# ---- block 1 ----
### Cells colored by class, block 1

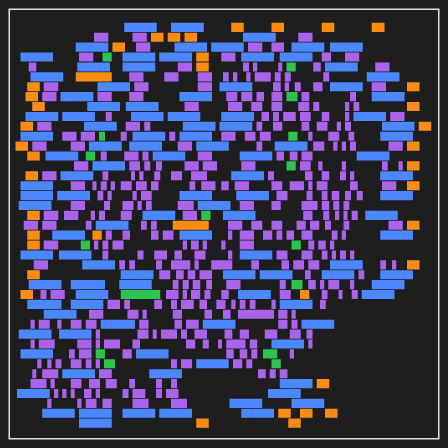

File: config.mk
export PLATFORM = sky130hd
export DESIGN_NAME = ir_program_loader
export DESIGN_NICKNAME = d
export VERILOG_FILES = /design/src/rtl/ir_program_loader.sv
export SDC_FILE = /design/constraint.sdc
export NUM_CORES = 1
export LEC_CHECK = 0
export CAP_MARGIN = 40
export CELL_PAD_IN_SITES_DETAIL_PLACEMENT = 1
export CELL_PAD_IN_SITES_GLOBAL_PLACEMENT = 2
export CORE_UTILIZATION = 41
export CTS_BUF_LIST = sky130_fd_sc_hd__clkbuf_4
export DETAILED_ROUTE_END_ITERATION = 10
export GPL_TIMING_DRIVEN = 0
export PLACE_DENSITY = 0.88
export REMOVE_ABC_BUFFERS = 1
export SETUP_SLACK_MARGIN = 0.2
export SYNTH_ARGS = -nofsm -noshare
export SYNTH_HDL_FRONTEND = slang
export SYNTH_SLANG_ARGS = --single-unit
File: constraint.sdc
create_clock -name clock -period 4.4 [get_ports clock]
set_input_delay 0.66 -clock clock [delete_from_list [all_inputs] [get_ports clock]]
set_output_delay 0.66 -clock clock [all_outputs]
set_load 0.01 [all_outputs]
File: src/rtl/ir_program_loader.sv
// ir_program_loader: receives a length-prefixed, XOR-checksummed program over UART and writes it to instruction memory
module ir_program_loader #(
  parameter int CLK_DIV = 434,
  parameter int ADDR_W  = 12
) (
  input  logic              clock,
  input  logic              reset,
  input  logic              rx,
  input  logic              start,
  output logic [ADDR_W-1:0] ir_m_addr,
  output logic [15:0]       ir_m_data,
  output logic              ir_m_rw,
  output logic              cpu_hold,
  output logic              busy,
  output logic              done,
  output logic              error
);
  localparam int CW = $clog2(CLK_DIV);
  localparam logic [16:0] CAP = 17'(2 ** ADDR_W);

  typedef enum logic [1:0] {R_HUNT, R_START, R_DATA, R_STOP} rx_t;
  typedef enum logic [3:0] {IDLE, LEN_HI, LEN_LO, DATA_HI, DATA_LO, WRITE, CHECK, DONE, ERROR} st_t;

  rx_t rs_q;
  logic [2:0] sync_q;
  logic [CW-1:0] cnt_q;
  logic [2:0] bit_q;
  logic [7:0] sh_q;
  logic rx_s, tick_full, tick_half, byte_valid, frame_err;

  // sync_q[1] is the synchronized line, sync_q[2] its previous value for edge detection
  assign rx_s       = sync_q[1];
  assign tick_full  = cnt_q == CW'(CLK_DIV - 1);
  assign tick_half  = cnt_q == CW'(CLK_DIV / 2 - 1);
  assign byte_valid = rs_q == R_STOP && tick_full && rx_s;
  assign frame_err  = rs_q == R_STOP && tick_full && !rx_s;

  always_ff @(posedge clock or posedge reset) begin
    if (reset) begin
      sync_q <= 3'b111;
      rs_q   <= R_HUNT;
      cnt_q  <= '0;
      bit_q  <= '0;
      sh_q   <= '0;
    end else begin
      sync_q <= {sync_q[1:0], rx};
      case (rs_q)
        R_HUNT: begin
          cnt_q <= '0;
          if (sync_q[2] && !rx_s) rs_q <= R_START;
        end
        R_START: begin
          cnt_q <= tick_half ? '0 : cnt_q + CW'(1);
          bit_q <= '0;
          if (tick_half) rs_q <= rx_s ? R_HUNT : R_DATA;
        end
        R_DATA: begin
          cnt_q <= tick_full ? '0 : cnt_q + CW'(1);
          if (tick_full) begin
            sh_q  <= {rx_s, sh_q[7:1]};
            bit_q <= bit_q + 3'd1;
            if (bit_q == 3'd7) rs_q <= R_STOP;
          end
        end
        default: begin
          cnt_q <= tick_full ? '0 : cnt_q + CW'(1);
          if (tick_full) rs_q <= R_HUNT;
        end
      endcase
    end
  end

  st_t st_q, st_d;
  logic [15:0] len_q, idx_q, n;
  logic [7:0] hi_q, ck_q;
  logic [ADDR_W-1:0] addr_q;
  logic [15:0] data_q;
  logic rw_q, hold_q, busy_q, done_q, err_q, idle_like, rcv, last;

  assign n         = {len_q[15:8], sh_q};
  assign idle_like = st_q inside {IDLE, DONE, ERROR};
  assign rcv       = st_q inside {LEN_HI, LEN_LO, DATA_HI, DATA_LO, CHECK};
  assign last      = idx_q + 16'd1 == len_q;

  always_comb begin
    st_d = st_q;
    if (idle_like && start) st_d = LEN_HI;
    else if (st_q == WRITE) st_d = last ? CHECK : DATA_HI;
    else if (rcv && frame_err) st_d = ERROR;
    else if (rcv && byte_valid)
      case (st_q)
        LEN_HI:  st_d = LEN_LO;
        LEN_LO:  st_d = n == 16'd0 ? CHECK : ({1'b0, n} > CAP ? ERROR : DATA_HI);
        DATA_HI: st_d = DATA_LO;
        DATA_LO: st_d = WRITE;
        default: st_d = sh_q == ck_q ? DONE : ERROR;
      endcase
  end

  always_ff @(posedge clock or posedge reset) begin
    if (reset) begin
      st_q   <= IDLE;
      len_q  <= '0;
      idx_q  <= '0;
      hi_q   <= '0;
      ck_q   <= '0;
      addr_q <= '0;
      data_q <= '0;
      rw_q   <= 1'b0;
      hold_q <= 1'b0;
      busy_q <= 1'b0;
      done_q <= 1'b0;
      err_q  <= 1'b0;
    end else begin
      st_q   <= st_d;
      rw_q   <= st_d == WRITE;
      hold_q <= !(st_d inside {IDLE, DONE});
      busy_q <= !(st_d inside {IDLE, DONE, ERROR});
      done_q <= st_d == DONE;
      err_q  <= st_d == ERROR;
      if (idle_like && start) begin
        ck_q  <= '0;
        idx_q <= '0;
      end
      if (st_q == WRITE) idx_q <= idx_q + 16'd1;
      if (byte_valid)
        case (st_q)
          LEN_HI:  len_q[15:8] <= sh_q;
          LEN_LO:  len_q[7:0] <= sh_q;
          DATA_HI: begin
            hi_q <= sh_q;
            ck_q <= ck_q ^ sh_q;
          end
          DATA_LO: begin
            ck_q   <= ck_q ^ sh_q;
            addr_q <= idx_q[ADDR_W-1:0];
            data_q <= {hi_q, sh_q};
          end
          default: ;
        endcase
    end
  end

  assign ir_m_addr = addr_q;
  assign ir_m_data = data_q;
  assign ir_m_rw   = rw_q;
  assign cpu_hold  = hold_q;
  assign busy      = busy_q;
  assign done      = done_q;
  assign error     = err_q;
endmodule
# ---- block 2 ----
===== src/rtl/irq_pkg.sv =====
// Shared definitions for the interrupt controller: source numbering,
// register offsets and the request FSM states.
package irq_pkg;

  localparam int NUM_SOURCES = 16;
  localparam int NUM_GROUPS  = 4;

  localparam int TIMER256_IRQ0 = 0;
  localparam int TIMER256_IRQ1 = 1;
  localparam int TIMER256_IRQ2 = 2;
  localparam int TIMER256_IRQ3 = 3;
  localparam int PRE_TIMER_IRQ0 = 4;
  localparam int PRE_TIMER_IRQ1 = 5;
  localparam int PRE_TIMER_IRQ2 = 6;
  localparam int PRE_TIMER_IRQ3 = 7;
  localparam int KEYPAD_IRQ0 = 8;
  localparam int KEYPAD_IRQ1 = 9;

  localparam logic [23:0] REG_PRIO     = 24'd0;
  localparam logic [23:0] REG_EN_LO    = 24'd1;
  localparam logic [23:0] REG_EN_HI    = 24'd2;
  localparam logic [23:0] REG_FLAGS_LO = 24'd3;
  localparam logic [23:0] REG_FLAGS_HI = 24'd4;

  typedef enum logic [1:0] {
    IRQ_IDLE  = 2'd0,
    IRQ_REQ   = 2'd1,
    IRQ_CLEAR = 2'd2
  } irq_state_t;

  // Index of the lowest set bit of a 4-bit group (0 when none set).
  function automatic logic [1:0] lowestSetBit(input logic [3:0] bits);
    logic [1:0] idx;
    idx = 2'd0;
    for (int i = 3; i >= 0; i--) begin
      if (bits[i]) idx = 2'(i);
    end
    return idx;
  endfunction

endpackage


===== src/rtl/irq_controller_if.sv =====
// Register bus plus the CPU interrupt handshake; the CPU side is the master.
interface irq_controller_if;

  logic        bus_write;
  logic        bus_read;
  logic [23:0] bus_address_in;
  logic [7:0]  bus_data_in;
  logic [7:0]  bus_data_out;
  logic [1:0]  cpu_ilevel;
  logic        irq_ack;
  logic        irq_req;
  logic [7:0]  irq_vector;
  logic [1:0]  irq_level;

  modport master (
    output bus_write, bus_read, bus_address_in, bus_data_in, cpu_ilevel, irq_ack,
    input  bus_data_out, irq_req, irq_vector, irq_level
  );

  modport slave (
    input  bus_write, bus_read, bus_address_in, bus_data_in, cpu_ilevel, irq_ack,
    output bus_data_out, irq_req, irq_vector, irq_level
  );

endinterface


===== src/rtl/irq_priority_select.sv =====
// Combinational arbiter: picks the pending, enabled source in the highest
// priority group above the CPU mask; ties go to the lower group, then lower source.
module irq_priority_select
  import irq_pkg::*;
(
  input  logic [15:0] i_flags,
  input  logic [15:0] i_enables,
  input  logic [7:0]  i_priorities,
  input  logic [1:0]  i_cpu_ilevel,
  output logic        o_valid,
  output logic [3:0]  o_winner,
  output logic [1:0]  o_level
);

  logic [3:0] w_pend [NUM_GROUPS];
  logic [1:0] w_grpPrio [NUM_GROUPS];

  for (genvar g = 0; g < NUM_GROUPS; g++) begin : g_group
    assign w_pend[g]    = i_flags[4*g +: 4] & i_enables[4*g +: 4];
    assign w_grpPrio[g] = i_priorities[2*g +: 2];
  end

  // Ascending scan replacing only on strictly higher level keeps the lower group on ties.
  always_comb begin
    o_valid  = 1'b0;
    o_winner = 4'd0;
    o_level  = 2'd0;
    for (int g = 0; g < NUM_GROUPS; g++) begin
      if ((|w_pend[g]) && (w_grpPrio[g] > i_cpu_ilevel) &&
          (!o_valid || (w_grpPrio[g] > o_level))) begin
        o_valid  = 1'b1;
        o_level  = w_grpPrio[g];
        o_winner = {2'(g), lowestSetBit(w_pend[g])};
      end
    end
  end

endmodule


===== src/rtl/irq_controller.sv =====
// Pokemon Mini interrupt controller: latches 16 source edges into flags,
// arbitrates them by group priority and holds one request until the CPU acks.
module irq_controller
  import irq_pkg::*;
#(
  parameter logic [23:0] REG_BASE    = 24'h002020,
  parameter logic [7:0]  VECTOR_BASE = 8'h03
) (
  input  logic         clk,
  input  logic         reset,
  input  logic         clk_ce,
  input  logic [15:0]  irq_sources,
  irq_controller_if.slave bus
);

  logic [7:0]  r_prio;
  logic [15:0] r_en;
  logic [15:0] r_flags;
  logic [15:0] r_hist;
  irq_state_t  r_state;
  logic [3:0]  r_idx;
  logic        r_req;
  logic [7:0]  r_vector;
  logic [1:0]  r_level;

  logic        w_selPrio, w_selEnLo, w_selEnHi, w_selFlLo, w_selFlHi;
  logic [7:0]  w_prioNext;
  logic [15:0] w_enNext;
  logic [15:0] w_w1c;
  logic [15:0] w_ackMask;
  logic [15:0] w_edge;
  logic [15:0] w_flagsNext;
  logic        w_latchedOk;
  logic        w_valid;
  logic [3:0]  w_winner;
  logic [1:0]  w_winLevel;
  logic [7:0]  w_rdata;
  logic        w_unused;

  assign w_unused = bus.bus_read;

  assign w_selPrio = (bus.bus_address_in == REG_BASE + REG_PRIO);
  assign w_selEnLo = (bus.bus_address_in == REG_BASE + REG_EN_LO);
  assign w_selEnHi = (bus.bus_address_in == REG_BASE + REG_EN_HI);
  assign w_selFlLo = (bus.bus_address_in == REG_BASE + REG_FLAGS_LO);
  assign w_selFlHi = (bus.bus_address_in == REG_BASE + REG_FLAGS_HI);

  assign w_prioNext  = (bus.bus_write && w_selPrio) ? bus.bus_data_in : r_prio;
  assign w_enNext[7:0]  = (bus.bus_write && w_selEnLo) ? bus.bus_data_in : r_en[7:0];
  assign w_enNext[15:8] = (bus.bus_write && w_selEnHi) ? bus.bus_data_in : r_en[15:8];
  assign w_w1c[7:0]  = (bus.bus_write && w_selFlLo) ? bus.bus_data_in : 8'h00;
  assign w_w1c[15:8] = (bus.bus_write && w_selFlHi) ? bus.bus_data_in : 8'h00;
  assign w_ackMask   = (r_state == IRQ_REQ && bus.irq_ack) ? (16'h0001 << r_idx) : 16'h0000;
  assign w_edge      = irq_sources & ~r_hist;

  // New edges are OR-ed in last so a set always beats a same-cycle clear.
  assign w_flagsNext = (r_flags & ~w_w1c & ~w_ackMask) | w_edge;

  // Withdrawal looks at the post-write state so a clear drops the request immediately.
  assign w_latchedOk = w_flagsNext[r_idx] & w_enNext[r_idx] &
                       (w_prioNext[{r_idx[3:2], 1'b0} +: 2] > bus.cpu_ilevel);

  irq_priority_select u_select (
    .i_flags      (r_flags),
    .i_enables    (r_en),
    .i_priorities (r_prio),
    .i_cpu_ilevel (bus.cpu_ilevel),
    .o_valid      (w_valid),
    .o_winner     (w_winner),
    .o_level      (w_winLevel)
  );

  always_ff @(posedge clk) begin
    if (reset) begin
      r_prio  <= 8'h00;
      r_en    <= 16'h0000;
      r_flags <= 16'h0000;
      r_hist  <= 16'h0000;
    end else if (clk_ce) begin
      r_prio  <= w_prioNext;
      r_en    <= w_enNext;
      r_flags <= w_flagsNext;
      r_hist  <= irq_sources;
    end
  end

  // Request FSM; vector and level are frozen when the request is latched.
  always_ff @(posedge clk) begin
    if (reset) begin
      r_state  <= IRQ_IDLE;
      r_idx    <= 4'd0;
      r_req    <= 1'b0;
      r_vector <= VECTOR_BASE;
      r_level  <= 2'd0;
    end else if (clk_ce) begin
      case (r_state)
        IRQ_IDLE: begin
          if (w_valid) begin
            r_state  <= IRQ_REQ;
            r_idx    <= w_winner;
            r_level  <= w_winLevel;
            r_vector <= VECTOR_BASE + {4'h0, w_winner};
            r_req    <= 1'b1;
          end
        end
        IRQ_REQ: begin
          if (bus.irq_ack) begin
            r_state <= IRQ_CLEAR;
            r_req   <= 1'b0;
          end else if (!w_latchedOk) begin
            r_state <= IRQ_IDLE;
            r_req   <= 1'b0;
          end
        end
        IRQ_CLEAR: begin
          r_state <= IRQ_IDLE;
          r_req   <= 1'b0;
        end
        default: begin
          r_state <= IRQ_IDLE;
          r_req   <= 1'b0;
        end
      endcase
    end
  end

  always_comb begin
    w_rdata = 8'h00;
    if (w_selPrio)      w_rdata = r_prio;
    else if (w_selEnLo) w_rdata = r_en[7:0];
    else if (w_selEnHi) w_rdata = r_en[15:8];
    else if (w_selFlLo) w_rdata = r_flags[7:0];
    else if (w_selFlHi) w_rdata = r_flags[15:8];
  end

  assign bus.bus_data_out = w_rdata;
  assign bus.irq_req      = r_req;
  assign bus.irq_vector   = r_vector;
  assign bus.irq_level    = r_level;

endmodule


===== src/flat_wrapper.sv =====
// flat-port wrapper written by rule: the top's interface ports become plain ports
module irq_controller_flat import irq_pkg::*;
#(
  parameter logic [23:0] REG_BASE    = 24'h002020,
  parameter logic [7:0]  VECTOR_BASE = 8'h03
)
  (clk, reset, clk_ce, irq_sources, bus_bus_write, bus_bus_read, bus_bus_address_in, bus_bus_data_in, bus_cpu_ilevel, bus_irq_ack, bus_bus_data_out, bus_irq_req, bus_irq_vector, bus_irq_level);
  irq_controller_if bus_i ();
  input  logic clk;
  input  logic reset;
  input  logic clk_ce;
  input  logic [15:0] irq_sources;
  input wire logic [$bits(bus_i.bus_write)-1:0] bus_bus_write;
  input wire logic [$bits(bus_i.bus_read)-1:0] bus_bus_read;
  input wire logic [$bits(bus_i.bus_address_in)-1:0] bus_bus_address_in;
  input wire logic [$bits(bus_i.bus_data_in)-1:0] bus_bus_data_in;
  input wire logic [$bits(bus_i.cpu_ilevel)-1:0] bus_cpu_ilevel;
  input wire logic [$bits(bus_i.irq_ack)-1:0] bus_irq_ack;
  output wire logic [$bits(bus_i.bus_data_out)-1:0] bus_bus_data_out;
  output wire logic [$bits(bus_i.irq_req)-1:0] bus_irq_req;
  output wire logic [$bits(bus_i.irq_vector)-1:0] bus_irq_vector;
  output wire logic [$bits(bus_i.irq_level)-1:0] bus_irq_level;
  assign bus_i.bus_write = bus_bus_write;
  assign bus_i.bus_read = bus_bus_read;
  assign bus_i.bus_address_in = bus_bus_address_in;
  assign bus_i.bus_data_in = bus_bus_data_in;
  assign bus_i.cpu_ilevel = bus_cpu_ilevel;
  assign bus_i.irq_ack = bus_irq_ack;
  assign bus_bus_data_out = bus_i.bus_data_out;
  assign bus_irq_req = bus_i.irq_req;
  assign bus_irq_vector = bus_i.irq_vector;
  assign bus_irq_level = bus_i.irq_level;
  irq_controller #(.REG_BASE(REG_BASE), .VECTOR_BASE(VECTOR_BASE)) u_core (.clk(clk), .reset(reset), .clk_ce(clk_ce), .irq_sources(irq_sources), .bus(bus_i));
endmodule

===== config.mk =====
export PLATFORM = sky130hd
export DESIGN_NAME = irq_controller_flat
export DESIGN_NICKNAME = d
export VERILOG_FILES = /design/src/rtl/irq_pkg.sv /design/src/rtl/irq_controller_if.sv /design/src/rtl/irq_priority_select.sv /design/src/rtl/irq_controller.sv /design/src/flat_wrapper.sv
export SDC_FILE = /design/constraint.sdc
export NUM_CORES = 1
export LEC_CHECK = 0
export CORE_UTILIZATION = 50
export CTS_BUF_LIST = sky130_fd_sc_hd__clkbuf_2 sky130_fd_sc_hd__clkbuf_4 sky130_fd_sc_hd__clkbuf_8
export DETAILED_ROUTE_END_ITERATION = 16
export PLACE_DENSITY = 0.75
export SLEW_MARGIN = 20
export SYNTH_ARGS = -nofsm -noshare
export SYNTH_HDL_FRONTEND = slang
export SYNTH_SLANG_ARGS = --single-unit

===== constraint.sdc =====
create_clock -name clk -period 16.95 [get_ports clk]
set_clock_uncertainty 0.2 [all_clocks]
set_input_delay 4.2375 -clock clk [delete_from_list [all_inputs] [get_ports clk]]
set_output_delay 4.2375 -clock clk [all_outputs]
set_load 0.05 [all_outputs]

### Register map, names as in the netlist, block 1

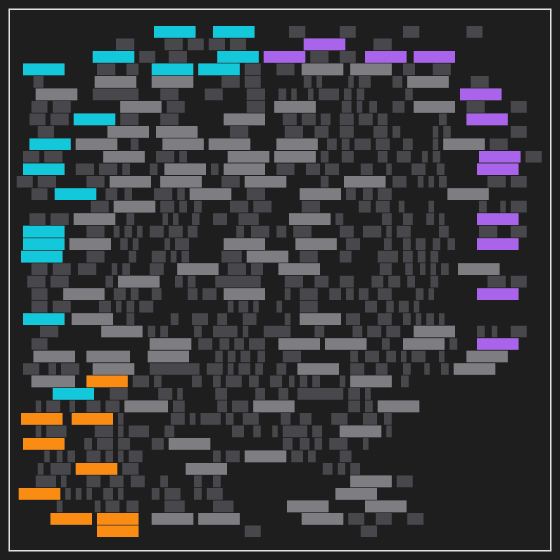
| color | netlist name | placed flops |
|---|---|---|
| cyan | ir_m_data | 16 |
| purple | ir_m_addr | 12 |
| orange | cnt_q | 9 |

### Cell density map, block 1

The die is cut into 12 by 12 equal tiles; black is low, pale yellow is high, 0 to 100% covered.
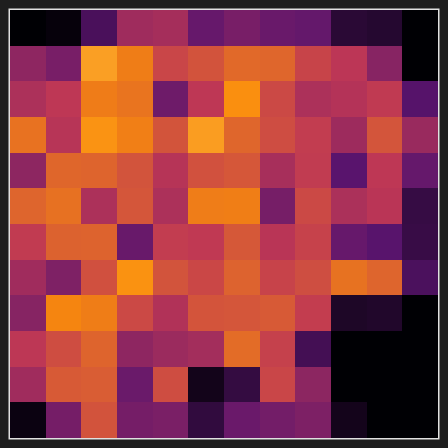
nearly empty tiles: 9.0%
fullest tile: 79%
mean over tiles: 43%

Notes on 'Cells colored by class' of block 1 above:
| color | class | cells |
|---|---|---|
| green | clock drivers and dummy loads | 16 |
| orange | remaining buffers and delay cells | 40 |
| purple | remaining logic cells | 358 |
| blue | registers | 110 |

==> results.txt, block 1 <==
Implementation run completed; key figures follow.

Run status:
- The run finished with clean final reports.

Final timing:
- The run puts the number of failing hold endpoints at the final stage at 0.
- The run gives the worst hold slack after final layout as 0.373 ns.

Setup path:
- The data required time reported for the critical path is 4.79 ns.
- The run puts the maximum fanout along the worst path at 20.
- The worst register-to-register path ends at ir_m_addr[5]$_DFFE_PP0P_.
- STA classifies the critical path startpoint as a flip-flop.

Pwr:
- Of the total power, combinational logic draws 0.072.
- The power report lists the sequential group at approximately 1.1 mW.

Worst hold path:
- Hold analysis lists the worst path endpoint as sync_q[1]$_DFF_PP1_.

Final layout:
- Of the cells placed in the final design, the portion with a size suffix greater than 1 is 0.198.
- The run puts the number of nets in the finished design at 529.

Clock tree:
- Looking at the clock tree report, the maximum root-to-sink buffer count equals 2.
- The run gives the count of cells resized by post-cts repair as 0.
- The run gives the number of buffers inserted to repair setup after CTS as 0.

Yosys:
- The run gives the share of synthesized cell area in and-or and or-and compound cells as 0.106.

Routing:
- The run puts the number of vias per cell at 5.50.
- The run gives the wire length on met2 as around 6 mm.

Global routing:
- The run puts the remaining global-route overflow at 0.
- The global routing report lists met2 layer usage as 0.317.

Placed design:
- The run puts the routability congestion estimate from global placement at 0.802.
## block 1: cells in the final DEF (no fill, tap or decap), drive strengths merged, types with 2 or more instances in the layout
cell type | netlist | final
dfrtp | 107 | 107
nand4 | 9 | 9
nand3 | 30 | 30
clkinv | 0 | 2
ha | 6 | 6
and4b | 2 | 2
buf | 19 | 4
nand2b | 6 | 6
xor2 | 16 | 16
a21o | 3 | 3
clkbuf | 10 | 9
a31oi | 6 | 6
and3 | 6 | 6
nand2 | 22 | 22
xnor2 | 25 | 25
nor2 | 39 | 39
nor4 | 6 | 6
nor2b | 3 | 3
o21ai | 53 | 53
mux2i | 2 | 2
a2111oi | 2 | 2
nor3 | 9 | 9
o21a | 2 | 2
mux2 | 58 | 58
and2 | 8 | 8
o31ai | 5 | 5
or4 | 3 | 3
clkdlybuf4s50 | 0 | 36
a211oi | 3 | 3
a21oi | 6 | 6
or3 | 2 | 2
dfstp | 3 | 3
inv | 8 | 11
a22o | 2 | 2
## block 1: area by class of cell
class / count / area, um^2
tap: 172 / 215
multi-input combinational: 350 / 2550
clock inverter: 7 / 80.1
sequential: 110 / 2760
fill: 1407 / 6690
timing repair buffer: 40 / 430
inverter: 8 / 32.5
clock buffer: 9 / 67.6
### Register map, names as in the netlist, block 2

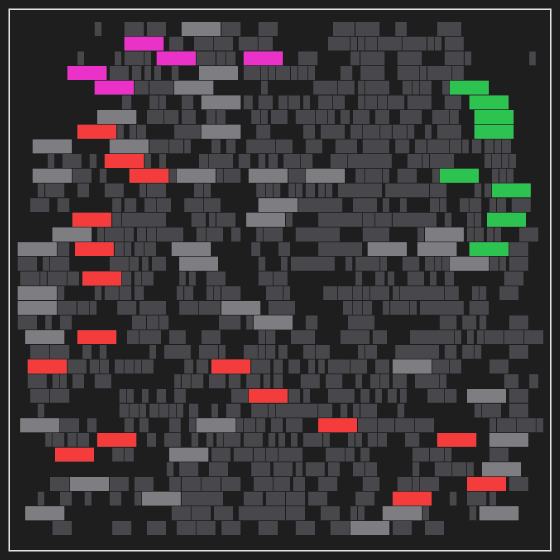
| color | netlist name | placed flops |
|---|---|---|
| magenta | u_core.bus.irq_vector | 5 |
| green | u_core.r_prio | 8 |
| red | u_core.r_flags | 16 |

==> results.txt, block 2 <==
Implementation run completed; key figures follow.

Placed design:
- The run puts the total instance count after detailed placement at 762.
- The run gives the minimum setup slack after placement as 5.58 ns.
- The congestion estimate from routability-driven global placement came to approximately 0.99.

Setup path:
- The run gives the register-to-register setup slack as 10.11 ns.
- The run gives the maximum fanout along the worst path as 13.
- For the worst reg-to-reg path, the endpoint reported by OpenROAD is u_core.bus.irq_vector[2]$_SDFFE_PP0P_.
- The run gives the launching point of the worst reg2reg path as u_core.r_prio[1]$_SDFFE_PP0P_.
- The run puts the endpoint required time on the critical path at 12.51 ns.

Final layout:
- The run puts the combinational cell area excluding buffers and inverters at 3210 um^2.
- The run puts the fraction of final layout cells sized beyond drive strength 1 at 0.0955.
- The run gives the most common library cell in the layout ignoring fill and taps as sky130_fd_sc_hd__nand2_1.
- The final report gives the core utilization as 0.619.

Global routing:
- The first global-routing pass estimated 24.9 mm of wire.
- The run puts the all-layer global routing usage at 0.326.

Yosys:
- The run puts the number of flops mapped to enable cells by yosys at 0.
- The run puts the number of cells in Yosys stat at 590.
- For reference, the post-synthesis area per instance comes to 8.15 um^2.
- The run gives the number of cells produced by synthesis as approximately 590.

Worst hold path:
- The run gives the origin of the worst min-delay path as u_core.bus.irq_vector[0]$_SDFFE_PP1P_.

Final timing:
- The run puts the time the worst path needs with I/O delays and setup at 11.43 ns.
- In the finished design, the share of the clock period the worst path needs comes to 0.674.
- The run puts the maximum clock frequency at 0.0875 GHz.

Routing:
- The run gives the total wire length as 15.6 mm.

Pwr:
- The run gives the leakage power as 2.06 nW.
- The power report attributes to the clock group a share of 0.374.

Clock tree:
- The run puts the number of buffers created by CTS at 9.
- The run gives the maximum clock path buffer count as 2.
- The run gives the depth of the CTS H-tree as 3.
- TritonCTS built the clock tree.

Run status:
- The run finished with clean final reports.
block 2: layer usage:
layer  up-vias  routed length, um  track usage
li1       2266                  -            -
met1      2326               6370        0.435
met2       279               6890        0.510
met3        68               1670       0.0717
met4         0                640        0.140
met5         -                  0            0
block 2: final cells by class:
cell class	count	area share
Timing Repair Buffer	72	0.123
Clock buffer	9	0.0216
Sequential cell	69	0.240
Inverter	26	0.0170
Multi-Input combinational cell	466	0.558
Tap cell	129	0.0281
Clock inverter	7	0.0113
block 2: logic make-up after synthesis:
group	Yosys count	share of synthesized area
AOI/OAI and AO/OA	147	0.205
xor gates and xnor gates	1	0.00182
adders and majority gates	17	0.0442
buffers and inverters	57	0.0486
DFF	69	0.287
muxes	59	0.162
other	1	0.000780
and+or+nand+nor	239	0.251
block 2: tightest hold or removal path, delay by kind of cell (launching register included):
family,cells,cell delay [ns]
AND-OR/OR-AND,1,0.08
flip-flops,1,0.32
buffers and inverters,1,0.05
block 2: sequential cells by signal (all words and copies together) (netlist names):
register               flops
u_core.r_prio              8
u_core.r_state             2
u_core.bus.irq_vector      5
u_core.bus.irq_level       2
u_core.r_flags            16
u_core.r_idx               4
u_core.r_hist             16
u_core.r_en               16

# ---- block 3 ----
### Drive-strength map, block 3

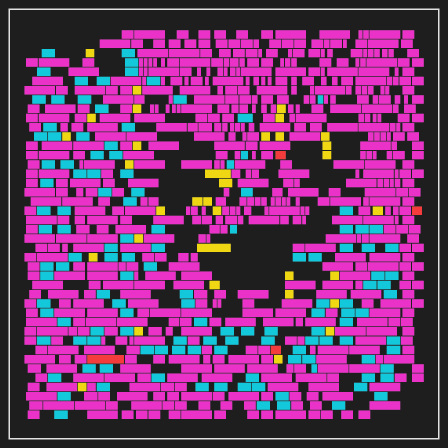

`config.mk`:
```
export PLATFORM = sky130hd
export DESIGN_NAME = fmul_issue_ctrl_flat
export DESIGN_NICKNAME = d
export VERILOG_FILES = /design/src/rtl/fmul_issue_ctrl_if.sv /design/src/rtl/fmul_issue_ctrl.sv /design/src/flat_wrapper.sv
export SDC_FILE = /design/constraint.sdc
export NUM_CORES = 1
export LEC_CHECK = 0
export CORE_MARGIN = 4
export CORE_UTILIZATION = 53
export CTS_BUF_LIST = sky130_fd_sc_hd__clkbuf_4
export CTS_CLUSTER_SIZE = 30
export DETAILED_ROUTE_END_ITERATION = 16
export PLACE_DENSITY = 0.92
export SYNTH_ARGS = -nofsm -noshare
export SYNTH_HDL_FRONTEND = slang
export SYNTH_SLANG_ARGS = --single-unit
```
`constraint.sdc`:
```
create_clock -name clk -period 9 [get_ports clk]
set_input_delay 1.8 -clock clk [delete_from_list [all_inputs] [get_ports clk]]
set_output_delay 1.8 -clock clk [all_outputs]
set_load 0.02 [all_outputs]
```
`src/rtl/fmul_issue_ctrl_if.sv`:
```
// Handshake and multiplier bundle for fmul_issue_ctrl: execute-side request/response
// plus the start/done link to the multi-cycle multiplier.
interface fmul_issue_ctrl_if #(
    parameter int unsigned TAG_W = 5
);
    logic              in_valid;
    logic              in_ready;
    logic [31:0]       in_a;
    logic [31:0]       in_b;
    logic [TAG_W-1:0]  in_tag;

    logic              out_valid;
    logic              out_ready;
    logic [31:0]       out_result;
    logic [TAG_W-1:0]  out_tag;
    logic [4:0]        out_fflags;

    logic              mul_start;
    logic [31:0]       mul_a;
    logic [31:0]       mul_b;
    logic [31:0]       mul_result;
    logic              mul_done;

    // Controller side
    modport slave (
        input  in_valid, in_a, in_b, in_tag, out_ready, mul_result, mul_done,
        output in_ready, out_valid, out_result, out_tag, out_fflags, mul_start, mul_a, mul_b
    );

    // Environment side: execute stage, result consumer and multiplier
    modport master (
        output in_valid, in_a, in_b, in_tag, out_ready, mul_result, mul_done,
        input  in_ready, out_valid, out_result, out_tag, out_fflags, mul_start, mul_a, mul_b
    );
endinterface

```
`src/rtl/fmul_issue_ctrl.sv`:
```
// FMUL.S issue controller: classifies operands, resolves special cases locally and
// drives the multiplier start/done protocol for normals. Optional watchdog: FMUL_WDT_EN.
module fmul_issue_ctrl #(
    parameter int unsigned TAG_W      = 5,
    parameter int unsigned WDT_CYCLES = 64
) (
    input  logic           clk,
    input  logic           rst,
    fmul_issue_ctrl_if.slave bus,
    output logic           busy
);
    localparam int unsigned FLAG_W = 5;
    localparam logic [31:0] QNAN   = 32'h7FC0_0000;
    localparam logic [FLAG_W-1:0] FL_NV = 5'b10000;
    localparam logic [FLAG_W-1:0] FL_OF = 5'b00100;
    localparam logic [FLAG_W-1:0] FL_UF = 5'b00010;
    localparam logic [FLAG_W-1:0] FL_NX = 5'b00001;

    typedef enum logic [2:0] {IDLE, CHECK, WAIT_MUL, DRAIN, RESP} state_t;

    state_t            state_q, state_d;
    logic [31:0]       a_q, a_d, b_q, b_d;
    logic [TAG_W-1:0]  tag_q, tag_d;
    logic              out_valid_q, out_valid_d;
    logic [31:0]       out_result_q, out_result_d;
    logic [TAG_W-1:0]  out_tag_q, out_tag_d;
    logic [FLAG_W-1:0] out_fflags_q, out_fflags_d;
    logic              mul_start_q, mul_start_d;
    logic [31:0]       mul_a_q, mul_a_d, mul_b_q, mul_b_d;

    // Operand classification on the captured operands (subnormals count as zero)
    logic a_exp_ff, b_exp_ff, a_nan, b_nan, a_snan, b_snan, a_inf, b_inf, a_zero, b_zero;
    logic sign, inf_zero;

    assign a_exp_ff = &a_q[30:23];
    assign b_exp_ff = &b_q[30:23];
    assign a_nan    = a_exp_ff & (|a_q[22:0]);
    assign b_nan    = b_exp_ff & (|b_q[22:0]);
    assign a_snan   = a_nan & ~a_q[22];
    assign b_snan   = b_nan & ~b_q[22];
    assign a_inf    = a_exp_ff & ~(|a_q[22:0]);
    assign b_inf    = b_exp_ff & ~(|b_q[22:0]);
    assign a_zero   = ~(|a_q[30:23]);
    assign b_zero   = ~(|b_q[30:23]);
    assign sign     = a_q[31] ^ b_q[31];
    assign inf_zero = (a_inf & b_zero) | (b_inf & a_zero);

`ifdef FMUL_WDT_EN
    localparam int unsigned WDT_W =
        ($clog2(WDT_CYCLES + 1) > 8) ? $clog2(WDT_CYCLES + 1) : 8;
    logic [WDT_W-1:0] wdt_q, wdt_d;
`endif

    // Next-state and next-output decode
    always_comb begin
        state_d      = state_q;
        a_d          = a_q;
        b_d          = b_q;
        tag_d        = tag_q;
        out_valid_d  = out_valid_q;
        out_result_d = out_result_q;
        out_tag_d    = out_tag_q;
        out_fflags_d = out_fflags_q;
        mul_start_d  = mul_start_q;
        mul_a_d      = mul_a_q;
        mul_b_d      = mul_b_q;
`ifdef FMUL_WDT_EN
        wdt_d        = wdt_q;
`endif
        unique case (state_q)
            IDLE: begin
                if (bus.in_valid) begin
                    a_d     = bus.in_a;
                    b_d     = bus.in_b;
                    tag_d   = bus.in_tag;
                    state_d = CHECK;
                end
            end
            CHECK: begin
                out_tag_d = tag_q;
                if (a_nan || b_nan || inf_zero) begin
                    out_result_d = QNAN;
                    out_fflags_d = (a_snan || b_snan || inf_zero) ? FL_NV : '0;
                    out_valid_d  = 1'b1;
                    state_d      = RESP;
                end else if (a_inf || b_inf) begin
                    out_result_d = {sign, 8'hFF, 23'd0};
                    out_fflags_d = '0;
                    out_valid_d  = 1'b1;
                    state_d      = RESP;
                end else if (a_zero || b_zero) begin
                    out_result_d = {sign, 31'd0};
                    out_fflags_d = '0;
                    out_valid_d  = 1'b1;
                    state_d      = RESP;
                end else begin
                    mul_a_d     = a_q;
                    mul_b_d     = b_q;
                    mul_start_d = 1'b1;
`ifdef FMUL_WDT_EN
                    wdt_d       = '0;
`endif
                    state_d     = WAIT_MUL;
                end
            end
            WAIT_MUL: begin
                if (bus.mul_done) begin
                    mul_start_d = 1'b0;
                    state_d     = DRAIN;
                    // Saturated exponents from the multiplier become exact inf/zero
                    if (&bus.mul_result[30:23]) begin
                        out_result_d = {sign, 8'hFF, 23'd0};
                        out_fflags_d = FL_OF | FL_NX;
                    end else if (~(|bus.mul_result[30:23])) begin
                        out_result_d = {sign, 31'd0};
                        out_fflags_d = FL_UF | FL_NX;
                    end else begin
                        out_result_d = {sign, bus.mul_result[30:0]};
                        out_fflags_d = '0;
                    end
                end
`ifdef FMUL_WDT_EN
                else if (wdt_q == WDT_W'(WDT_CYCLES - 1)) begin
                    mul_start_d  = 1'b0;
                    out_result_d = QNAN;
                    out_fflags_d = FL_NV;
                    state_d      = DRAIN;
                end else begin
                    wdt_d = wdt_q + WDT_W'(1);
                end
`endif
            end
            DRAIN: begin
                // Never issue the next start while a stale done is still up
                if (!bus.mul_done) begin
                    out_valid_d = 1'b1;
                    state_d     = RESP;
                end
            end
            RESP: begin
                if (bus.out_ready) begin
                    out_valid_d = 1'b0;
                    state_d     = IDLE;
                end
            end
            default: state_d = IDLE;
        endcase
    end

    // State and output registers
    always_ff @(posedge clk or posedge rst) begin
        if (rst) begin
            state_q      <= IDLE;
            a_q          <= '0;
            b_q          <= '0;
            tag_q        <= '0;
            out_valid_q  <= 1'b0;
            out_result_q <= '0;
            out_tag_q    <= '0;
            out_fflags_q <= '0;
            mul_start_q  <= 1'b0;
            mul_a_q      <= '0;
            mul_b_q      <= '0;
`ifdef FMUL_WDT_EN
            wdt_q        <= '0;
`endif
        end else begin
            state_q      <= state_d;
            a_q          <= a_d;
            b_q          <= b_d;
            tag_q        <= tag_d;
            out_valid_q  <= out_valid_d;
            out_result_q <= out_result_d;
            out_tag_q    <= out_tag_d;
            out_fflags_q <= out_fflags_d;
            mul_start_q  <= mul_start_d;
            mul_a_q      <= mul_a_d;
            mul_b_q      <= mul_b_d;
`ifdef FMUL_WDT_EN
            wdt_q        <= wdt_d;
`endif
        end
    end

    assign bus.in_ready   = (state_q == IDLE);
    assign busy           = (state_q != IDLE);
    assign bus.out_valid  = out_valid_q;
    assign bus.out_result = out_result_q;
    assign bus.out_tag    = out_tag_q;
    assign bus.out_fflags = out_fflags_q;
    assign bus.mul_start  = mul_start_q;
    assign bus.mul_a      = mul_a_q;
    assign bus.mul_b      = mul_b_q;
endmodule

```
`src/flat_wrapper.sv`:
```
// flat-port wrapper written by rule: the top's interface ports become plain ports
module fmul_issue_ctrl_flat 
#(
    parameter int unsigned TAG_W      = 5,
    parameter int unsigned WDT_CYCLES = 64
)
  (clk, rst, busy, bus_in_valid, bus_in_a, bus_in_b, bus_in_tag, bus_out_ready, bus_mul_result, bus_mul_done, bus_in_ready, bus_out_valid, bus_out_result, bus_out_tag, bus_out_fflags, bus_mul_start, bus_mul_a, bus_mul_b);
  fmul_issue_ctrl_if #(.TAG_W(TAG_W)) bus_i ();
  input  logic clk;
  input  logic rst;
  output logic busy;
  input wire logic [$bits(bus_i.in_valid)-1:0] bus_in_valid;
  input wire logic [$bits(bus_i.in_a)-1:0] bus_in_a;
  input wire logic [$bits(bus_i.in_b)-1:0] bus_in_b;
  input wire logic [$bits(bus_i.in_tag)-1:0] bus_in_tag;
  input wire logic [$bits(bus_i.out_ready)-1:0] bus_out_ready;
  input wire logic [$bits(bus_i.mul_result)-1:0] bus_mul_result;
  input wire logic [$bits(bus_i.mul_done)-1:0] bus_mul_done;
  output wire logic [$bits(bus_i.in_ready)-1:0] bus_in_ready;
  output wire logic [$bits(bus_i.out_valid)-1:0] bus_out_valid;
  output wire logic [$bits(bus_i.out_result)-1:0] bus_out_result;
  output wire logic [$bits(bus_i.out_tag)-1:0] bus_out_tag;
  output wire logic [$bits(bus_i.out_fflags)-1:0] bus_out_fflags;
  output wire logic [$bits(bus_i.mul_start)-1:0] bus_mul_start;
  output wire logic [$bits(bus_i.mul_a)-1:0] bus_mul_a;
  output wire logic [$bits(bus_i.mul_b)-1:0] bus_mul_b;
  assign bus_i.in_valid = bus_in_valid;
  assign bus_i.in_a = bus_in_a;
  assign bus_i.in_b = bus_in_b;
  assign bus_i.in_tag = bus_in_tag;
  assign bus_i.out_ready = bus_out_ready;
  assign bus_i.mul_result = bus_mul_result;
  assign bus_i.mul_done = bus_mul_done;
  assign bus_in_ready = bus_i.in_ready;
  assign bus_out_valid = bus_i.out_valid;
  assign bus_out_result = bus_i.out_result;
  assign bus_out_tag = bus_i.out_tag;
  assign bus_out_fflags = bus_i.out_fflags;
  assign bus_mul_start = bus_i.mul_start;
  assign bus_mul_a = bus_i.mul_a;
  assign bus_mul_b = bus_i.mul_b;
  fmul_issue_ctrl #(.TAG_W(TAG_W), .WDT_CYCLES(WDT_CYCLES)) u_core (.clk(clk), .rst(rst), .bus(bus_i), .busy(busy));
endmodule
```
# ---- block 4 ----
[src/rtl/an_barrett_decoder_pipe.sv]
// AN-code decoder: Barrett division of the received codeword by A in a
// three-stage valid pipeline with a global stall and a saturating error counter.
module an_barrett_decoder_pipe #(
  parameter int unsigned CW_W  = 14,
  parameter int unsigned A     = 29,
  parameter int unsigned R_W   = 5,
  parameter int unsigned K     = 15,
  parameter int unsigned M     = 1129,
  parameter int unsigned CNT_W = 16
) (
  input  logic             clk,
  input  logic             rst,
  input  logic             in_valid,
  output logic             in_ready,
  input  logic [CW_W-1:0]  codeword,
  output logic             out_valid,
  input  logic             out_ready,
  output logic [CW_W-1:0]  q,
  output logic [R_W-1:0]   r,
  output logic             error,
  output logic [CW_W-1:0]  receive,
  input  logic             err_clr,
  output logic [CNT_W-1:0] err_cnt
);

  localparam int unsigned MW   = $clog2(M + 1);
  localparam int unsigned P_W  = CW_W + MW;
  localparam int unsigned AW   = $clog2(A + 1);
  localparam int unsigned QA_W = CW_W + AW;
  localparam int unsigned RT_W = R_W + 1;

  logic            stall;
  logic            v1, v2;
  logic [CW_W-1:0] cw1, cw2, qe1, qe2;
  logic [RT_W-1:0] rt2;
  logic [CW_W-1:0] qe_next;
  logic [RT_W-1:0] rt_next;
  logic [CW_W-1:0] q_next;
  logic [R_W-1:0]  r_next;

  // Downstream holding a result it has not taken freezes every stage.
  assign stall    = out_valid && !out_ready;
  assign in_ready = !stall;

  always_comb begin
    qe_next = CW_W'((P_W'(codeword) * P_W'(M)) >> K);
    rt_next = RT_W'(QA_W'(cw1) - (QA_W'(qe1) * QA_W'(A)));
    q_next  = qe2;
    r_next  = R_W'(rt2);
    // Barrett estimate may be one short; r_tmp < 2A bounds the fix to one step.
    if (rt2 >= RT_W'(A)) begin
      q_next = qe2 + CW_W'(1);
      r_next = R_W'(rt2 - RT_W'(A));
    end
  end

  always_ff @(posedge clk or posedge rst) begin
    if (rst) begin
      v1        <= 1'b0;
      v2        <= 1'b0;
      cw1       <= '0;
      cw2       <= '0;
      qe1       <= '0;
      qe2       <= '0;
      rt2       <= '0;
      out_valid <= 1'b0;
      q         <= '0;
      r         <= '0;
      error     <= 1'b0;
      receive   <= '0;
    end else if (!stall) begin
      v1        <= in_valid;
      cw1       <= codeword;
      qe1       <= qe_next;
      v2        <= v1;
      cw2       <= cw1;
      qe2       <= qe1;
      rt2       <= rt_next;
      out_valid <= v2;
      q         <= q_next;
      r         <= r_next;
      error     <= (r_next != '0);
      receive   <= cw2;
    end
  end

  // Counts delivered error results; clear wins over a same-cycle increment.
  always_ff @(posedge clk or posedge rst) begin
    if (rst) begin
      err_cnt <= '0;
    end else if (err_clr) begin
      err_cnt <= '0;
    end else if (out_valid && out_ready && error && (err_cnt != '1)) begin
      err_cnt <= err_cnt + CNT_W'(1);
    end
  end

endmodule

[config.mk]
export PLATFORM = sky130hd
export DESIGN_NAME = an_barrett_decoder_pipe
export DESIGN_NICKNAME = d
export VERILOG_FILES = /design/src/rtl/an_barrett_decoder_pipe.sv
export SDC_FILE = /design/constraint.sdc
export NUM_CORES = 1
export LEC_CHECK = 0
export CORE_AREA = 5 5 125 127
export DETAILED_ROUTE_END_ITERATION = 8
export DIE_AREA = 0 0 130 132
export GPL_ROUTABILITY_DRIVEN = 0
export GPL_TIMING_DRIVEN = 0
export PLACE_DENSITY = 0.7
export SLEW_MARGIN = 20
export SYNTH_ARGS = -nofsm -noshare
export SYNTH_HDL_FRONTEND = slang
export SYNTH_SLANG_ARGS = --single-unit
[constraint.sdc]
create_clock -name clk -period 5.3 [get_ports clk]
set_input_delay 1.06 -clock clk [delete_from_list [all_inputs] [get_ports clk]]
set_output_delay 1.06 -clock clk [all_outputs]
set_load 0.01 [all_outputs]
# ---- block 5 ----
===== config.mk =====
export PLATFORM = sky130hd
export DESIGN_NAME = disp_timing_ctrl_flat
export DESIGN_NICKNAME = d
export VERILOG_FILES = /design/src/rtl/disp_pix_if.sv /design/src/rtl/disp_timing_ctrl.sv /design/src/flat_wrapper.sv
export SDC_FILE = /design/constraint.sdc
export NUM_CORES = 1
export LEC_CHECK = 0
export CAP_MARGIN = 5
export CORE_MARGIN = 3
export CORE_UTILIZATION = 43
export DETAILED_ROUTE_END_ITERATION = 7
export GPL_ROUTABILITY_DRIVEN = 0
export GPL_TIMING_DRIVEN = 0
export PLACE_DENSITY = 0.8
export SLEW_MARGIN = 20
export SYNTH_ARGS = -nofsm -noshare
export SYNTH_HDL_FRONTEND = slang
export SYNTH_SLANG_ARGS = --single-unit

===== constraint.sdc =====
create_clock -name clk_disp -period 2.05 [get_ports clk_disp]
set_input_delay 0.41 -clock clk_disp [delete_from_list [all_inputs] [get_ports clk_disp]]
set_output_delay 0.41 -clock clk_disp [all_outputs]
set_load 0.01 [all_outputs]

===== src/rtl/disp_pix_if.sv =====
// Pixel request bus between the raster timing generator and the pixel source.
// The timing generator (master) publishes the active-area address and a
// request strobe; the source (slave) answers combinationally with a 24-bit
// {R,G,B} pixel in the same cycle.
interface disp_pix_if;
  logic [23:0] disp_data;
  logic [11:0] disp_h_addr;
  logic [11:0] disp_v_addr;
  logic        disp_data_req;

  modport master (
    output disp_h_addr,
    output disp_v_addr,
    output disp_data_req,
    input  disp_data
  );

  modport slave (
    input  disp_h_addr,
    input  disp_v_addr,
    input  disp_data_req,
    output disp_data
  );
endinterface


===== src/rtl/disp_timing_ctrl.sv =====
// Raster timing generator and registered output stage for the RGB/HDMI path.
// Free-running horizontal/vertical counters walk sync, back porch, active and
// front porch regions. The pixel request and address are combinational from
// the counters; HS, VS, DE, RGB and frame_start are registered so that all
// video outputs are aligned one clock after the request.
// Totals (H and V) above 4095 do not fit the 12-bit counters and are illegal.
module disp_timing_ctrl #(
  parameter int H_SYNC   = 128,
  parameter int H_BACK   = 88,
  parameter int H_DISP   = 800,
  parameter int H_FRONT  = 40,
  parameter int V_SYNC   = 2,
  parameter int V_BACK   = 33,
  parameter int V_DISP   = 480,
  parameter int V_FRONT  = 10,
  parameter bit SYNC_POL = 1'b0
) (
  input  logic        clk_disp,
  input  logic        reset,
  disp_pix_if.master  pix,
  output logic        disp_hs,
  output logic        disp_vs,
  output logic        disp_de,
  output logic [7:0]  disp_red,
  output logic [7:0]  disp_green,
  output logic [7:0]  disp_blue,
  output logic        frame_start
);

  // Region boundaries, all in counter width.
  localparam logic [11:0] H_LAST     = 12'(H_SYNC + H_BACK + H_DISP + H_FRONT - 1);
  localparam logic [11:0] H_START    = 12'(H_SYNC + H_BACK);
  localparam logic [11:0] H_END      = 12'(H_SYNC + H_BACK + H_DISP);
  localparam logic [11:0] H_SYNC_END = 12'(H_SYNC);
  localparam logic [11:0] V_LAST     = 12'(V_SYNC + V_BACK + V_DISP + V_FRONT - 1);
  localparam logic [11:0] V_START    = 12'(V_SYNC + V_BACK);
  localparam logic [11:0] V_END      = 12'(V_SYNC + V_BACK + V_DISP);
  localparam logic [11:0] V_SYNC_END = 12'(V_SYNC);
  // Pin level while a sync pulse is active; the idle level is its inverse.
  localparam logic        SYNC_ACT   = SYNC_POL;

  logic [11:0] h_cnt_q, h_cnt_d;
  logic [11:0] v_cnt_q, v_cnt_d;

  logic        h_act_s;
  logic        v_act_s;
  logic        req_s;
  logic        hs_raw_s;
  logic        vs_raw_s;
  logic [11:0] h_addr_s;
  logic [11:0] v_addr_s;

  logic        de_q, de_d;
  logic [23:0] rgb_q, rgb_d;
  logic        hs_q, hs_d;
  logic        vs_q, vs_d;
  logic        fs_q, fs_d;

  // Next counter values: h wraps at the line end, v steps (and wraps) only there.
  always_comb begin
    h_cnt_d = h_cnt_q + 12'd1;
    v_cnt_d = v_cnt_q;
    if (h_cnt_q == H_LAST) begin
      h_cnt_d = 12'd0;
      if (v_cnt_q == V_LAST) begin
        v_cnt_d = 12'd0;
      end else begin
        v_cnt_d = v_cnt_q + 12'd1;
      end
    end else begin
      v_cnt_d = v_cnt_q;
    end
  end

  // Region decode, pixel request and active-area address (0 outside active).
  always_comb begin
    h_act_s  = (h_cnt_q >= H_START) && (h_cnt_q < H_END);
    v_act_s  = (v_cnt_q >= V_START) && (v_cnt_q < V_END);
    req_s    = h_act_s && v_act_s;
    hs_raw_s = (h_cnt_q < H_SYNC_END);
    vs_raw_s = (v_cnt_q < V_SYNC_END);
    h_addr_s = 12'd0;
    v_addr_s = 12'd0;
    if (req_s) begin
      h_addr_s = h_cnt_q - H_START;
      v_addr_s = v_cnt_q - V_START;
    end else begin
      h_addr_s = 12'd0;
      v_addr_s = 12'd0;
    end
  end

  // Next output-stage values; pixel data is discarded outside the active area.
  always_comb begin
    de_d  = req_s;
    rgb_d = 24'h000000;
    if (req_s) begin
      rgb_d = pix.disp_data;
    end else begin
      rgb_d = 24'h000000;
    end
    hs_d = hs_raw_s ~^ SYNC_ACT;
    vs_d = vs_raw_s ~^ SYNC_ACT;
    fs_d = (h_cnt_q == 12'd0) && (v_cnt_q == 12'd0);
  end

  // Raster counters; reset aborts the current frame and restarts at (0,0).
  always_ff @(posedge clk_disp) begin
    if (reset) begin
      h_cnt_q <= 12'd0;
      v_cnt_q <= 12'd0;
    end else begin
      h_cnt_q <= h_cnt_d;
      v_cnt_q <= v_cnt_d;
    end
  end

  // Registered video outputs, one clock behind the request; syncs idle in reset.
  always_ff @(posedge clk_disp) begin
    if (reset) begin
      de_q  <= 1'b0;
      rgb_q <= 24'h000000;
      hs_q  <= ~SYNC_ACT;
      vs_q  <= ~SYNC_ACT;
      fs_q  <= 1'b0;
    end else begin
      de_q  <= de_d;
      rgb_q <= rgb_d;
      hs_q  <= hs_d;
      vs_q  <= vs_d;
      fs_q  <= fs_d;
    end
  end

  assign pix.disp_h_addr   = h_addr_s;
  assign pix.disp_v_addr   = v_addr_s;
  assign pix.disp_data_req = req_s;

  assign disp_hs     = hs_q;
  assign disp_vs     = vs_q;
  assign disp_de     = de_q;
  assign disp_red    = rgb_q[23:16];
  assign disp_green  = rgb_q[15:8];
  assign disp_blue   = rgb_q[7:0];
  assign frame_start = fs_q;

endmodule


===== src/flat_wrapper.sv =====
// flat-port wrapper written by rule: the top's interface ports become plain ports
module disp_timing_ctrl_flat 
#(
  parameter int H_SYNC   = 128,
  parameter int H_BACK   = 88,
  parameter int H_DISP   = 800,
  parameter int H_FRONT  = 40,
  parameter int V_SYNC   = 2,
  parameter int V_BACK   = 33,
  parameter int V_DISP   = 480,
  parameter int V_FRONT  = 10,
  parameter bit SYNC_POL = 1'b0
)
  (clk_disp, reset, disp_hs, disp_vs, disp_de, disp_red, disp_green, disp_blue, frame_start, pix_disp_h_addr, pix_disp_v_addr, pix_disp_data_req, pix_disp_data);
  disp_pix_if pix_i ();
  input  logic clk_disp;
  input  logic reset;
  output logic disp_hs;
  output logic disp_vs;
  output logic disp_de;
  output logic [7:0] disp_red;
  output logic [7:0] disp_green;
  output logic [7:0] disp_blue;
  output logic frame_start;
  output wire logic [$bits(pix_i.disp_h_addr)-1:0] pix_disp_h_addr;
  output wire logic [$bits(pix_i.disp_v_addr)-1:0] pix_disp_v_addr;
  output wire logic [$bits(pix_i.disp_data_req)-1:0] pix_disp_data_req;
  input wire logic [$bits(pix_i.disp_data)-1:0] pix_disp_data;
  assign pix_disp_h_addr = pix_i.disp_h_addr;
  assign pix_disp_v_addr = pix_i.disp_v_addr;
  assign pix_disp_data_req = pix_i.disp_data_req;
  assign pix_i.disp_data = pix_disp_data;
  disp_timing_ctrl #(.H_SYNC(H_SYNC), .H_BACK(H_BACK), .H_DISP(H_DISP), .H_FRONT(H_FRONT), .V_SYNC(V_SYNC), .V_BACK(V_BACK), .V_DISP(V_DISP), .V_FRONT(V_FRONT), .SYNC_POL(SYNC_POL)) u_core (.clk_disp(clk_disp), .reset(reset), .pix(pix_i), .disp_hs(disp_hs), .disp_vs(disp_vs), .disp_de(disp_de), .disp_red(disp_red), .disp_green(disp_green), .disp_blue(disp_blue), .frame_start(frame_start));
endmodule

# ---- block 6 ----
### src/rtl/vec_addsub_sequencer_if.sv
// Request/result handshake bundle between the vector add/sub sequencer,
// its requester (in_*) and the writeback consumer (out_*).
interface vec_addsub_sequencer_if #(
  parameter int WIDTH = 8,
  parameter int LANES = 4
);

  logic                   in_valid;
  logic                   in_ready;
  logic [LANES*WIDTH-1:0] in_a;
  logic [LANES*WIDTH-1:0] in_b;
  logic                   in_sub;

  logic                   out_valid;
  logic                   out_ready;
  logic [LANES*WIDTH-1:0] out_s;
  logic [LANES-1:0]       out_c;
  logic [LANES-1:0]       out_v;
  logic [LANES-1:0]       out_z;
  logic                   out_any_v;

  // Requester/consumer side.
  modport master (
    output in_valid, in_a, in_b, in_sub, out_ready,
    input  in_ready, out_valid, out_s, out_c, out_v, out_z, out_any_v
  );

  // Sequencer side.
  modport slave (
    input  in_valid, in_a, in_b, in_sub, out_ready,
    output in_ready, out_valid, out_s, out_c, out_v, out_z, out_any_v
  );

endinterface

### src/rtl/vec_addsub_sequencer.sv
// Vector add/sub sequencer: accepts one LANES x WIDTH operation, walks the
// shared combinational adder one lane per cycle, collects sum/carry/overflow
// per lane and hands the packed result to writeback.
module vec_addsub_sequencer #(
  parameter int WIDTH = 8,
  parameter int LANES = 4
) (
  input  logic                 clk,
  input  logic                 rst,
  vec_addsub_sequencer_if.slave io,
  output logic [WIDTH-1:0]     add_a,
  output logic [WIDTH-1:0]     add_b,
  output logic                 add_subs,
  input  logic [WIDTH-1:0]     add_s,
  input  logic                 add_cout,
  input  logic                 add_v
);

  localparam int IDXW = (LANES > 1) ? $clog2(LANES) : 1;

  typedef enum logic [1:0] {IDLE, RUN, DONE} state_t;

  state_t            state;
  logic [IDXW-1:0]   idx;
  logic [IDXW-1:0]   nextIdx;
  logic              lastLane;

  logic [WIDTH-1:0]  opA [LANES];
  logic [WIDTH-1:0]  opB [LANES];

  assign lastLane = (idx == IDXW'(LANES - 1));
  assign nextIdx  = idx + 1'b1;

  // Summary overflow is a pure function of the registered per-lane flags.
  assign io.out_any_v = |io.out_v;

  // Capture the operand vectors on the accept edge.
  // NOTE: operand registers have no reset; they are always loaded on accept
  // before anything reads them, so a reset would only cost routing.
  always_ff @(posedge clk) begin
    if (state == IDLE && io.in_valid) begin
      for (int k = 0; k < LANES; k++) begin
        opA[k] <= io.in_a[k*WIDTH +: WIDTH];
        opB[k] <= io.in_b[k*WIDTH +: WIDTH];
      end
    end
  end

  // Control FSM with registered handshake, adder-drive and result outputs.
  // NOTE: all sequential state uses non-blocking assignments so every
  // register samples pre-edge values regardless of statement order.
  always_ff @(posedge clk) begin
    if (rst) begin
      state        <= IDLE;
      idx          <= '0;
      io.in_ready  <= 1'b1;
      io.out_valid <= 1'b0;
      io.out_s     <= '0;
      io.out_c     <= '0;
      io.out_v     <= '0;
      io.out_z     <= '0;
      add_a        <= '0;
      add_b        <= '0;
      add_subs     <= 1'b0;
    end else begin
      case (state)
        IDLE: begin
          if (io.in_valid) begin
            state       <= RUN;
            idx         <= '0;
            io.in_ready <= 1'b0;
            // Lane 0 goes straight from the request bus; operand registers
            // are only being written on this same edge.
            add_a       <= io.in_a[WIDTH-1:0];
            add_b       <= io.in_b[WIDTH-1:0];
            add_subs    <= io.in_sub;
          end
        end

        RUN: begin
          io.out_s[idx*WIDTH +: WIDTH] <= add_s;
          io.out_c[idx]                <= add_cout;
          io.out_v[idx]                <= add_v;
          io.out_z[idx]                <= (add_s == '0);
          if (lastLane) begin
            state        <= DONE;
            idx          <= '0;
            io.out_valid <= 1'b1;
            add_a        <= '0;
            add_b        <= '0;
            add_subs     <= 1'b0;
          end else begin
            idx   <= nextIdx;
            add_a <= opA[nextIdx];
            add_b <= opB[nextIdx];
          end
        end

        DONE: begin
          if (io.out_ready) begin
            state        <= IDLE;
            io.out_valid <= 1'b0;
            io.in_ready  <= 1'b1;
          end
        end

        default: state <= IDLE;
      endcase
    end
  end

endmodule
### src/flat_wrapper.sv
// flat-port wrapper written by rule: the top's interface ports become plain ports
module vec_addsub_sequencer_flat 
#(
  parameter int WIDTH = 8,
  parameter int LANES = 4
)
  (clk, rst, add_a, add_b, add_subs, add_s, add_cout, add_v, io_in_valid, io_in_a, io_in_b, io_in_sub, io_out_ready, io_in_ready, io_out_valid, io_out_s, io_out_c, io_out_v, io_out_z, io_out_any_v);
  vec_addsub_sequencer_if #(.WIDTH(WIDTH), .LANES(LANES)) io_i ();
  input  logic clk;
  input  logic rst;
  output logic [WIDTH-1:0] add_a;
  output logic [WIDTH-1:0] add_b;
  output logic add_subs;
  input  logic [WIDTH-1:0] add_s;
  input  logic add_cout;
  input  logic add_v;
  input wire logic [$bits(io_i.in_valid)-1:0] io_in_valid;
  input wire logic [$bits(io_i.in_a)-1:0] io_in_a;
  input wire logic [$bits(io_i.in_b)-1:0] io_in_b;
  input wire logic [$bits(io_i.in_sub)-1:0] io_in_sub;
  input wire logic [$bits(io_i.out_ready)-1:0] io_out_ready;
  output wire logic [$bits(io_i.in_ready)-1:0] io_in_ready;
  output wire logic [$bits(io_i.out_valid)-1:0] io_out_valid;
  output wire logic [$bits(io_i.out_s)-1:0] io_out_s;
  output wire logic [$bits(io_i.out_c)-1:0] io_out_c;
  output wire logic [$bits(io_i.out_v)-1:0] io_out_v;
  output wire logic [$bits(io_i.out_z)-1:0] io_out_z;
  output wire logic [$bits(io_i.out_any_v)-1:0] io_out_any_v;
  assign io_i.in_valid = io_in_valid;
  assign io_i.in_a = io_in_a;
  assign io_i.in_b = io_in_b;
  assign io_i.in_sub = io_in_sub;
  assign io_i.out_ready = io_out_ready;
  assign io_in_ready = io_i.in_ready;
  assign io_out_valid = io_i.out_valid;
  assign io_out_s = io_i.out_s;
  assign io_out_c = io_i.out_c;
  assign io_out_v = io_i.out_v;
  assign io_out_z = io_i.out_z;
  assign io_out_any_v = io_i.out_any_v;
  vec_addsub_sequencer #(.WIDTH(WIDTH), .LANES(LANES)) u_core (.clk(clk), .rst(rst), .io(io_i), .add_a(add_a), .add_b(add_b), .add_subs(add_subs), .add_s(add_s), .add_cout(add_cout), .add_v(add_v));
endmodule
### config.mk
export PLATFORM = sky130hd
export DESIGN_NAME = vec_addsub_sequencer_flat
export DESIGN_NICKNAME = d
export VERILOG_FILES = /design/src/rtl/vec_addsub_sequencer_if.sv /design/src/rtl/vec_addsub_sequencer.sv /design/src/flat_wrapper.sv
export SDC_FILE = /design/constraint.sdc
export NUM_CORES = 1
export LEC_CHECK = 0
export ABC_AREA = 0
export ABC_CLOCK_PERIOD_IN_PS = 21100
export CORE_UTILIZATION = 52
export DETAILED_ROUTE_END_ITERATION = 8
export PLACE_DENSITY = 0.85
export SETUP_SLACK_MARGIN = 0.15
export SLEW_MARGIN = 20
export SYNTH_ARGS = -nofsm -noshare
export SYNTH_HDL_FRONTEND = slang
export SYNTH_SLANG_ARGS = --single-unit
export TNS_END_PERCENT = 50
### constraint.sdc
create_clock -name clk -period 21.1 [get_ports clk]
set_clock_uncertainty 0.05 [all_clocks]
set_input_delay 6.33 -clock clk [delete_from_list [all_inputs] [get_ports clk]]
set_output_delay 6.33 -clock clk [all_outputs]
set_load 0.02 [all_outputs]
### Cell density map, block 3

The die is cut into 13 by 13 equal tiles; black is low, pale yellow is high, 0 to 100% covered.
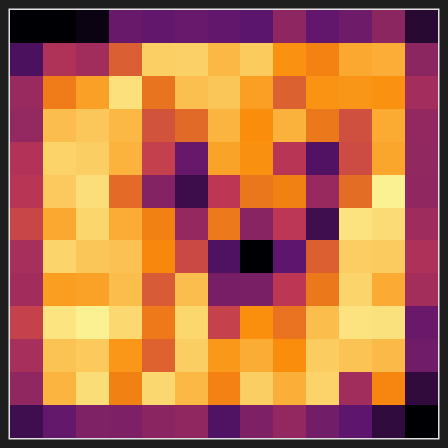
tiles over 75% full: 43%
nearly empty tiles: 2.4%
fullest tile: 97%
mean over tiles: 61%

### Routing congestion map, block 3

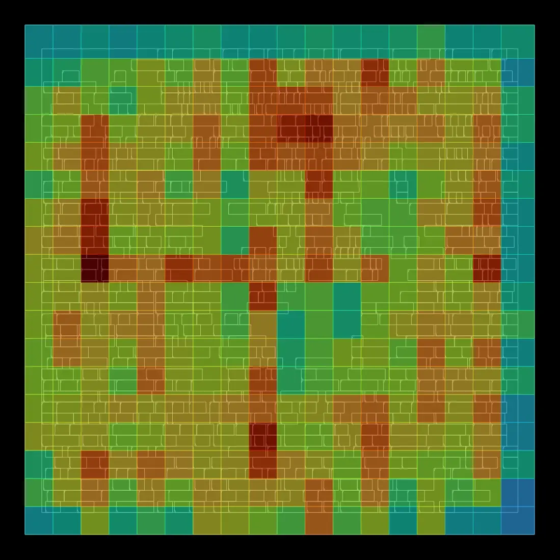
average detailed-routed wire length per instance: 18.5 um
layer with the highest usage after global routing: met2
GRT Overall Usage: 0.225
GR Util met2: 0.373
final cell utilization of the core: 0.730

Notes on 'Drive-strength map' of block 3 above:
| color | size | cells |
|---|---|---|
| red | x6 and larger | 4 |
| cyan | x2 | 130 |
| yellow | x3 and x4 | 33 |
| magenta | x1 and smaller | 601 |

==> results.txt, block 3 <==
Implementation run completed; key figures follow.

Run status:
- The run finished with clean final reports.

Yosys:
- In this run, the synthesized area fraction spent on AND-OR/OR-AND gates is recorded as 0.0431.
- In the post-synthesis netlist, the cell with the most instances is sky130_fd_sc_hd__dfrtp_1.
- The largest total area in the synthesized netlist belongs to sky130_fd_sc_hd__dfrtp_1.
- Per the Yosys statistics, synthesis produced 548 cells.
- Looking at the cell usage after synthesis, the top flip-flop cell is sky130_fd_sc_hd__dfrtp_1.

Setup path:
- The run gives the kind of end point of the critical path as an output pin.
- Per STA, the worst path accumulates the most delay in the family buffers and inverters.
- The critical path starts at u_core.state_q[1]$_DFFE_PP0P_.

Routing:
- The run puts the iteration count of the initial detailed-routing pass at 5.
- The run gives the total DRC errors in the routed layout as 0.

Clock tree:
- The clock tree synthesis step divided the H-tree into 4 levels.
- The run gives the insertion delay at the late pin of the worst-skew pair as between 0.5 and 0.6 ns.

Final timing:
- The run puts the final critical-path share of the clock period at 0.426.
- For the final database, setup skew stands at about 0.016 ns.
- The run gives the max-slew headroom at the worst pin as 0.365.

Global routing:
- The via count of the first global-routing pass was about 5500.

Floorplan:
- According to the floorplan report, the total die area is 15800 um^2.
block 3: per-layer routing:
layer / GRT usage / wire [um] / vias to the layer above
met5: 0 / 0 / -
met4: 0.0855 / 384 / 0
met3: 0.0925 / 1600 / 26
met2: 0.373 / 8740 / 177
met1: 0.261 / 6740 / 2579
li1: - / - / 2358
block 3: kinds of logic after synthesis:
group	after synthesis
simple gates	132
flops	179
compound gates	51
other cells	1
buf+inv	41
mux	143
xor+xnor	1
block 3: where the power goes:
group	internal, mW	switching (mW)	total [mW]
Sequential	1.18	0.251	1.43
Combinational	0.826	0.739	1.56
Clock	0.137	0.265	0.402
block 3: final cells by class:
type,count,area share
Timing Repair Buffer,216,0.220
Tap cell,176,0.0225
Clock inverter,14,0.0116
Clock buffer,18,0.0138
Inverter,13,0.00550
Multi-Input combinational cell,328,0.268
Sequential cell,179,0.458
block 3: worst reg2reg max path, cell delays in order (launching register included):
cell and delay (ns):
sky130_fd_sc_hd__dfrtp_1 0.47, sky130_fd_sc_hd__inv_1 0.19, sky130_fd_sc_hd__and3_1 0.50, sky130_fd_sc_hd__nand2_1 0.66, sky130_fd_sc_hd__nand2_2 0.55, sky130_fd_sc_hd__mux2_1 0.36
### Drive-strength map, block 4

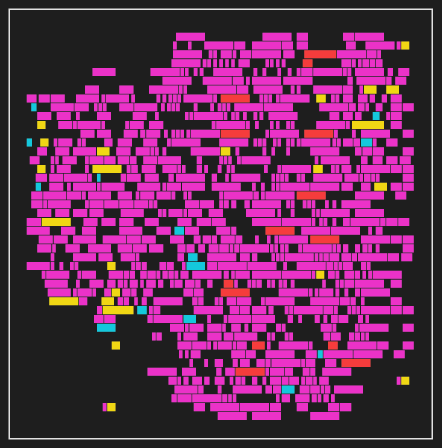
| color | size | cells |
|---|---|---|
| red | x6 and larger | 14 |
| magenta | x1 and smaller | 773 |
| yellow | x3 and x4 | 23 |
| cyan | x2 | 14 |

==> results.txt, block 4 <==
Implementation run completed; key figures follow.

Clock tree:
- The number of clock sinks came to about 100.
- The run puts the depth of the CTS H-tree at 3.

Setup path:
- The timing report gives the biggest stage delay along the critical path as around 0.52 ns.
- Logic depth along the worst register-to-register path is recorded as 8.
- The worst-case reg-to-reg setup slack stands at approximately 2.3 ns.
- The run gives the kind of end point of the critical path as a flip-flop.

Flow run:
- The run puts the number of warnings in the stage logs at 30.

Yosys:
- The run gives the share of flip-flops with an asynchronous set or reset as 1.00.
- The run puts the share of synthesized cell area in and-or and or-and compound cells at 0.0839.
- The run gives the fraction of post-synthesis cell area in the top cell type by area as 0.372.
- The mapped netlist covers 7000 um^2.

Routing:
- The run gives the via count of the routed design as 5245.
- The run gives the met1 wire length as between 6 and 7 mm.

Final layout:
- The run gives the number of nets in the finished design as 970.
- The run gives the final instance area as 8300 um^2.
- The run puts the clock distribution area overhead in the final layout at 0.0347.
- The run puts the buffer count excluding the clock tree in the final layout at 97.

Run status:
- The flow ran to the end, and the final reports show no timing, DRC or antenna violations.

Floorplan:
- The run puts the I/O pin count at ~71.

Placed design:
- The run puts the port buffer count at 66.
- The run gives the HPWL reported at the end of detailed placement as 11.6 mm.
- At the placement stage, the worst setup path has a slack of -0.919 ns.

Pwr:
- The switching component of the power was reported as 1.88 mW.
- The run puts the relative contribution of sequential cells to total power at 0.288.

Global routing:
- The run puts the number of antenna violations at the first check in global routing at 0.
[block 4: power groups by stage]
stage | Clock, mW | Combinational, mW | Sequential [mW]
after floorplan | 0 | 1.80 | 1.33
after global placement | 0 | 2.45 | 1.31
after detailed placement | 0 | 2.54 | 1.33
after CTS | 0.647 | 2.60 | 1.31
after global routing | 0.678 | 2.98 | 1.35
final | 0.630 | 2.62 | 1.31
[block 4: how the worst max path moves through the flow]
| stage | from | cells past startpoint | end |
|---|---|---|---|
| final | codeword[8] | 17 | qe1[7]$_DFFE_PP0N_ |
| after global routing | codeword[2] | 15 | qe1[2]$_DFFE_PP0N_ |
| after CTS | codeword[6] | 18 | qe1[6]$_DFFE_PP0N_ |
| after detailed placement | codeword[5] | 18 | qe1[6]$_DFFE_PP0N_ |
| after global placement | codeword[5] | 18 | qe1[6]$_DFFE_PP0N_ |
| after floorplan | codeword[5] | 17 | qe1[6]$_DFFE_PP0N_ |
[block 4: state kept, by name, indices dropped and copies added (netlist names)]
name       cells
receive       14
v1             1
v2             1
qe1           10
r              5
error          1
qe2           10
rt2            6
err_cnt       16
cw1           14
cw2           14
q             11
out_valid      1
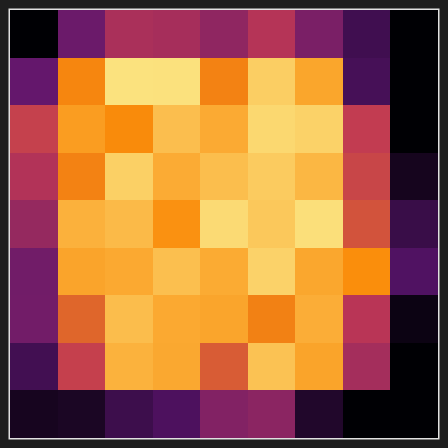
*Cell density map, block 5*
The die is cut into 9 by 9 equal tiles; black is low, pale yellow is high, 0 to 100% covered.
mean over tiles: 55%
fullest tile: 94%
densest ninth of the die: center
tiles over 75% full: 43%
nearly empty tiles: 8.6%

==> results.txt, block 5 <==
Implementation run completed; key figures follow.

Run status:
- The run finished, with violations left.
- The checks that failed: setup timing.

Global routing:
- The run gives the number of antenna violations at the first check in global routing as 0.

Final timing:
- The run gives the total of endpoints with negative setup slack in the final report as 24.
- Max-slew check failures listed in the final report amount to 0.
- The run gives the final worst-path setup slack as -0.509 ns.

Worst hold path:
- The run puts the cell depth of the worst hold path at 1.

Yosys:
- The run gives the share of flip-flops with an asynchronous set or reset as 0.
- The run puts the number of cells in Yosys stat at 313.
- The run gives the sequential-to-total area share from yosys stat as 0.377.

Setup path:
- The run puts the biggest cell delay along the critical path at 0.39 ns.

Final layout:
- Per the layout area report, the register area comes to approximately 1100 um^2.
- The run puts the fraction of final layout cells sized beyond drive strength 1 at 0.316.

Routing:
- The final route contains 2770 vias.
- The routed layout reports a DRC error count of 0.

Clock tree:
- The run gives the maximum clock path buffer count as 2.
block 5: report_power, final:
group	switching [mW]	internal (mW)	total [mW]
sequential	0.0105	1.02	1.03
clock	0.347	0.363	0.711
combinational	0.0675	0.0878	0.155
block 5: repair_timing:
action,CTS,global route
gates resized,140,21
cloned,2,0
pin swaps,10,9
setup buffers,12,4
endpoints found under the setup margin,25,46
hold buffers,0,0
block 5: per-layer routing:
metal	routed length (um)	up-vias	part of all wire
li1	-	1308	-
met1	3510	1338	0.41
met2	4390	108	0.52
met3	399	16	0.047
met4	209	0	0.025
met5	0	-	0
block 5: final cells by class:
class                   count  share of cell area
plain buffers              23              0.0442
clock buffers               6              0.0173
clock inverters             2             0.00836
inverters                   8             0.00716
multi-input cells         219               0.441
flip-flops and latches     52               0.253
well taps                  75              0.0224
repair buffers             95               0.206
block 5: Yosys cell counts (all sizes together), types with 5 or more instances:
cell type / count
nand3: 14
o21ai: 7
nor2: 23
inv: 8
buf: 17
xor2: 12
or3: 10
clkbuf: 17
and4: 5
nand4: 7
ha: 5
nor3: 27
nor4b: 26
a21oi: 15
dfxtp: 52
nand2: 19
xnor2: 12
### Drive-strength map, block 6

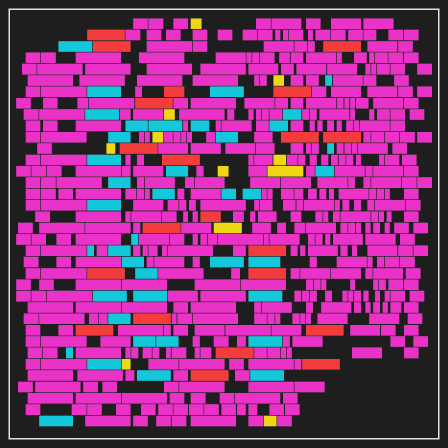
| color | size | cells |
|---|---|---|
| cyan | x2 | 40 |
| magenta | x1 and smaller | 486 |
| red | x6 and larger | 21 |
| yellow | x3 and x4 | 11 |

==> results.txt, block 6 <==
Implementation run completed; key figures follow.

Run status:
- The flow ran to the end, and the final reports show no timing, DRC or antenna violations.

Final layout:
- In the final layout, the multi-input gates occupy between 1500 and 2000 um^2.
- The run gives the cell type taking the most area as sequential cells.

Setup path:
- For the worst setup path, the data arrival time is between 9 and 10 ns.
- Counting both buffers and inverters, the worst setup path holds a total of 2.
- Among all stages on the critical path, the largest delay is contributed by sky130_fd_sc_hd__clkdlybuf4s50_1.
- The run gives the biggest cell delay along the critical path as 0.99 ns.

Placed design:
- The run gives the routability congestion estimate from global placement as between 0.7 and 0.8.
- According to the dpl log, the detail-placed design has an HPWL of 8.31 mm.
- The placement report lists the number of port buffers as 142.

Pwr:
- In this run the power spent charging and discharging nets is 0.155 mW.
- The run gives the combinational group share of total power as 0.119.
- The run puts the combinational-cell power consumption at 0.0765 mW.

Yosys:
- The run puts the flop and latch count out of synthesis at 131.
- The average instance in the mapped netlist occupies 12.8 um^2.

Global routing:
- The run gives the via count of the first global-routing pass as 4063.
- The global routing report lists combined usage of all routing layers as 0.261.

Flow run:
- The run gives the number of warnings in the stage logs as 31.
## block 6: per-stage QoR
step | utilization | instances | hold slack [ns] | worst slack [ns]
2_1_floorplan | - | 412 | 0.479 | 9.36
5_1_grt | 0.744 | 691 | 0.416 | 12.27
6_report | 0.744 | 691 | 0.401 | 12.43
3_5_place_dp | 0.685 | 659 | 0.396 | 11.88
4_1_cts | 0.744 | 691 | 0.403 | 12.42
3_3_place_gp | 0.685 | 659 | 0.390 | 12.01
## block 6: kinds of logic (layout without fill, tap and decap cells)
family | Yosys count | count (layout) | share of synthesized area
compound gates | 70 | 70 | 0.104
fa+ha+maj | 6 | 6 | 0.0143
buf+inv | 34 | 180 | 0.0345
flops | 131 | 131 | 0.621
mux | 16 | 16 | 0.0685
simple gates | 155 | 155 | 0.158
## block 6: state kept, by name, indices dropped and copies added, names as in the netlist
signal and flops:
u_core.io.out_valid 1, u_core.add_a 8, u_core.idx 2, u_core.opB 32
u_core.io.in_ready 1, u_core.io.out_v 4, u_core.add_subs 1, u_core.add_b 8
u_core.io.out_s 32, u_core.io.out_z 4, u_core.io.out_c 4, u_core.state 2
u_core.opA 32

# ---- block 7 ----
<file path="src/rtl/spi_pwm_cfg_slave_if.sv">
// rtl/spi_pwm_cfg_slave_if.sv - SPI bus bundle between the configuration master and spi_pwm_cfg_slave
//
// Signals:
//   spi_cs   - chip select, active-low, driven by the master
//   spi_mosi - serial data master->slave, LSB first
//   spi_miso - serial data slave->master, LSB first
// spi_sclk and rst stay plain ports on the slave.

interface spi_pwm_cfg_slave_if;
    logic spi_cs;
    logic spi_mosi;
    logic spi_miso;

    modport master (
        output spi_cs,
        output spi_mosi,
        input  spi_miso
    );

    modport slave (
        input  spi_cs,
        input  spi_mosi,
        output spi_miso
    );
endinterface

</file>
<file path="src/rtl/spi_pwm_cfg_slave.sv">
// rtl/spi_pwm_cfg_slave.sv - SPI configuration slave holding per-channel PWM divider/duty registers
//
// Ports:
//   spi_sclk      - SPI clock, also the block clock (mode 0)
//   rst           - asynchronous active-low reset
//   bus           - SPI bus (spi_cs, spi_mosi in; spi_miso out)
//   cfg_clock_div - channel c divider at [c*CLOCK_DIV_WIDTH +: CLOCK_DIV_WIDTH]
//   cfg_duty      - channel c duty at [c*DUTY_CYCLE_WIDTH +: DUTY_CYCLE_WIDTH]
//   cfg_toggle    - per-channel level that flips on every committed write
//   frame_err     - sticky frame error flag
//
// Frame: 8 command bits then CLOCK_DIV_WIDTH+DUTY_CYCLE_WIDTH payload bits,
// all LSB first. Command: [3:0] channel, [5:4] reserved (0), [6] clr_err,
// [7] write.

module spi_pwm_cfg_slave #(
    parameter int                         DUTY_CYCLE_WIDTH = 8,
    parameter int                         CLOCK_DIV_WIDTH  = 32,
    parameter int                         NUM_CH           = 4,
    parameter logic [CLOCK_DIV_WIDTH-1:0] RESET_DIV        = 32'hFFFF
) (
    input  logic                                 spi_sclk,
    input  logic                                 rst,
    spi_pwm_cfg_slave_if.slave                   bus,
    output logic [NUM_CH*CLOCK_DIV_WIDTH-1:0]    cfg_clock_div,
    output logic [NUM_CH*DUTY_CYCLE_WIDTH-1:0]   cfg_duty,
    output logic [NUM_CH-1:0]                    cfg_toggle,
    output logic                                 frame_err
);

    localparam int PW   = CLOCK_DIV_WIDTH + DUTY_CYCLE_WIDTH;
    localparam int LAST = 8 + PW;
    localparam int CW   = $clog2(LAST + 2);

    // Counter value before the edge that samples the named bit (k = cnt_q + 1).
    localparam logic [CW-1:0] K_CMD_END = CW'(7);
    localparam logic [CW-1:0] K_PAY_END = CW'(LAST - 1);
    localparam logic [CW-1:0] K_OVR     = CW'(LAST);
    localparam logic [CW-1:0] K_SAT     = CW'(LAST + 1);
    localparam logic [CW-1:0] K_PAY_0   = CW'(8);

    localparam logic [1:0] PH_CMD     = 2'd0;
    localparam logic [1:0] PH_PAYLOAD = 2'd1;
    localparam logic [1:0] PH_DONE    = 2'd2;

    // Frame state: cleared by rst or by spi_cs high.
    logic [CW-1:0]  cnt_q,    cnt_d;
    logic [1:0]     phase_q,  phase_d;
    logic [6:0]     cmd_sr_q, cmd_sr_d;
    logic [PW-2:0]  pay_sr_q, pay_sr_d;
    logic           valid_q,  valid_d;
    logic           wr_q,     wr_d;
    logic [3:0]     ch_q,     ch_d;
    logic [PW-1:0]  snap_q,   snap_d;
    logic           miso_q;

    // Configuration state: cleared by rst only.
    logic [CLOCK_DIV_WIDTH-1:0]  div_q  [NUM_CH];
    logic [DUTY_CYCLE_WIDTH-1:0] duty_q [NUM_CH];
    logic [NUM_CH-1:0]           toggle_q;
    logic                        err_q;

    logic           frame_rst_n;
    logic [7:0]     cmd_full;
    logic [PW-1:0]  pay_full;
    logic           cmd_ok;
    logic [PW-1:0]  sel_word;
    logic           decode_ev;
    logic           commit_ev;
    logic           overrun_ev;
    logic [CW-1:0]  miso_idx;

    assign frame_rst_n = rst & ~bus.spi_cs;

    // Include the bit being sampled on this edge so decode and commit see whole fields.
    assign cmd_full = {bus.spi_mosi, cmd_sr_q};
    assign pay_full = {bus.spi_mosi, pay_sr_q};
    assign cmd_ok   = (int'(cmd_full[3:0]) < NUM_CH) && (cmd_full[5:4] == 2'b00);
    assign miso_idx = cnt_q - K_PAY_0;

    always_comb begin
        sel_word = '0;
        for (int c = 0; c < NUM_CH; c++) begin
            if (cmd_full[3:0] == 4'(c)) begin
                sel_word = {duty_q[c], div_q[c]};
            end
        end
    end

    always_comb begin
        cnt_d      = (cnt_q == K_SAT) ? cnt_q : cnt_q + CW'(1);
        phase_d    = phase_q;
        cmd_sr_d   = cmd_sr_q;
        pay_sr_d   = pay_sr_q;
        valid_d    = valid_q;
        wr_d       = wr_q;
        ch_d       = ch_q;
        snap_d     = snap_q;
        decode_ev  = 1'b0;
        commit_ev  = 1'b0;
        overrun_ev = 1'b0;
        case (phase_q)
            PH_CMD: begin
                cmd_sr_d = cmd_full[7:1];
                if (cnt_q == K_CMD_END) begin
                    decode_ev = 1'b1;
                    valid_d   = cmd_ok;
                    wr_d      = cmd_full[7];
                    ch_d      = cmd_full[3:0];
                    // Snapshot now so a commit later in this frame cannot alter MISO.
                    snap_d    = cmd_ok ? sel_word : '0;
                    phase_d   = PH_PAYLOAD;
                end
            end
            PH_PAYLOAD: begin
                pay_sr_d = pay_full[PW-1:1];
                if (cnt_q == K_PAY_END) begin
                    commit_ev = valid_q & wr_q;
                    phase_d   = PH_DONE;
                end
            end
            default: begin
                // Counter saturates one past K_OVR, so this fires once per frame.
                overrun_ev = (cnt_q == K_OVR);
            end
        endcase
    end

    always_ff @(posedge spi_sclk or negedge frame_rst_n) begin
        if (!frame_rst_n) begin
            cnt_q    <= '0;
            phase_q  <= PH_CMD;
            cmd_sr_q <= '0;
            pay_sr_q <= '0;
            valid_q  <= 1'b0;
            wr_q     <= 1'b0;
            ch_q     <= '0;
            snap_q   <= '0;
        end else begin
            cnt_q    <= cnt_d;
            phase_q  <= phase_d;
            cmd_sr_q <= cmd_sr_d;
            pay_sr_q <= pay_sr_d;
            valid_q  <= valid_d;
            wr_q     <= wr_d;
            ch_q     <= ch_d;
            snap_q   <= snap_d;
        end
    end

    always_ff @(posedge spi_sclk or negedge rst) begin
        if (!rst) begin
            for (int c = 0; c < NUM_CH; c++) begin
                div_q[c]  <= RESET_DIV;
                duty_q[c] <= '0;
            end
            toggle_q <= '0;
            err_q    <= 1'b0;
        end else if (!bus.spi_cs) begin
            if (decode_ev) begin
                if (!cmd_ok) begin
                    err_q <= 1'b1;
                end else if (cmd_full[6]) begin
                    err_q <= 1'b0;
                end
            end
            if (overrun_ev) begin
                err_q <= 1'b1;
            end
            if (commit_ev) begin
                for (int c = 0; c < NUM_CH; c++) begin
                    if (ch_q == 4'(c)) begin
                        div_q[c]    <= pay_full[CLOCK_DIV_WIDTH-1:0];
                        duty_q[c]   <= pay_full[PW-1:CLOCK_DIV_WIDTH];
                        toggle_q[c] <= ~toggle_q[c];
                    end
                end
            end
        end
    end

    // MISO updates on the falling edge; after negedge 8+j it carries payload bit j.
    always_ff @(negedge spi_sclk or negedge frame_rst_n) begin
        if (!frame_rst_n) begin
            miso_q <= 1'b0;
        end else if (phase_q == PH_PAYLOAD) begin
            miso_q <= snap_q[miso_idx];
        end else begin
            miso_q <= 1'b0;
        end
    end

    assign bus.spi_miso = miso_q;

    genvar g;
    generate
        for (g = 0; g < NUM_CH; g++) begin : g_out
            assign cfg_clock_div[g*CLOCK_DIV_WIDTH +: CLOCK_DIV_WIDTH]   = div_q[g];
            assign cfg_duty[g*DUTY_CYCLE_WIDTH +: DUTY_CYCLE_WIDTH]      = duty_q[g];
        end
    endgenerate

    assign cfg_toggle = toggle_q;
    assign frame_err  = err_q;

endmodule

</file>
<file path="src/flat_wrapper.sv">
// flat-port wrapper written by rule: the top's interface ports become plain ports
module spi_pwm_cfg_slave_flat 
#(
    parameter int                         DUTY_CYCLE_WIDTH = 8,
    parameter int                         CLOCK_DIV_WIDTH  = 32,
    parameter int                         NUM_CH           = 4,
    parameter logic [CLOCK_DIV_WIDTH-1:0] RESET_DIV        = 32'hFFFF
)
  (spi_sclk, rst, cfg_clock_div, cfg_duty, cfg_toggle, frame_err, bus_spi_cs, bus_spi_mosi, bus_spi_miso);
  spi_pwm_cfg_slave_if bus_i ();
  input  logic spi_sclk;
  input  logic rst;
  output logic [NUM_CH*CLOCK_DIV_WIDTH-1:0] cfg_clock_div;
  output logic [NUM_CH*DUTY_CYCLE_WIDTH-1:0] cfg_duty;
  output logic [NUM_CH-1:0] cfg_toggle;
  output logic frame_err;
  input wire logic [$bits(bus_i.spi_cs)-1:0] bus_spi_cs;
  input wire logic [$bits(bus_i.spi_mosi)-1:0] bus_spi_mosi;
  output wire logic [$bits(bus_i.spi_miso)-1:0] bus_spi_miso;
  assign bus_i.spi_cs = bus_spi_cs;
  assign bus_i.spi_mosi = bus_spi_mosi;
  assign bus_spi_miso = bus_i.spi_miso;
  spi_pwm_cfg_slave #(.DUTY_CYCLE_WIDTH(DUTY_CYCLE_WIDTH), .CLOCK_DIV_WIDTH(CLOCK_DIV_WIDTH), .NUM_CH(NUM_CH), .RESET_DIV(RESET_DIV)) u_core (.spi_sclk(spi_sclk), .rst(rst), .bus(bus_i), .cfg_clock_div(cfg_clock_div), .cfg_duty(cfg_duty), .cfg_toggle(cfg_toggle), .frame_err(frame_err));
endmodule
</file>
<file path="config.mk">
export PLATFORM = sky130hd
export DESIGN_NAME = spi_pwm_cfg_slave_flat
export DESIGN_NICKNAME = d
export VERILOG_FILES = /design/src/rtl/spi_pwm_cfg_slave_if.sv /design/src/rtl/spi_pwm_cfg_slave.sv /design/src/flat_wrapper.sv
export SDC_FILE = /design/constraint.sdc
export NUM_CORES = 1
export LEC_CHECK = 0
export ABC_AREA = 1
export CAP_MARGIN = 20
export CORE_AREA = 2 2 142 157
export CTS_BUF_LIST = sky130_fd_sc_hd__clkbuf_8
export CTS_CLUSTER_SIZE = 30
export DETAILED_ROUTE_END_ITERATION = 6
export DIE_AREA = 0 0 144 159
export PLACE_DENSITY_LB_ADDON = 0.2
export SLEW_MARGIN = 25
export SYNTH_ARGS = -nofsm -noshare
export SYNTH_HDL_FRONTEND = slang
export SYNTH_SLANG_ARGS = --single-unit
</file>
<file path="constraint.sdc">
create_clock -name spi_sclk -period 9.95 [get_ports spi_sclk]
set_clock_uncertainty 0.1 [all_clocks]
set_input_delay 1.99 -clock spi_sclk [delete_from_list [all_inputs] [get_ports spi_sclk]]
set_output_delay 1.99 -clock spi_sclk [all_outputs]
set_load 0.005 [all_outputs]
</file>
# ---- block 8 ----
--- config.mk ---
export PLATFORM = sky130hd
export DESIGN_NAME = spi_register_bridge_flat
export DESIGN_NICKNAME = d
export VERILOG_FILES = /design/src/rtl/spi_register_bridge_if.sv /design/src/rtl/spi_register_bridge.sv /design/src/flat_wrapper.sv
export SDC_FILE = /design/constraint.sdc
export NUM_CORES = 1
export LEC_CHECK = 0
export ABC_AREA = 1
export CAP_MARGIN = 20
export CORE_ASPECT_RATIO = 0.8
export CORE_MARGIN = 4
export CORE_UTILIZATION = 59
export DETAILED_ROUTE_END_ITERATION = 8
export GPL_TIMING_DRIVEN = 0
export HOLD_SLACK_MARGIN = 0.08
export PLACE_DENSITY = 0.85
export SLEW_MARGIN = 5
export SYNTH_ARGS = -nofsm -noshare
export SYNTH_HDL_FRONTEND = slang
export SYNTH_SLANG_ARGS = --single-unit
--- constraint.sdc ---
create_clock -name CLK -period 3.7 [get_ports CLK]
set_clock_uncertainty 0.05 [all_clocks]
set_input_delay 0.74 -clock CLK [delete_from_list [all_inputs] [get_ports CLK]]
set_output_delay 0.74 -clock CLK [all_outputs]
set_load 0.02 [all_outputs]
--- src/rtl/spi_register_bridge_if.sv ---
// Register-bus side of the SPI bridge: select/strobe/data out, combinational read value back.
interface spi_register_bridge_if #(
    parameter int SEL_W  = 4,
    parameter int DATA_W = 32
);
    logic [SEL_W-1:0]  register_select;
    logic              write_enable;
    logic [DATA_W-1:0] write_data;
    logic [DATA_W-1:0] read_data;

    modport master (output register_select, write_enable, write_data, input read_data);
    modport slave  (input register_select, write_enable, write_data, output read_data);
endinterface

--- src/rtl/spi_register_bridge.sv ---
// SPI mode-0 slave turning 8-bit command + DATA_W-bit data frames into register bus accesses.
// Every SPI pin is oversampled in the CLK domain; nothing runs on SCK.
module spi_register_bridge #(
    parameter int SEL_W  = 4,
    parameter int DATA_W = 32
) (
    input  logic CLK,
    input  logic nRST,
    input  logic SCK,
    input  logic CS_n,
    input  logic MOSI,
    output logic MISO,
    output logic frame_error,
    spi_register_bridge_if.master bus
);
    localparam int CNT_W = $clog2(DATA_W > 8 ? DATA_W : 8);

    typedef enum logic [1:0] {IDLE, CMD, DATA, DONE} state_t;

    state_t state_q, state_d;
    // [0] first sync flop, [1] synchronized value, [2] one-cycle-delayed copy for edge detect
    logic [2:0] sck_sync_q, cs_sync_q;
    logic [1:0] mosi_sync_q;
    logic [CNT_W-1:0] cnt_q, cnt_d;
    logic [6:0] cmd_sr_q, cmd_sr_d;
    logic [DATA_W-2:0] in_sr_q, in_sr_d;
    logic [DATA_W-1:0] out_sr_q, out_sr_d, write_data_q, write_data_d;
    logic [SEL_W-1:0] sel_q, sel_d;
    logic rw_q, rw_d, load_q, load_d, arm_q, arm_d;
    logic we_q, we_d, err_q, err_d, miso_q, miso_d;

    logic sck_rise, sck_fall, cs_fall, cs_high, mosi_s;
    logic [7:0] cmd_next;
    logic [DATA_W-1:0] word_next;

    assign sck_rise  = sck_sync_q[1] & ~sck_sync_q[2];
    assign sck_fall  = ~sck_sync_q[1] & sck_sync_q[2];
    assign cs_fall   = ~cs_sync_q[1] & cs_sync_q[2];
    assign cs_high   = cs_sync_q[1];
    assign mosi_s    = mosi_sync_q[1];
    assign cmd_next  = {cmd_sr_q, mosi_s};
    assign word_next = {in_sr_q, mosi_s};

    always_comb begin
        state_d      = state_q;
        cnt_d        = cnt_q;
        cmd_sr_d     = cmd_sr_q;
        in_sr_d      = in_sr_q;
        out_sr_d     = out_sr_q;
        write_data_d = write_data_q;
        sel_d        = sel_q;
        rw_d         = rw_q;
        load_d       = load_q;
        arm_d        = arm_q;
        we_d         = 1'b0;
        err_d        = 1'b0;
        case (state_q)
            IDLE: begin
                if (cs_fall) begin
                    state_d = CMD;
                    cnt_d   = '0;
                end
            end
            CMD: begin
                if (cs_high) begin
                    state_d = IDLE;
                    err_d   = 1'b1;
                end else if (sck_rise) begin
                    cmd_sr_d = cmd_next[6:0];
                    if (cnt_q == CNT_W'(7)) begin
                        sel_d    = cmd_next[SEL_W-1:0];
                        rw_d     = cmd_next[7];
                        load_d   = ~cmd_next[7];
                        arm_d    = 1'b0;
                        out_sr_d = '0;
                        cnt_d    = '0;
                        state_d  = DATA;
                    end else begin
                        cnt_d = cnt_q + CNT_W'(1);
                    end
                end
            end
            DATA: begin
                if (cs_high) begin
                    state_d = IDLE;
                    err_d   = 1'b1;
                    load_d  = 1'b0;
                end else begin
                    if (load_q) begin
                        out_sr_d = bus.read_data;
                        load_d   = 1'b0;
                    end
                    if (sck_rise) begin
                        arm_d = 1'b1;
                        if (rw_q) in_sr_d = word_next[DATA_W-2:0];
                        if (cnt_q == CNT_W'(DATA_W-1)) begin
                            state_d = DONE;
                            if (rw_q) begin
                                write_data_d = word_next;
                                we_d         = 1'b1;
                            end
                        end else begin
                            cnt_d = cnt_q + CNT_W'(1);
                        end
                    end else if (sck_fall && arm_q) begin
                        // Only falls that trail a data-phase rise advance the read word
                        arm_d = 1'b0;
                        if (!rw_q) out_sr_d = out_sr_q << 1;
                    end
                end
            end
            DONE: begin
                if (cs_high) state_d = IDLE;
            end
            default: state_d = IDLE;
        endcase
        miso_d = (state_d == DATA && !rw_d) ? out_sr_d[DATA_W-1] : 1'b0;
    end

    always_ff @(posedge CLK or negedge nRST) begin
        if (!nRST) begin
            state_q      <= IDLE;
            sck_sync_q   <= '0;
            cs_sync_q    <= '0;
            mosi_sync_q  <= '0;
            cnt_q        <= '0;
            cmd_sr_q     <= '0;
            in_sr_q      <= '0;
            out_sr_q     <= '0;
            write_data_q <= '0;
            sel_q        <= '0;
            rw_q         <= 1'b0;
            load_q       <= 1'b0;
            arm_q        <= 1'b0;
            we_q         <= 1'b0;
            err_q        <= 1'b0;
            miso_q       <= 1'b0;
        end else begin
            state_q      <= state_d;
            sck_sync_q   <= {sck_sync_q[1:0], SCK};
            cs_sync_q    <= {cs_sync_q[1:0], CS_n};
            mosi_sync_q  <= {mosi_sync_q[0], MOSI};
            cnt_q        <= cnt_d;
            cmd_sr_q     <= cmd_sr_d;
            in_sr_q      <= in_sr_d;
            out_sr_q     <= out_sr_d;
            write_data_q <= write_data_d;
            sel_q        <= sel_d;
            rw_q         <= rw_d;
            load_q       <= load_d;
            arm_q        <= arm_d;
            we_q         <= we_d;
            err_q        <= err_d;
            miso_q       <= miso_d;
        end
    end

    assign MISO                = miso_q;
    assign frame_error         = err_q;
    assign bus.register_select = sel_q;
    assign bus.write_enable    = we_q;
    assign bus.write_data      = write_data_q;
endmodule

--- src/flat_wrapper.sv ---
// flat-port wrapper written by rule: the top's interface ports become plain ports
module spi_register_bridge_flat 
#(
    parameter int SEL_W  = 4,
    parameter int DATA_W = 32
)
  (CLK, nRST, SCK, CS_n, MOSI, MISO, frame_error, bus_register_select, bus_write_enable, bus_write_data, bus_read_data);
  spi_register_bridge_if #(.SEL_W(SEL_W), .DATA_W(DATA_W)) bus_i ();
  input  logic CLK;
  input  logic nRST;
  input  logic SCK;
  input  logic CS_n;
  input  logic MOSI;
  output logic MISO;
  output logic frame_error;
  output wire logic [$bits(bus_i.register_select)-1:0] bus_register_select;
  output wire logic [$bits(bus_i.write_enable)-1:0] bus_write_enable;
  output wire logic [$bits(bus_i.write_data)-1:0] bus_write_data;
  input wire logic [$bits(bus_i.read_data)-1:0] bus_read_data;
  assign bus_register_select = bus_i.register_select;
  assign bus_write_enable = bus_i.write_enable;
  assign bus_write_data = bus_i.write_data;
  assign bus_i.read_data = bus_read_data;
  spi_register_bridge #(.SEL_W(SEL_W), .DATA_W(DATA_W)) u_core (.CLK(CLK), .nRST(nRST), .SCK(SCK), .CS_n(CS_n), .MOSI(MOSI), .MISO(MISO), .frame_error(frame_error), .bus(bus_i));
endmodule
# ---- block 9 ----
## config.mk

```make
export PLATFORM = sky130hd
export DESIGN_NAME = apb4_slave_regs
export DESIGN_NICKNAME = d
export VERILOG_FILES = /design/src/rtl/apb4_pkg.sv /design/src/rtl/apb4_wait_ctr.sv /design/src/rtl/apb4_slave_regs.sv
export SDC_FILE = /design/constraint.sdc
export NUM_CORES = 1
export LEC_CHECK = 0
export ABC_AREA = 1
export CORE_AREA = 2 2 175 177
export DETAILED_ROUTE_END_ITERATION = 12
export DIE_AREA = 0 0 177 179
export MAX_ROUTING_LAYER = met4
export PLACE_DENSITY = 0.77
export RECOVER_POWER = 25
export SLEW_MARGIN = 20
export SYNTH_ARGS = -nofsm -noshare
export SYNTH_HDL_FRONTEND = slang
export SYNTH_SLANG_ARGS = --single-unit
```

## constraint.sdc

```tcl
create_clock -name pclk -period 2.4 [get_ports pclk]
set_input_delay 0.48 -clock pclk [delete_from_list [all_inputs] [get_ports pclk]]
set_output_delay 0.48 -clock pclk [all_outputs]
set_load 0.02 [all_outputs]
```

## src/rtl/apb4_pkg.sv

```systemverilog
// Shared types and helpers for the APB4 register slave: bus FSM states,
// default ID word and the byte-strobe merge used on register writes.
package apb4_pkg;

   typedef enum logic [1:0] {
      ST_IDLE   = 2'd0,
      ST_SETUP  = 2'd1,
      ST_ACCESS = 2'd2
   } apb_state_e;

   localparam logic [31:0] ID_VALUE_DEFAULT = 32'hA9B0_0001;

   // Wide enough for the largest supported wait-state count (15).
   localparam int unsigned WAIT_CTR_W = 4;

   function automatic logic [31:0] strb_merge(
      input logic [31:0] old_v,
      input logic [31:0] new_v,
      input logic [3:0]  strb
   );
      logic [31:0] res;
      res = old_v;
      for (int k = 0; k < 4; k++) begin
         if (strb[k]) res[8*k +: 8] = new_v[8*k +: 8];
      end
      return res;
   endfunction

endpackage

```

## src/rtl/apb4_wait_ctr.sv

```systemverilog
// Access-phase wait counter: cleared on entry to SETUP, counts stalled
// ACCESS cycles and raises pready when the count reaches WAIT_STATES.
module apb4_wait_ctr
   import apb4_pkg::*;
#(
   parameter int unsigned WAIT_STATES = 0
) (
   input  logic pclk,
   input  logic preset,
   input  logic clr,
   input  logic in_access,
   input  logic psel,
   output logic pready
);

   localparam logic [WAIT_CTR_W-1:0] WS_TC = WAIT_CTR_W'(WAIT_STATES);

   logic [WAIT_CTR_W-1:0] cnt_q, cnt_d;

   // Qualified by psel so a deselected access never completes, and by
   // preset so nothing commits in a cycle where reset is being applied.
   always_comb begin
      pready = in_access & psel & ~preset & (cnt_q == WS_TC);
   end

   always_comb begin
      cnt_d = cnt_q;
      if (clr) begin
         cnt_d = '0;
      end else if (in_access && !pready) begin
         cnt_d = cnt_q + 1'b1;
      end
   end

   always_ff @(posedge pclk) begin
      if (preset) begin
         cnt_q <= '0;
      end else begin
         cnt_q <= cnt_d;
      end
   end

endmodule

```

## src/rtl/apb4_slave_regs.sv

```systemverilog
// APB4 slave with a small register file; register 0 is a read-only ID.
//   state     | meaning
//   ST_IDLE   | no transfer; waiting for psel & !penable
//   ST_SETUP  | bus fields captured, wait counter cleared
//   ST_ACCESS | waiting for pready; psel drop aborts
module apb4_slave_regs
   import apb4_pkg::*;
#(
   parameter int unsigned ADDR_W      = 32,
   parameter int unsigned DATA_W      = 32,
   parameter int unsigned NUM_REGS    = 8,
   parameter int unsigned WAIT_STATES = 0,
   parameter logic [31:0] ID_VALUE    = ID_VALUE_DEFAULT
) (
   input  logic                         pclk,
   input  logic                         preset,
   input  logic [ADDR_W-1:0]            paddr,
   input  logic                         psel,
   input  logic                         penable,
   input  logic                         pwrite,
   input  logic [DATA_W-1:0]            pwdata,
   input  logic [DATA_W/8-1:0]          pstrb,
   output logic [DATA_W-1:0]            prdata,
   output logic                         pready,
   output logic                         pslverr,
   output logic [NUM_REGS*DATA_W-1:0]   reg_q
);

   localparam int unsigned       STRB_W    = DATA_W / 8;
   localparam int unsigned       BYTE_LSB  = $clog2(STRB_W);
   localparam logic [DATA_W-1:0] ID_TRUNC  = ID_VALUE[DATA_W-1:0];
   localparam logic [ADDR_W-1:0] LSB_MASK  = ADDR_W'(STRB_W - 1);
   localparam logic [ADDR_W-1:0] REG_LIMIT = ADDR_W'(NUM_REGS);

   apb_state_e          state_q, state_d;
   logic [ADDR_W-1:0]   addr_q, addr_d;
   logic                pwrite_q, pwrite_d;
   logic [DATA_W-1:0]   pwdata_q, pwdata_d;
   logic [STRB_W-1:0]   pstrb_q, pstrb_d;
   logic [DATA_W-1:0]   regs_q [1:NUM_REGS-1];
   logic [DATA_W-1:0]   regs_d [1:NUM_REGS-1];

   logic                load;
   logic                in_access;
   logic                ready;
   logic                err;
   logic                commit;
   logic [ADDR_W-1:0]   idx;
   logic [DATA_W-1:0]   rd_data;

   apb4_wait_ctr #(
      .WAIT_STATES (WAIT_STATES)
   ) u_wait_ctr (
      .pclk      (pclk),
      .preset    (preset),
      .clr       (load),
      .in_access (in_access),
      .psel      (psel),
      .pready    (ready)
   );

   always_comb begin
      state_d   = state_q;
      load      = 1'b0;
      in_access = (state_q == ST_ACCESS);
      case (state_q)
         ST_IDLE: begin
            if (psel && !penable) begin
               state_d = ST_SETUP;
               load    = 1'b1;
            end
         end
         ST_SETUP: begin
            state_d = ST_ACCESS;
         end
         ST_ACCESS: begin
            if (!psel) begin
               state_d = ST_IDLE;
            end else if (ready) begin
               if (!penable) begin
                  state_d = ST_SETUP;
                  load    = 1'b1;
               end else begin
                  state_d = ST_IDLE;
               end
            end
         end
         default: begin
            state_d = ST_IDLE;
         end
      endcase
   end

   always_comb begin
      addr_d   = addr_q;
      pwrite_d = pwrite_q;
      pwdata_d = pwdata_q;
      pstrb_d  = pstrb_q;
      if (load) begin
         addr_d   = paddr;
         pwrite_d = pwrite;
         pwdata_d = pwdata;
         pstrb_d  = pstrb;
      end
   end

   always_comb begin
      idx    = addr_q >> BYTE_LSB;
      err    = ((addr_q & LSB_MASK) != '0) || (idx >= REG_LIMIT) ||
               (pwrite_q && (idx == '0));
      commit = ready & pwrite_q & ~err;
   end

   // Register decode: read mux and strobe-merged write-back share one loop.
   always_comb begin
      regs_d  = regs_q;
      rd_data = '0;
      if (!err && (idx == '0)) rd_data = ID_TRUNC;
      for (int i = 1; i < NUM_REGS; i++) begin
         if (!err && (idx == ADDR_W'(i))) begin
            rd_data = regs_q[i];
            if (commit) begin
               regs_d[i] = DATA_W'(strb_merge(32'(regs_q[i]), 32'(pwdata_q),
                                              4'(pstrb_q)));
            end
         end
      end
   end

   always_comb begin
      pready  = ready;
      pslverr = ready & err;
      prdata  = (ready && !pwrite_q) ? rd_data : '0;
   end

   always_comb begin
      reg_q              = '0;
      reg_q[DATA_W-1:0]  = ID_TRUNC;
      for (int i = 1; i < NUM_REGS; i++) begin
         reg_q[i*DATA_W +: DATA_W] = regs_q[i];
      end
   end

   always_ff @(posedge pclk) begin
      if (preset) begin
         state_q  <= ST_IDLE;
         addr_q   <= '0;
         pwrite_q <= 1'b0;
         pwdata_q <= '0;
         pstrb_q  <= '0;
         for (int i = 1; i < NUM_REGS; i++) begin
            regs_q[i] <= '0;
         end
      end else begin
         state_q  <= state_d;
         addr_q   <= addr_d;
         pwrite_q <= pwrite_d;
         pwdata_q <= pwdata_d;
         pstrb_q  <= pstrb_d;
         regs_q   <= regs_d;
      end
   end

endmodule

```

# ---- block 10 ----
<file path="src/rtl/mem_region_decoder.sv">
// Maps MEM-stage load/store addresses onto data-RAM word indices and byte lanes, and captures faults for the exception unit.
// Latency 1 cycle; no backpressure, so one request is accepted every cycle.
module mem_region_decoder #(
   parameter int                ADDR_W      = 32,
   parameter int                PHYS_W      = 11,
   parameter int                REGION_LOG2 = 12,
   parameter logic [ADDR_W-1:0] GLOBAL_BASE = 32'h10010000,
   parameter logic [ADDR_W-1:0] STACK_BASE  = 32'h7FFFF000,
   parameter bit                CHECK_ALIGN = 1'b1,
   parameter int                CNT_W       = 8
) (
   input  logic              clk,
   input  logic              rst_n,
   input  logic              req_valid,
   input  logic [ADDR_W-1:0] req_addr,
   input  logic [1:0]        req_size,
   input  logic              fault_clear,
   output logic              rsp_valid,
   output logic [PHYS_W-1:0] rsp_phys_addr,
   output logic [3:0]        rsp_byte_en,
   output logic [1:0]        rsp_region,
   output logic              rsp_fault,
   output logic [1:0]        rsp_cause,
   output logic              fault_sticky,
   output logic [ADDR_W-1:0] fault_addr,
   output logic [1:0]        fault_cause,
   output logic [CNT_W-1:0]  fault_count
);

   localparam logic [1:0] SZ_BYTE = 2'b00;
   localparam logic [1:0] SZ_HALF = 2'b01;
   localparam logic [1:0] SZ_WORD = 2'b10;
   localparam logic [1:0] SZ_RSVD = 2'b11;

   localparam logic [1:0] CAUSE_NONE  = 2'd0;
   localparam logic [1:0] CAUSE_UNMAP = 2'd1;
   localparam logic [1:0] CAUSE_ALIGN = 2'd2;
   localparam logic [1:0] CAUSE_SIZE  = 2'd3;

   typedef struct packed {
      logic              vld;
      logic [PHYS_W-1:0] phys;
      logic [3:0]        be;
      logic [1:0]        region;
      logic              fault;
      logic [1:0]        cause;
   } rsp_t;

   logic                   w_hit_glb;
   logic                   w_hit_stk;
   logic [1:0]             w_lane;
   logic [REGION_LOG2-2:0] w_idx;
   logic [3:0]             w_be;
   logic [1:0]             w_cause;
   logic                   w_fault;
   rsp_t                   w_rsp;

   rsp_t                   r_rsp;
   logic                   r_sticky;
   logic [ADDR_W-1:0]      r_faddr;
   logic [1:0]             r_fcause;
   logic [CNT_W-1:0]       r_fcnt;

   assign w_hit_glb = (req_addr[ADDR_W-1:REGION_LOG2] == GLOBAL_BASE[ADDR_W-1:REGION_LOG2]);
   assign w_hit_stk = (req_addr[ADDR_W-1:REGION_LOG2] == STACK_BASE[ADDR_W-1:REGION_LOG2]);
   assign w_lane    = req_addr[1:0];

   // Stack window sits directly above the global one: its index MSB is the stack hit.
   assign w_idx = {w_hit_stk, req_addr[REGION_LOG2-1:2]};

   always_comb begin
      w_be = 4'b0000;
      case (req_size)
         SZ_BYTE: w_be = 4'b0001 << w_lane;
         SZ_HALF: w_be = 4'b0011 << {w_lane[1], 1'b0};
         SZ_WORD: w_be = 4'b1111;
         default: w_be = 4'b0000;
      endcase
   end

   always_comb begin
      w_cause = CAUSE_NONE;
      if (!(w_hit_glb || w_hit_stk)) begin
         w_cause = CAUSE_UNMAP;
      end else if (req_size == SZ_RSVD) begin
         w_cause = CAUSE_SIZE;
      end else if (CHECK_ALIGN &&
                   (((req_size == SZ_HALF) && w_lane[0]) ||
                    ((req_size == SZ_WORD) && (w_lane != 2'b00)))) begin
         w_cause = CAUSE_ALIGN;
      end
   end

   assign w_fault = req_valid && (w_cause != CAUSE_NONE);

   always_comb begin
      w_rsp = '0;
      if (req_valid) begin
         w_rsp.vld = 1'b1;
         if (w_fault) begin
            w_rsp.fault = 1'b1;
            w_rsp.cause = w_cause;
         end else begin
            w_rsp.phys   = PHYS_W'(w_idx);
            w_rsp.be     = w_be;
            w_rsp.region = w_hit_stk ? 2'd2 : 2'd1;
         end
      end
   end

   always_ff @(posedge clk or negedge rst_n) begin
      if (!rst_n) begin
         r_rsp <= '0;
      end else begin
         r_rsp <= w_rsp;
      end
   end

   // A fault landing with a clear is treated as the first fault of a fresh window.
   always_ff @(posedge clk or negedge rst_n) begin
      if (!rst_n) begin
         r_sticky <= 1'b0;
         r_faddr  <= '0;
         r_fcause <= CAUSE_NONE;
         r_fcnt   <= '0;
      end else if (w_fault) begin
         r_sticky <= 1'b1;
         if (!r_sticky || fault_clear) begin
            r_faddr  <= req_addr;
            r_fcause <= w_cause;
         end
         if (fault_clear) begin
            r_fcnt <= CNT_W'(1);
         end else if (!(&r_fcnt)) begin
            r_fcnt <= r_fcnt + 1'b1;
         end
      end else if (fault_clear) begin
         r_sticky <= 1'b0;
         r_faddr  <= '0;
         r_fcause <= CAUSE_NONE;
         r_fcnt   <= '0;
      end
   end

   assign rsp_valid     = r_rsp.vld;
   assign rsp_phys_addr = r_rsp.phys;
   assign rsp_byte_en   = r_rsp.be;
   assign rsp_region    = r_rsp.region;
   assign rsp_fault     = r_rsp.fault;
   assign rsp_cause     = r_rsp.cause;
   assign fault_sticky  = r_sticky;
   assign fault_addr    = r_faddr;
   assign fault_cause   = r_fcause;
   assign fault_count   = r_fcnt;

endmodule

</file>
<file path="config.mk">
export PLATFORM = sky130hd
export DESIGN_NAME = mem_region_decoder
export DESIGN_NICKNAME = d
export VERILOG_FILES = /design/src/rtl/mem_region_decoder.sv
export SDC_FILE = /design/constraint.sdc
export NUM_CORES = 1
export LEC_CHECK = 0
export CORE_MARGIN = 10
export CORE_UTILIZATION = 47
export DETAILED_ROUTE_END_ITERATION = 12
export PLACE_DENSITY = 0.86
export SKIP_CTS_REPAIR_TIMING = 1
export SKIP_LAST_GASP = 1
export SYNTH_ARGS = -nofsm -noshare
export SYNTH_HDL_FRONTEND = slang
export SYNTH_SLANG_ARGS = --single-unit
export TNS_END_PERCENT = 20
</file>
<file path="constraint.sdc">
create_clock -name clk -period 4.75 [get_ports clk]
set_clock_uncertainty 0.2 [all_clocks]
set_input_delay 0.95 -clock clk [delete_from_list [all_inputs] [get_ports clk]]
set_output_delay 0.95 -clock clk [all_outputs]
set_load 0.005 [all_outputs]
</file>
### Cell density map, block 10

The die is cut into 9 by 9 equal tiles; black is low, pale yellow is high, 0 to 100% covered.
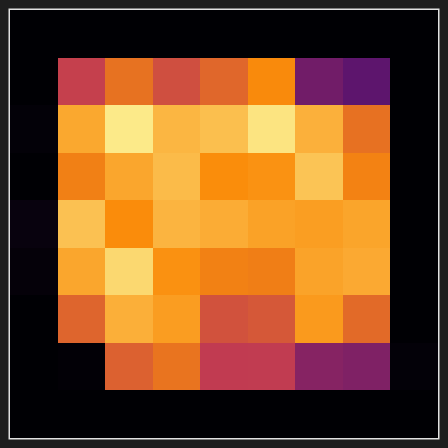
nearly empty tiles: 40%
tiles over 75% full: 32%
densest ninth of the die: center
mean over tiles: 42%
fullest tile: 96%

==> results.txt, block 10 <==
Implementation run completed; key figures follow.

Clock tree:
- The run puts the clock slew at the register clock pins of the worst setup and hold paths at roughly 0.070 ns.
- The run gives the clock tree from TritonCTS as yes.
- The run gives the buffer type at the clock tree root as sky130_fd_sc_hd__clkbuf_8.

Routing:
- In the log, the iteration count for the first detailed-route pass is 4.
- The routed design shows a via density per instance of 5.48.
- TritonRoute output was used to compute an average wire per cell of 19.3 um.

Yosys:
- After synthesis, the most frequently instantiated cells are sky130_fd_sc_hd__dfrtp_1 (63), sky130_fd_sc_hd__a22o_1 (32), sky130_fd_sc_hd__and2_1 (14), sky130_fd_sc_hd__nor2_1 (11), sky130_fd_sc_hd__nand2_1 (8).
- The cell count after synthesis came out at 207.
- The most used flip-flop cell after synthesis is sky130_fd_sc_hd__dfrtp_1.
- Grouping non-sequential cells by family puts the most area in AND-OR/OR-AND gates.
- sky130_fd_sc_hd__dfrtp_1 takes more of the synthesized area than any other cell.

Final layout:
- For this run, combinational gates with multiple inputs come to 129.
- The run gives the number of nets in the finished design as 350.
- Multi-input logic gates represent a cell area share of 0.239.
- The run puts the fraction of final layout cells sized beyond drive strength 1 at 0.0759.

Global routing:
- The global routing report lists combined usage of all routing layers as 0.171.

Pwr:
- The run gives the power share of the clock group as 0.392.

Setup path:
- The run puts the cell depth of the worst flop-to-flop path at 5.
- STA lists the endpoint of the worst register-to-register path as fault_count[5]$_DFFE_PN0P_.
- The worst register-to-register path has a setup slack of 2.66 ns.
- The run gives the start point of the critical path as req_addr[0].

Run status:
- The run finished with clean final reports.

Worst hold path:
- Along the worst hold path, the cell count comes to 1.

Floorplan:
- The run puts the number of core rows at 26.
- Tap insertion was completed with 70 tapcells.

Flow run:
- The run gives the number of warnings in the stage logs as 26.

Final timing:
- The run gives the worst hold slack after final layout as slightly above 0.3 ns.
==> block 10: metrics by stage <==
stage,util,setup slack (ns),instance area [um^2],std cells
after floorplan,-,2.21,2590,207
after global placement,0.693,1.06,3630,370
after detailed placement,0.693,0.951,3630,370
after CTS,0.734,1.33,3850,386
after global routing,0.734,1.12,3850,386
final,0.734,1.29,3850,386
==> block 10: sequential cells by signal (all words and copies together) (netlist names) <==
name / flops
fault_addr: 32
rsp_phys_addr: 11
fault_count: 8
rsp_byte_en: 4
fault_cause: 2
rsp_cause: 2
fault_sticky: 1
rsp_fault: 1
rsp_region: 1
rsp_valid: 1
==> block 10: routing by layer <==
metal / up-vias / share of wire / global-route usage
li1: 982 / - / -
met4: 0 / 0.012 / 0.0608
met5: - / 0 / 0
met3: 7 / 0.086 / 0.0568
met1: 1039 / 0.40 / 0.215
met2: 86 / 0.50 / 0.269
==> block 10: power by group through the flow <==
stage	clock, mW	combinational [mW]	sequential [mW]
2_1_floorplan	0	0.0564	0.595
4_1_cts	0.503	0.182	0.585
3_3_place_gp	0	0.175	0.594
6_report	0.493	0.178	0.586
3_5_place_dp	0	0.181	0.594
5_1_grt	0.533	0.194	0.588
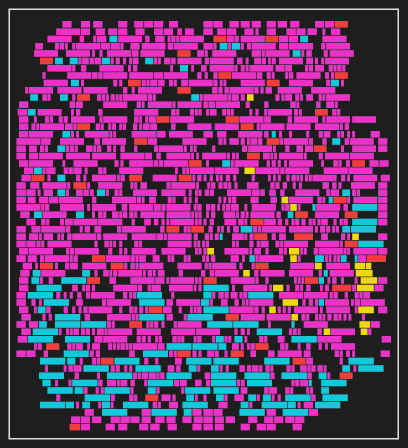
*Drive-strength map, block 7*
| color | size | cells |
|---|---|---|
| cyan | x2 | 137 |
| red | x6 and larger | 56 |
| yellow | x3 and x4 | 23 |
| magenta | x1 and smaller | 1219 |

==> results.txt, block 7 <==
Implementation run completed; key figures follow.

Final layout:
- Counting the inverters off the clock network in the layout gives around 95.
- The run puts the layout buffering overhead excluding clock cells at 0.127.
- The finished layout reports a core utilization of 0.679.
- The run puts the clock distribution area overhead in the final layout at 0.0561.

Yosys:
- The run gives the yosys synthesis warning count as 0.
- The run gives the number of flops mapped to enable cells by yosys as 0.
- The run gives the yosys-reported design area after synthesis as 12000 um^2.
- The run puts the sequential-to-total area share from yosys stat at 0.564.
- Post-synth the commonest register cell is sky130_fd_sc_hd__dfrtp_1.

Floorplan:
- The run puts the overall chip area at 22900 um^2.
- After floorplanning, the core was divided into 56 placement rows.

Pwr:
- The run puts the switching power share of the total at 0.236.
- The dominant power group in this design is registers.
- The run puts the total power draw at roughly 2.1 mW.
- The run puts the worst ir drop on vdd at 0.000104 V.

Global routing:
- The run gives the number of antenna violations at the first check in global routing as 0.
- The run gives the all-layer global routing usage as 0.293.

Clock tree:
- Looking at the clock tree report, the maximum root-to-sink buffer count equals 3.
- Once the clock tree was built, the resizer swapped 0 gates to a different size.
- CTS placed an instance of sky130_fd_sc_hd__clkbuf_8 at the clock tree root.
- Per the CTS log, the maximum H-tree level is 2.

Final timing:
- The run gives the total of endpoints with negative setup slack in the final report as 0.
- Counting endpoints that fail hold in the final report gives 0.
- Measured against its own limit, the worst slew margin works out to 0.331.

Placed design:
- The run puts the cell area reported after detailed placement at 13600 um^2.

Setup path:
- The run gives the endpoint required time on the critical path as 7.86 ns.
- For this run, the slowest stage of the critical path takes 0.49 ns.
- The run gives the data arrival time of the worst path as 6.36 ns.
- The timing report attributes the biggest portion of critical-path delay to buffers and inverters.

Routing:
- The run puts the via count of the routed design at 9848.

Run status:
- The run finished with clean final reports.

Worst hold path:
- The run gives the origin of the worst min-delay path as u_core.cfg_toggle[3]$_DFFE_PN0P_.
## block 7: metal layers
metal	part of all wire	wire, um	vias up	global-route usage
met2	0.46	15000	417	0.443
met5	0	0	-	0
met3	0.071	2340	74	0.0541
li1	-	-	4560	-
met4	0.032	1040	0	0.107
met1	0.44	14400	4797	0.425
## block 7: placed cells by master (no fill, tap or decap), drive strengths merged
cell | netlist | final
buf | 53 | 15
xnor2 | 4 | 4
clkinvlp | 0 | 1
a21oi | 6 | 6
nand3 | 50 | 50
clkinv | 1 | 3
o211ai | 71 | 71
nand2 | 313 | 313
nand4 | 4 | 4
o2111ai | 12 | 12
clkdlybuf4s50 | 0 | 168
ha | 5 | 5
inv | 94 | 114
and3b | 1 | 1
nor2 | 47 | 47
xor2 | 4 | 4
clkbuf | 36 | 52
o31ai | 1 | 1
dfrtn | 1 | 1
nand3b | 1 | 1
dfstp | 64 | 64
dfrtp | 201 | 201
nor3 | 8 | 8
a31oi | 28 | 28
o21ai | 261 | 261
### Routing congestion map, block 9

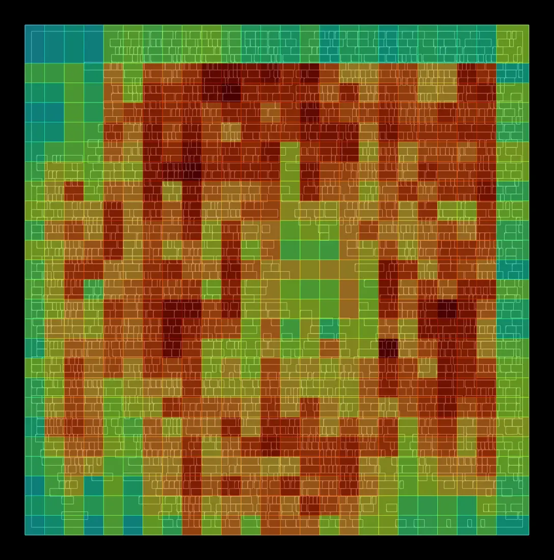
GR Util met2: 0.534
GRT Overall Usage: 0.320
final cell utilization of the core: 0.734

==> results.txt, block 9 <==
Implementation run completed; key figures follow.

Final layout:
- After routing the design area is around 22000 um^2.
- The most common logic cells in the final layout are sky130_fd_sc_hd__dfxtp_1 (289), sky130_fd_sc_hd__nand2_1 (256), sky130_fd_sc_hd__clkdlybuf4s50_1 (214), sky130_fd_sc_hd__a21oi_1 (189), sky130_fd_sc_hd__inv_1 (136).
- The library cell used most frequently in the layout, excluding fill and tap cells, is sky130_fd_sc_hd__dfxtp_1.

Final timing:
- The run gives the total of endpoints with negative setup slack in the final report as between 150 and 200.
- The critical path in the final layout is reported with a setup slack of -0.847 ns.
- Across all hold checks on the routed design, the worst slack comes to 0.473 ns.

Yosys:
- The synthesis stat section lists a flop and latch total of 299.
- The run gives the share of flip-flops with an asynchronous set or reset as 0.
- The run gives the sequential-to-total area share from yosys stat as 0.465.

Routing:
- Per the detail_route report, routed wire per instance is 21.0 um.
- Detailed routing placed a total of 27.8 mm of wire on met2.
- The script logs the ratio of routed vias to standard cells as 5.79.
- The run puts the total DRC errors in the routed layout at 0.

Clock tree:
- The run puts the number of buffers created by CTS at 34.
- Looking at the clock tree report, the maximum root-to-sink buffer count equals 3.
- The run gives the buffer type at the clock tree root as sky130_fd_sc_hd__clkbuf_16.

Setup path:
- The run puts the number of buffer and inverter stages on the critical path at 4.
- The run gives the endpoint required time on the critical path as 1.92 ns.

Run status:
- The run finished, with violations left.
- The final reports fail on setup timing.

Floorplan:
- The run puts the number of core rows at 64.

Global routing:
- The first global-routing pass estimated roughly 77 mm of wire.

Pwr:
- The run puts the total power draw at 11.6 mW.
## block 9: kinds of logic (layout without fill, tap and decap cells)
logic type                 Yosys count  after routing  synth area share
AOI/OAI and AO/OA                  597            597             0.235
other                                2             32          0.000584
and+or+nand+nor                    614            614             0.202
DFF                                299            299             0.465
adders and majority gates            2              2           0.00194
buffers and inverters              286            785            0.0954
## block 9: cell type report
type | count | area [um^2]
Multi-Input combinational cell | 1245 | 7630
Fill cell | 2029 | 8000
Inverter | 146 | 556
Clock inverter | 13 | 184
Sequential cell | 299 | 6000
Clock buffer | 47 | 971
Tap cell | 396 | 495
Timing Repair Buffer | 579 | 6200
## block 9: worst paths after layout
kind,startpoint,to,slack [ns]
setup / recovery,addr_q[31]$_SDFFE_PP0P_,prdata[4],-0.85
hold / removal,addr_q[12]$_SDFFE_PP0P_,addr_q[12]$_SDFFE_PP0P_,0.47
setup reg to reg,addr_q[31]$_SDFFE_PP0P_,reg_q[68]$_SDFFE_PP0P_,-0.18
hold reg to reg,addr_q[12]$_SDFFE_PP0P_,addr_q[12]$_SDFFE_PP0P_,0.47
### Cells colored by class, block 8

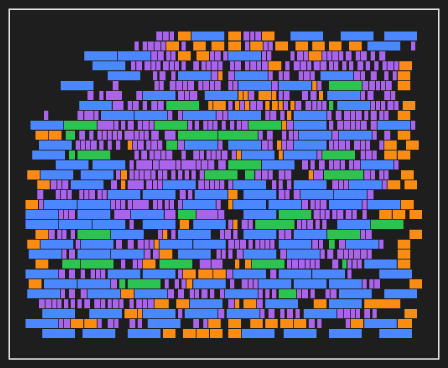
| color | class | cells |
|---|---|---|
| orange | remaining buffers and delay cells | 111 |
| blue | registers | 127 |
| purple | remaining logic cells | 521 |
| green | clock drivers and dummy loads | 32 |

### Drive-strength map, block 8

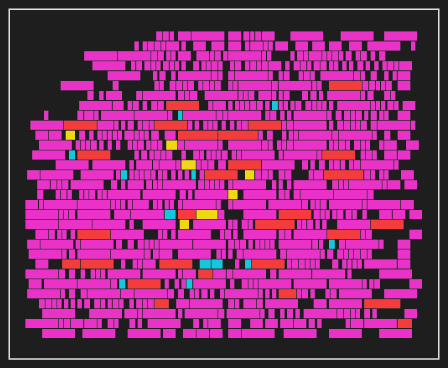
| color | size | cells |
|---|---|---|
| cyan | x2 | 12 |
| red | x6 and larger | 28 |
| yellow | x3 and x4 | 7 |
| magenta | x1 and smaller | 744 |

==> results.txt, block 8 <==
Implementation run completed; key figures follow.

Yosys:
- The run puts the yosys-reported design area after synthesis at roughly 5700 um^2.
- Ranked by total cell area, the synthesized netlist is headed by sky130_fd_sc_hd__dfrtp_1 (56%), sky130_fd_sc_hd__nand2_1 (13%), sky130_fd_sc_hd__o21ai_0 (12%).
- The run puts the number of cells in Yosys stat at 683.
- The run gives the synthesized area as 5650 um^2.
- The run puts the number of distinct library cells after synthesis at 24.
- The run puts the multiplexer area fraction after synthesis at 0.
- Summed over all instances, the cell type with the most area after synthesis is sky130_fd_sc_hd__dfrtp_1.

Final layout:
- In the final layout, flip-flops and latches occupy 3180 um^2.
- The run gives the sequential portion of the cell area as 0.441.
- For the completed layout, the total cell area is recorded as 7210 um^2.
- The run puts the total of fill cells in the finished design at 605.
- Summing all multi-input logic gate instances after layout gives a little under 2000 um^2.

Run status:
- The flow ran to the end, and the final reports show no timing, DRC or antenna violations.

Setup path:
- On the critical path, the stage with the largest delay is an instance of sky130_fd_sc_hd__dfrtp_1.
- Among the stages of the critical path, the cell type that occurs most often is sky130_fd_sc_hd__clkbuf_1.

Final timing:
- The run gives the slew at the pin with the worst max-slew slack as 0.517 ns.
- In the finished design, the share of the clock period the worst path needs comes to 0.641.

Placed design:
- The run gives the routability congestion estimate from global placement as ~0.87.

Global routing:
- The run gives the via count of the first global-routing pass as between 5000 and 6000.

Pwr:
- The run gives the internal power as 2.88 mW.
- The run puts the combinational-cell power consumption at between 0.7 and 0.8 mW.

Clock tree:
- The run gives the depth of the CTS H-tree as 4.

Floorplan:
- According to the floorplan report, the die width is 117 um.
- In this run the count of I/O pins placed on the die edge is 76.
## block 8: path summary, 6_finish.rpt
check                                                        end                           from  slack [ns]
setup reg to reg                 u_core.out_sr_q[28]$_DFFE_PN0P_    u_core.state_q[1]$_DFF_PN0_        1.33
min in group CLK                   u_core.cs_sync_q[1]$_DFF_PN0_  u_core.cs_sync_q[0]$_DFF_PN0_        0.30
max in group asynchronous            u_core.state_q[0]$_DFF_PN0_                           nRST        2.68
hold / removal             u_core.bus.write_data[24]$_DFFE_PN0P_                           nRST        0.19
setup / recovery                 u_core.out_sr_q[28]$_DFFE_PN0P_    u_core.state_q[1]$_DFF_PN0_        1.33
hold reg to reg                    u_core.cs_sync_q[1]$_DFF_PN0_  u_core.cs_sync_q[0]$_DFF_PN0_        0.30
## block 8: worst register-to-register path: cells and delay by family (launching register included)
family,cells,cell delay [ns]
flops,1,0.42
simple gates,3,0.48
fa+ha+maj,1,0.30
buf+inv,3,0.85
compound gates,1,0.15
## block 8: layer usage
metal  vias to the layer above  share of wire  track usage
li1                       2357              -            -
met1                      2389           0.42        0.332
met2                       262           0.48        0.445
met3                        49          0.081       0.0670
met4                         0          0.028        0.112
met5                         -              0            0

# ---- block 11 ----
### Cells colored by class, block 11

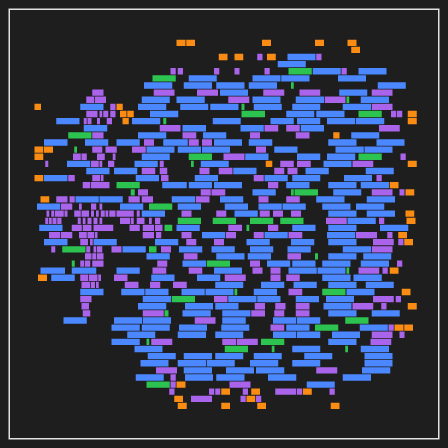

$ cat config.mk
export PLATFORM = sky130hd
export DESIGN_NAME = uart_word_rx
export DESIGN_NICKNAME = d
export VERILOG_FILES = /design/src/rtl/uart_word_rx.sv
export SDC_FILE = /design/constraint.sdc
export NUM_CORES = 1
export LEC_CHECK = 0
export ABC_AREA = 0
export CORE_MARGIN = 8
export CORE_UTILIZATION = 40
export CTS_CLUSTER_SIZE = 20
export DETAILED_ROUTE_END_ITERATION = 7
export HOLD_SLACK_MARGIN = 0.15
export SLEW_MARGIN = 20
export SYNTH_ARGS = -nofsm -noshare
export SYNTH_HDL_FRONTEND = slang
export SYNTH_SLANG_ARGS = --single-unit
$ cat constraint.sdc
create_clock -name clk -period 5.4 [get_ports clk]
set_input_delay 1.08 -clock clk [delete_from_list [all_inputs] [get_ports clk]]
set_output_delay 1.08 -clock clk [all_outputs]
set_load 0.03 [all_outputs]
$ cat src/rtl/uart_word_rx.sv
// uart_word_rx
//   Oversampling 8N1 UART receiver. It packs four bytes into a 32-bit word,
//   with the first byte in [31:24], and queues the words in a small FIFO that
//   uses a valid/ready handshake.
//
// Ports
//   clk         system clock, rising edge
//   nrst        asynchronous active-low reset
//   rxd         asynchronous serial input, idle high, LSB first
//   word_data   FIFO head word (0 when empty)
//   word_valid  FIFO not empty
//   word_ready  consumer accepts the head word this cycle
//   frame_err   sticky: a stop bit was sampled low
//   overflow    sticky: a word was dropped because the FIFO was full
//   err_clr     clears frame_err and overflow (a same-cycle set wins)
//   busy        frame in progress or partial word held
module uart_word_rx #(
  parameter int CLKS_PER_BIT = 8,
  parameter int FIFO_DEPTH   = 4
) (
  input  logic        clk,
  input  logic        nrst,
  input  logic        rxd,
  output logic [31:0] word_data,
  output logic        word_valid,
  input  logic        word_ready,
  output logic        frame_err,
  output logic        overflow,
  input  logic        err_clr,
  output logic        busy
);

  localparam int CW = $clog2(CLKS_PER_BIT);
  localparam int PW = $clog2(FIFO_DEPTH);
  localparam logic [CW-1:0] CNT_LAST = CW'(CLKS_PER_BIT - 1);
  localparam logic [CW-1:0] CNT_MID  = CW'(CLKS_PER_BIT / 2 - 1);
  localparam logic [PW:0]   FULL_CNT = (PW + 1)'(FIFO_DEPTH);

  typedef enum logic [2:0] {IDLE, START, DATA, STOP, BREAK} state_t;

  state_t        state_reg, state_next;
  logic          rx_meta_reg, rxs_reg;
  logic [CW-1:0] cnt_reg;
  logic [2:0]    bitidx_reg;
  logic [7:0]    shreg_reg;
  logic [1:0]    bytecnt_reg;
  logic [23:0]   asm_reg;        // first three bytes of the word being built
  logic          push_reg;
  logic [31:0]   push_data_reg;
  logic          frame_err_reg, overflow_reg;

  logic          shift_en, commit, frame_set;

  logic [31:0]   mem [FIFO_DEPTH];
  logic [PW-1:0] wr_ptr_reg, rd_ptr_reg;
  logic [PW:0]   count_reg;
  logic          pop, full, wr_en, ovf_set;

  // Next-state logic and the per-cycle strobes for the datapath.
  always_comb begin
    state_next = state_reg;
    shift_en   = 1'b0;
    commit     = 1'b0;
    frame_set  = 1'b0;
    case (state_reg)
      IDLE:  if (!rxs_reg) state_next = START;
      START: if (cnt_reg == CNT_MID) state_next = rxs_reg ? IDLE : DATA;
      DATA: begin
        if (cnt_reg == CNT_LAST) begin
          shift_en = 1'b1;
          if (bitidx_reg == 3'd7) state_next = STOP;
        end
      end
      STOP: begin
        if (cnt_reg == CNT_LAST) begin
          if (rxs_reg) begin
            commit     = 1'b1;
            state_next = IDLE;
          end else begin
            frame_set  = 1'b1;
            state_next = BREAK;
          end
        end
      end
      BREAK: if (rxs_reg) state_next = IDLE;
      default: state_next = IDLE;
    endcase
  end

  always_ff @(posedge clk or negedge nrst) begin
    if (!nrst) begin
      rx_meta_reg   <= 1'b1;
      rxs_reg       <= 1'b1;
      state_reg     <= IDLE;
      cnt_reg       <= '0;
      bitidx_reg    <= '0;
      shreg_reg     <= '0;
      bytecnt_reg   <= '0;
      asm_reg       <= '0;
      push_reg      <= 1'b0;
      push_data_reg <= '0;
    end else begin
      rx_meta_reg <= rxd;
      rxs_reg     <= rx_meta_reg;
      state_reg   <= state_next;
      push_reg    <= 1'b0;

      // The baud counter restarts on every state change. It free-runs only
      // while a frame is being timed.
      if (state_next != state_reg) begin
        cnt_reg <= '0;
      end else if (state_reg == START || state_reg == DATA || state_reg == STOP) begin
        cnt_reg <= (cnt_reg == CNT_LAST) ? '0 : cnt_reg + CW'(1);
      end

      if (state_reg == START) bitidx_reg <= '0;
      if (shift_en) begin
        shreg_reg  <= {rxs_reg, shreg_reg[7:1]};
        bitidx_reg <= bitidx_reg + 3'd1;
      end

      if (commit) begin
        bytecnt_reg <= bytecnt_reg + 2'd1;
        case (bytecnt_reg)
          2'd0: asm_reg[23:16] <= shreg_reg;
          2'd1: asm_reg[15:8]  <= shreg_reg;
          2'd2: asm_reg[7:0]   <= shreg_reg;
          default: begin
            push_reg      <= 1'b1;
            push_data_reg <= {asm_reg, shreg_reg};
          end
        endcase
      end else if (frame_set) begin
        bytecnt_reg <= '0;
      end
    end
  end

  // Word FIFO. A pop in the same cycle as a push while full frees the slot.
  assign pop     = (count_reg != '0) && word_ready;
  assign full    = (count_reg == FULL_CNT);
  assign wr_en   = push_reg && (!full || pop);
  assign ovf_set = push_reg && full && !pop;

  always_ff @(posedge clk or negedge nrst) begin
    if (!nrst) begin
      wr_ptr_reg    <= '0;
      rd_ptr_reg    <= '0;
      count_reg     <= '0;
      frame_err_reg <= 1'b0;
      overflow_reg  <= 1'b0;
    end else begin
      if (wr_en) wr_ptr_reg <= wr_ptr_reg + PW'(1);
      if (pop)   rd_ptr_reg <= rd_ptr_reg + PW'(1);
      if (wr_en && !pop)      count_reg <= count_reg + (PW + 1)'(1);
      else if (!wr_en && pop) count_reg <= count_reg - (PW + 1)'(1);
      frame_err_reg <= frame_set | (frame_err_reg & ~err_clr);
      overflow_reg  <= ovf_set   | (overflow_reg  & ~err_clr);
    end
  end

  // The storage array has no reset. Words that are not valid are masked at
  // the output.
  always_ff @(posedge clk) begin
    if (wr_en) mem[wr_ptr_reg] <= push_data_reg;
  end

  // The head word is read combinationally so that it is visible in the same
  // cycle that valid is high.
  assign word_valid = (count_reg != '0);
  assign word_data  = word_valid ? mem[rd_ptr_reg] : 32'd0;
  assign frame_err  = frame_err_reg;
  assign overflow   = overflow_reg;
  assign busy       = (state_reg != IDLE) || (bytecnt_reg != 2'd0);

endmodule

# ---- block 12 ----
<file path="src/rtl/inductive_state_pkg.sv">
// inductive_state_pkg: shared FSM encoding and channel slicing for the inductive-state tap
package inductive_state_pkg;

    typedef enum logic [1:0] {ST_FILL, ST_RUN, ST_HOLD} tap_state_e;

    function automatic int ch_lo(input int idx, input int ch_w);
        return idx * ch_w;
    endfunction

endpackage

</file>
<file path="src/rtl/inductive_state_tap_if.sv">
// inductive_state_tap_if: harness-side (master) and tap-side (slave) view of the tapped state bus
interface inductive_state_tap_if #(
    parameter int NUM_CH = 4,
    parameter int CH_W   = 32,
    parameter int CNT_W  = 8
) ();
    logic [NUM_CH*CH_W-1:0] state_in;
    logic [NUM_CH-1:0]      ch_mask;
    logic                   flush;
    logic                   snap_req;
    logic                   snap_release;
    logic [NUM_CH*CH_W-1:0] state_src;
    logic                   src_valid;
    logic                   snap_held;
    logic [CNT_W-1:0]       stable_cnt;

    modport master (
        output state_in, ch_mask, flush, snap_req, snap_release,
        input  state_src, src_valid, snap_held, stable_cnt
    );

    modport slave (
        input  state_in, ch_mask, flush, snap_req, snap_release,
        output state_src, src_valid, snap_held, stable_cnt
    );
endinterface

</file>
<file path="src/rtl/inductive_state_delay_line.sv">
// inductive_state_delay_line: free-running DEPTH-stage shift register with sync flush; DEPTH==0 is a wire
module inductive_state_delay_line #(
    parameter int WIDTH = 128,
    parameter int DEPTH = 2
) (
    input  logic             clock,
    input  logic             reset_n,
    input  logic             flush,
    input  logic [WIDTH-1:0] din,
    output logic [WIDTH-1:0] dout
);
    if (DEPTH == 0) begin : g_wire
        logic unused_ctrl;
        assign unused_ctrl = ^{clock, reset_n, flush};
        assign dout = din;
    end else begin : g_reg
        logic [DEPTH-1:0][WIDTH-1:0] stage;
        always_ff @(posedge clock or negedge reset_n) begin
            if (!reset_n) begin
                stage <= '0;
            end else if (flush) begin
                stage <= '0;
            end else begin
                stage[0] <= din;
                for (int i = 1; i < DEPTH; i++) stage[i] <= stage[i-1];
            end
        end
        assign dout = stage[DEPTH-1];
    end
endmodule

</file>
<file path="src/rtl/inductive_state_tap.sv">
// inductive_state_tap: delayed, maskable, freezable export of core state with a stability counter
module inductive_state_tap
    import inductive_state_pkg::*;
#(
    parameter int NUM_CH = 4,
    parameter int CH_W   = 32,
    parameter int DELAY  = 2,
    parameter int CNT_W  = 8
) (
    input logic                  clock,
    input logic                  reset_n,
    inductive_state_tap_if.slave bus
);
    localparam int W  = NUM_CH * CH_W;
    localparam int FW = (DELAY > 0) ? $clog2(DELAY + 1) : 1;
    localparam tap_state_e       ST_INIT   = (DELAY == 0) ? ST_RUN : ST_FILL;
    localparam logic [FW-1:0]    FILL_LAST = FW'((DELAY > 0) ? DELAY - 1 : 0);
    localparam logic [CNT_W-1:0] CNT_MAX   = '1;

    tap_state_e       state;
    logic [FW-1:0]    fill_cnt;
    logic [W-1:0]     delayed, snap, raw_src, masked, prev;
    logic [CNT_W-1:0] cnt;
    logic             valid;

    inductive_state_delay_line #(.WIDTH(W), .DEPTH(DELAY)) u_delay (
        .clock   (clock),
        .reset_n (reset_n),
        .flush   (bus.flush),
        .din     (bus.state_in),
        .dout    (delayed)
    );

    // Raw data is stored everywhere; the mask is applied only here so mask edits act immediately.
    assign raw_src = (state == ST_HOLD) ? snap : delayed;
    for (genvar c = 0; c < NUM_CH; c++) begin : g_mask
        assign masked[ch_lo(c, CH_W) +: CH_W] = bus.ch_mask[c] ? raw_src[ch_lo(c, CH_W) +: CH_W] : '0;
    end

    assign valid          = (state != ST_FILL);
    assign bus.state_src  = masked;
    assign bus.src_valid  = valid;
    assign bus.snap_held  = (state == ST_HOLD);
    assign bus.stable_cnt = cnt;

    always_ff @(posedge clock or negedge reset_n) begin
        if (!reset_n) begin
            state    <= ST_INIT;
            fill_cnt <= '0;
            snap     <= '0;
        end else if (bus.flush) begin
            state    <= ST_INIT;
            fill_cnt <= '0;
            snap     <= '0;
        end else begin
            case (state)
                ST_FILL: begin
                    fill_cnt <= fill_cnt + 1'b1;
                    if (fill_cnt == FILL_LAST) state <= ST_RUN;
                end
                ST_RUN: begin
                    if (bus.snap_req) begin
                        state <= ST_HOLD;
                        snap  <= delayed;
                    end
                end
                ST_HOLD: if (bus.snap_release) state <= ST_RUN;
                default: state <= ST_INIT;
            endcase
        end
    end

    // Compares the masked output, so a mask change restarts the count.
    always_ff @(posedge clock or negedge reset_n) begin
        if (!reset_n) begin
            prev <= '0;
            cnt  <= '0;
        end else if (bus.flush) begin
            prev <= '0;
            cnt  <= '0;
        end else begin
            prev <= masked;
            cnt  <= (valid && masked == prev) ? ((cnt == CNT_MAX) ? cnt : cnt + 1'b1) : '0;
        end
    end
endmodule
</file>
<file path="src/flat_wrapper.sv">
// flat-port wrapper written by rule: the top's interface ports become plain ports
module inductive_state_tap_flat import inductive_state_pkg::*;
#(
    parameter int NUM_CH = 4,
    parameter int CH_W   = 32,
    parameter int DELAY  = 2,
    parameter int CNT_W  = 8
)
  (clock, reset_n, bus_state_in, bus_ch_mask, bus_flush, bus_snap_req, bus_snap_release, bus_state_src, bus_src_valid, bus_snap_held, bus_stable_cnt);
  inductive_state_tap_if #(.NUM_CH(NUM_CH), .CH_W(CH_W), .CNT_W(CNT_W)) bus_i ();
  input logic clock;
  input logic reset_n;
  input wire logic [$bits(bus_i.state_in)-1:0] bus_state_in;
  input wire logic [$bits(bus_i.ch_mask)-1:0] bus_ch_mask;
  input wire logic [$bits(bus_i.flush)-1:0] bus_flush;
  input wire logic [$bits(bus_i.snap_req)-1:0] bus_snap_req;
  input wire logic [$bits(bus_i.snap_release)-1:0] bus_snap_release;
  output wire logic [$bits(bus_i.state_src)-1:0] bus_state_src;
  output wire logic [$bits(bus_i.src_valid)-1:0] bus_src_valid;
  output wire logic [$bits(bus_i.snap_held)-1:0] bus_snap_held;
  output wire logic [$bits(bus_i.stable_cnt)-1:0] bus_stable_cnt;
  assign bus_i.state_in = bus_state_in;
  assign bus_i.ch_mask = bus_ch_mask;
  assign bus_i.flush = bus_flush;
  assign bus_i.snap_req = bus_snap_req;
  assign bus_i.snap_release = bus_snap_release;
  assign bus_state_src = bus_i.state_src;
  assign bus_src_valid = bus_i.src_valid;
  assign bus_snap_held = bus_i.snap_held;
  assign bus_stable_cnt = bus_i.stable_cnt;
  inductive_state_tap #(.NUM_CH(NUM_CH), .CH_W(CH_W), .DELAY(DELAY), .CNT_W(CNT_W)) u_core (.clock(clock), .reset_n(reset_n), .bus(bus_i));
endmodule
</file>
<file path="config.mk">
export PLATFORM = sky130hd
export DESIGN_NAME = inductive_state_tap_flat
export DESIGN_NICKNAME = d
export VERILOG_FILES = /design/src/rtl/inductive_state_pkg.sv /design/src/rtl/inductive_state_tap_if.sv /design/src/rtl/inductive_state_delay_line.sv /design/src/rtl/inductive_state_tap.sv /design/src/flat_wrapper.sv
export SDC_FILE = /design/constraint.sdc
export NUM_CORES = 1
export LEC_CHECK = 0
export CAP_MARGIN = 25
export CORE_MARGIN = 3
export CORE_UTILIZATION = 56
export CTS_CLUSTER_SIZE = 25
export DETAILED_ROUTE_END_ITERATION = 12
export GPL_TIMING_DRIVEN = 0
export PLACE_DENSITY_LB_ADDON = 0.25
export SKIP_LAST_GASP = 1
export SYNTH_ARGS = -nofsm -noshare
export SYNTH_HDL_FRONTEND = slang
export SYNTH_HIERARCHICAL = 1
export SYNTH_SLANG_ARGS = --single-unit
export TNS_END_PERCENT = 30
</file>
<file path="constraint.sdc">
create_clock -name clock -period 3 [get_ports clock]
set_input_delay 0.3 -clock clock [delete_from_list [all_inputs] [get_ports clock]]
set_output_delay 0.3 -clock clock [all_outputs]
set_load 0.02 [all_outputs]
</file>
# ---- block 13 ----
$ cat src/rtl/gfx_mem_responder.sv
// Memory-side responder: queues texture reads, arbitrates them against framebuffer
// stores onto one fixed-latency memory port, and returns read data in request order.
module gfx_mem_responder #(
    parameter int DEPTH   = 4,
    parameter int MEM_LAT = 1
) (
    input  logic        clk,
    input  logic        rst_n,
    input  logic        flush,
    input  logic        tex_req_valid,
    input  logic [31:0] tex_req_addr,
    input  logic [4:0]  tex_req_rd,
    output logic        tex_req_ready,
    output logic        tex_resp_valid,
    output logic [31:0] tex_resp_data,
    output logic [4:0]  tex_resp_rd,
    input  logic        gfx_st_valid,
    input  logic [31:0] gfx_st_addr,
    input  logic [31:0] gfx_st_wdata,
    input  logic [3:0]  gfx_st_wstrb,
    output logic        gfx_st_ready,
    output logic        mem_valid,
    output logic        mem_we,
    output logic [31:0] mem_addr,
    output logic [31:0] mem_wdata,
    output logic [3:0]  mem_wstrb,
    input  logic        mem_ready,
    input  logic [31:0] mem_rdata,
    output logic        busy
);

    localparam int PW = $clog2(DEPTH);
    localparam int CW = PW + 1;

    typedef enum logic {
        GRANT_READ  = 1'b0,
        GRANT_STORE = 1'b1
    } grant_e;

    logic [31:0]   fifo_addr_r [DEPTH];
    logic [4:0]    fifo_rd_r   [DEPTH];
    logic [PW-1:0] wr_ptr_r;
    logic [PW-1:0] rd_ptr_r;
    logic [CW-1:0] count_r;
    grant_e        last_grant_r;

    logic [MEM_LAT-1:0] pipe_v_r;
    logic [4:0]         pipe_rd_r [MEM_LAT];

    logic        resp_valid_r;
    logic [31:0] resp_data_r;
    logic [4:0]  resp_rd_r;

    logic full_s;
    logic empty_s;
    logic push_s;
    logic pop_s;
    logic hazard_s;
    logic rd_cand_s;
    logic st_cand_s;
    logic grant_read_s;
    logic grant_store_s;
    logic mem_hs_s;

    assign full_s  = (count_r == CW'(DEPTH));
    assign empty_s = (count_r == {CW{1'b0}});

    // Store hazard: any occupied FIFO slot holding a read to the same word.
    always_comb begin
        hazard_s = 1'b0;
        for (int i = 0; i < DEPTH; i++) begin
            if (({1'b0, PW'(i) - rd_ptr_r} < count_r) &&
                (fifo_addr_r[i][31:2] == gfx_st_addr[31:2])) begin
                hazard_s = 1'b1;
            end else begin
                hazard_s = hazard_s;
            end
        end
    end

    // Candidate selection and round-robin tie-break against the last completed grant.
    always_comb begin
        rd_cand_s = rst_n && !empty_s && !flush;
        st_cand_s = rst_n && gfx_st_valid && !hazard_s;
        if (rd_cand_s && st_cand_s) begin
            grant_read_s = (last_grant_r == GRANT_STORE);
        end else begin
            grant_read_s = rd_cand_s;
        end
        grant_store_s = st_cand_s && !grant_read_s;
        mem_hs_s      = (rd_cand_s || st_cand_s) && mem_ready;
        pop_s         = grant_read_s && mem_ready;
        push_s        = rst_n && tex_req_valid && !full_s && !flush;
    end

    // Memory command mux driven by the current grant.
    always_comb begin
        mem_we    = 1'b0;
        mem_addr  = 32'd0;
        mem_wdata = 32'd0;
        mem_wstrb = 4'd0;
        if (grant_store_s) begin
            mem_we    = 1'b1;
            mem_addr  = gfx_st_addr;
            mem_wdata = gfx_st_wdata;
            mem_wstrb = gfx_st_wstrb;
        end else if (grant_read_s) begin
            mem_addr = fifo_addr_r[rd_ptr_r];
        end else begin
            mem_we = 1'b0;
        end
    end

    assign mem_valid     = rd_cand_s || st_cand_s;
    assign gfx_st_ready  = mem_ready && grant_store_s;
    assign tex_req_ready = rst_n && !full_s;
    assign busy          = rst_n && (!empty_s || (|pipe_v_r) || resp_valid_r);

    // Read request FIFO; a full cycle never pushes even when it also pops.
    always_ff @(posedge clk) begin
        if (!rst_n) begin
            wr_ptr_r <= {PW{1'b0}};
            rd_ptr_r <= {PW{1'b0}};
            count_r  <= {CW{1'b0}};
            for (int i = 0; i < DEPTH; i++) begin
                fifo_addr_r[i] <= 32'd0;
                fifo_rd_r[i]   <= 5'd0;
            end
        end else if (flush) begin
            wr_ptr_r <= {PW{1'b0}};
            rd_ptr_r <= {PW{1'b0}};
            count_r  <= {CW{1'b0}};
        end else begin
            if (push_s) begin
                fifo_addr_r[wr_ptr_r] <= tex_req_addr;
                fifo_rd_r[wr_ptr_r]   <= tex_req_rd;
                wr_ptr_r              <= wr_ptr_r + PW'(1);
            end
            if (pop_s) begin
                rd_ptr_r <= rd_ptr_r + PW'(1);
            end
            case ({push_s, pop_s})
                2'b10:   count_r <= count_r + CW'(1);
                2'b01:   count_r <= count_r - CW'(1);
                default: count_r <= count_r;
            endcase
        end
    end

    // Arbitration history advances only on an accepted command.
    always_ff @(posedge clk) begin
        if (!rst_n) begin
            last_grant_r <= GRANT_READ;
        end else if (mem_hs_s) begin
            last_grant_r <= grant_store_s ? GRANT_STORE : GRANT_READ;
        end else begin
            last_grant_r <= last_grant_r;
        end
    end

    // Tag pipeline tracking accepted reads until their data returns.
    always_ff @(posedge clk) begin
        if (!rst_n) begin
            pipe_v_r <= {MEM_LAT{1'b0}};
            for (int i = 0; i < MEM_LAT; i++) begin
                pipe_rd_r[i] <= 5'd0;
            end
        end else if (flush) begin
            pipe_v_r <= {MEM_LAT{1'b0}};
        end else begin
            pipe_v_r[0]  <= pop_s;
            pipe_rd_r[0] <= fifo_rd_r[rd_ptr_r];
            for (int i = 1; i < MEM_LAT; i++) begin
                pipe_v_r[i]  <= pipe_v_r[i-1];
                pipe_rd_r[i] <= pipe_rd_r[i-1];
            end
        end
    end

    // Response register: captures returning data while the last tag stage is live.
    always_ff @(posedge clk) begin
        if (!rst_n) begin
            resp_valid_r <= 1'b0;
            resp_data_r  <= 32'd0;
            resp_rd_r    <= 5'd0;
        end else if (flush) begin
            resp_valid_r <= 1'b0;
        end else begin
            resp_valid_r <= pipe_v_r[MEM_LAT-1];
            if (pipe_v_r[MEM_LAT-1]) begin
                resp_data_r <= mem_rdata;
                resp_rd_r   <= pipe_rd_r[MEM_LAT-1];
            end else begin
                resp_data_r <= resp_data_r;
                resp_rd_r   <= resp_rd_r;
            end
        end
    end

    assign tex_resp_valid = rst_n && resp_valid_r;
    assign tex_resp_data  = rst_n ? resp_data_r : 32'd0;
    assign tex_resp_rd    = rst_n ? resp_rd_r : 5'd0;

endmodule

$ cat config.mk
export PLATFORM = sky130hd
export DESIGN_NAME = gfx_mem_responder
export DESIGN_NICKNAME = d
export VERILOG_FILES = /design/src/rtl/gfx_mem_responder.sv
export SDC_FILE = /design/constraint.sdc
export NUM_CORES = 1
export LEC_CHECK = 0
export CORE_MARGIN = 2
export CORE_UTILIZATION = 43
export DETAILED_ROUTE_END_ITERATION = 8
export GPL_ROUTABILITY_DRIVEN = 0
export HOLD_SLACK_MARGIN = 0.08
export PLACE_DENSITY = 0.77
export SYNTH_ARGS = -nofsm -noshare
export SYNTH_HDL_FRONTEND = slang
export SYNTH_SLANG_ARGS = --single-unit
$ cat constraint.sdc
create_clock -name clk -period 4.04 [get_ports clk]
set_clock_uncertainty 0.05 [all_clocks]
set_input_delay 0.808 -clock clk [delete_from_list [all_inputs] [get_ports clk]]
set_output_delay 0.808 -clock clk [all_outputs]
set_load 0.02 [all_outputs]
# ---- block 14 ----
**config.mk**
```make
export PLATFORM = sky130hd
export DESIGN_NAME = truth_table_sweeper
export DESIGN_NICKNAME = d
export VERILOG_FILES = /design/src/rtl/tt_pkg.sv /design/src/rtl/truth_table_sweeper.sv
export SDC_FILE = /design/constraint.sdc
export NUM_CORES = 1
export LEC_CHECK = 0
export ABC_AREA = 1
export CORE_AREA = 4 4 65 67
export CTS_BUF_LIST = sky130_fd_sc_hd__clkbuf_2
export DETAILED_ROUTE_END_ITERATION = 8
export DIE_AREA = 0 0 69 71
export GPL_TIMING_DRIVEN = 0
export PLACE_DENSITY = 0.82
export RECOVER_POWER = 25
export SETUP_SLACK_MARGIN = 0.2
export SYNTH_ARGS = -nofsm -noshare
export SYNTH_HDL_FRONTEND = slang
export SYNTH_SLANG_ARGS = --single-unit
```
**constraint.sdc**
```tcl
create_clock -name clk -period 1.5 [get_ports clk]
set_input_delay 0.3 -clock clk [delete_from_list [all_inputs] [get_ports clk]]
set_output_delay 0.3 -clock clk [all_outputs]
set_load 0.02 [all_outputs]
```
**src/rtl/tt_pkg.sv**
```systemverilog
// Shared definitions for the truth-table sweep sequencer and its sibling exercises.
// Reference maps: bit i is the expected output for input vector i, where a is the MSB.
package tt_pkg;

   typedef enum logic [1:0] {
      IDLE,
      SETTLE,
      SAMPLE,
      DONE
   } tt_state_e;

   localparam logic [15:0] Q0101_MAP = 16'h6996;  // odd parity of a,b,c,d
   localparam logic [15:0] Q0102_MAP = 16'hE880;  // at least three inputs high
   localparam logic [15:0] Q0103_MAP = 16'hAC3C;  // ~b&c | ~a&b&~c | a&b&d

endpackage

```
**src/rtl/truth_table_sweeper.sv**
```systemverilog
// Drives every input combination to a combinational block, samples its output after a
// settle interval, and compares the resulting minterm map with a reference map.
module truth_table_sweeper
   import tt_pkg::*;
#(
   parameter int unsigned          N_IN          = 4,
   parameter int unsigned          SETTLE_CYCLES = 1,
   parameter logic [2**N_IN-1:0]   EXPECTED      = Q0103_MAP
) (
   input  logic                 clk,
   input  logic                 rst_n,
   input  logic                 start,
   input  logic                 dut_s,
   output logic [N_IN-1:0]      vec_out,
   output logic                 busy,
   output logic                 done,
   output logic                 pass,
   output logic [2**N_IN-1:0]   captured,
   output logic [N_IN:0]        mismatch_count,
   output logic [N_IN-1:0]      first_fail_idx,
   output logic                 fail_seen
);

   localparam int unsigned    N_VEC       = 2**N_IN;
   localparam int unsigned    SW          = $clog2(SETTLE_CYCLES + 1);
   localparam logic [N_IN-1:0] LAST_VEC   = '1;
   localparam logic [SW-1:0]  SETTLE_LAST = SW'(SETTLE_CYCLES - 1);
   localparam logic [N_IN:0]  MM_MAX      = (N_IN+1)'(N_VEC);

   tt_state_e            state, state_nxt;
   logic [SW-1:0]        settle_cnt, settle_cnt_nxt;
   logic [N_IN-1:0]      vec_nxt;
   logic                 busy_nxt, done_nxt, pass_nxt, fail_seen_nxt;
   logic [N_VEC-1:0]     captured_nxt;
   logic [N_IN:0]        mismatch_nxt;
   logic [N_IN-1:0]      first_fail_nxt;

   // done is still high during the first IDLE cycle; a start there must not be accepted
   logic accept;
   assign accept = start && !done;

   always_ff @(posedge clk or negedge rst_n) begin
      if (!rst_n) begin
         state          <= IDLE;
         settle_cnt     <= '0;
         vec_out        <= '0;
         busy           <= 1'b0;
         done           <= 1'b0;
         pass           <= 1'b0;
         captured       <= '0;
         mismatch_count <= '0;
         first_fail_idx <= '0;
         fail_seen      <= 1'b0;
      end else begin
         state          <= state_nxt;
         settle_cnt     <= settle_cnt_nxt;
         vec_out        <= vec_nxt;
         busy           <= busy_nxt;
         done           <= done_nxt;
         pass           <= pass_nxt;
         captured       <= captured_nxt;
         mismatch_count <= mismatch_nxt;
         first_fail_idx <= first_fail_nxt;
         fail_seen      <= fail_seen_nxt;
      end
   end

   always_comb begin
      state_nxt = state;
      case (state)
         IDLE:    if (accept) state_nxt = SETTLE;
         SETTLE:  if (settle_cnt == SETTLE_LAST) state_nxt = SAMPLE;
         SAMPLE:  state_nxt = (vec_out == LAST_VEC) ? DONE : SETTLE;
         DONE:    state_nxt = IDLE;
         default: state_nxt = IDLE;
      endcase
   end

   always_comb begin
      settle_cnt_nxt = settle_cnt;
      vec_nxt        = vec_out;
      busy_nxt       = busy;
      done_nxt       = 1'b0;
      pass_nxt       = pass;
      captured_nxt   = captured;
      mismatch_nxt   = mismatch_count;
      first_fail_nxt = first_fail_idx;
      fail_seen_nxt  = fail_seen;
      case (state)
         IDLE: begin
            if (accept) begin
               settle_cnt_nxt = '0;
               vec_nxt        = '0;
               busy_nxt       = 1'b1;
               pass_nxt       = 1'b0;
               captured_nxt   = '0;
               mismatch_nxt   = '0;
               first_fail_nxt = '0;
               fail_seen_nxt  = 1'b0;
            end
         end
         SETTLE: begin
            settle_cnt_nxt = settle_cnt + 1'b1;
         end
         SAMPLE: begin
            captured_nxt[vec_out] = dut_s;
            if (dut_s != EXPECTED[vec_out]) begin
               if (mismatch_count != MM_MAX) mismatch_nxt = mismatch_count + 1'b1;
               if (!fail_seen) begin
                  first_fail_nxt = vec_out;
                  fail_seen_nxt  = 1'b1;
               end
            end
            if (vec_out != LAST_VEC) begin
               vec_nxt        = vec_out + 1'b1;
               settle_cnt_nxt = '0;
            end
         end
         DONE: begin
            done_nxt = 1'b1;
            pass_nxt = (mismatch_count == '0);
            busy_nxt = 1'b0;
         end
         default: ;
      endcase
   end

endmodule

```
### Cells colored by class, block 13

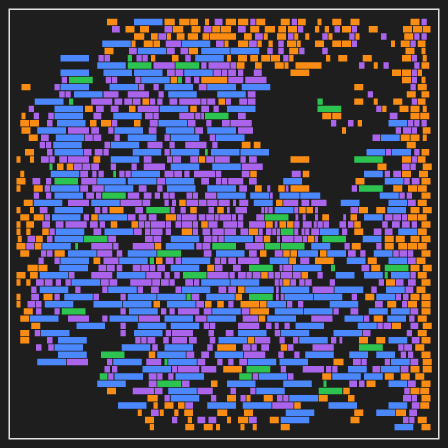
| color | class | cells |
|---|---|---|
| orange | remaining buffers and delay cells | 338 |
| blue | registers | 202 |
| purple | remaining logic cells | 572 |
| green | clock drivers and dummy loads | 44 |

### Drive-strength map, block 13

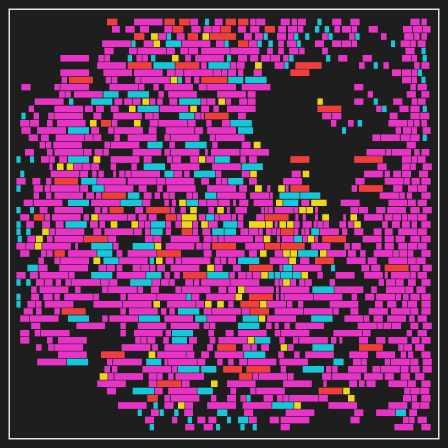
| color | size | cells |
|---|---|---|
| magenta | x1 and smaller | 876 |
| red | x6 and larger | 58 |
| yellow | x3 and x4 | 75 |
| cyan | x2 | 147 |

==> results.txt, block 13 <==
Implementation run completed; key figures follow.

Run status:
- The run finished, with violations left.
- The checks that failed: setup timing.

Final timing:
- The run puts the final critical-path share of the clock period at 1.00.
- Setup slack on the critical path of the routed design comes to -0.00157 ns.
- The run puts the worst hold slack after final layout at 0.430 ns.
- The run gives the total of endpoints with negative setup slack in the final report as 1.
- The run gives the total negative slack as -0.00157 ns.

Setup path:
- The run gives the kind of end point of the critical path as an output pin.

Final layout:
- The run gives the sequential portion of the cell area as 0.379.
- Summing all flip-flop and latch instances after layout gives 5580 um^2.
- The largest registers in the layout are fifo_addr_r: 128 flops, resp_data_r: 32 flops, fifo_rd_r: 20 flops.
- Measured on the finished design, the core utilization comes to 0.608.

Pwr:
- The switching portion of total power comes to 0.241.
- The run puts the worst ir drop on vdd at 0.000226 V.

Clock tree:
- The run puts the depth of the CTS H-tree at 1.
- After clock tree synthesis, the flow added hold-fix buffers numbering 0.
- The cell sitting at the root of the clock tree is a sky130_fd_sc_hd__clkbuf_16.

Global routing:
- The number of antenna violations at the first check in global routing is 0.
- The via count of the first global-routing pass was 8039.

Yosys:
- The run gives the multiplexer area fraction after synthesis as 0.0815.
- The run gives the sequential-to-total area share from yosys stat as 0.527.
- Per the synth stats, the flop cell with the highest instance count is sky130_fd_sc_hd__edfxtp_1.

Routing:
- The run gives the wire length on met2 as 16.5 mm.
## block 13: how the worst max path moves through the flow
stage / from / to / slack (ns) / cells past startpoint
6_report: gfx_st_addr[26] / mem_addr[5] / -0.002 / 12
5_1_grt: gfx_st_addr[8] / mem_addr[5] / -0.05 / 13
4_1_cts: gfx_st_addr[29] / mem_addr[19] / 0.0006 / 12
3_5_place_dp: gfx_st_addr[30] / mem_addr[20] / -0.82 / 10
3_3_place_gp: gfx_st_addr[30] / mem_addr[8] / -0.76 / 10
2_1_floorplan: gfx_st_addr[9] / count_r[2]$_SDFFE_PN0P_ / 0.49 / 13
## block 13: through the flow
stage | total power, mW | instances | area [um^2]
floorplan | 2.68 | 851 | 10600
global placement | 3.05 | 1425 | 13900
detailed placement | 3.06 | 1425 | 13900
CTS | 5.14 | 1480 | 14800
global route | 5.26 | 1480 | 14700
finish | 5.11 | 1480 | 14700
## block 13: worst max-delay path: cells and delay by family
family / cells / cell delay (ns)
buf+inv: 5 / 0.68
xor+xnor: 1 / 0.19
simple gates: 2 / 0.40
compound gates: 4 / 1.09
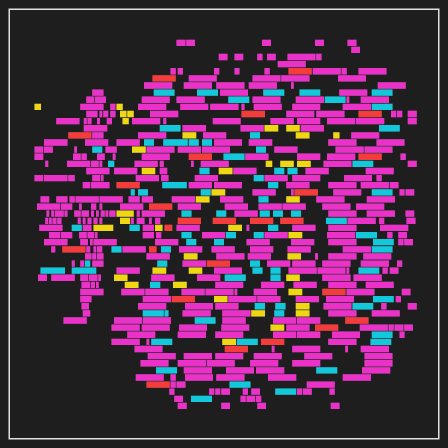
*Drive-strength map, block 11*
| color | size | cells |
|---|---|---|
| yellow | x3 and x4 | 40 |
| magenta | x1 and smaller | 388 |
| red | x6 and larger | 25 |
| cyan | x2 | 78 |

Notes on 'Cells colored by class' of block 11 above:
| color | class | cells |
|---|---|---|
| orange | remaining buffers and delay cells | 46 |
| blue | registers | 215 |
| purple | remaining logic cells | 228 |
| green | clock drivers and dummy loads | 42 |

==> results.txt, block 11 <==
Implementation run completed; key figures follow.

Run status:
- The flow ran to the end, and the final reports show no timing, DRC or antenna violations.

Final layout:
- The number of multi-input combinational cells in the layout is 220.
- The final layout contains a sequential cell count of 215.
- The run puts the number of nets in the finished design at between 500 and 600.
- The layout summary lists the proportion of cells stronger than drive strength 1 as 0.269.
- Counting the inverters off the clock network in the layout gives 8.

Setup path:
- The run puts the cell depth of the worst flop-to-flop path at 8.
- The run gives the biggest cell delay along the critical path as 0.85 ns.
- The critical path's slowest stage uses the library cell sky130_fd_sc_hd__dfrtp_2.
- Among cell families on the critical path, the largest total delay comes from buffers and inverters.
- In this run the worst setup path begins at rd_ptr_reg[0]$_DFFE_PN0N_.
- Per the timing report, the biggest fanout along the worst path comes to 21.

Yosys:
- For reference, the top cells by count after synthesis are sky130_fd_sc_hd__edfxtp_1 (128), sky130_fd_sc_hd__dfrtp_1 (85), sky130_fd_sc_hd__and2_1 (38), sky130_fd_sc_hd__mux2_2 (38), sky130_fd_sc_hd__mux4_2 (32).
- By instance count, the leading cell after synthesis is sky130_fd_sc_hd__edfxtp_1.
- The run puts the fraction of post-synthesis cell area in the top cell type by area at 0.442.
- After synthesis, the chip area reported by Yosys is roughly 8700 um^2.
- The run puts the number of distinct library cells after synthesis at 41.

Placed design:
- After its last routability iteration, the placer logged a weighted congestion of 0.655.

Routing:
- The run puts the wire length per cell at 18.2 um.

Global routing:
- The run puts the remaining global-route overflow at 0.

Final timing:
- The run puts the final worst-path setup slack at 1.26 ns.
block 11: logic make-up (layout without fill, tap and decap cells):
group                    Yosys count  after routing  share of synthesized area
multiplexers                     101            101                      0.184
flip-flops                       215            215                      0.692
AND-OR/OR-AND                     23             23                     0.0193
adder cells (fa/ha/maj)           16             16                     0.0239
XOR/XNOR                           6              6                    0.00604
AND/OR/NAND/NOR                   74             74                     0.0513
buffers and inverters             33             96                     0.0229
block 11: power breakdown:
group | switching, mW | internal (mW) | leakage (nW) | total (mW)
clock network | 0.596 | 0.781 | 0.322 | 1.38
logic | 0.682 | 0.718 | 1.21 | 1.40
registers | 0.179 | 1.78 | 2.39 | 1.96
block 11: how the worst max path moves through the flow:
stage | endpoint | slack (ns)
2_1_floorplan | count_reg[1]$_DFFE_PN0P_ | 2.72
3_3_place_gp | word_data[17] | 1.70
3_5_place_dp | word_data[20] | 1.67
4_1_cts | word_data[20] | 1.14
5_1_grt | word_data[14] | 1.03
6_report | word_data[20] | 1.26
block 11: layer usage:
metal | track usage | up-vias | routed length (um)
li1 | - | 1853 | -
met1 | 0.145 | 2117 | 6470
met2 | 0.199 | 67 | 7410
met3 | 0.0237 | 20 | 599
met4 | 0.0310 | 0 | 287
met5 | 0 | - | 0
### Register map, names as in the netlist, block 14

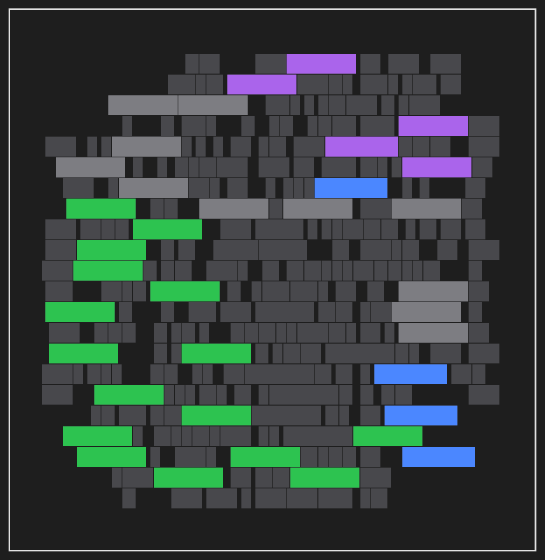
| color | netlist name | placed flops |
|---|---|---|
| green | captured | 16 |
| purple | mismatch_count | 5 |
| blue | vec_out | 4 |

==> results.txt, block 14 <==
Implementation run completed; key figures follow.

Global routing:
- Global routing finished with a remaining overflow of 0.
- The via count of the first global-routing pass came to 1779.

Routing:
- The run gives the DRC marker count from the first detailed-route iteration as 128.
- The routed layout reports a DRC error count of 0.

Clock tree:
- TritonCTS built the clock tree.

Setup path:
- The run puts the register-to-register setup slack at 0.13 ns.
- The worst setup path is captured at a flip-flop.
- The run puts the biggest cell delay along the critical path at 0.46 ns.
- Among the stages of the critical path, the cell type that occurs most often is sky130_fd_sc_hd__nand2_1.
- The run gives the cell depth of the worst flop-to-flop path as 8.
- The run gives the launching point of the worst reg2reg path as mismatch_count[1]$_DFFE_PN0P_.

Placed design:
- The run gives the minimum setup slack after placement as -0.256 ns.
- The run puts the port buffer count at 36.

Yosys:
- The run puts the multiplexer area fraction after synthesis at 0.
- The run gives the flop and latch count out of synthesis as 36.
- The run puts the number of cells in Yosys stat at roughly 220.
- The run puts the yosys synthesis warning count at 0.
- The run gives the yosys-reported design area after synthesis as 1860 um^2.
- The share of synthesized area in the top cell type comes to 0.483.
- Grouping non-sequential cells by family puts the most area in simple AND/OR/NAND/NOR gates.

Floorplan:
- The run gives the vertical die dimension as 71 um.

Final layout:
- The run gives the fraction of final layout cells sized beyond drive strength 1 as 0.420.
- The run gives the buffer count excluding the clock tree in the final layout as roughly 69.
- The run gives the number of nets in the finished design as around 300.
- The run puts the core occupancy in the finished layout at 0.743.
- The run puts the number of inverters outside the clock class in the layout at 18.

Final timing:
- The run gives the final critical-path share of the clock period as 0.912.
- Setup repair after global routing could not meet its margin everywhere.
- The run gives the maximum clock frequency as between 0.7 and 0.8 GHz.
- The run gives the worst clock skew as 0.0206 ns.
- The worst path meets setup with 0.132 ns of slack.

Run status:
- The flow ran to the end, and the final reports show no timing, DRC or antenna violations.
-- block 14: synth_stat cells, drive strengths merged --
cell,n
a21oi,7
buf,5
clkinv,1
dfrtp,36
ha,7
inv,17
nand2,67
nand3,26
nand4,8
nor2,20
o21ai,11
o22ai,7
o31ai,2
xnor2,1
xor2,2
-- block 14: critical path, delay by kind of cell (launching register included) --
kind / cells / cell delay [ns]
and+or+nand+nor: 6 / 0.58
buffers and inverters: 1 / 0.07
DFF: 1 / 0.46
adders and majority gates: 1 / 0.19
-- block 14: power by group --
part,total [mW],switching [mW],internal [mW],leakage [nW]
Combinational,2.51,1.45,1.06,0.829
Sequential,1.40,0.200,1.20,0.478
Clock,0.425,0.330,0.0957,0.0239
Total,4.34,1.98,2.36,1.33
-- block 14: registers in the layout, indices dropped and copies added (netlist names) --
signal          flops
pass                1
captured           16
state               2
first_fail_idx      4
busy                1
fail_seen           1
vec_out             4
settle_cnt          1
done                1
mismatch_count      5
-- block 14: repair_timing --
item	in CTS	in global routing
pin swaps	3	10
hold buffers	1	0
gates resized	160	70
hold endpoints to repair	36	0
setup buffers	17	10
endpoints found under the setup margin	45	63
### Cell density map, block 12

The die is cut into 20 by 20 equal tiles; black is low, pale yellow is high, 0 to 100% covered.
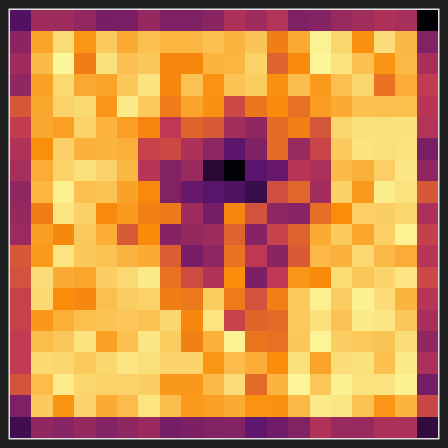
tiles over 75% full: 56%
emptiest ninth of the die: center
mean over tiles: 70%
nearly empty tiles: 0.50%

==> results.txt, block 12 <==
Implementation run completed; key figures follow.

Run status:
- The flow ran to the end, but the final reports show violations.
- The checks that failed: setup timing.

Global routing:
- The run gives the pin count of the biggest net entering global routing as between 100 and 150.

Routing:
- The run puts the wire length per cell at 26.5 um.
- After the first detailed-routing iteration, the DRC count stood at 1880.

Final timing:
- The run gives the final worst-path setup slack as -0.254 ns.
- The run gives the total negative slack as -7.67 ns.
- Endpoints with negative setup slack in the final report add up to 139.
- On the final layout, the worst clock skew is 0.0194 ns.

Setup path:
- The critical path is of the reg2reg type.
- The cell that appears most often on the critical path is sky130_fd_sc_hd__buf_12.

Worst hold path:
- The run gives the worst-case hold path end point as u_core/u_delay/g_reg.stage[0]$_DFF_PN0_.

Final layout:
- The run puts the total of fill cells in the finished design at between 2000 and 2500.
- The run gives the antenna cell count as 2.
- The run gives the final instance count without filler cells as 2876.
- In this run the layout overhead on the synthesized area is reported as 36.4%.

Yosys:
- The run gives the number of flops mapped to enable cells by yosys as 0.
- The biggest area contributor in the post-synthesis netlist is sky130_fd_sc_hd__dfrtp_1.
- The run puts the xor/xnor share of the synthesized area at 0.0244.

Placed design:
- The run gives the total instance count after detailed placement as 2711.

Clock tree:
- TritonCTS built the clock tree.

Pwr:
- The run gives the power in sequential cells as 7.44 mW.
- The run puts the combinational group share of total power at 0.170.
## block 12: Yosys cell counts (all sizes together), types with 4 or more instances
| library cell | number |
|---|---|
| nand2 | 131 |
| nor4 | 22 |
| dfrtp | 524 |
| or3 | 9 |
| a221oi | 4 |
| nand4 | 9 |
| nand4b | 7 |
| or4 | 5 |
| o22ai | 10 |
| mux2i | 40 |
| xor2 | 36 |
| nand3 | 11 |
| mux2 | 4 |
| xnor2 | 25 |
| nor4b | 4 |
| a211oi | 4 |
| and4b | 16 |
| o2111ai | 5 |
| a22o | 130 |
| inv | 54 |
| clkbuf | 65 |
| o21ai | 32 |
| a31oi | 39 |
| nand3b | 4 |
| nor2b | 313 |
| buf | 187 |
| a21oi | 50 |
| nor3 | 46 |
| and3 | 25 |
| nor2 | 91 |
| a22oi | 7 |
| o21a | 4 |
## block 12: routing by layer
layer,share of wire,track usage
met3,0.094,0.0777
met1,0.39,0.490
met5,0.00020,0
met2,0.47,0.561
met4,0.055,0.186
## block 12: worst max-delay path, delay by kind of cell, from the launching register on
kind / cells / cell delay, ns
muxes: 1 / 0.38
and+or+nand+nor: 7 / 1.37
buffers and inverters: 5 / 0.94
DFF: 1 / 0.41


==> layout pictures side by side <==
Register map, names as in the netlist.
(a)
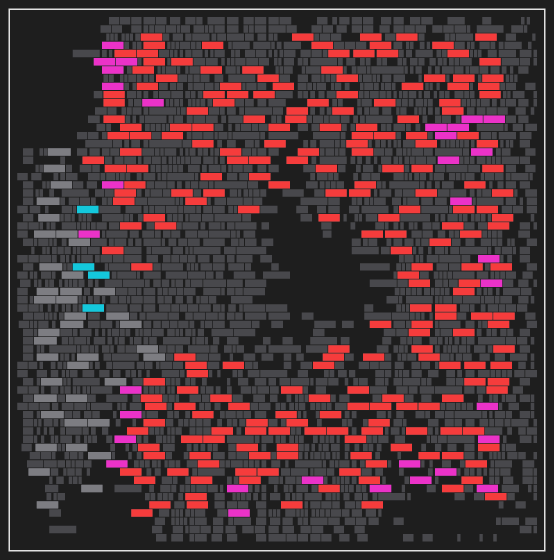
(b)
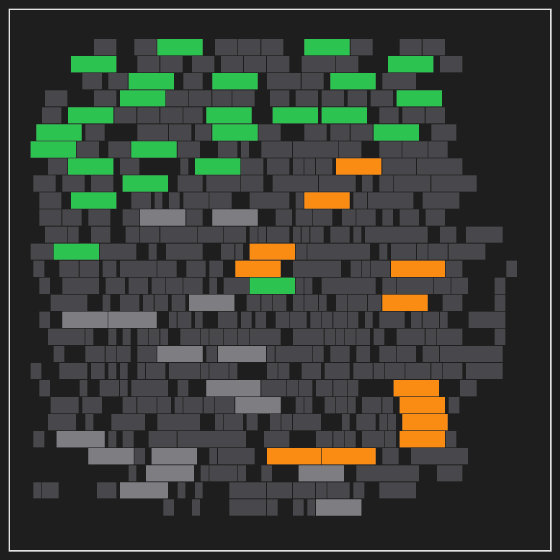
(c)
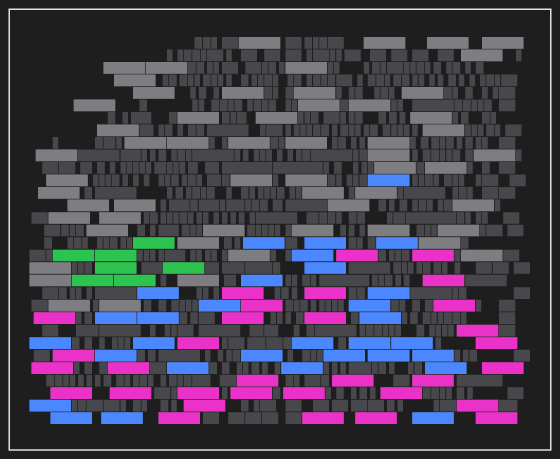
(d)
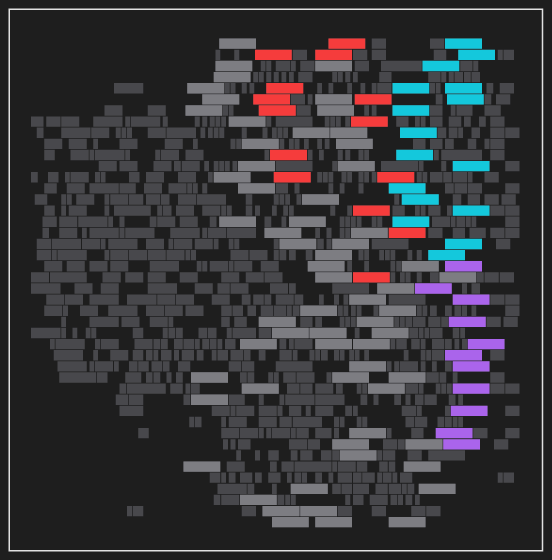
(e)
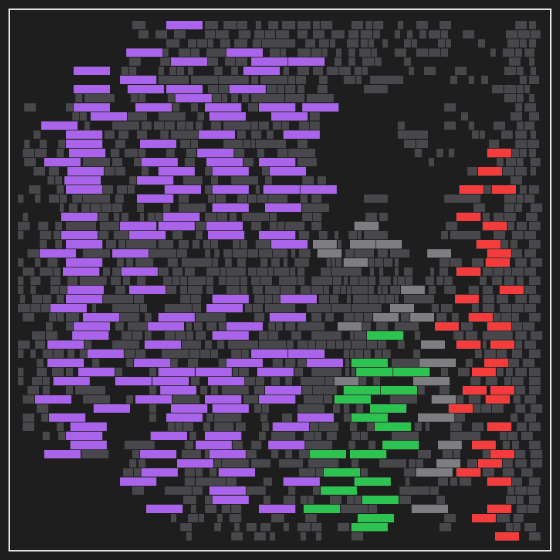
(f)
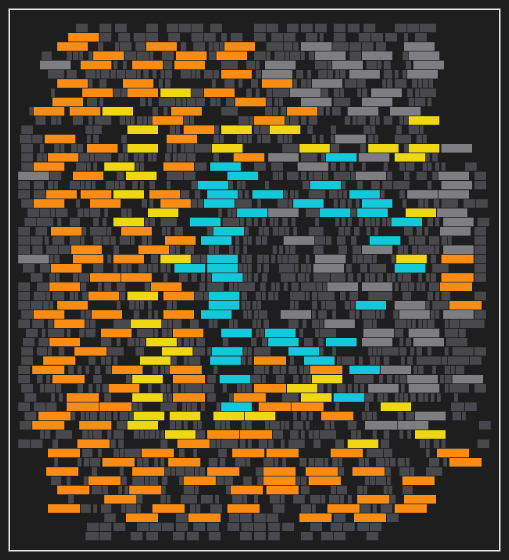
- fewest sequential cells: (b)
- most cells: (a)
(e): block 13
(c): block 8
(f): block 7
(b): block 5
(d): block 4
(a): block 9


==> gallery <==
Register map, names as in the netlist.
image #1
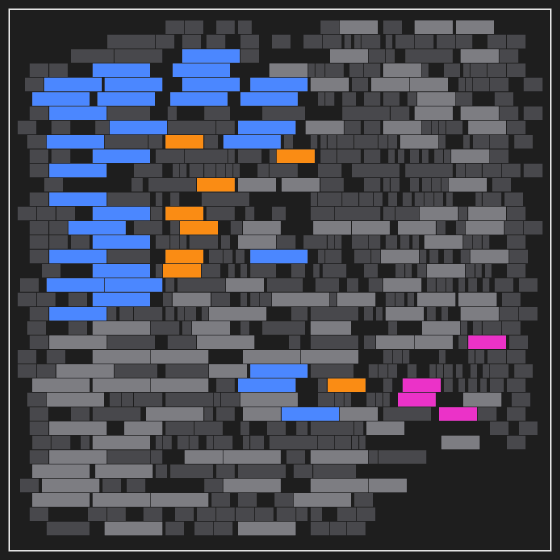
image #2
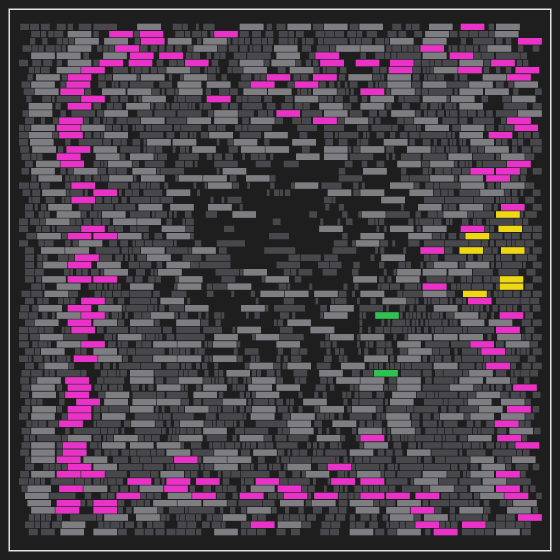
image #3
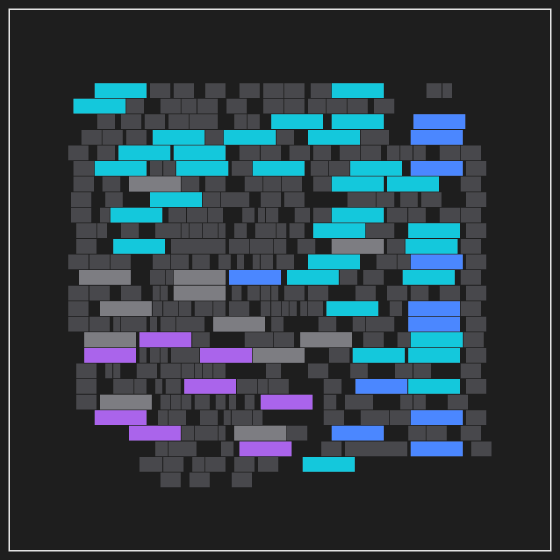
image #4
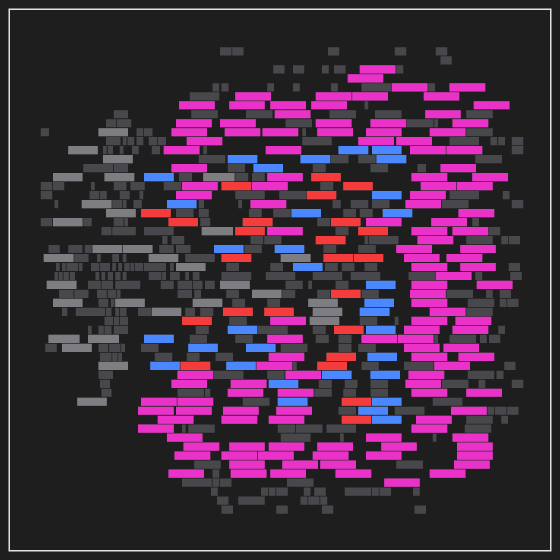
- most cells: image #2
- fewest cells: image #3
Image #1 comes from block 6.
Image #3 comes from block 10.
Image #2 comes from block 12.
Image #4 comes from block 11.

Key to image #2:
| color | netlist name | placed flops |
|---|---|---|
| yellow | u_core/bus.stable_cnt | 8 |
| magenta | u_core/u_delay/dout | 128 |
| green | u_core/fill_cnt | 2 |
not colored: 386

Power is estimated from default activity; no workload was simulated.
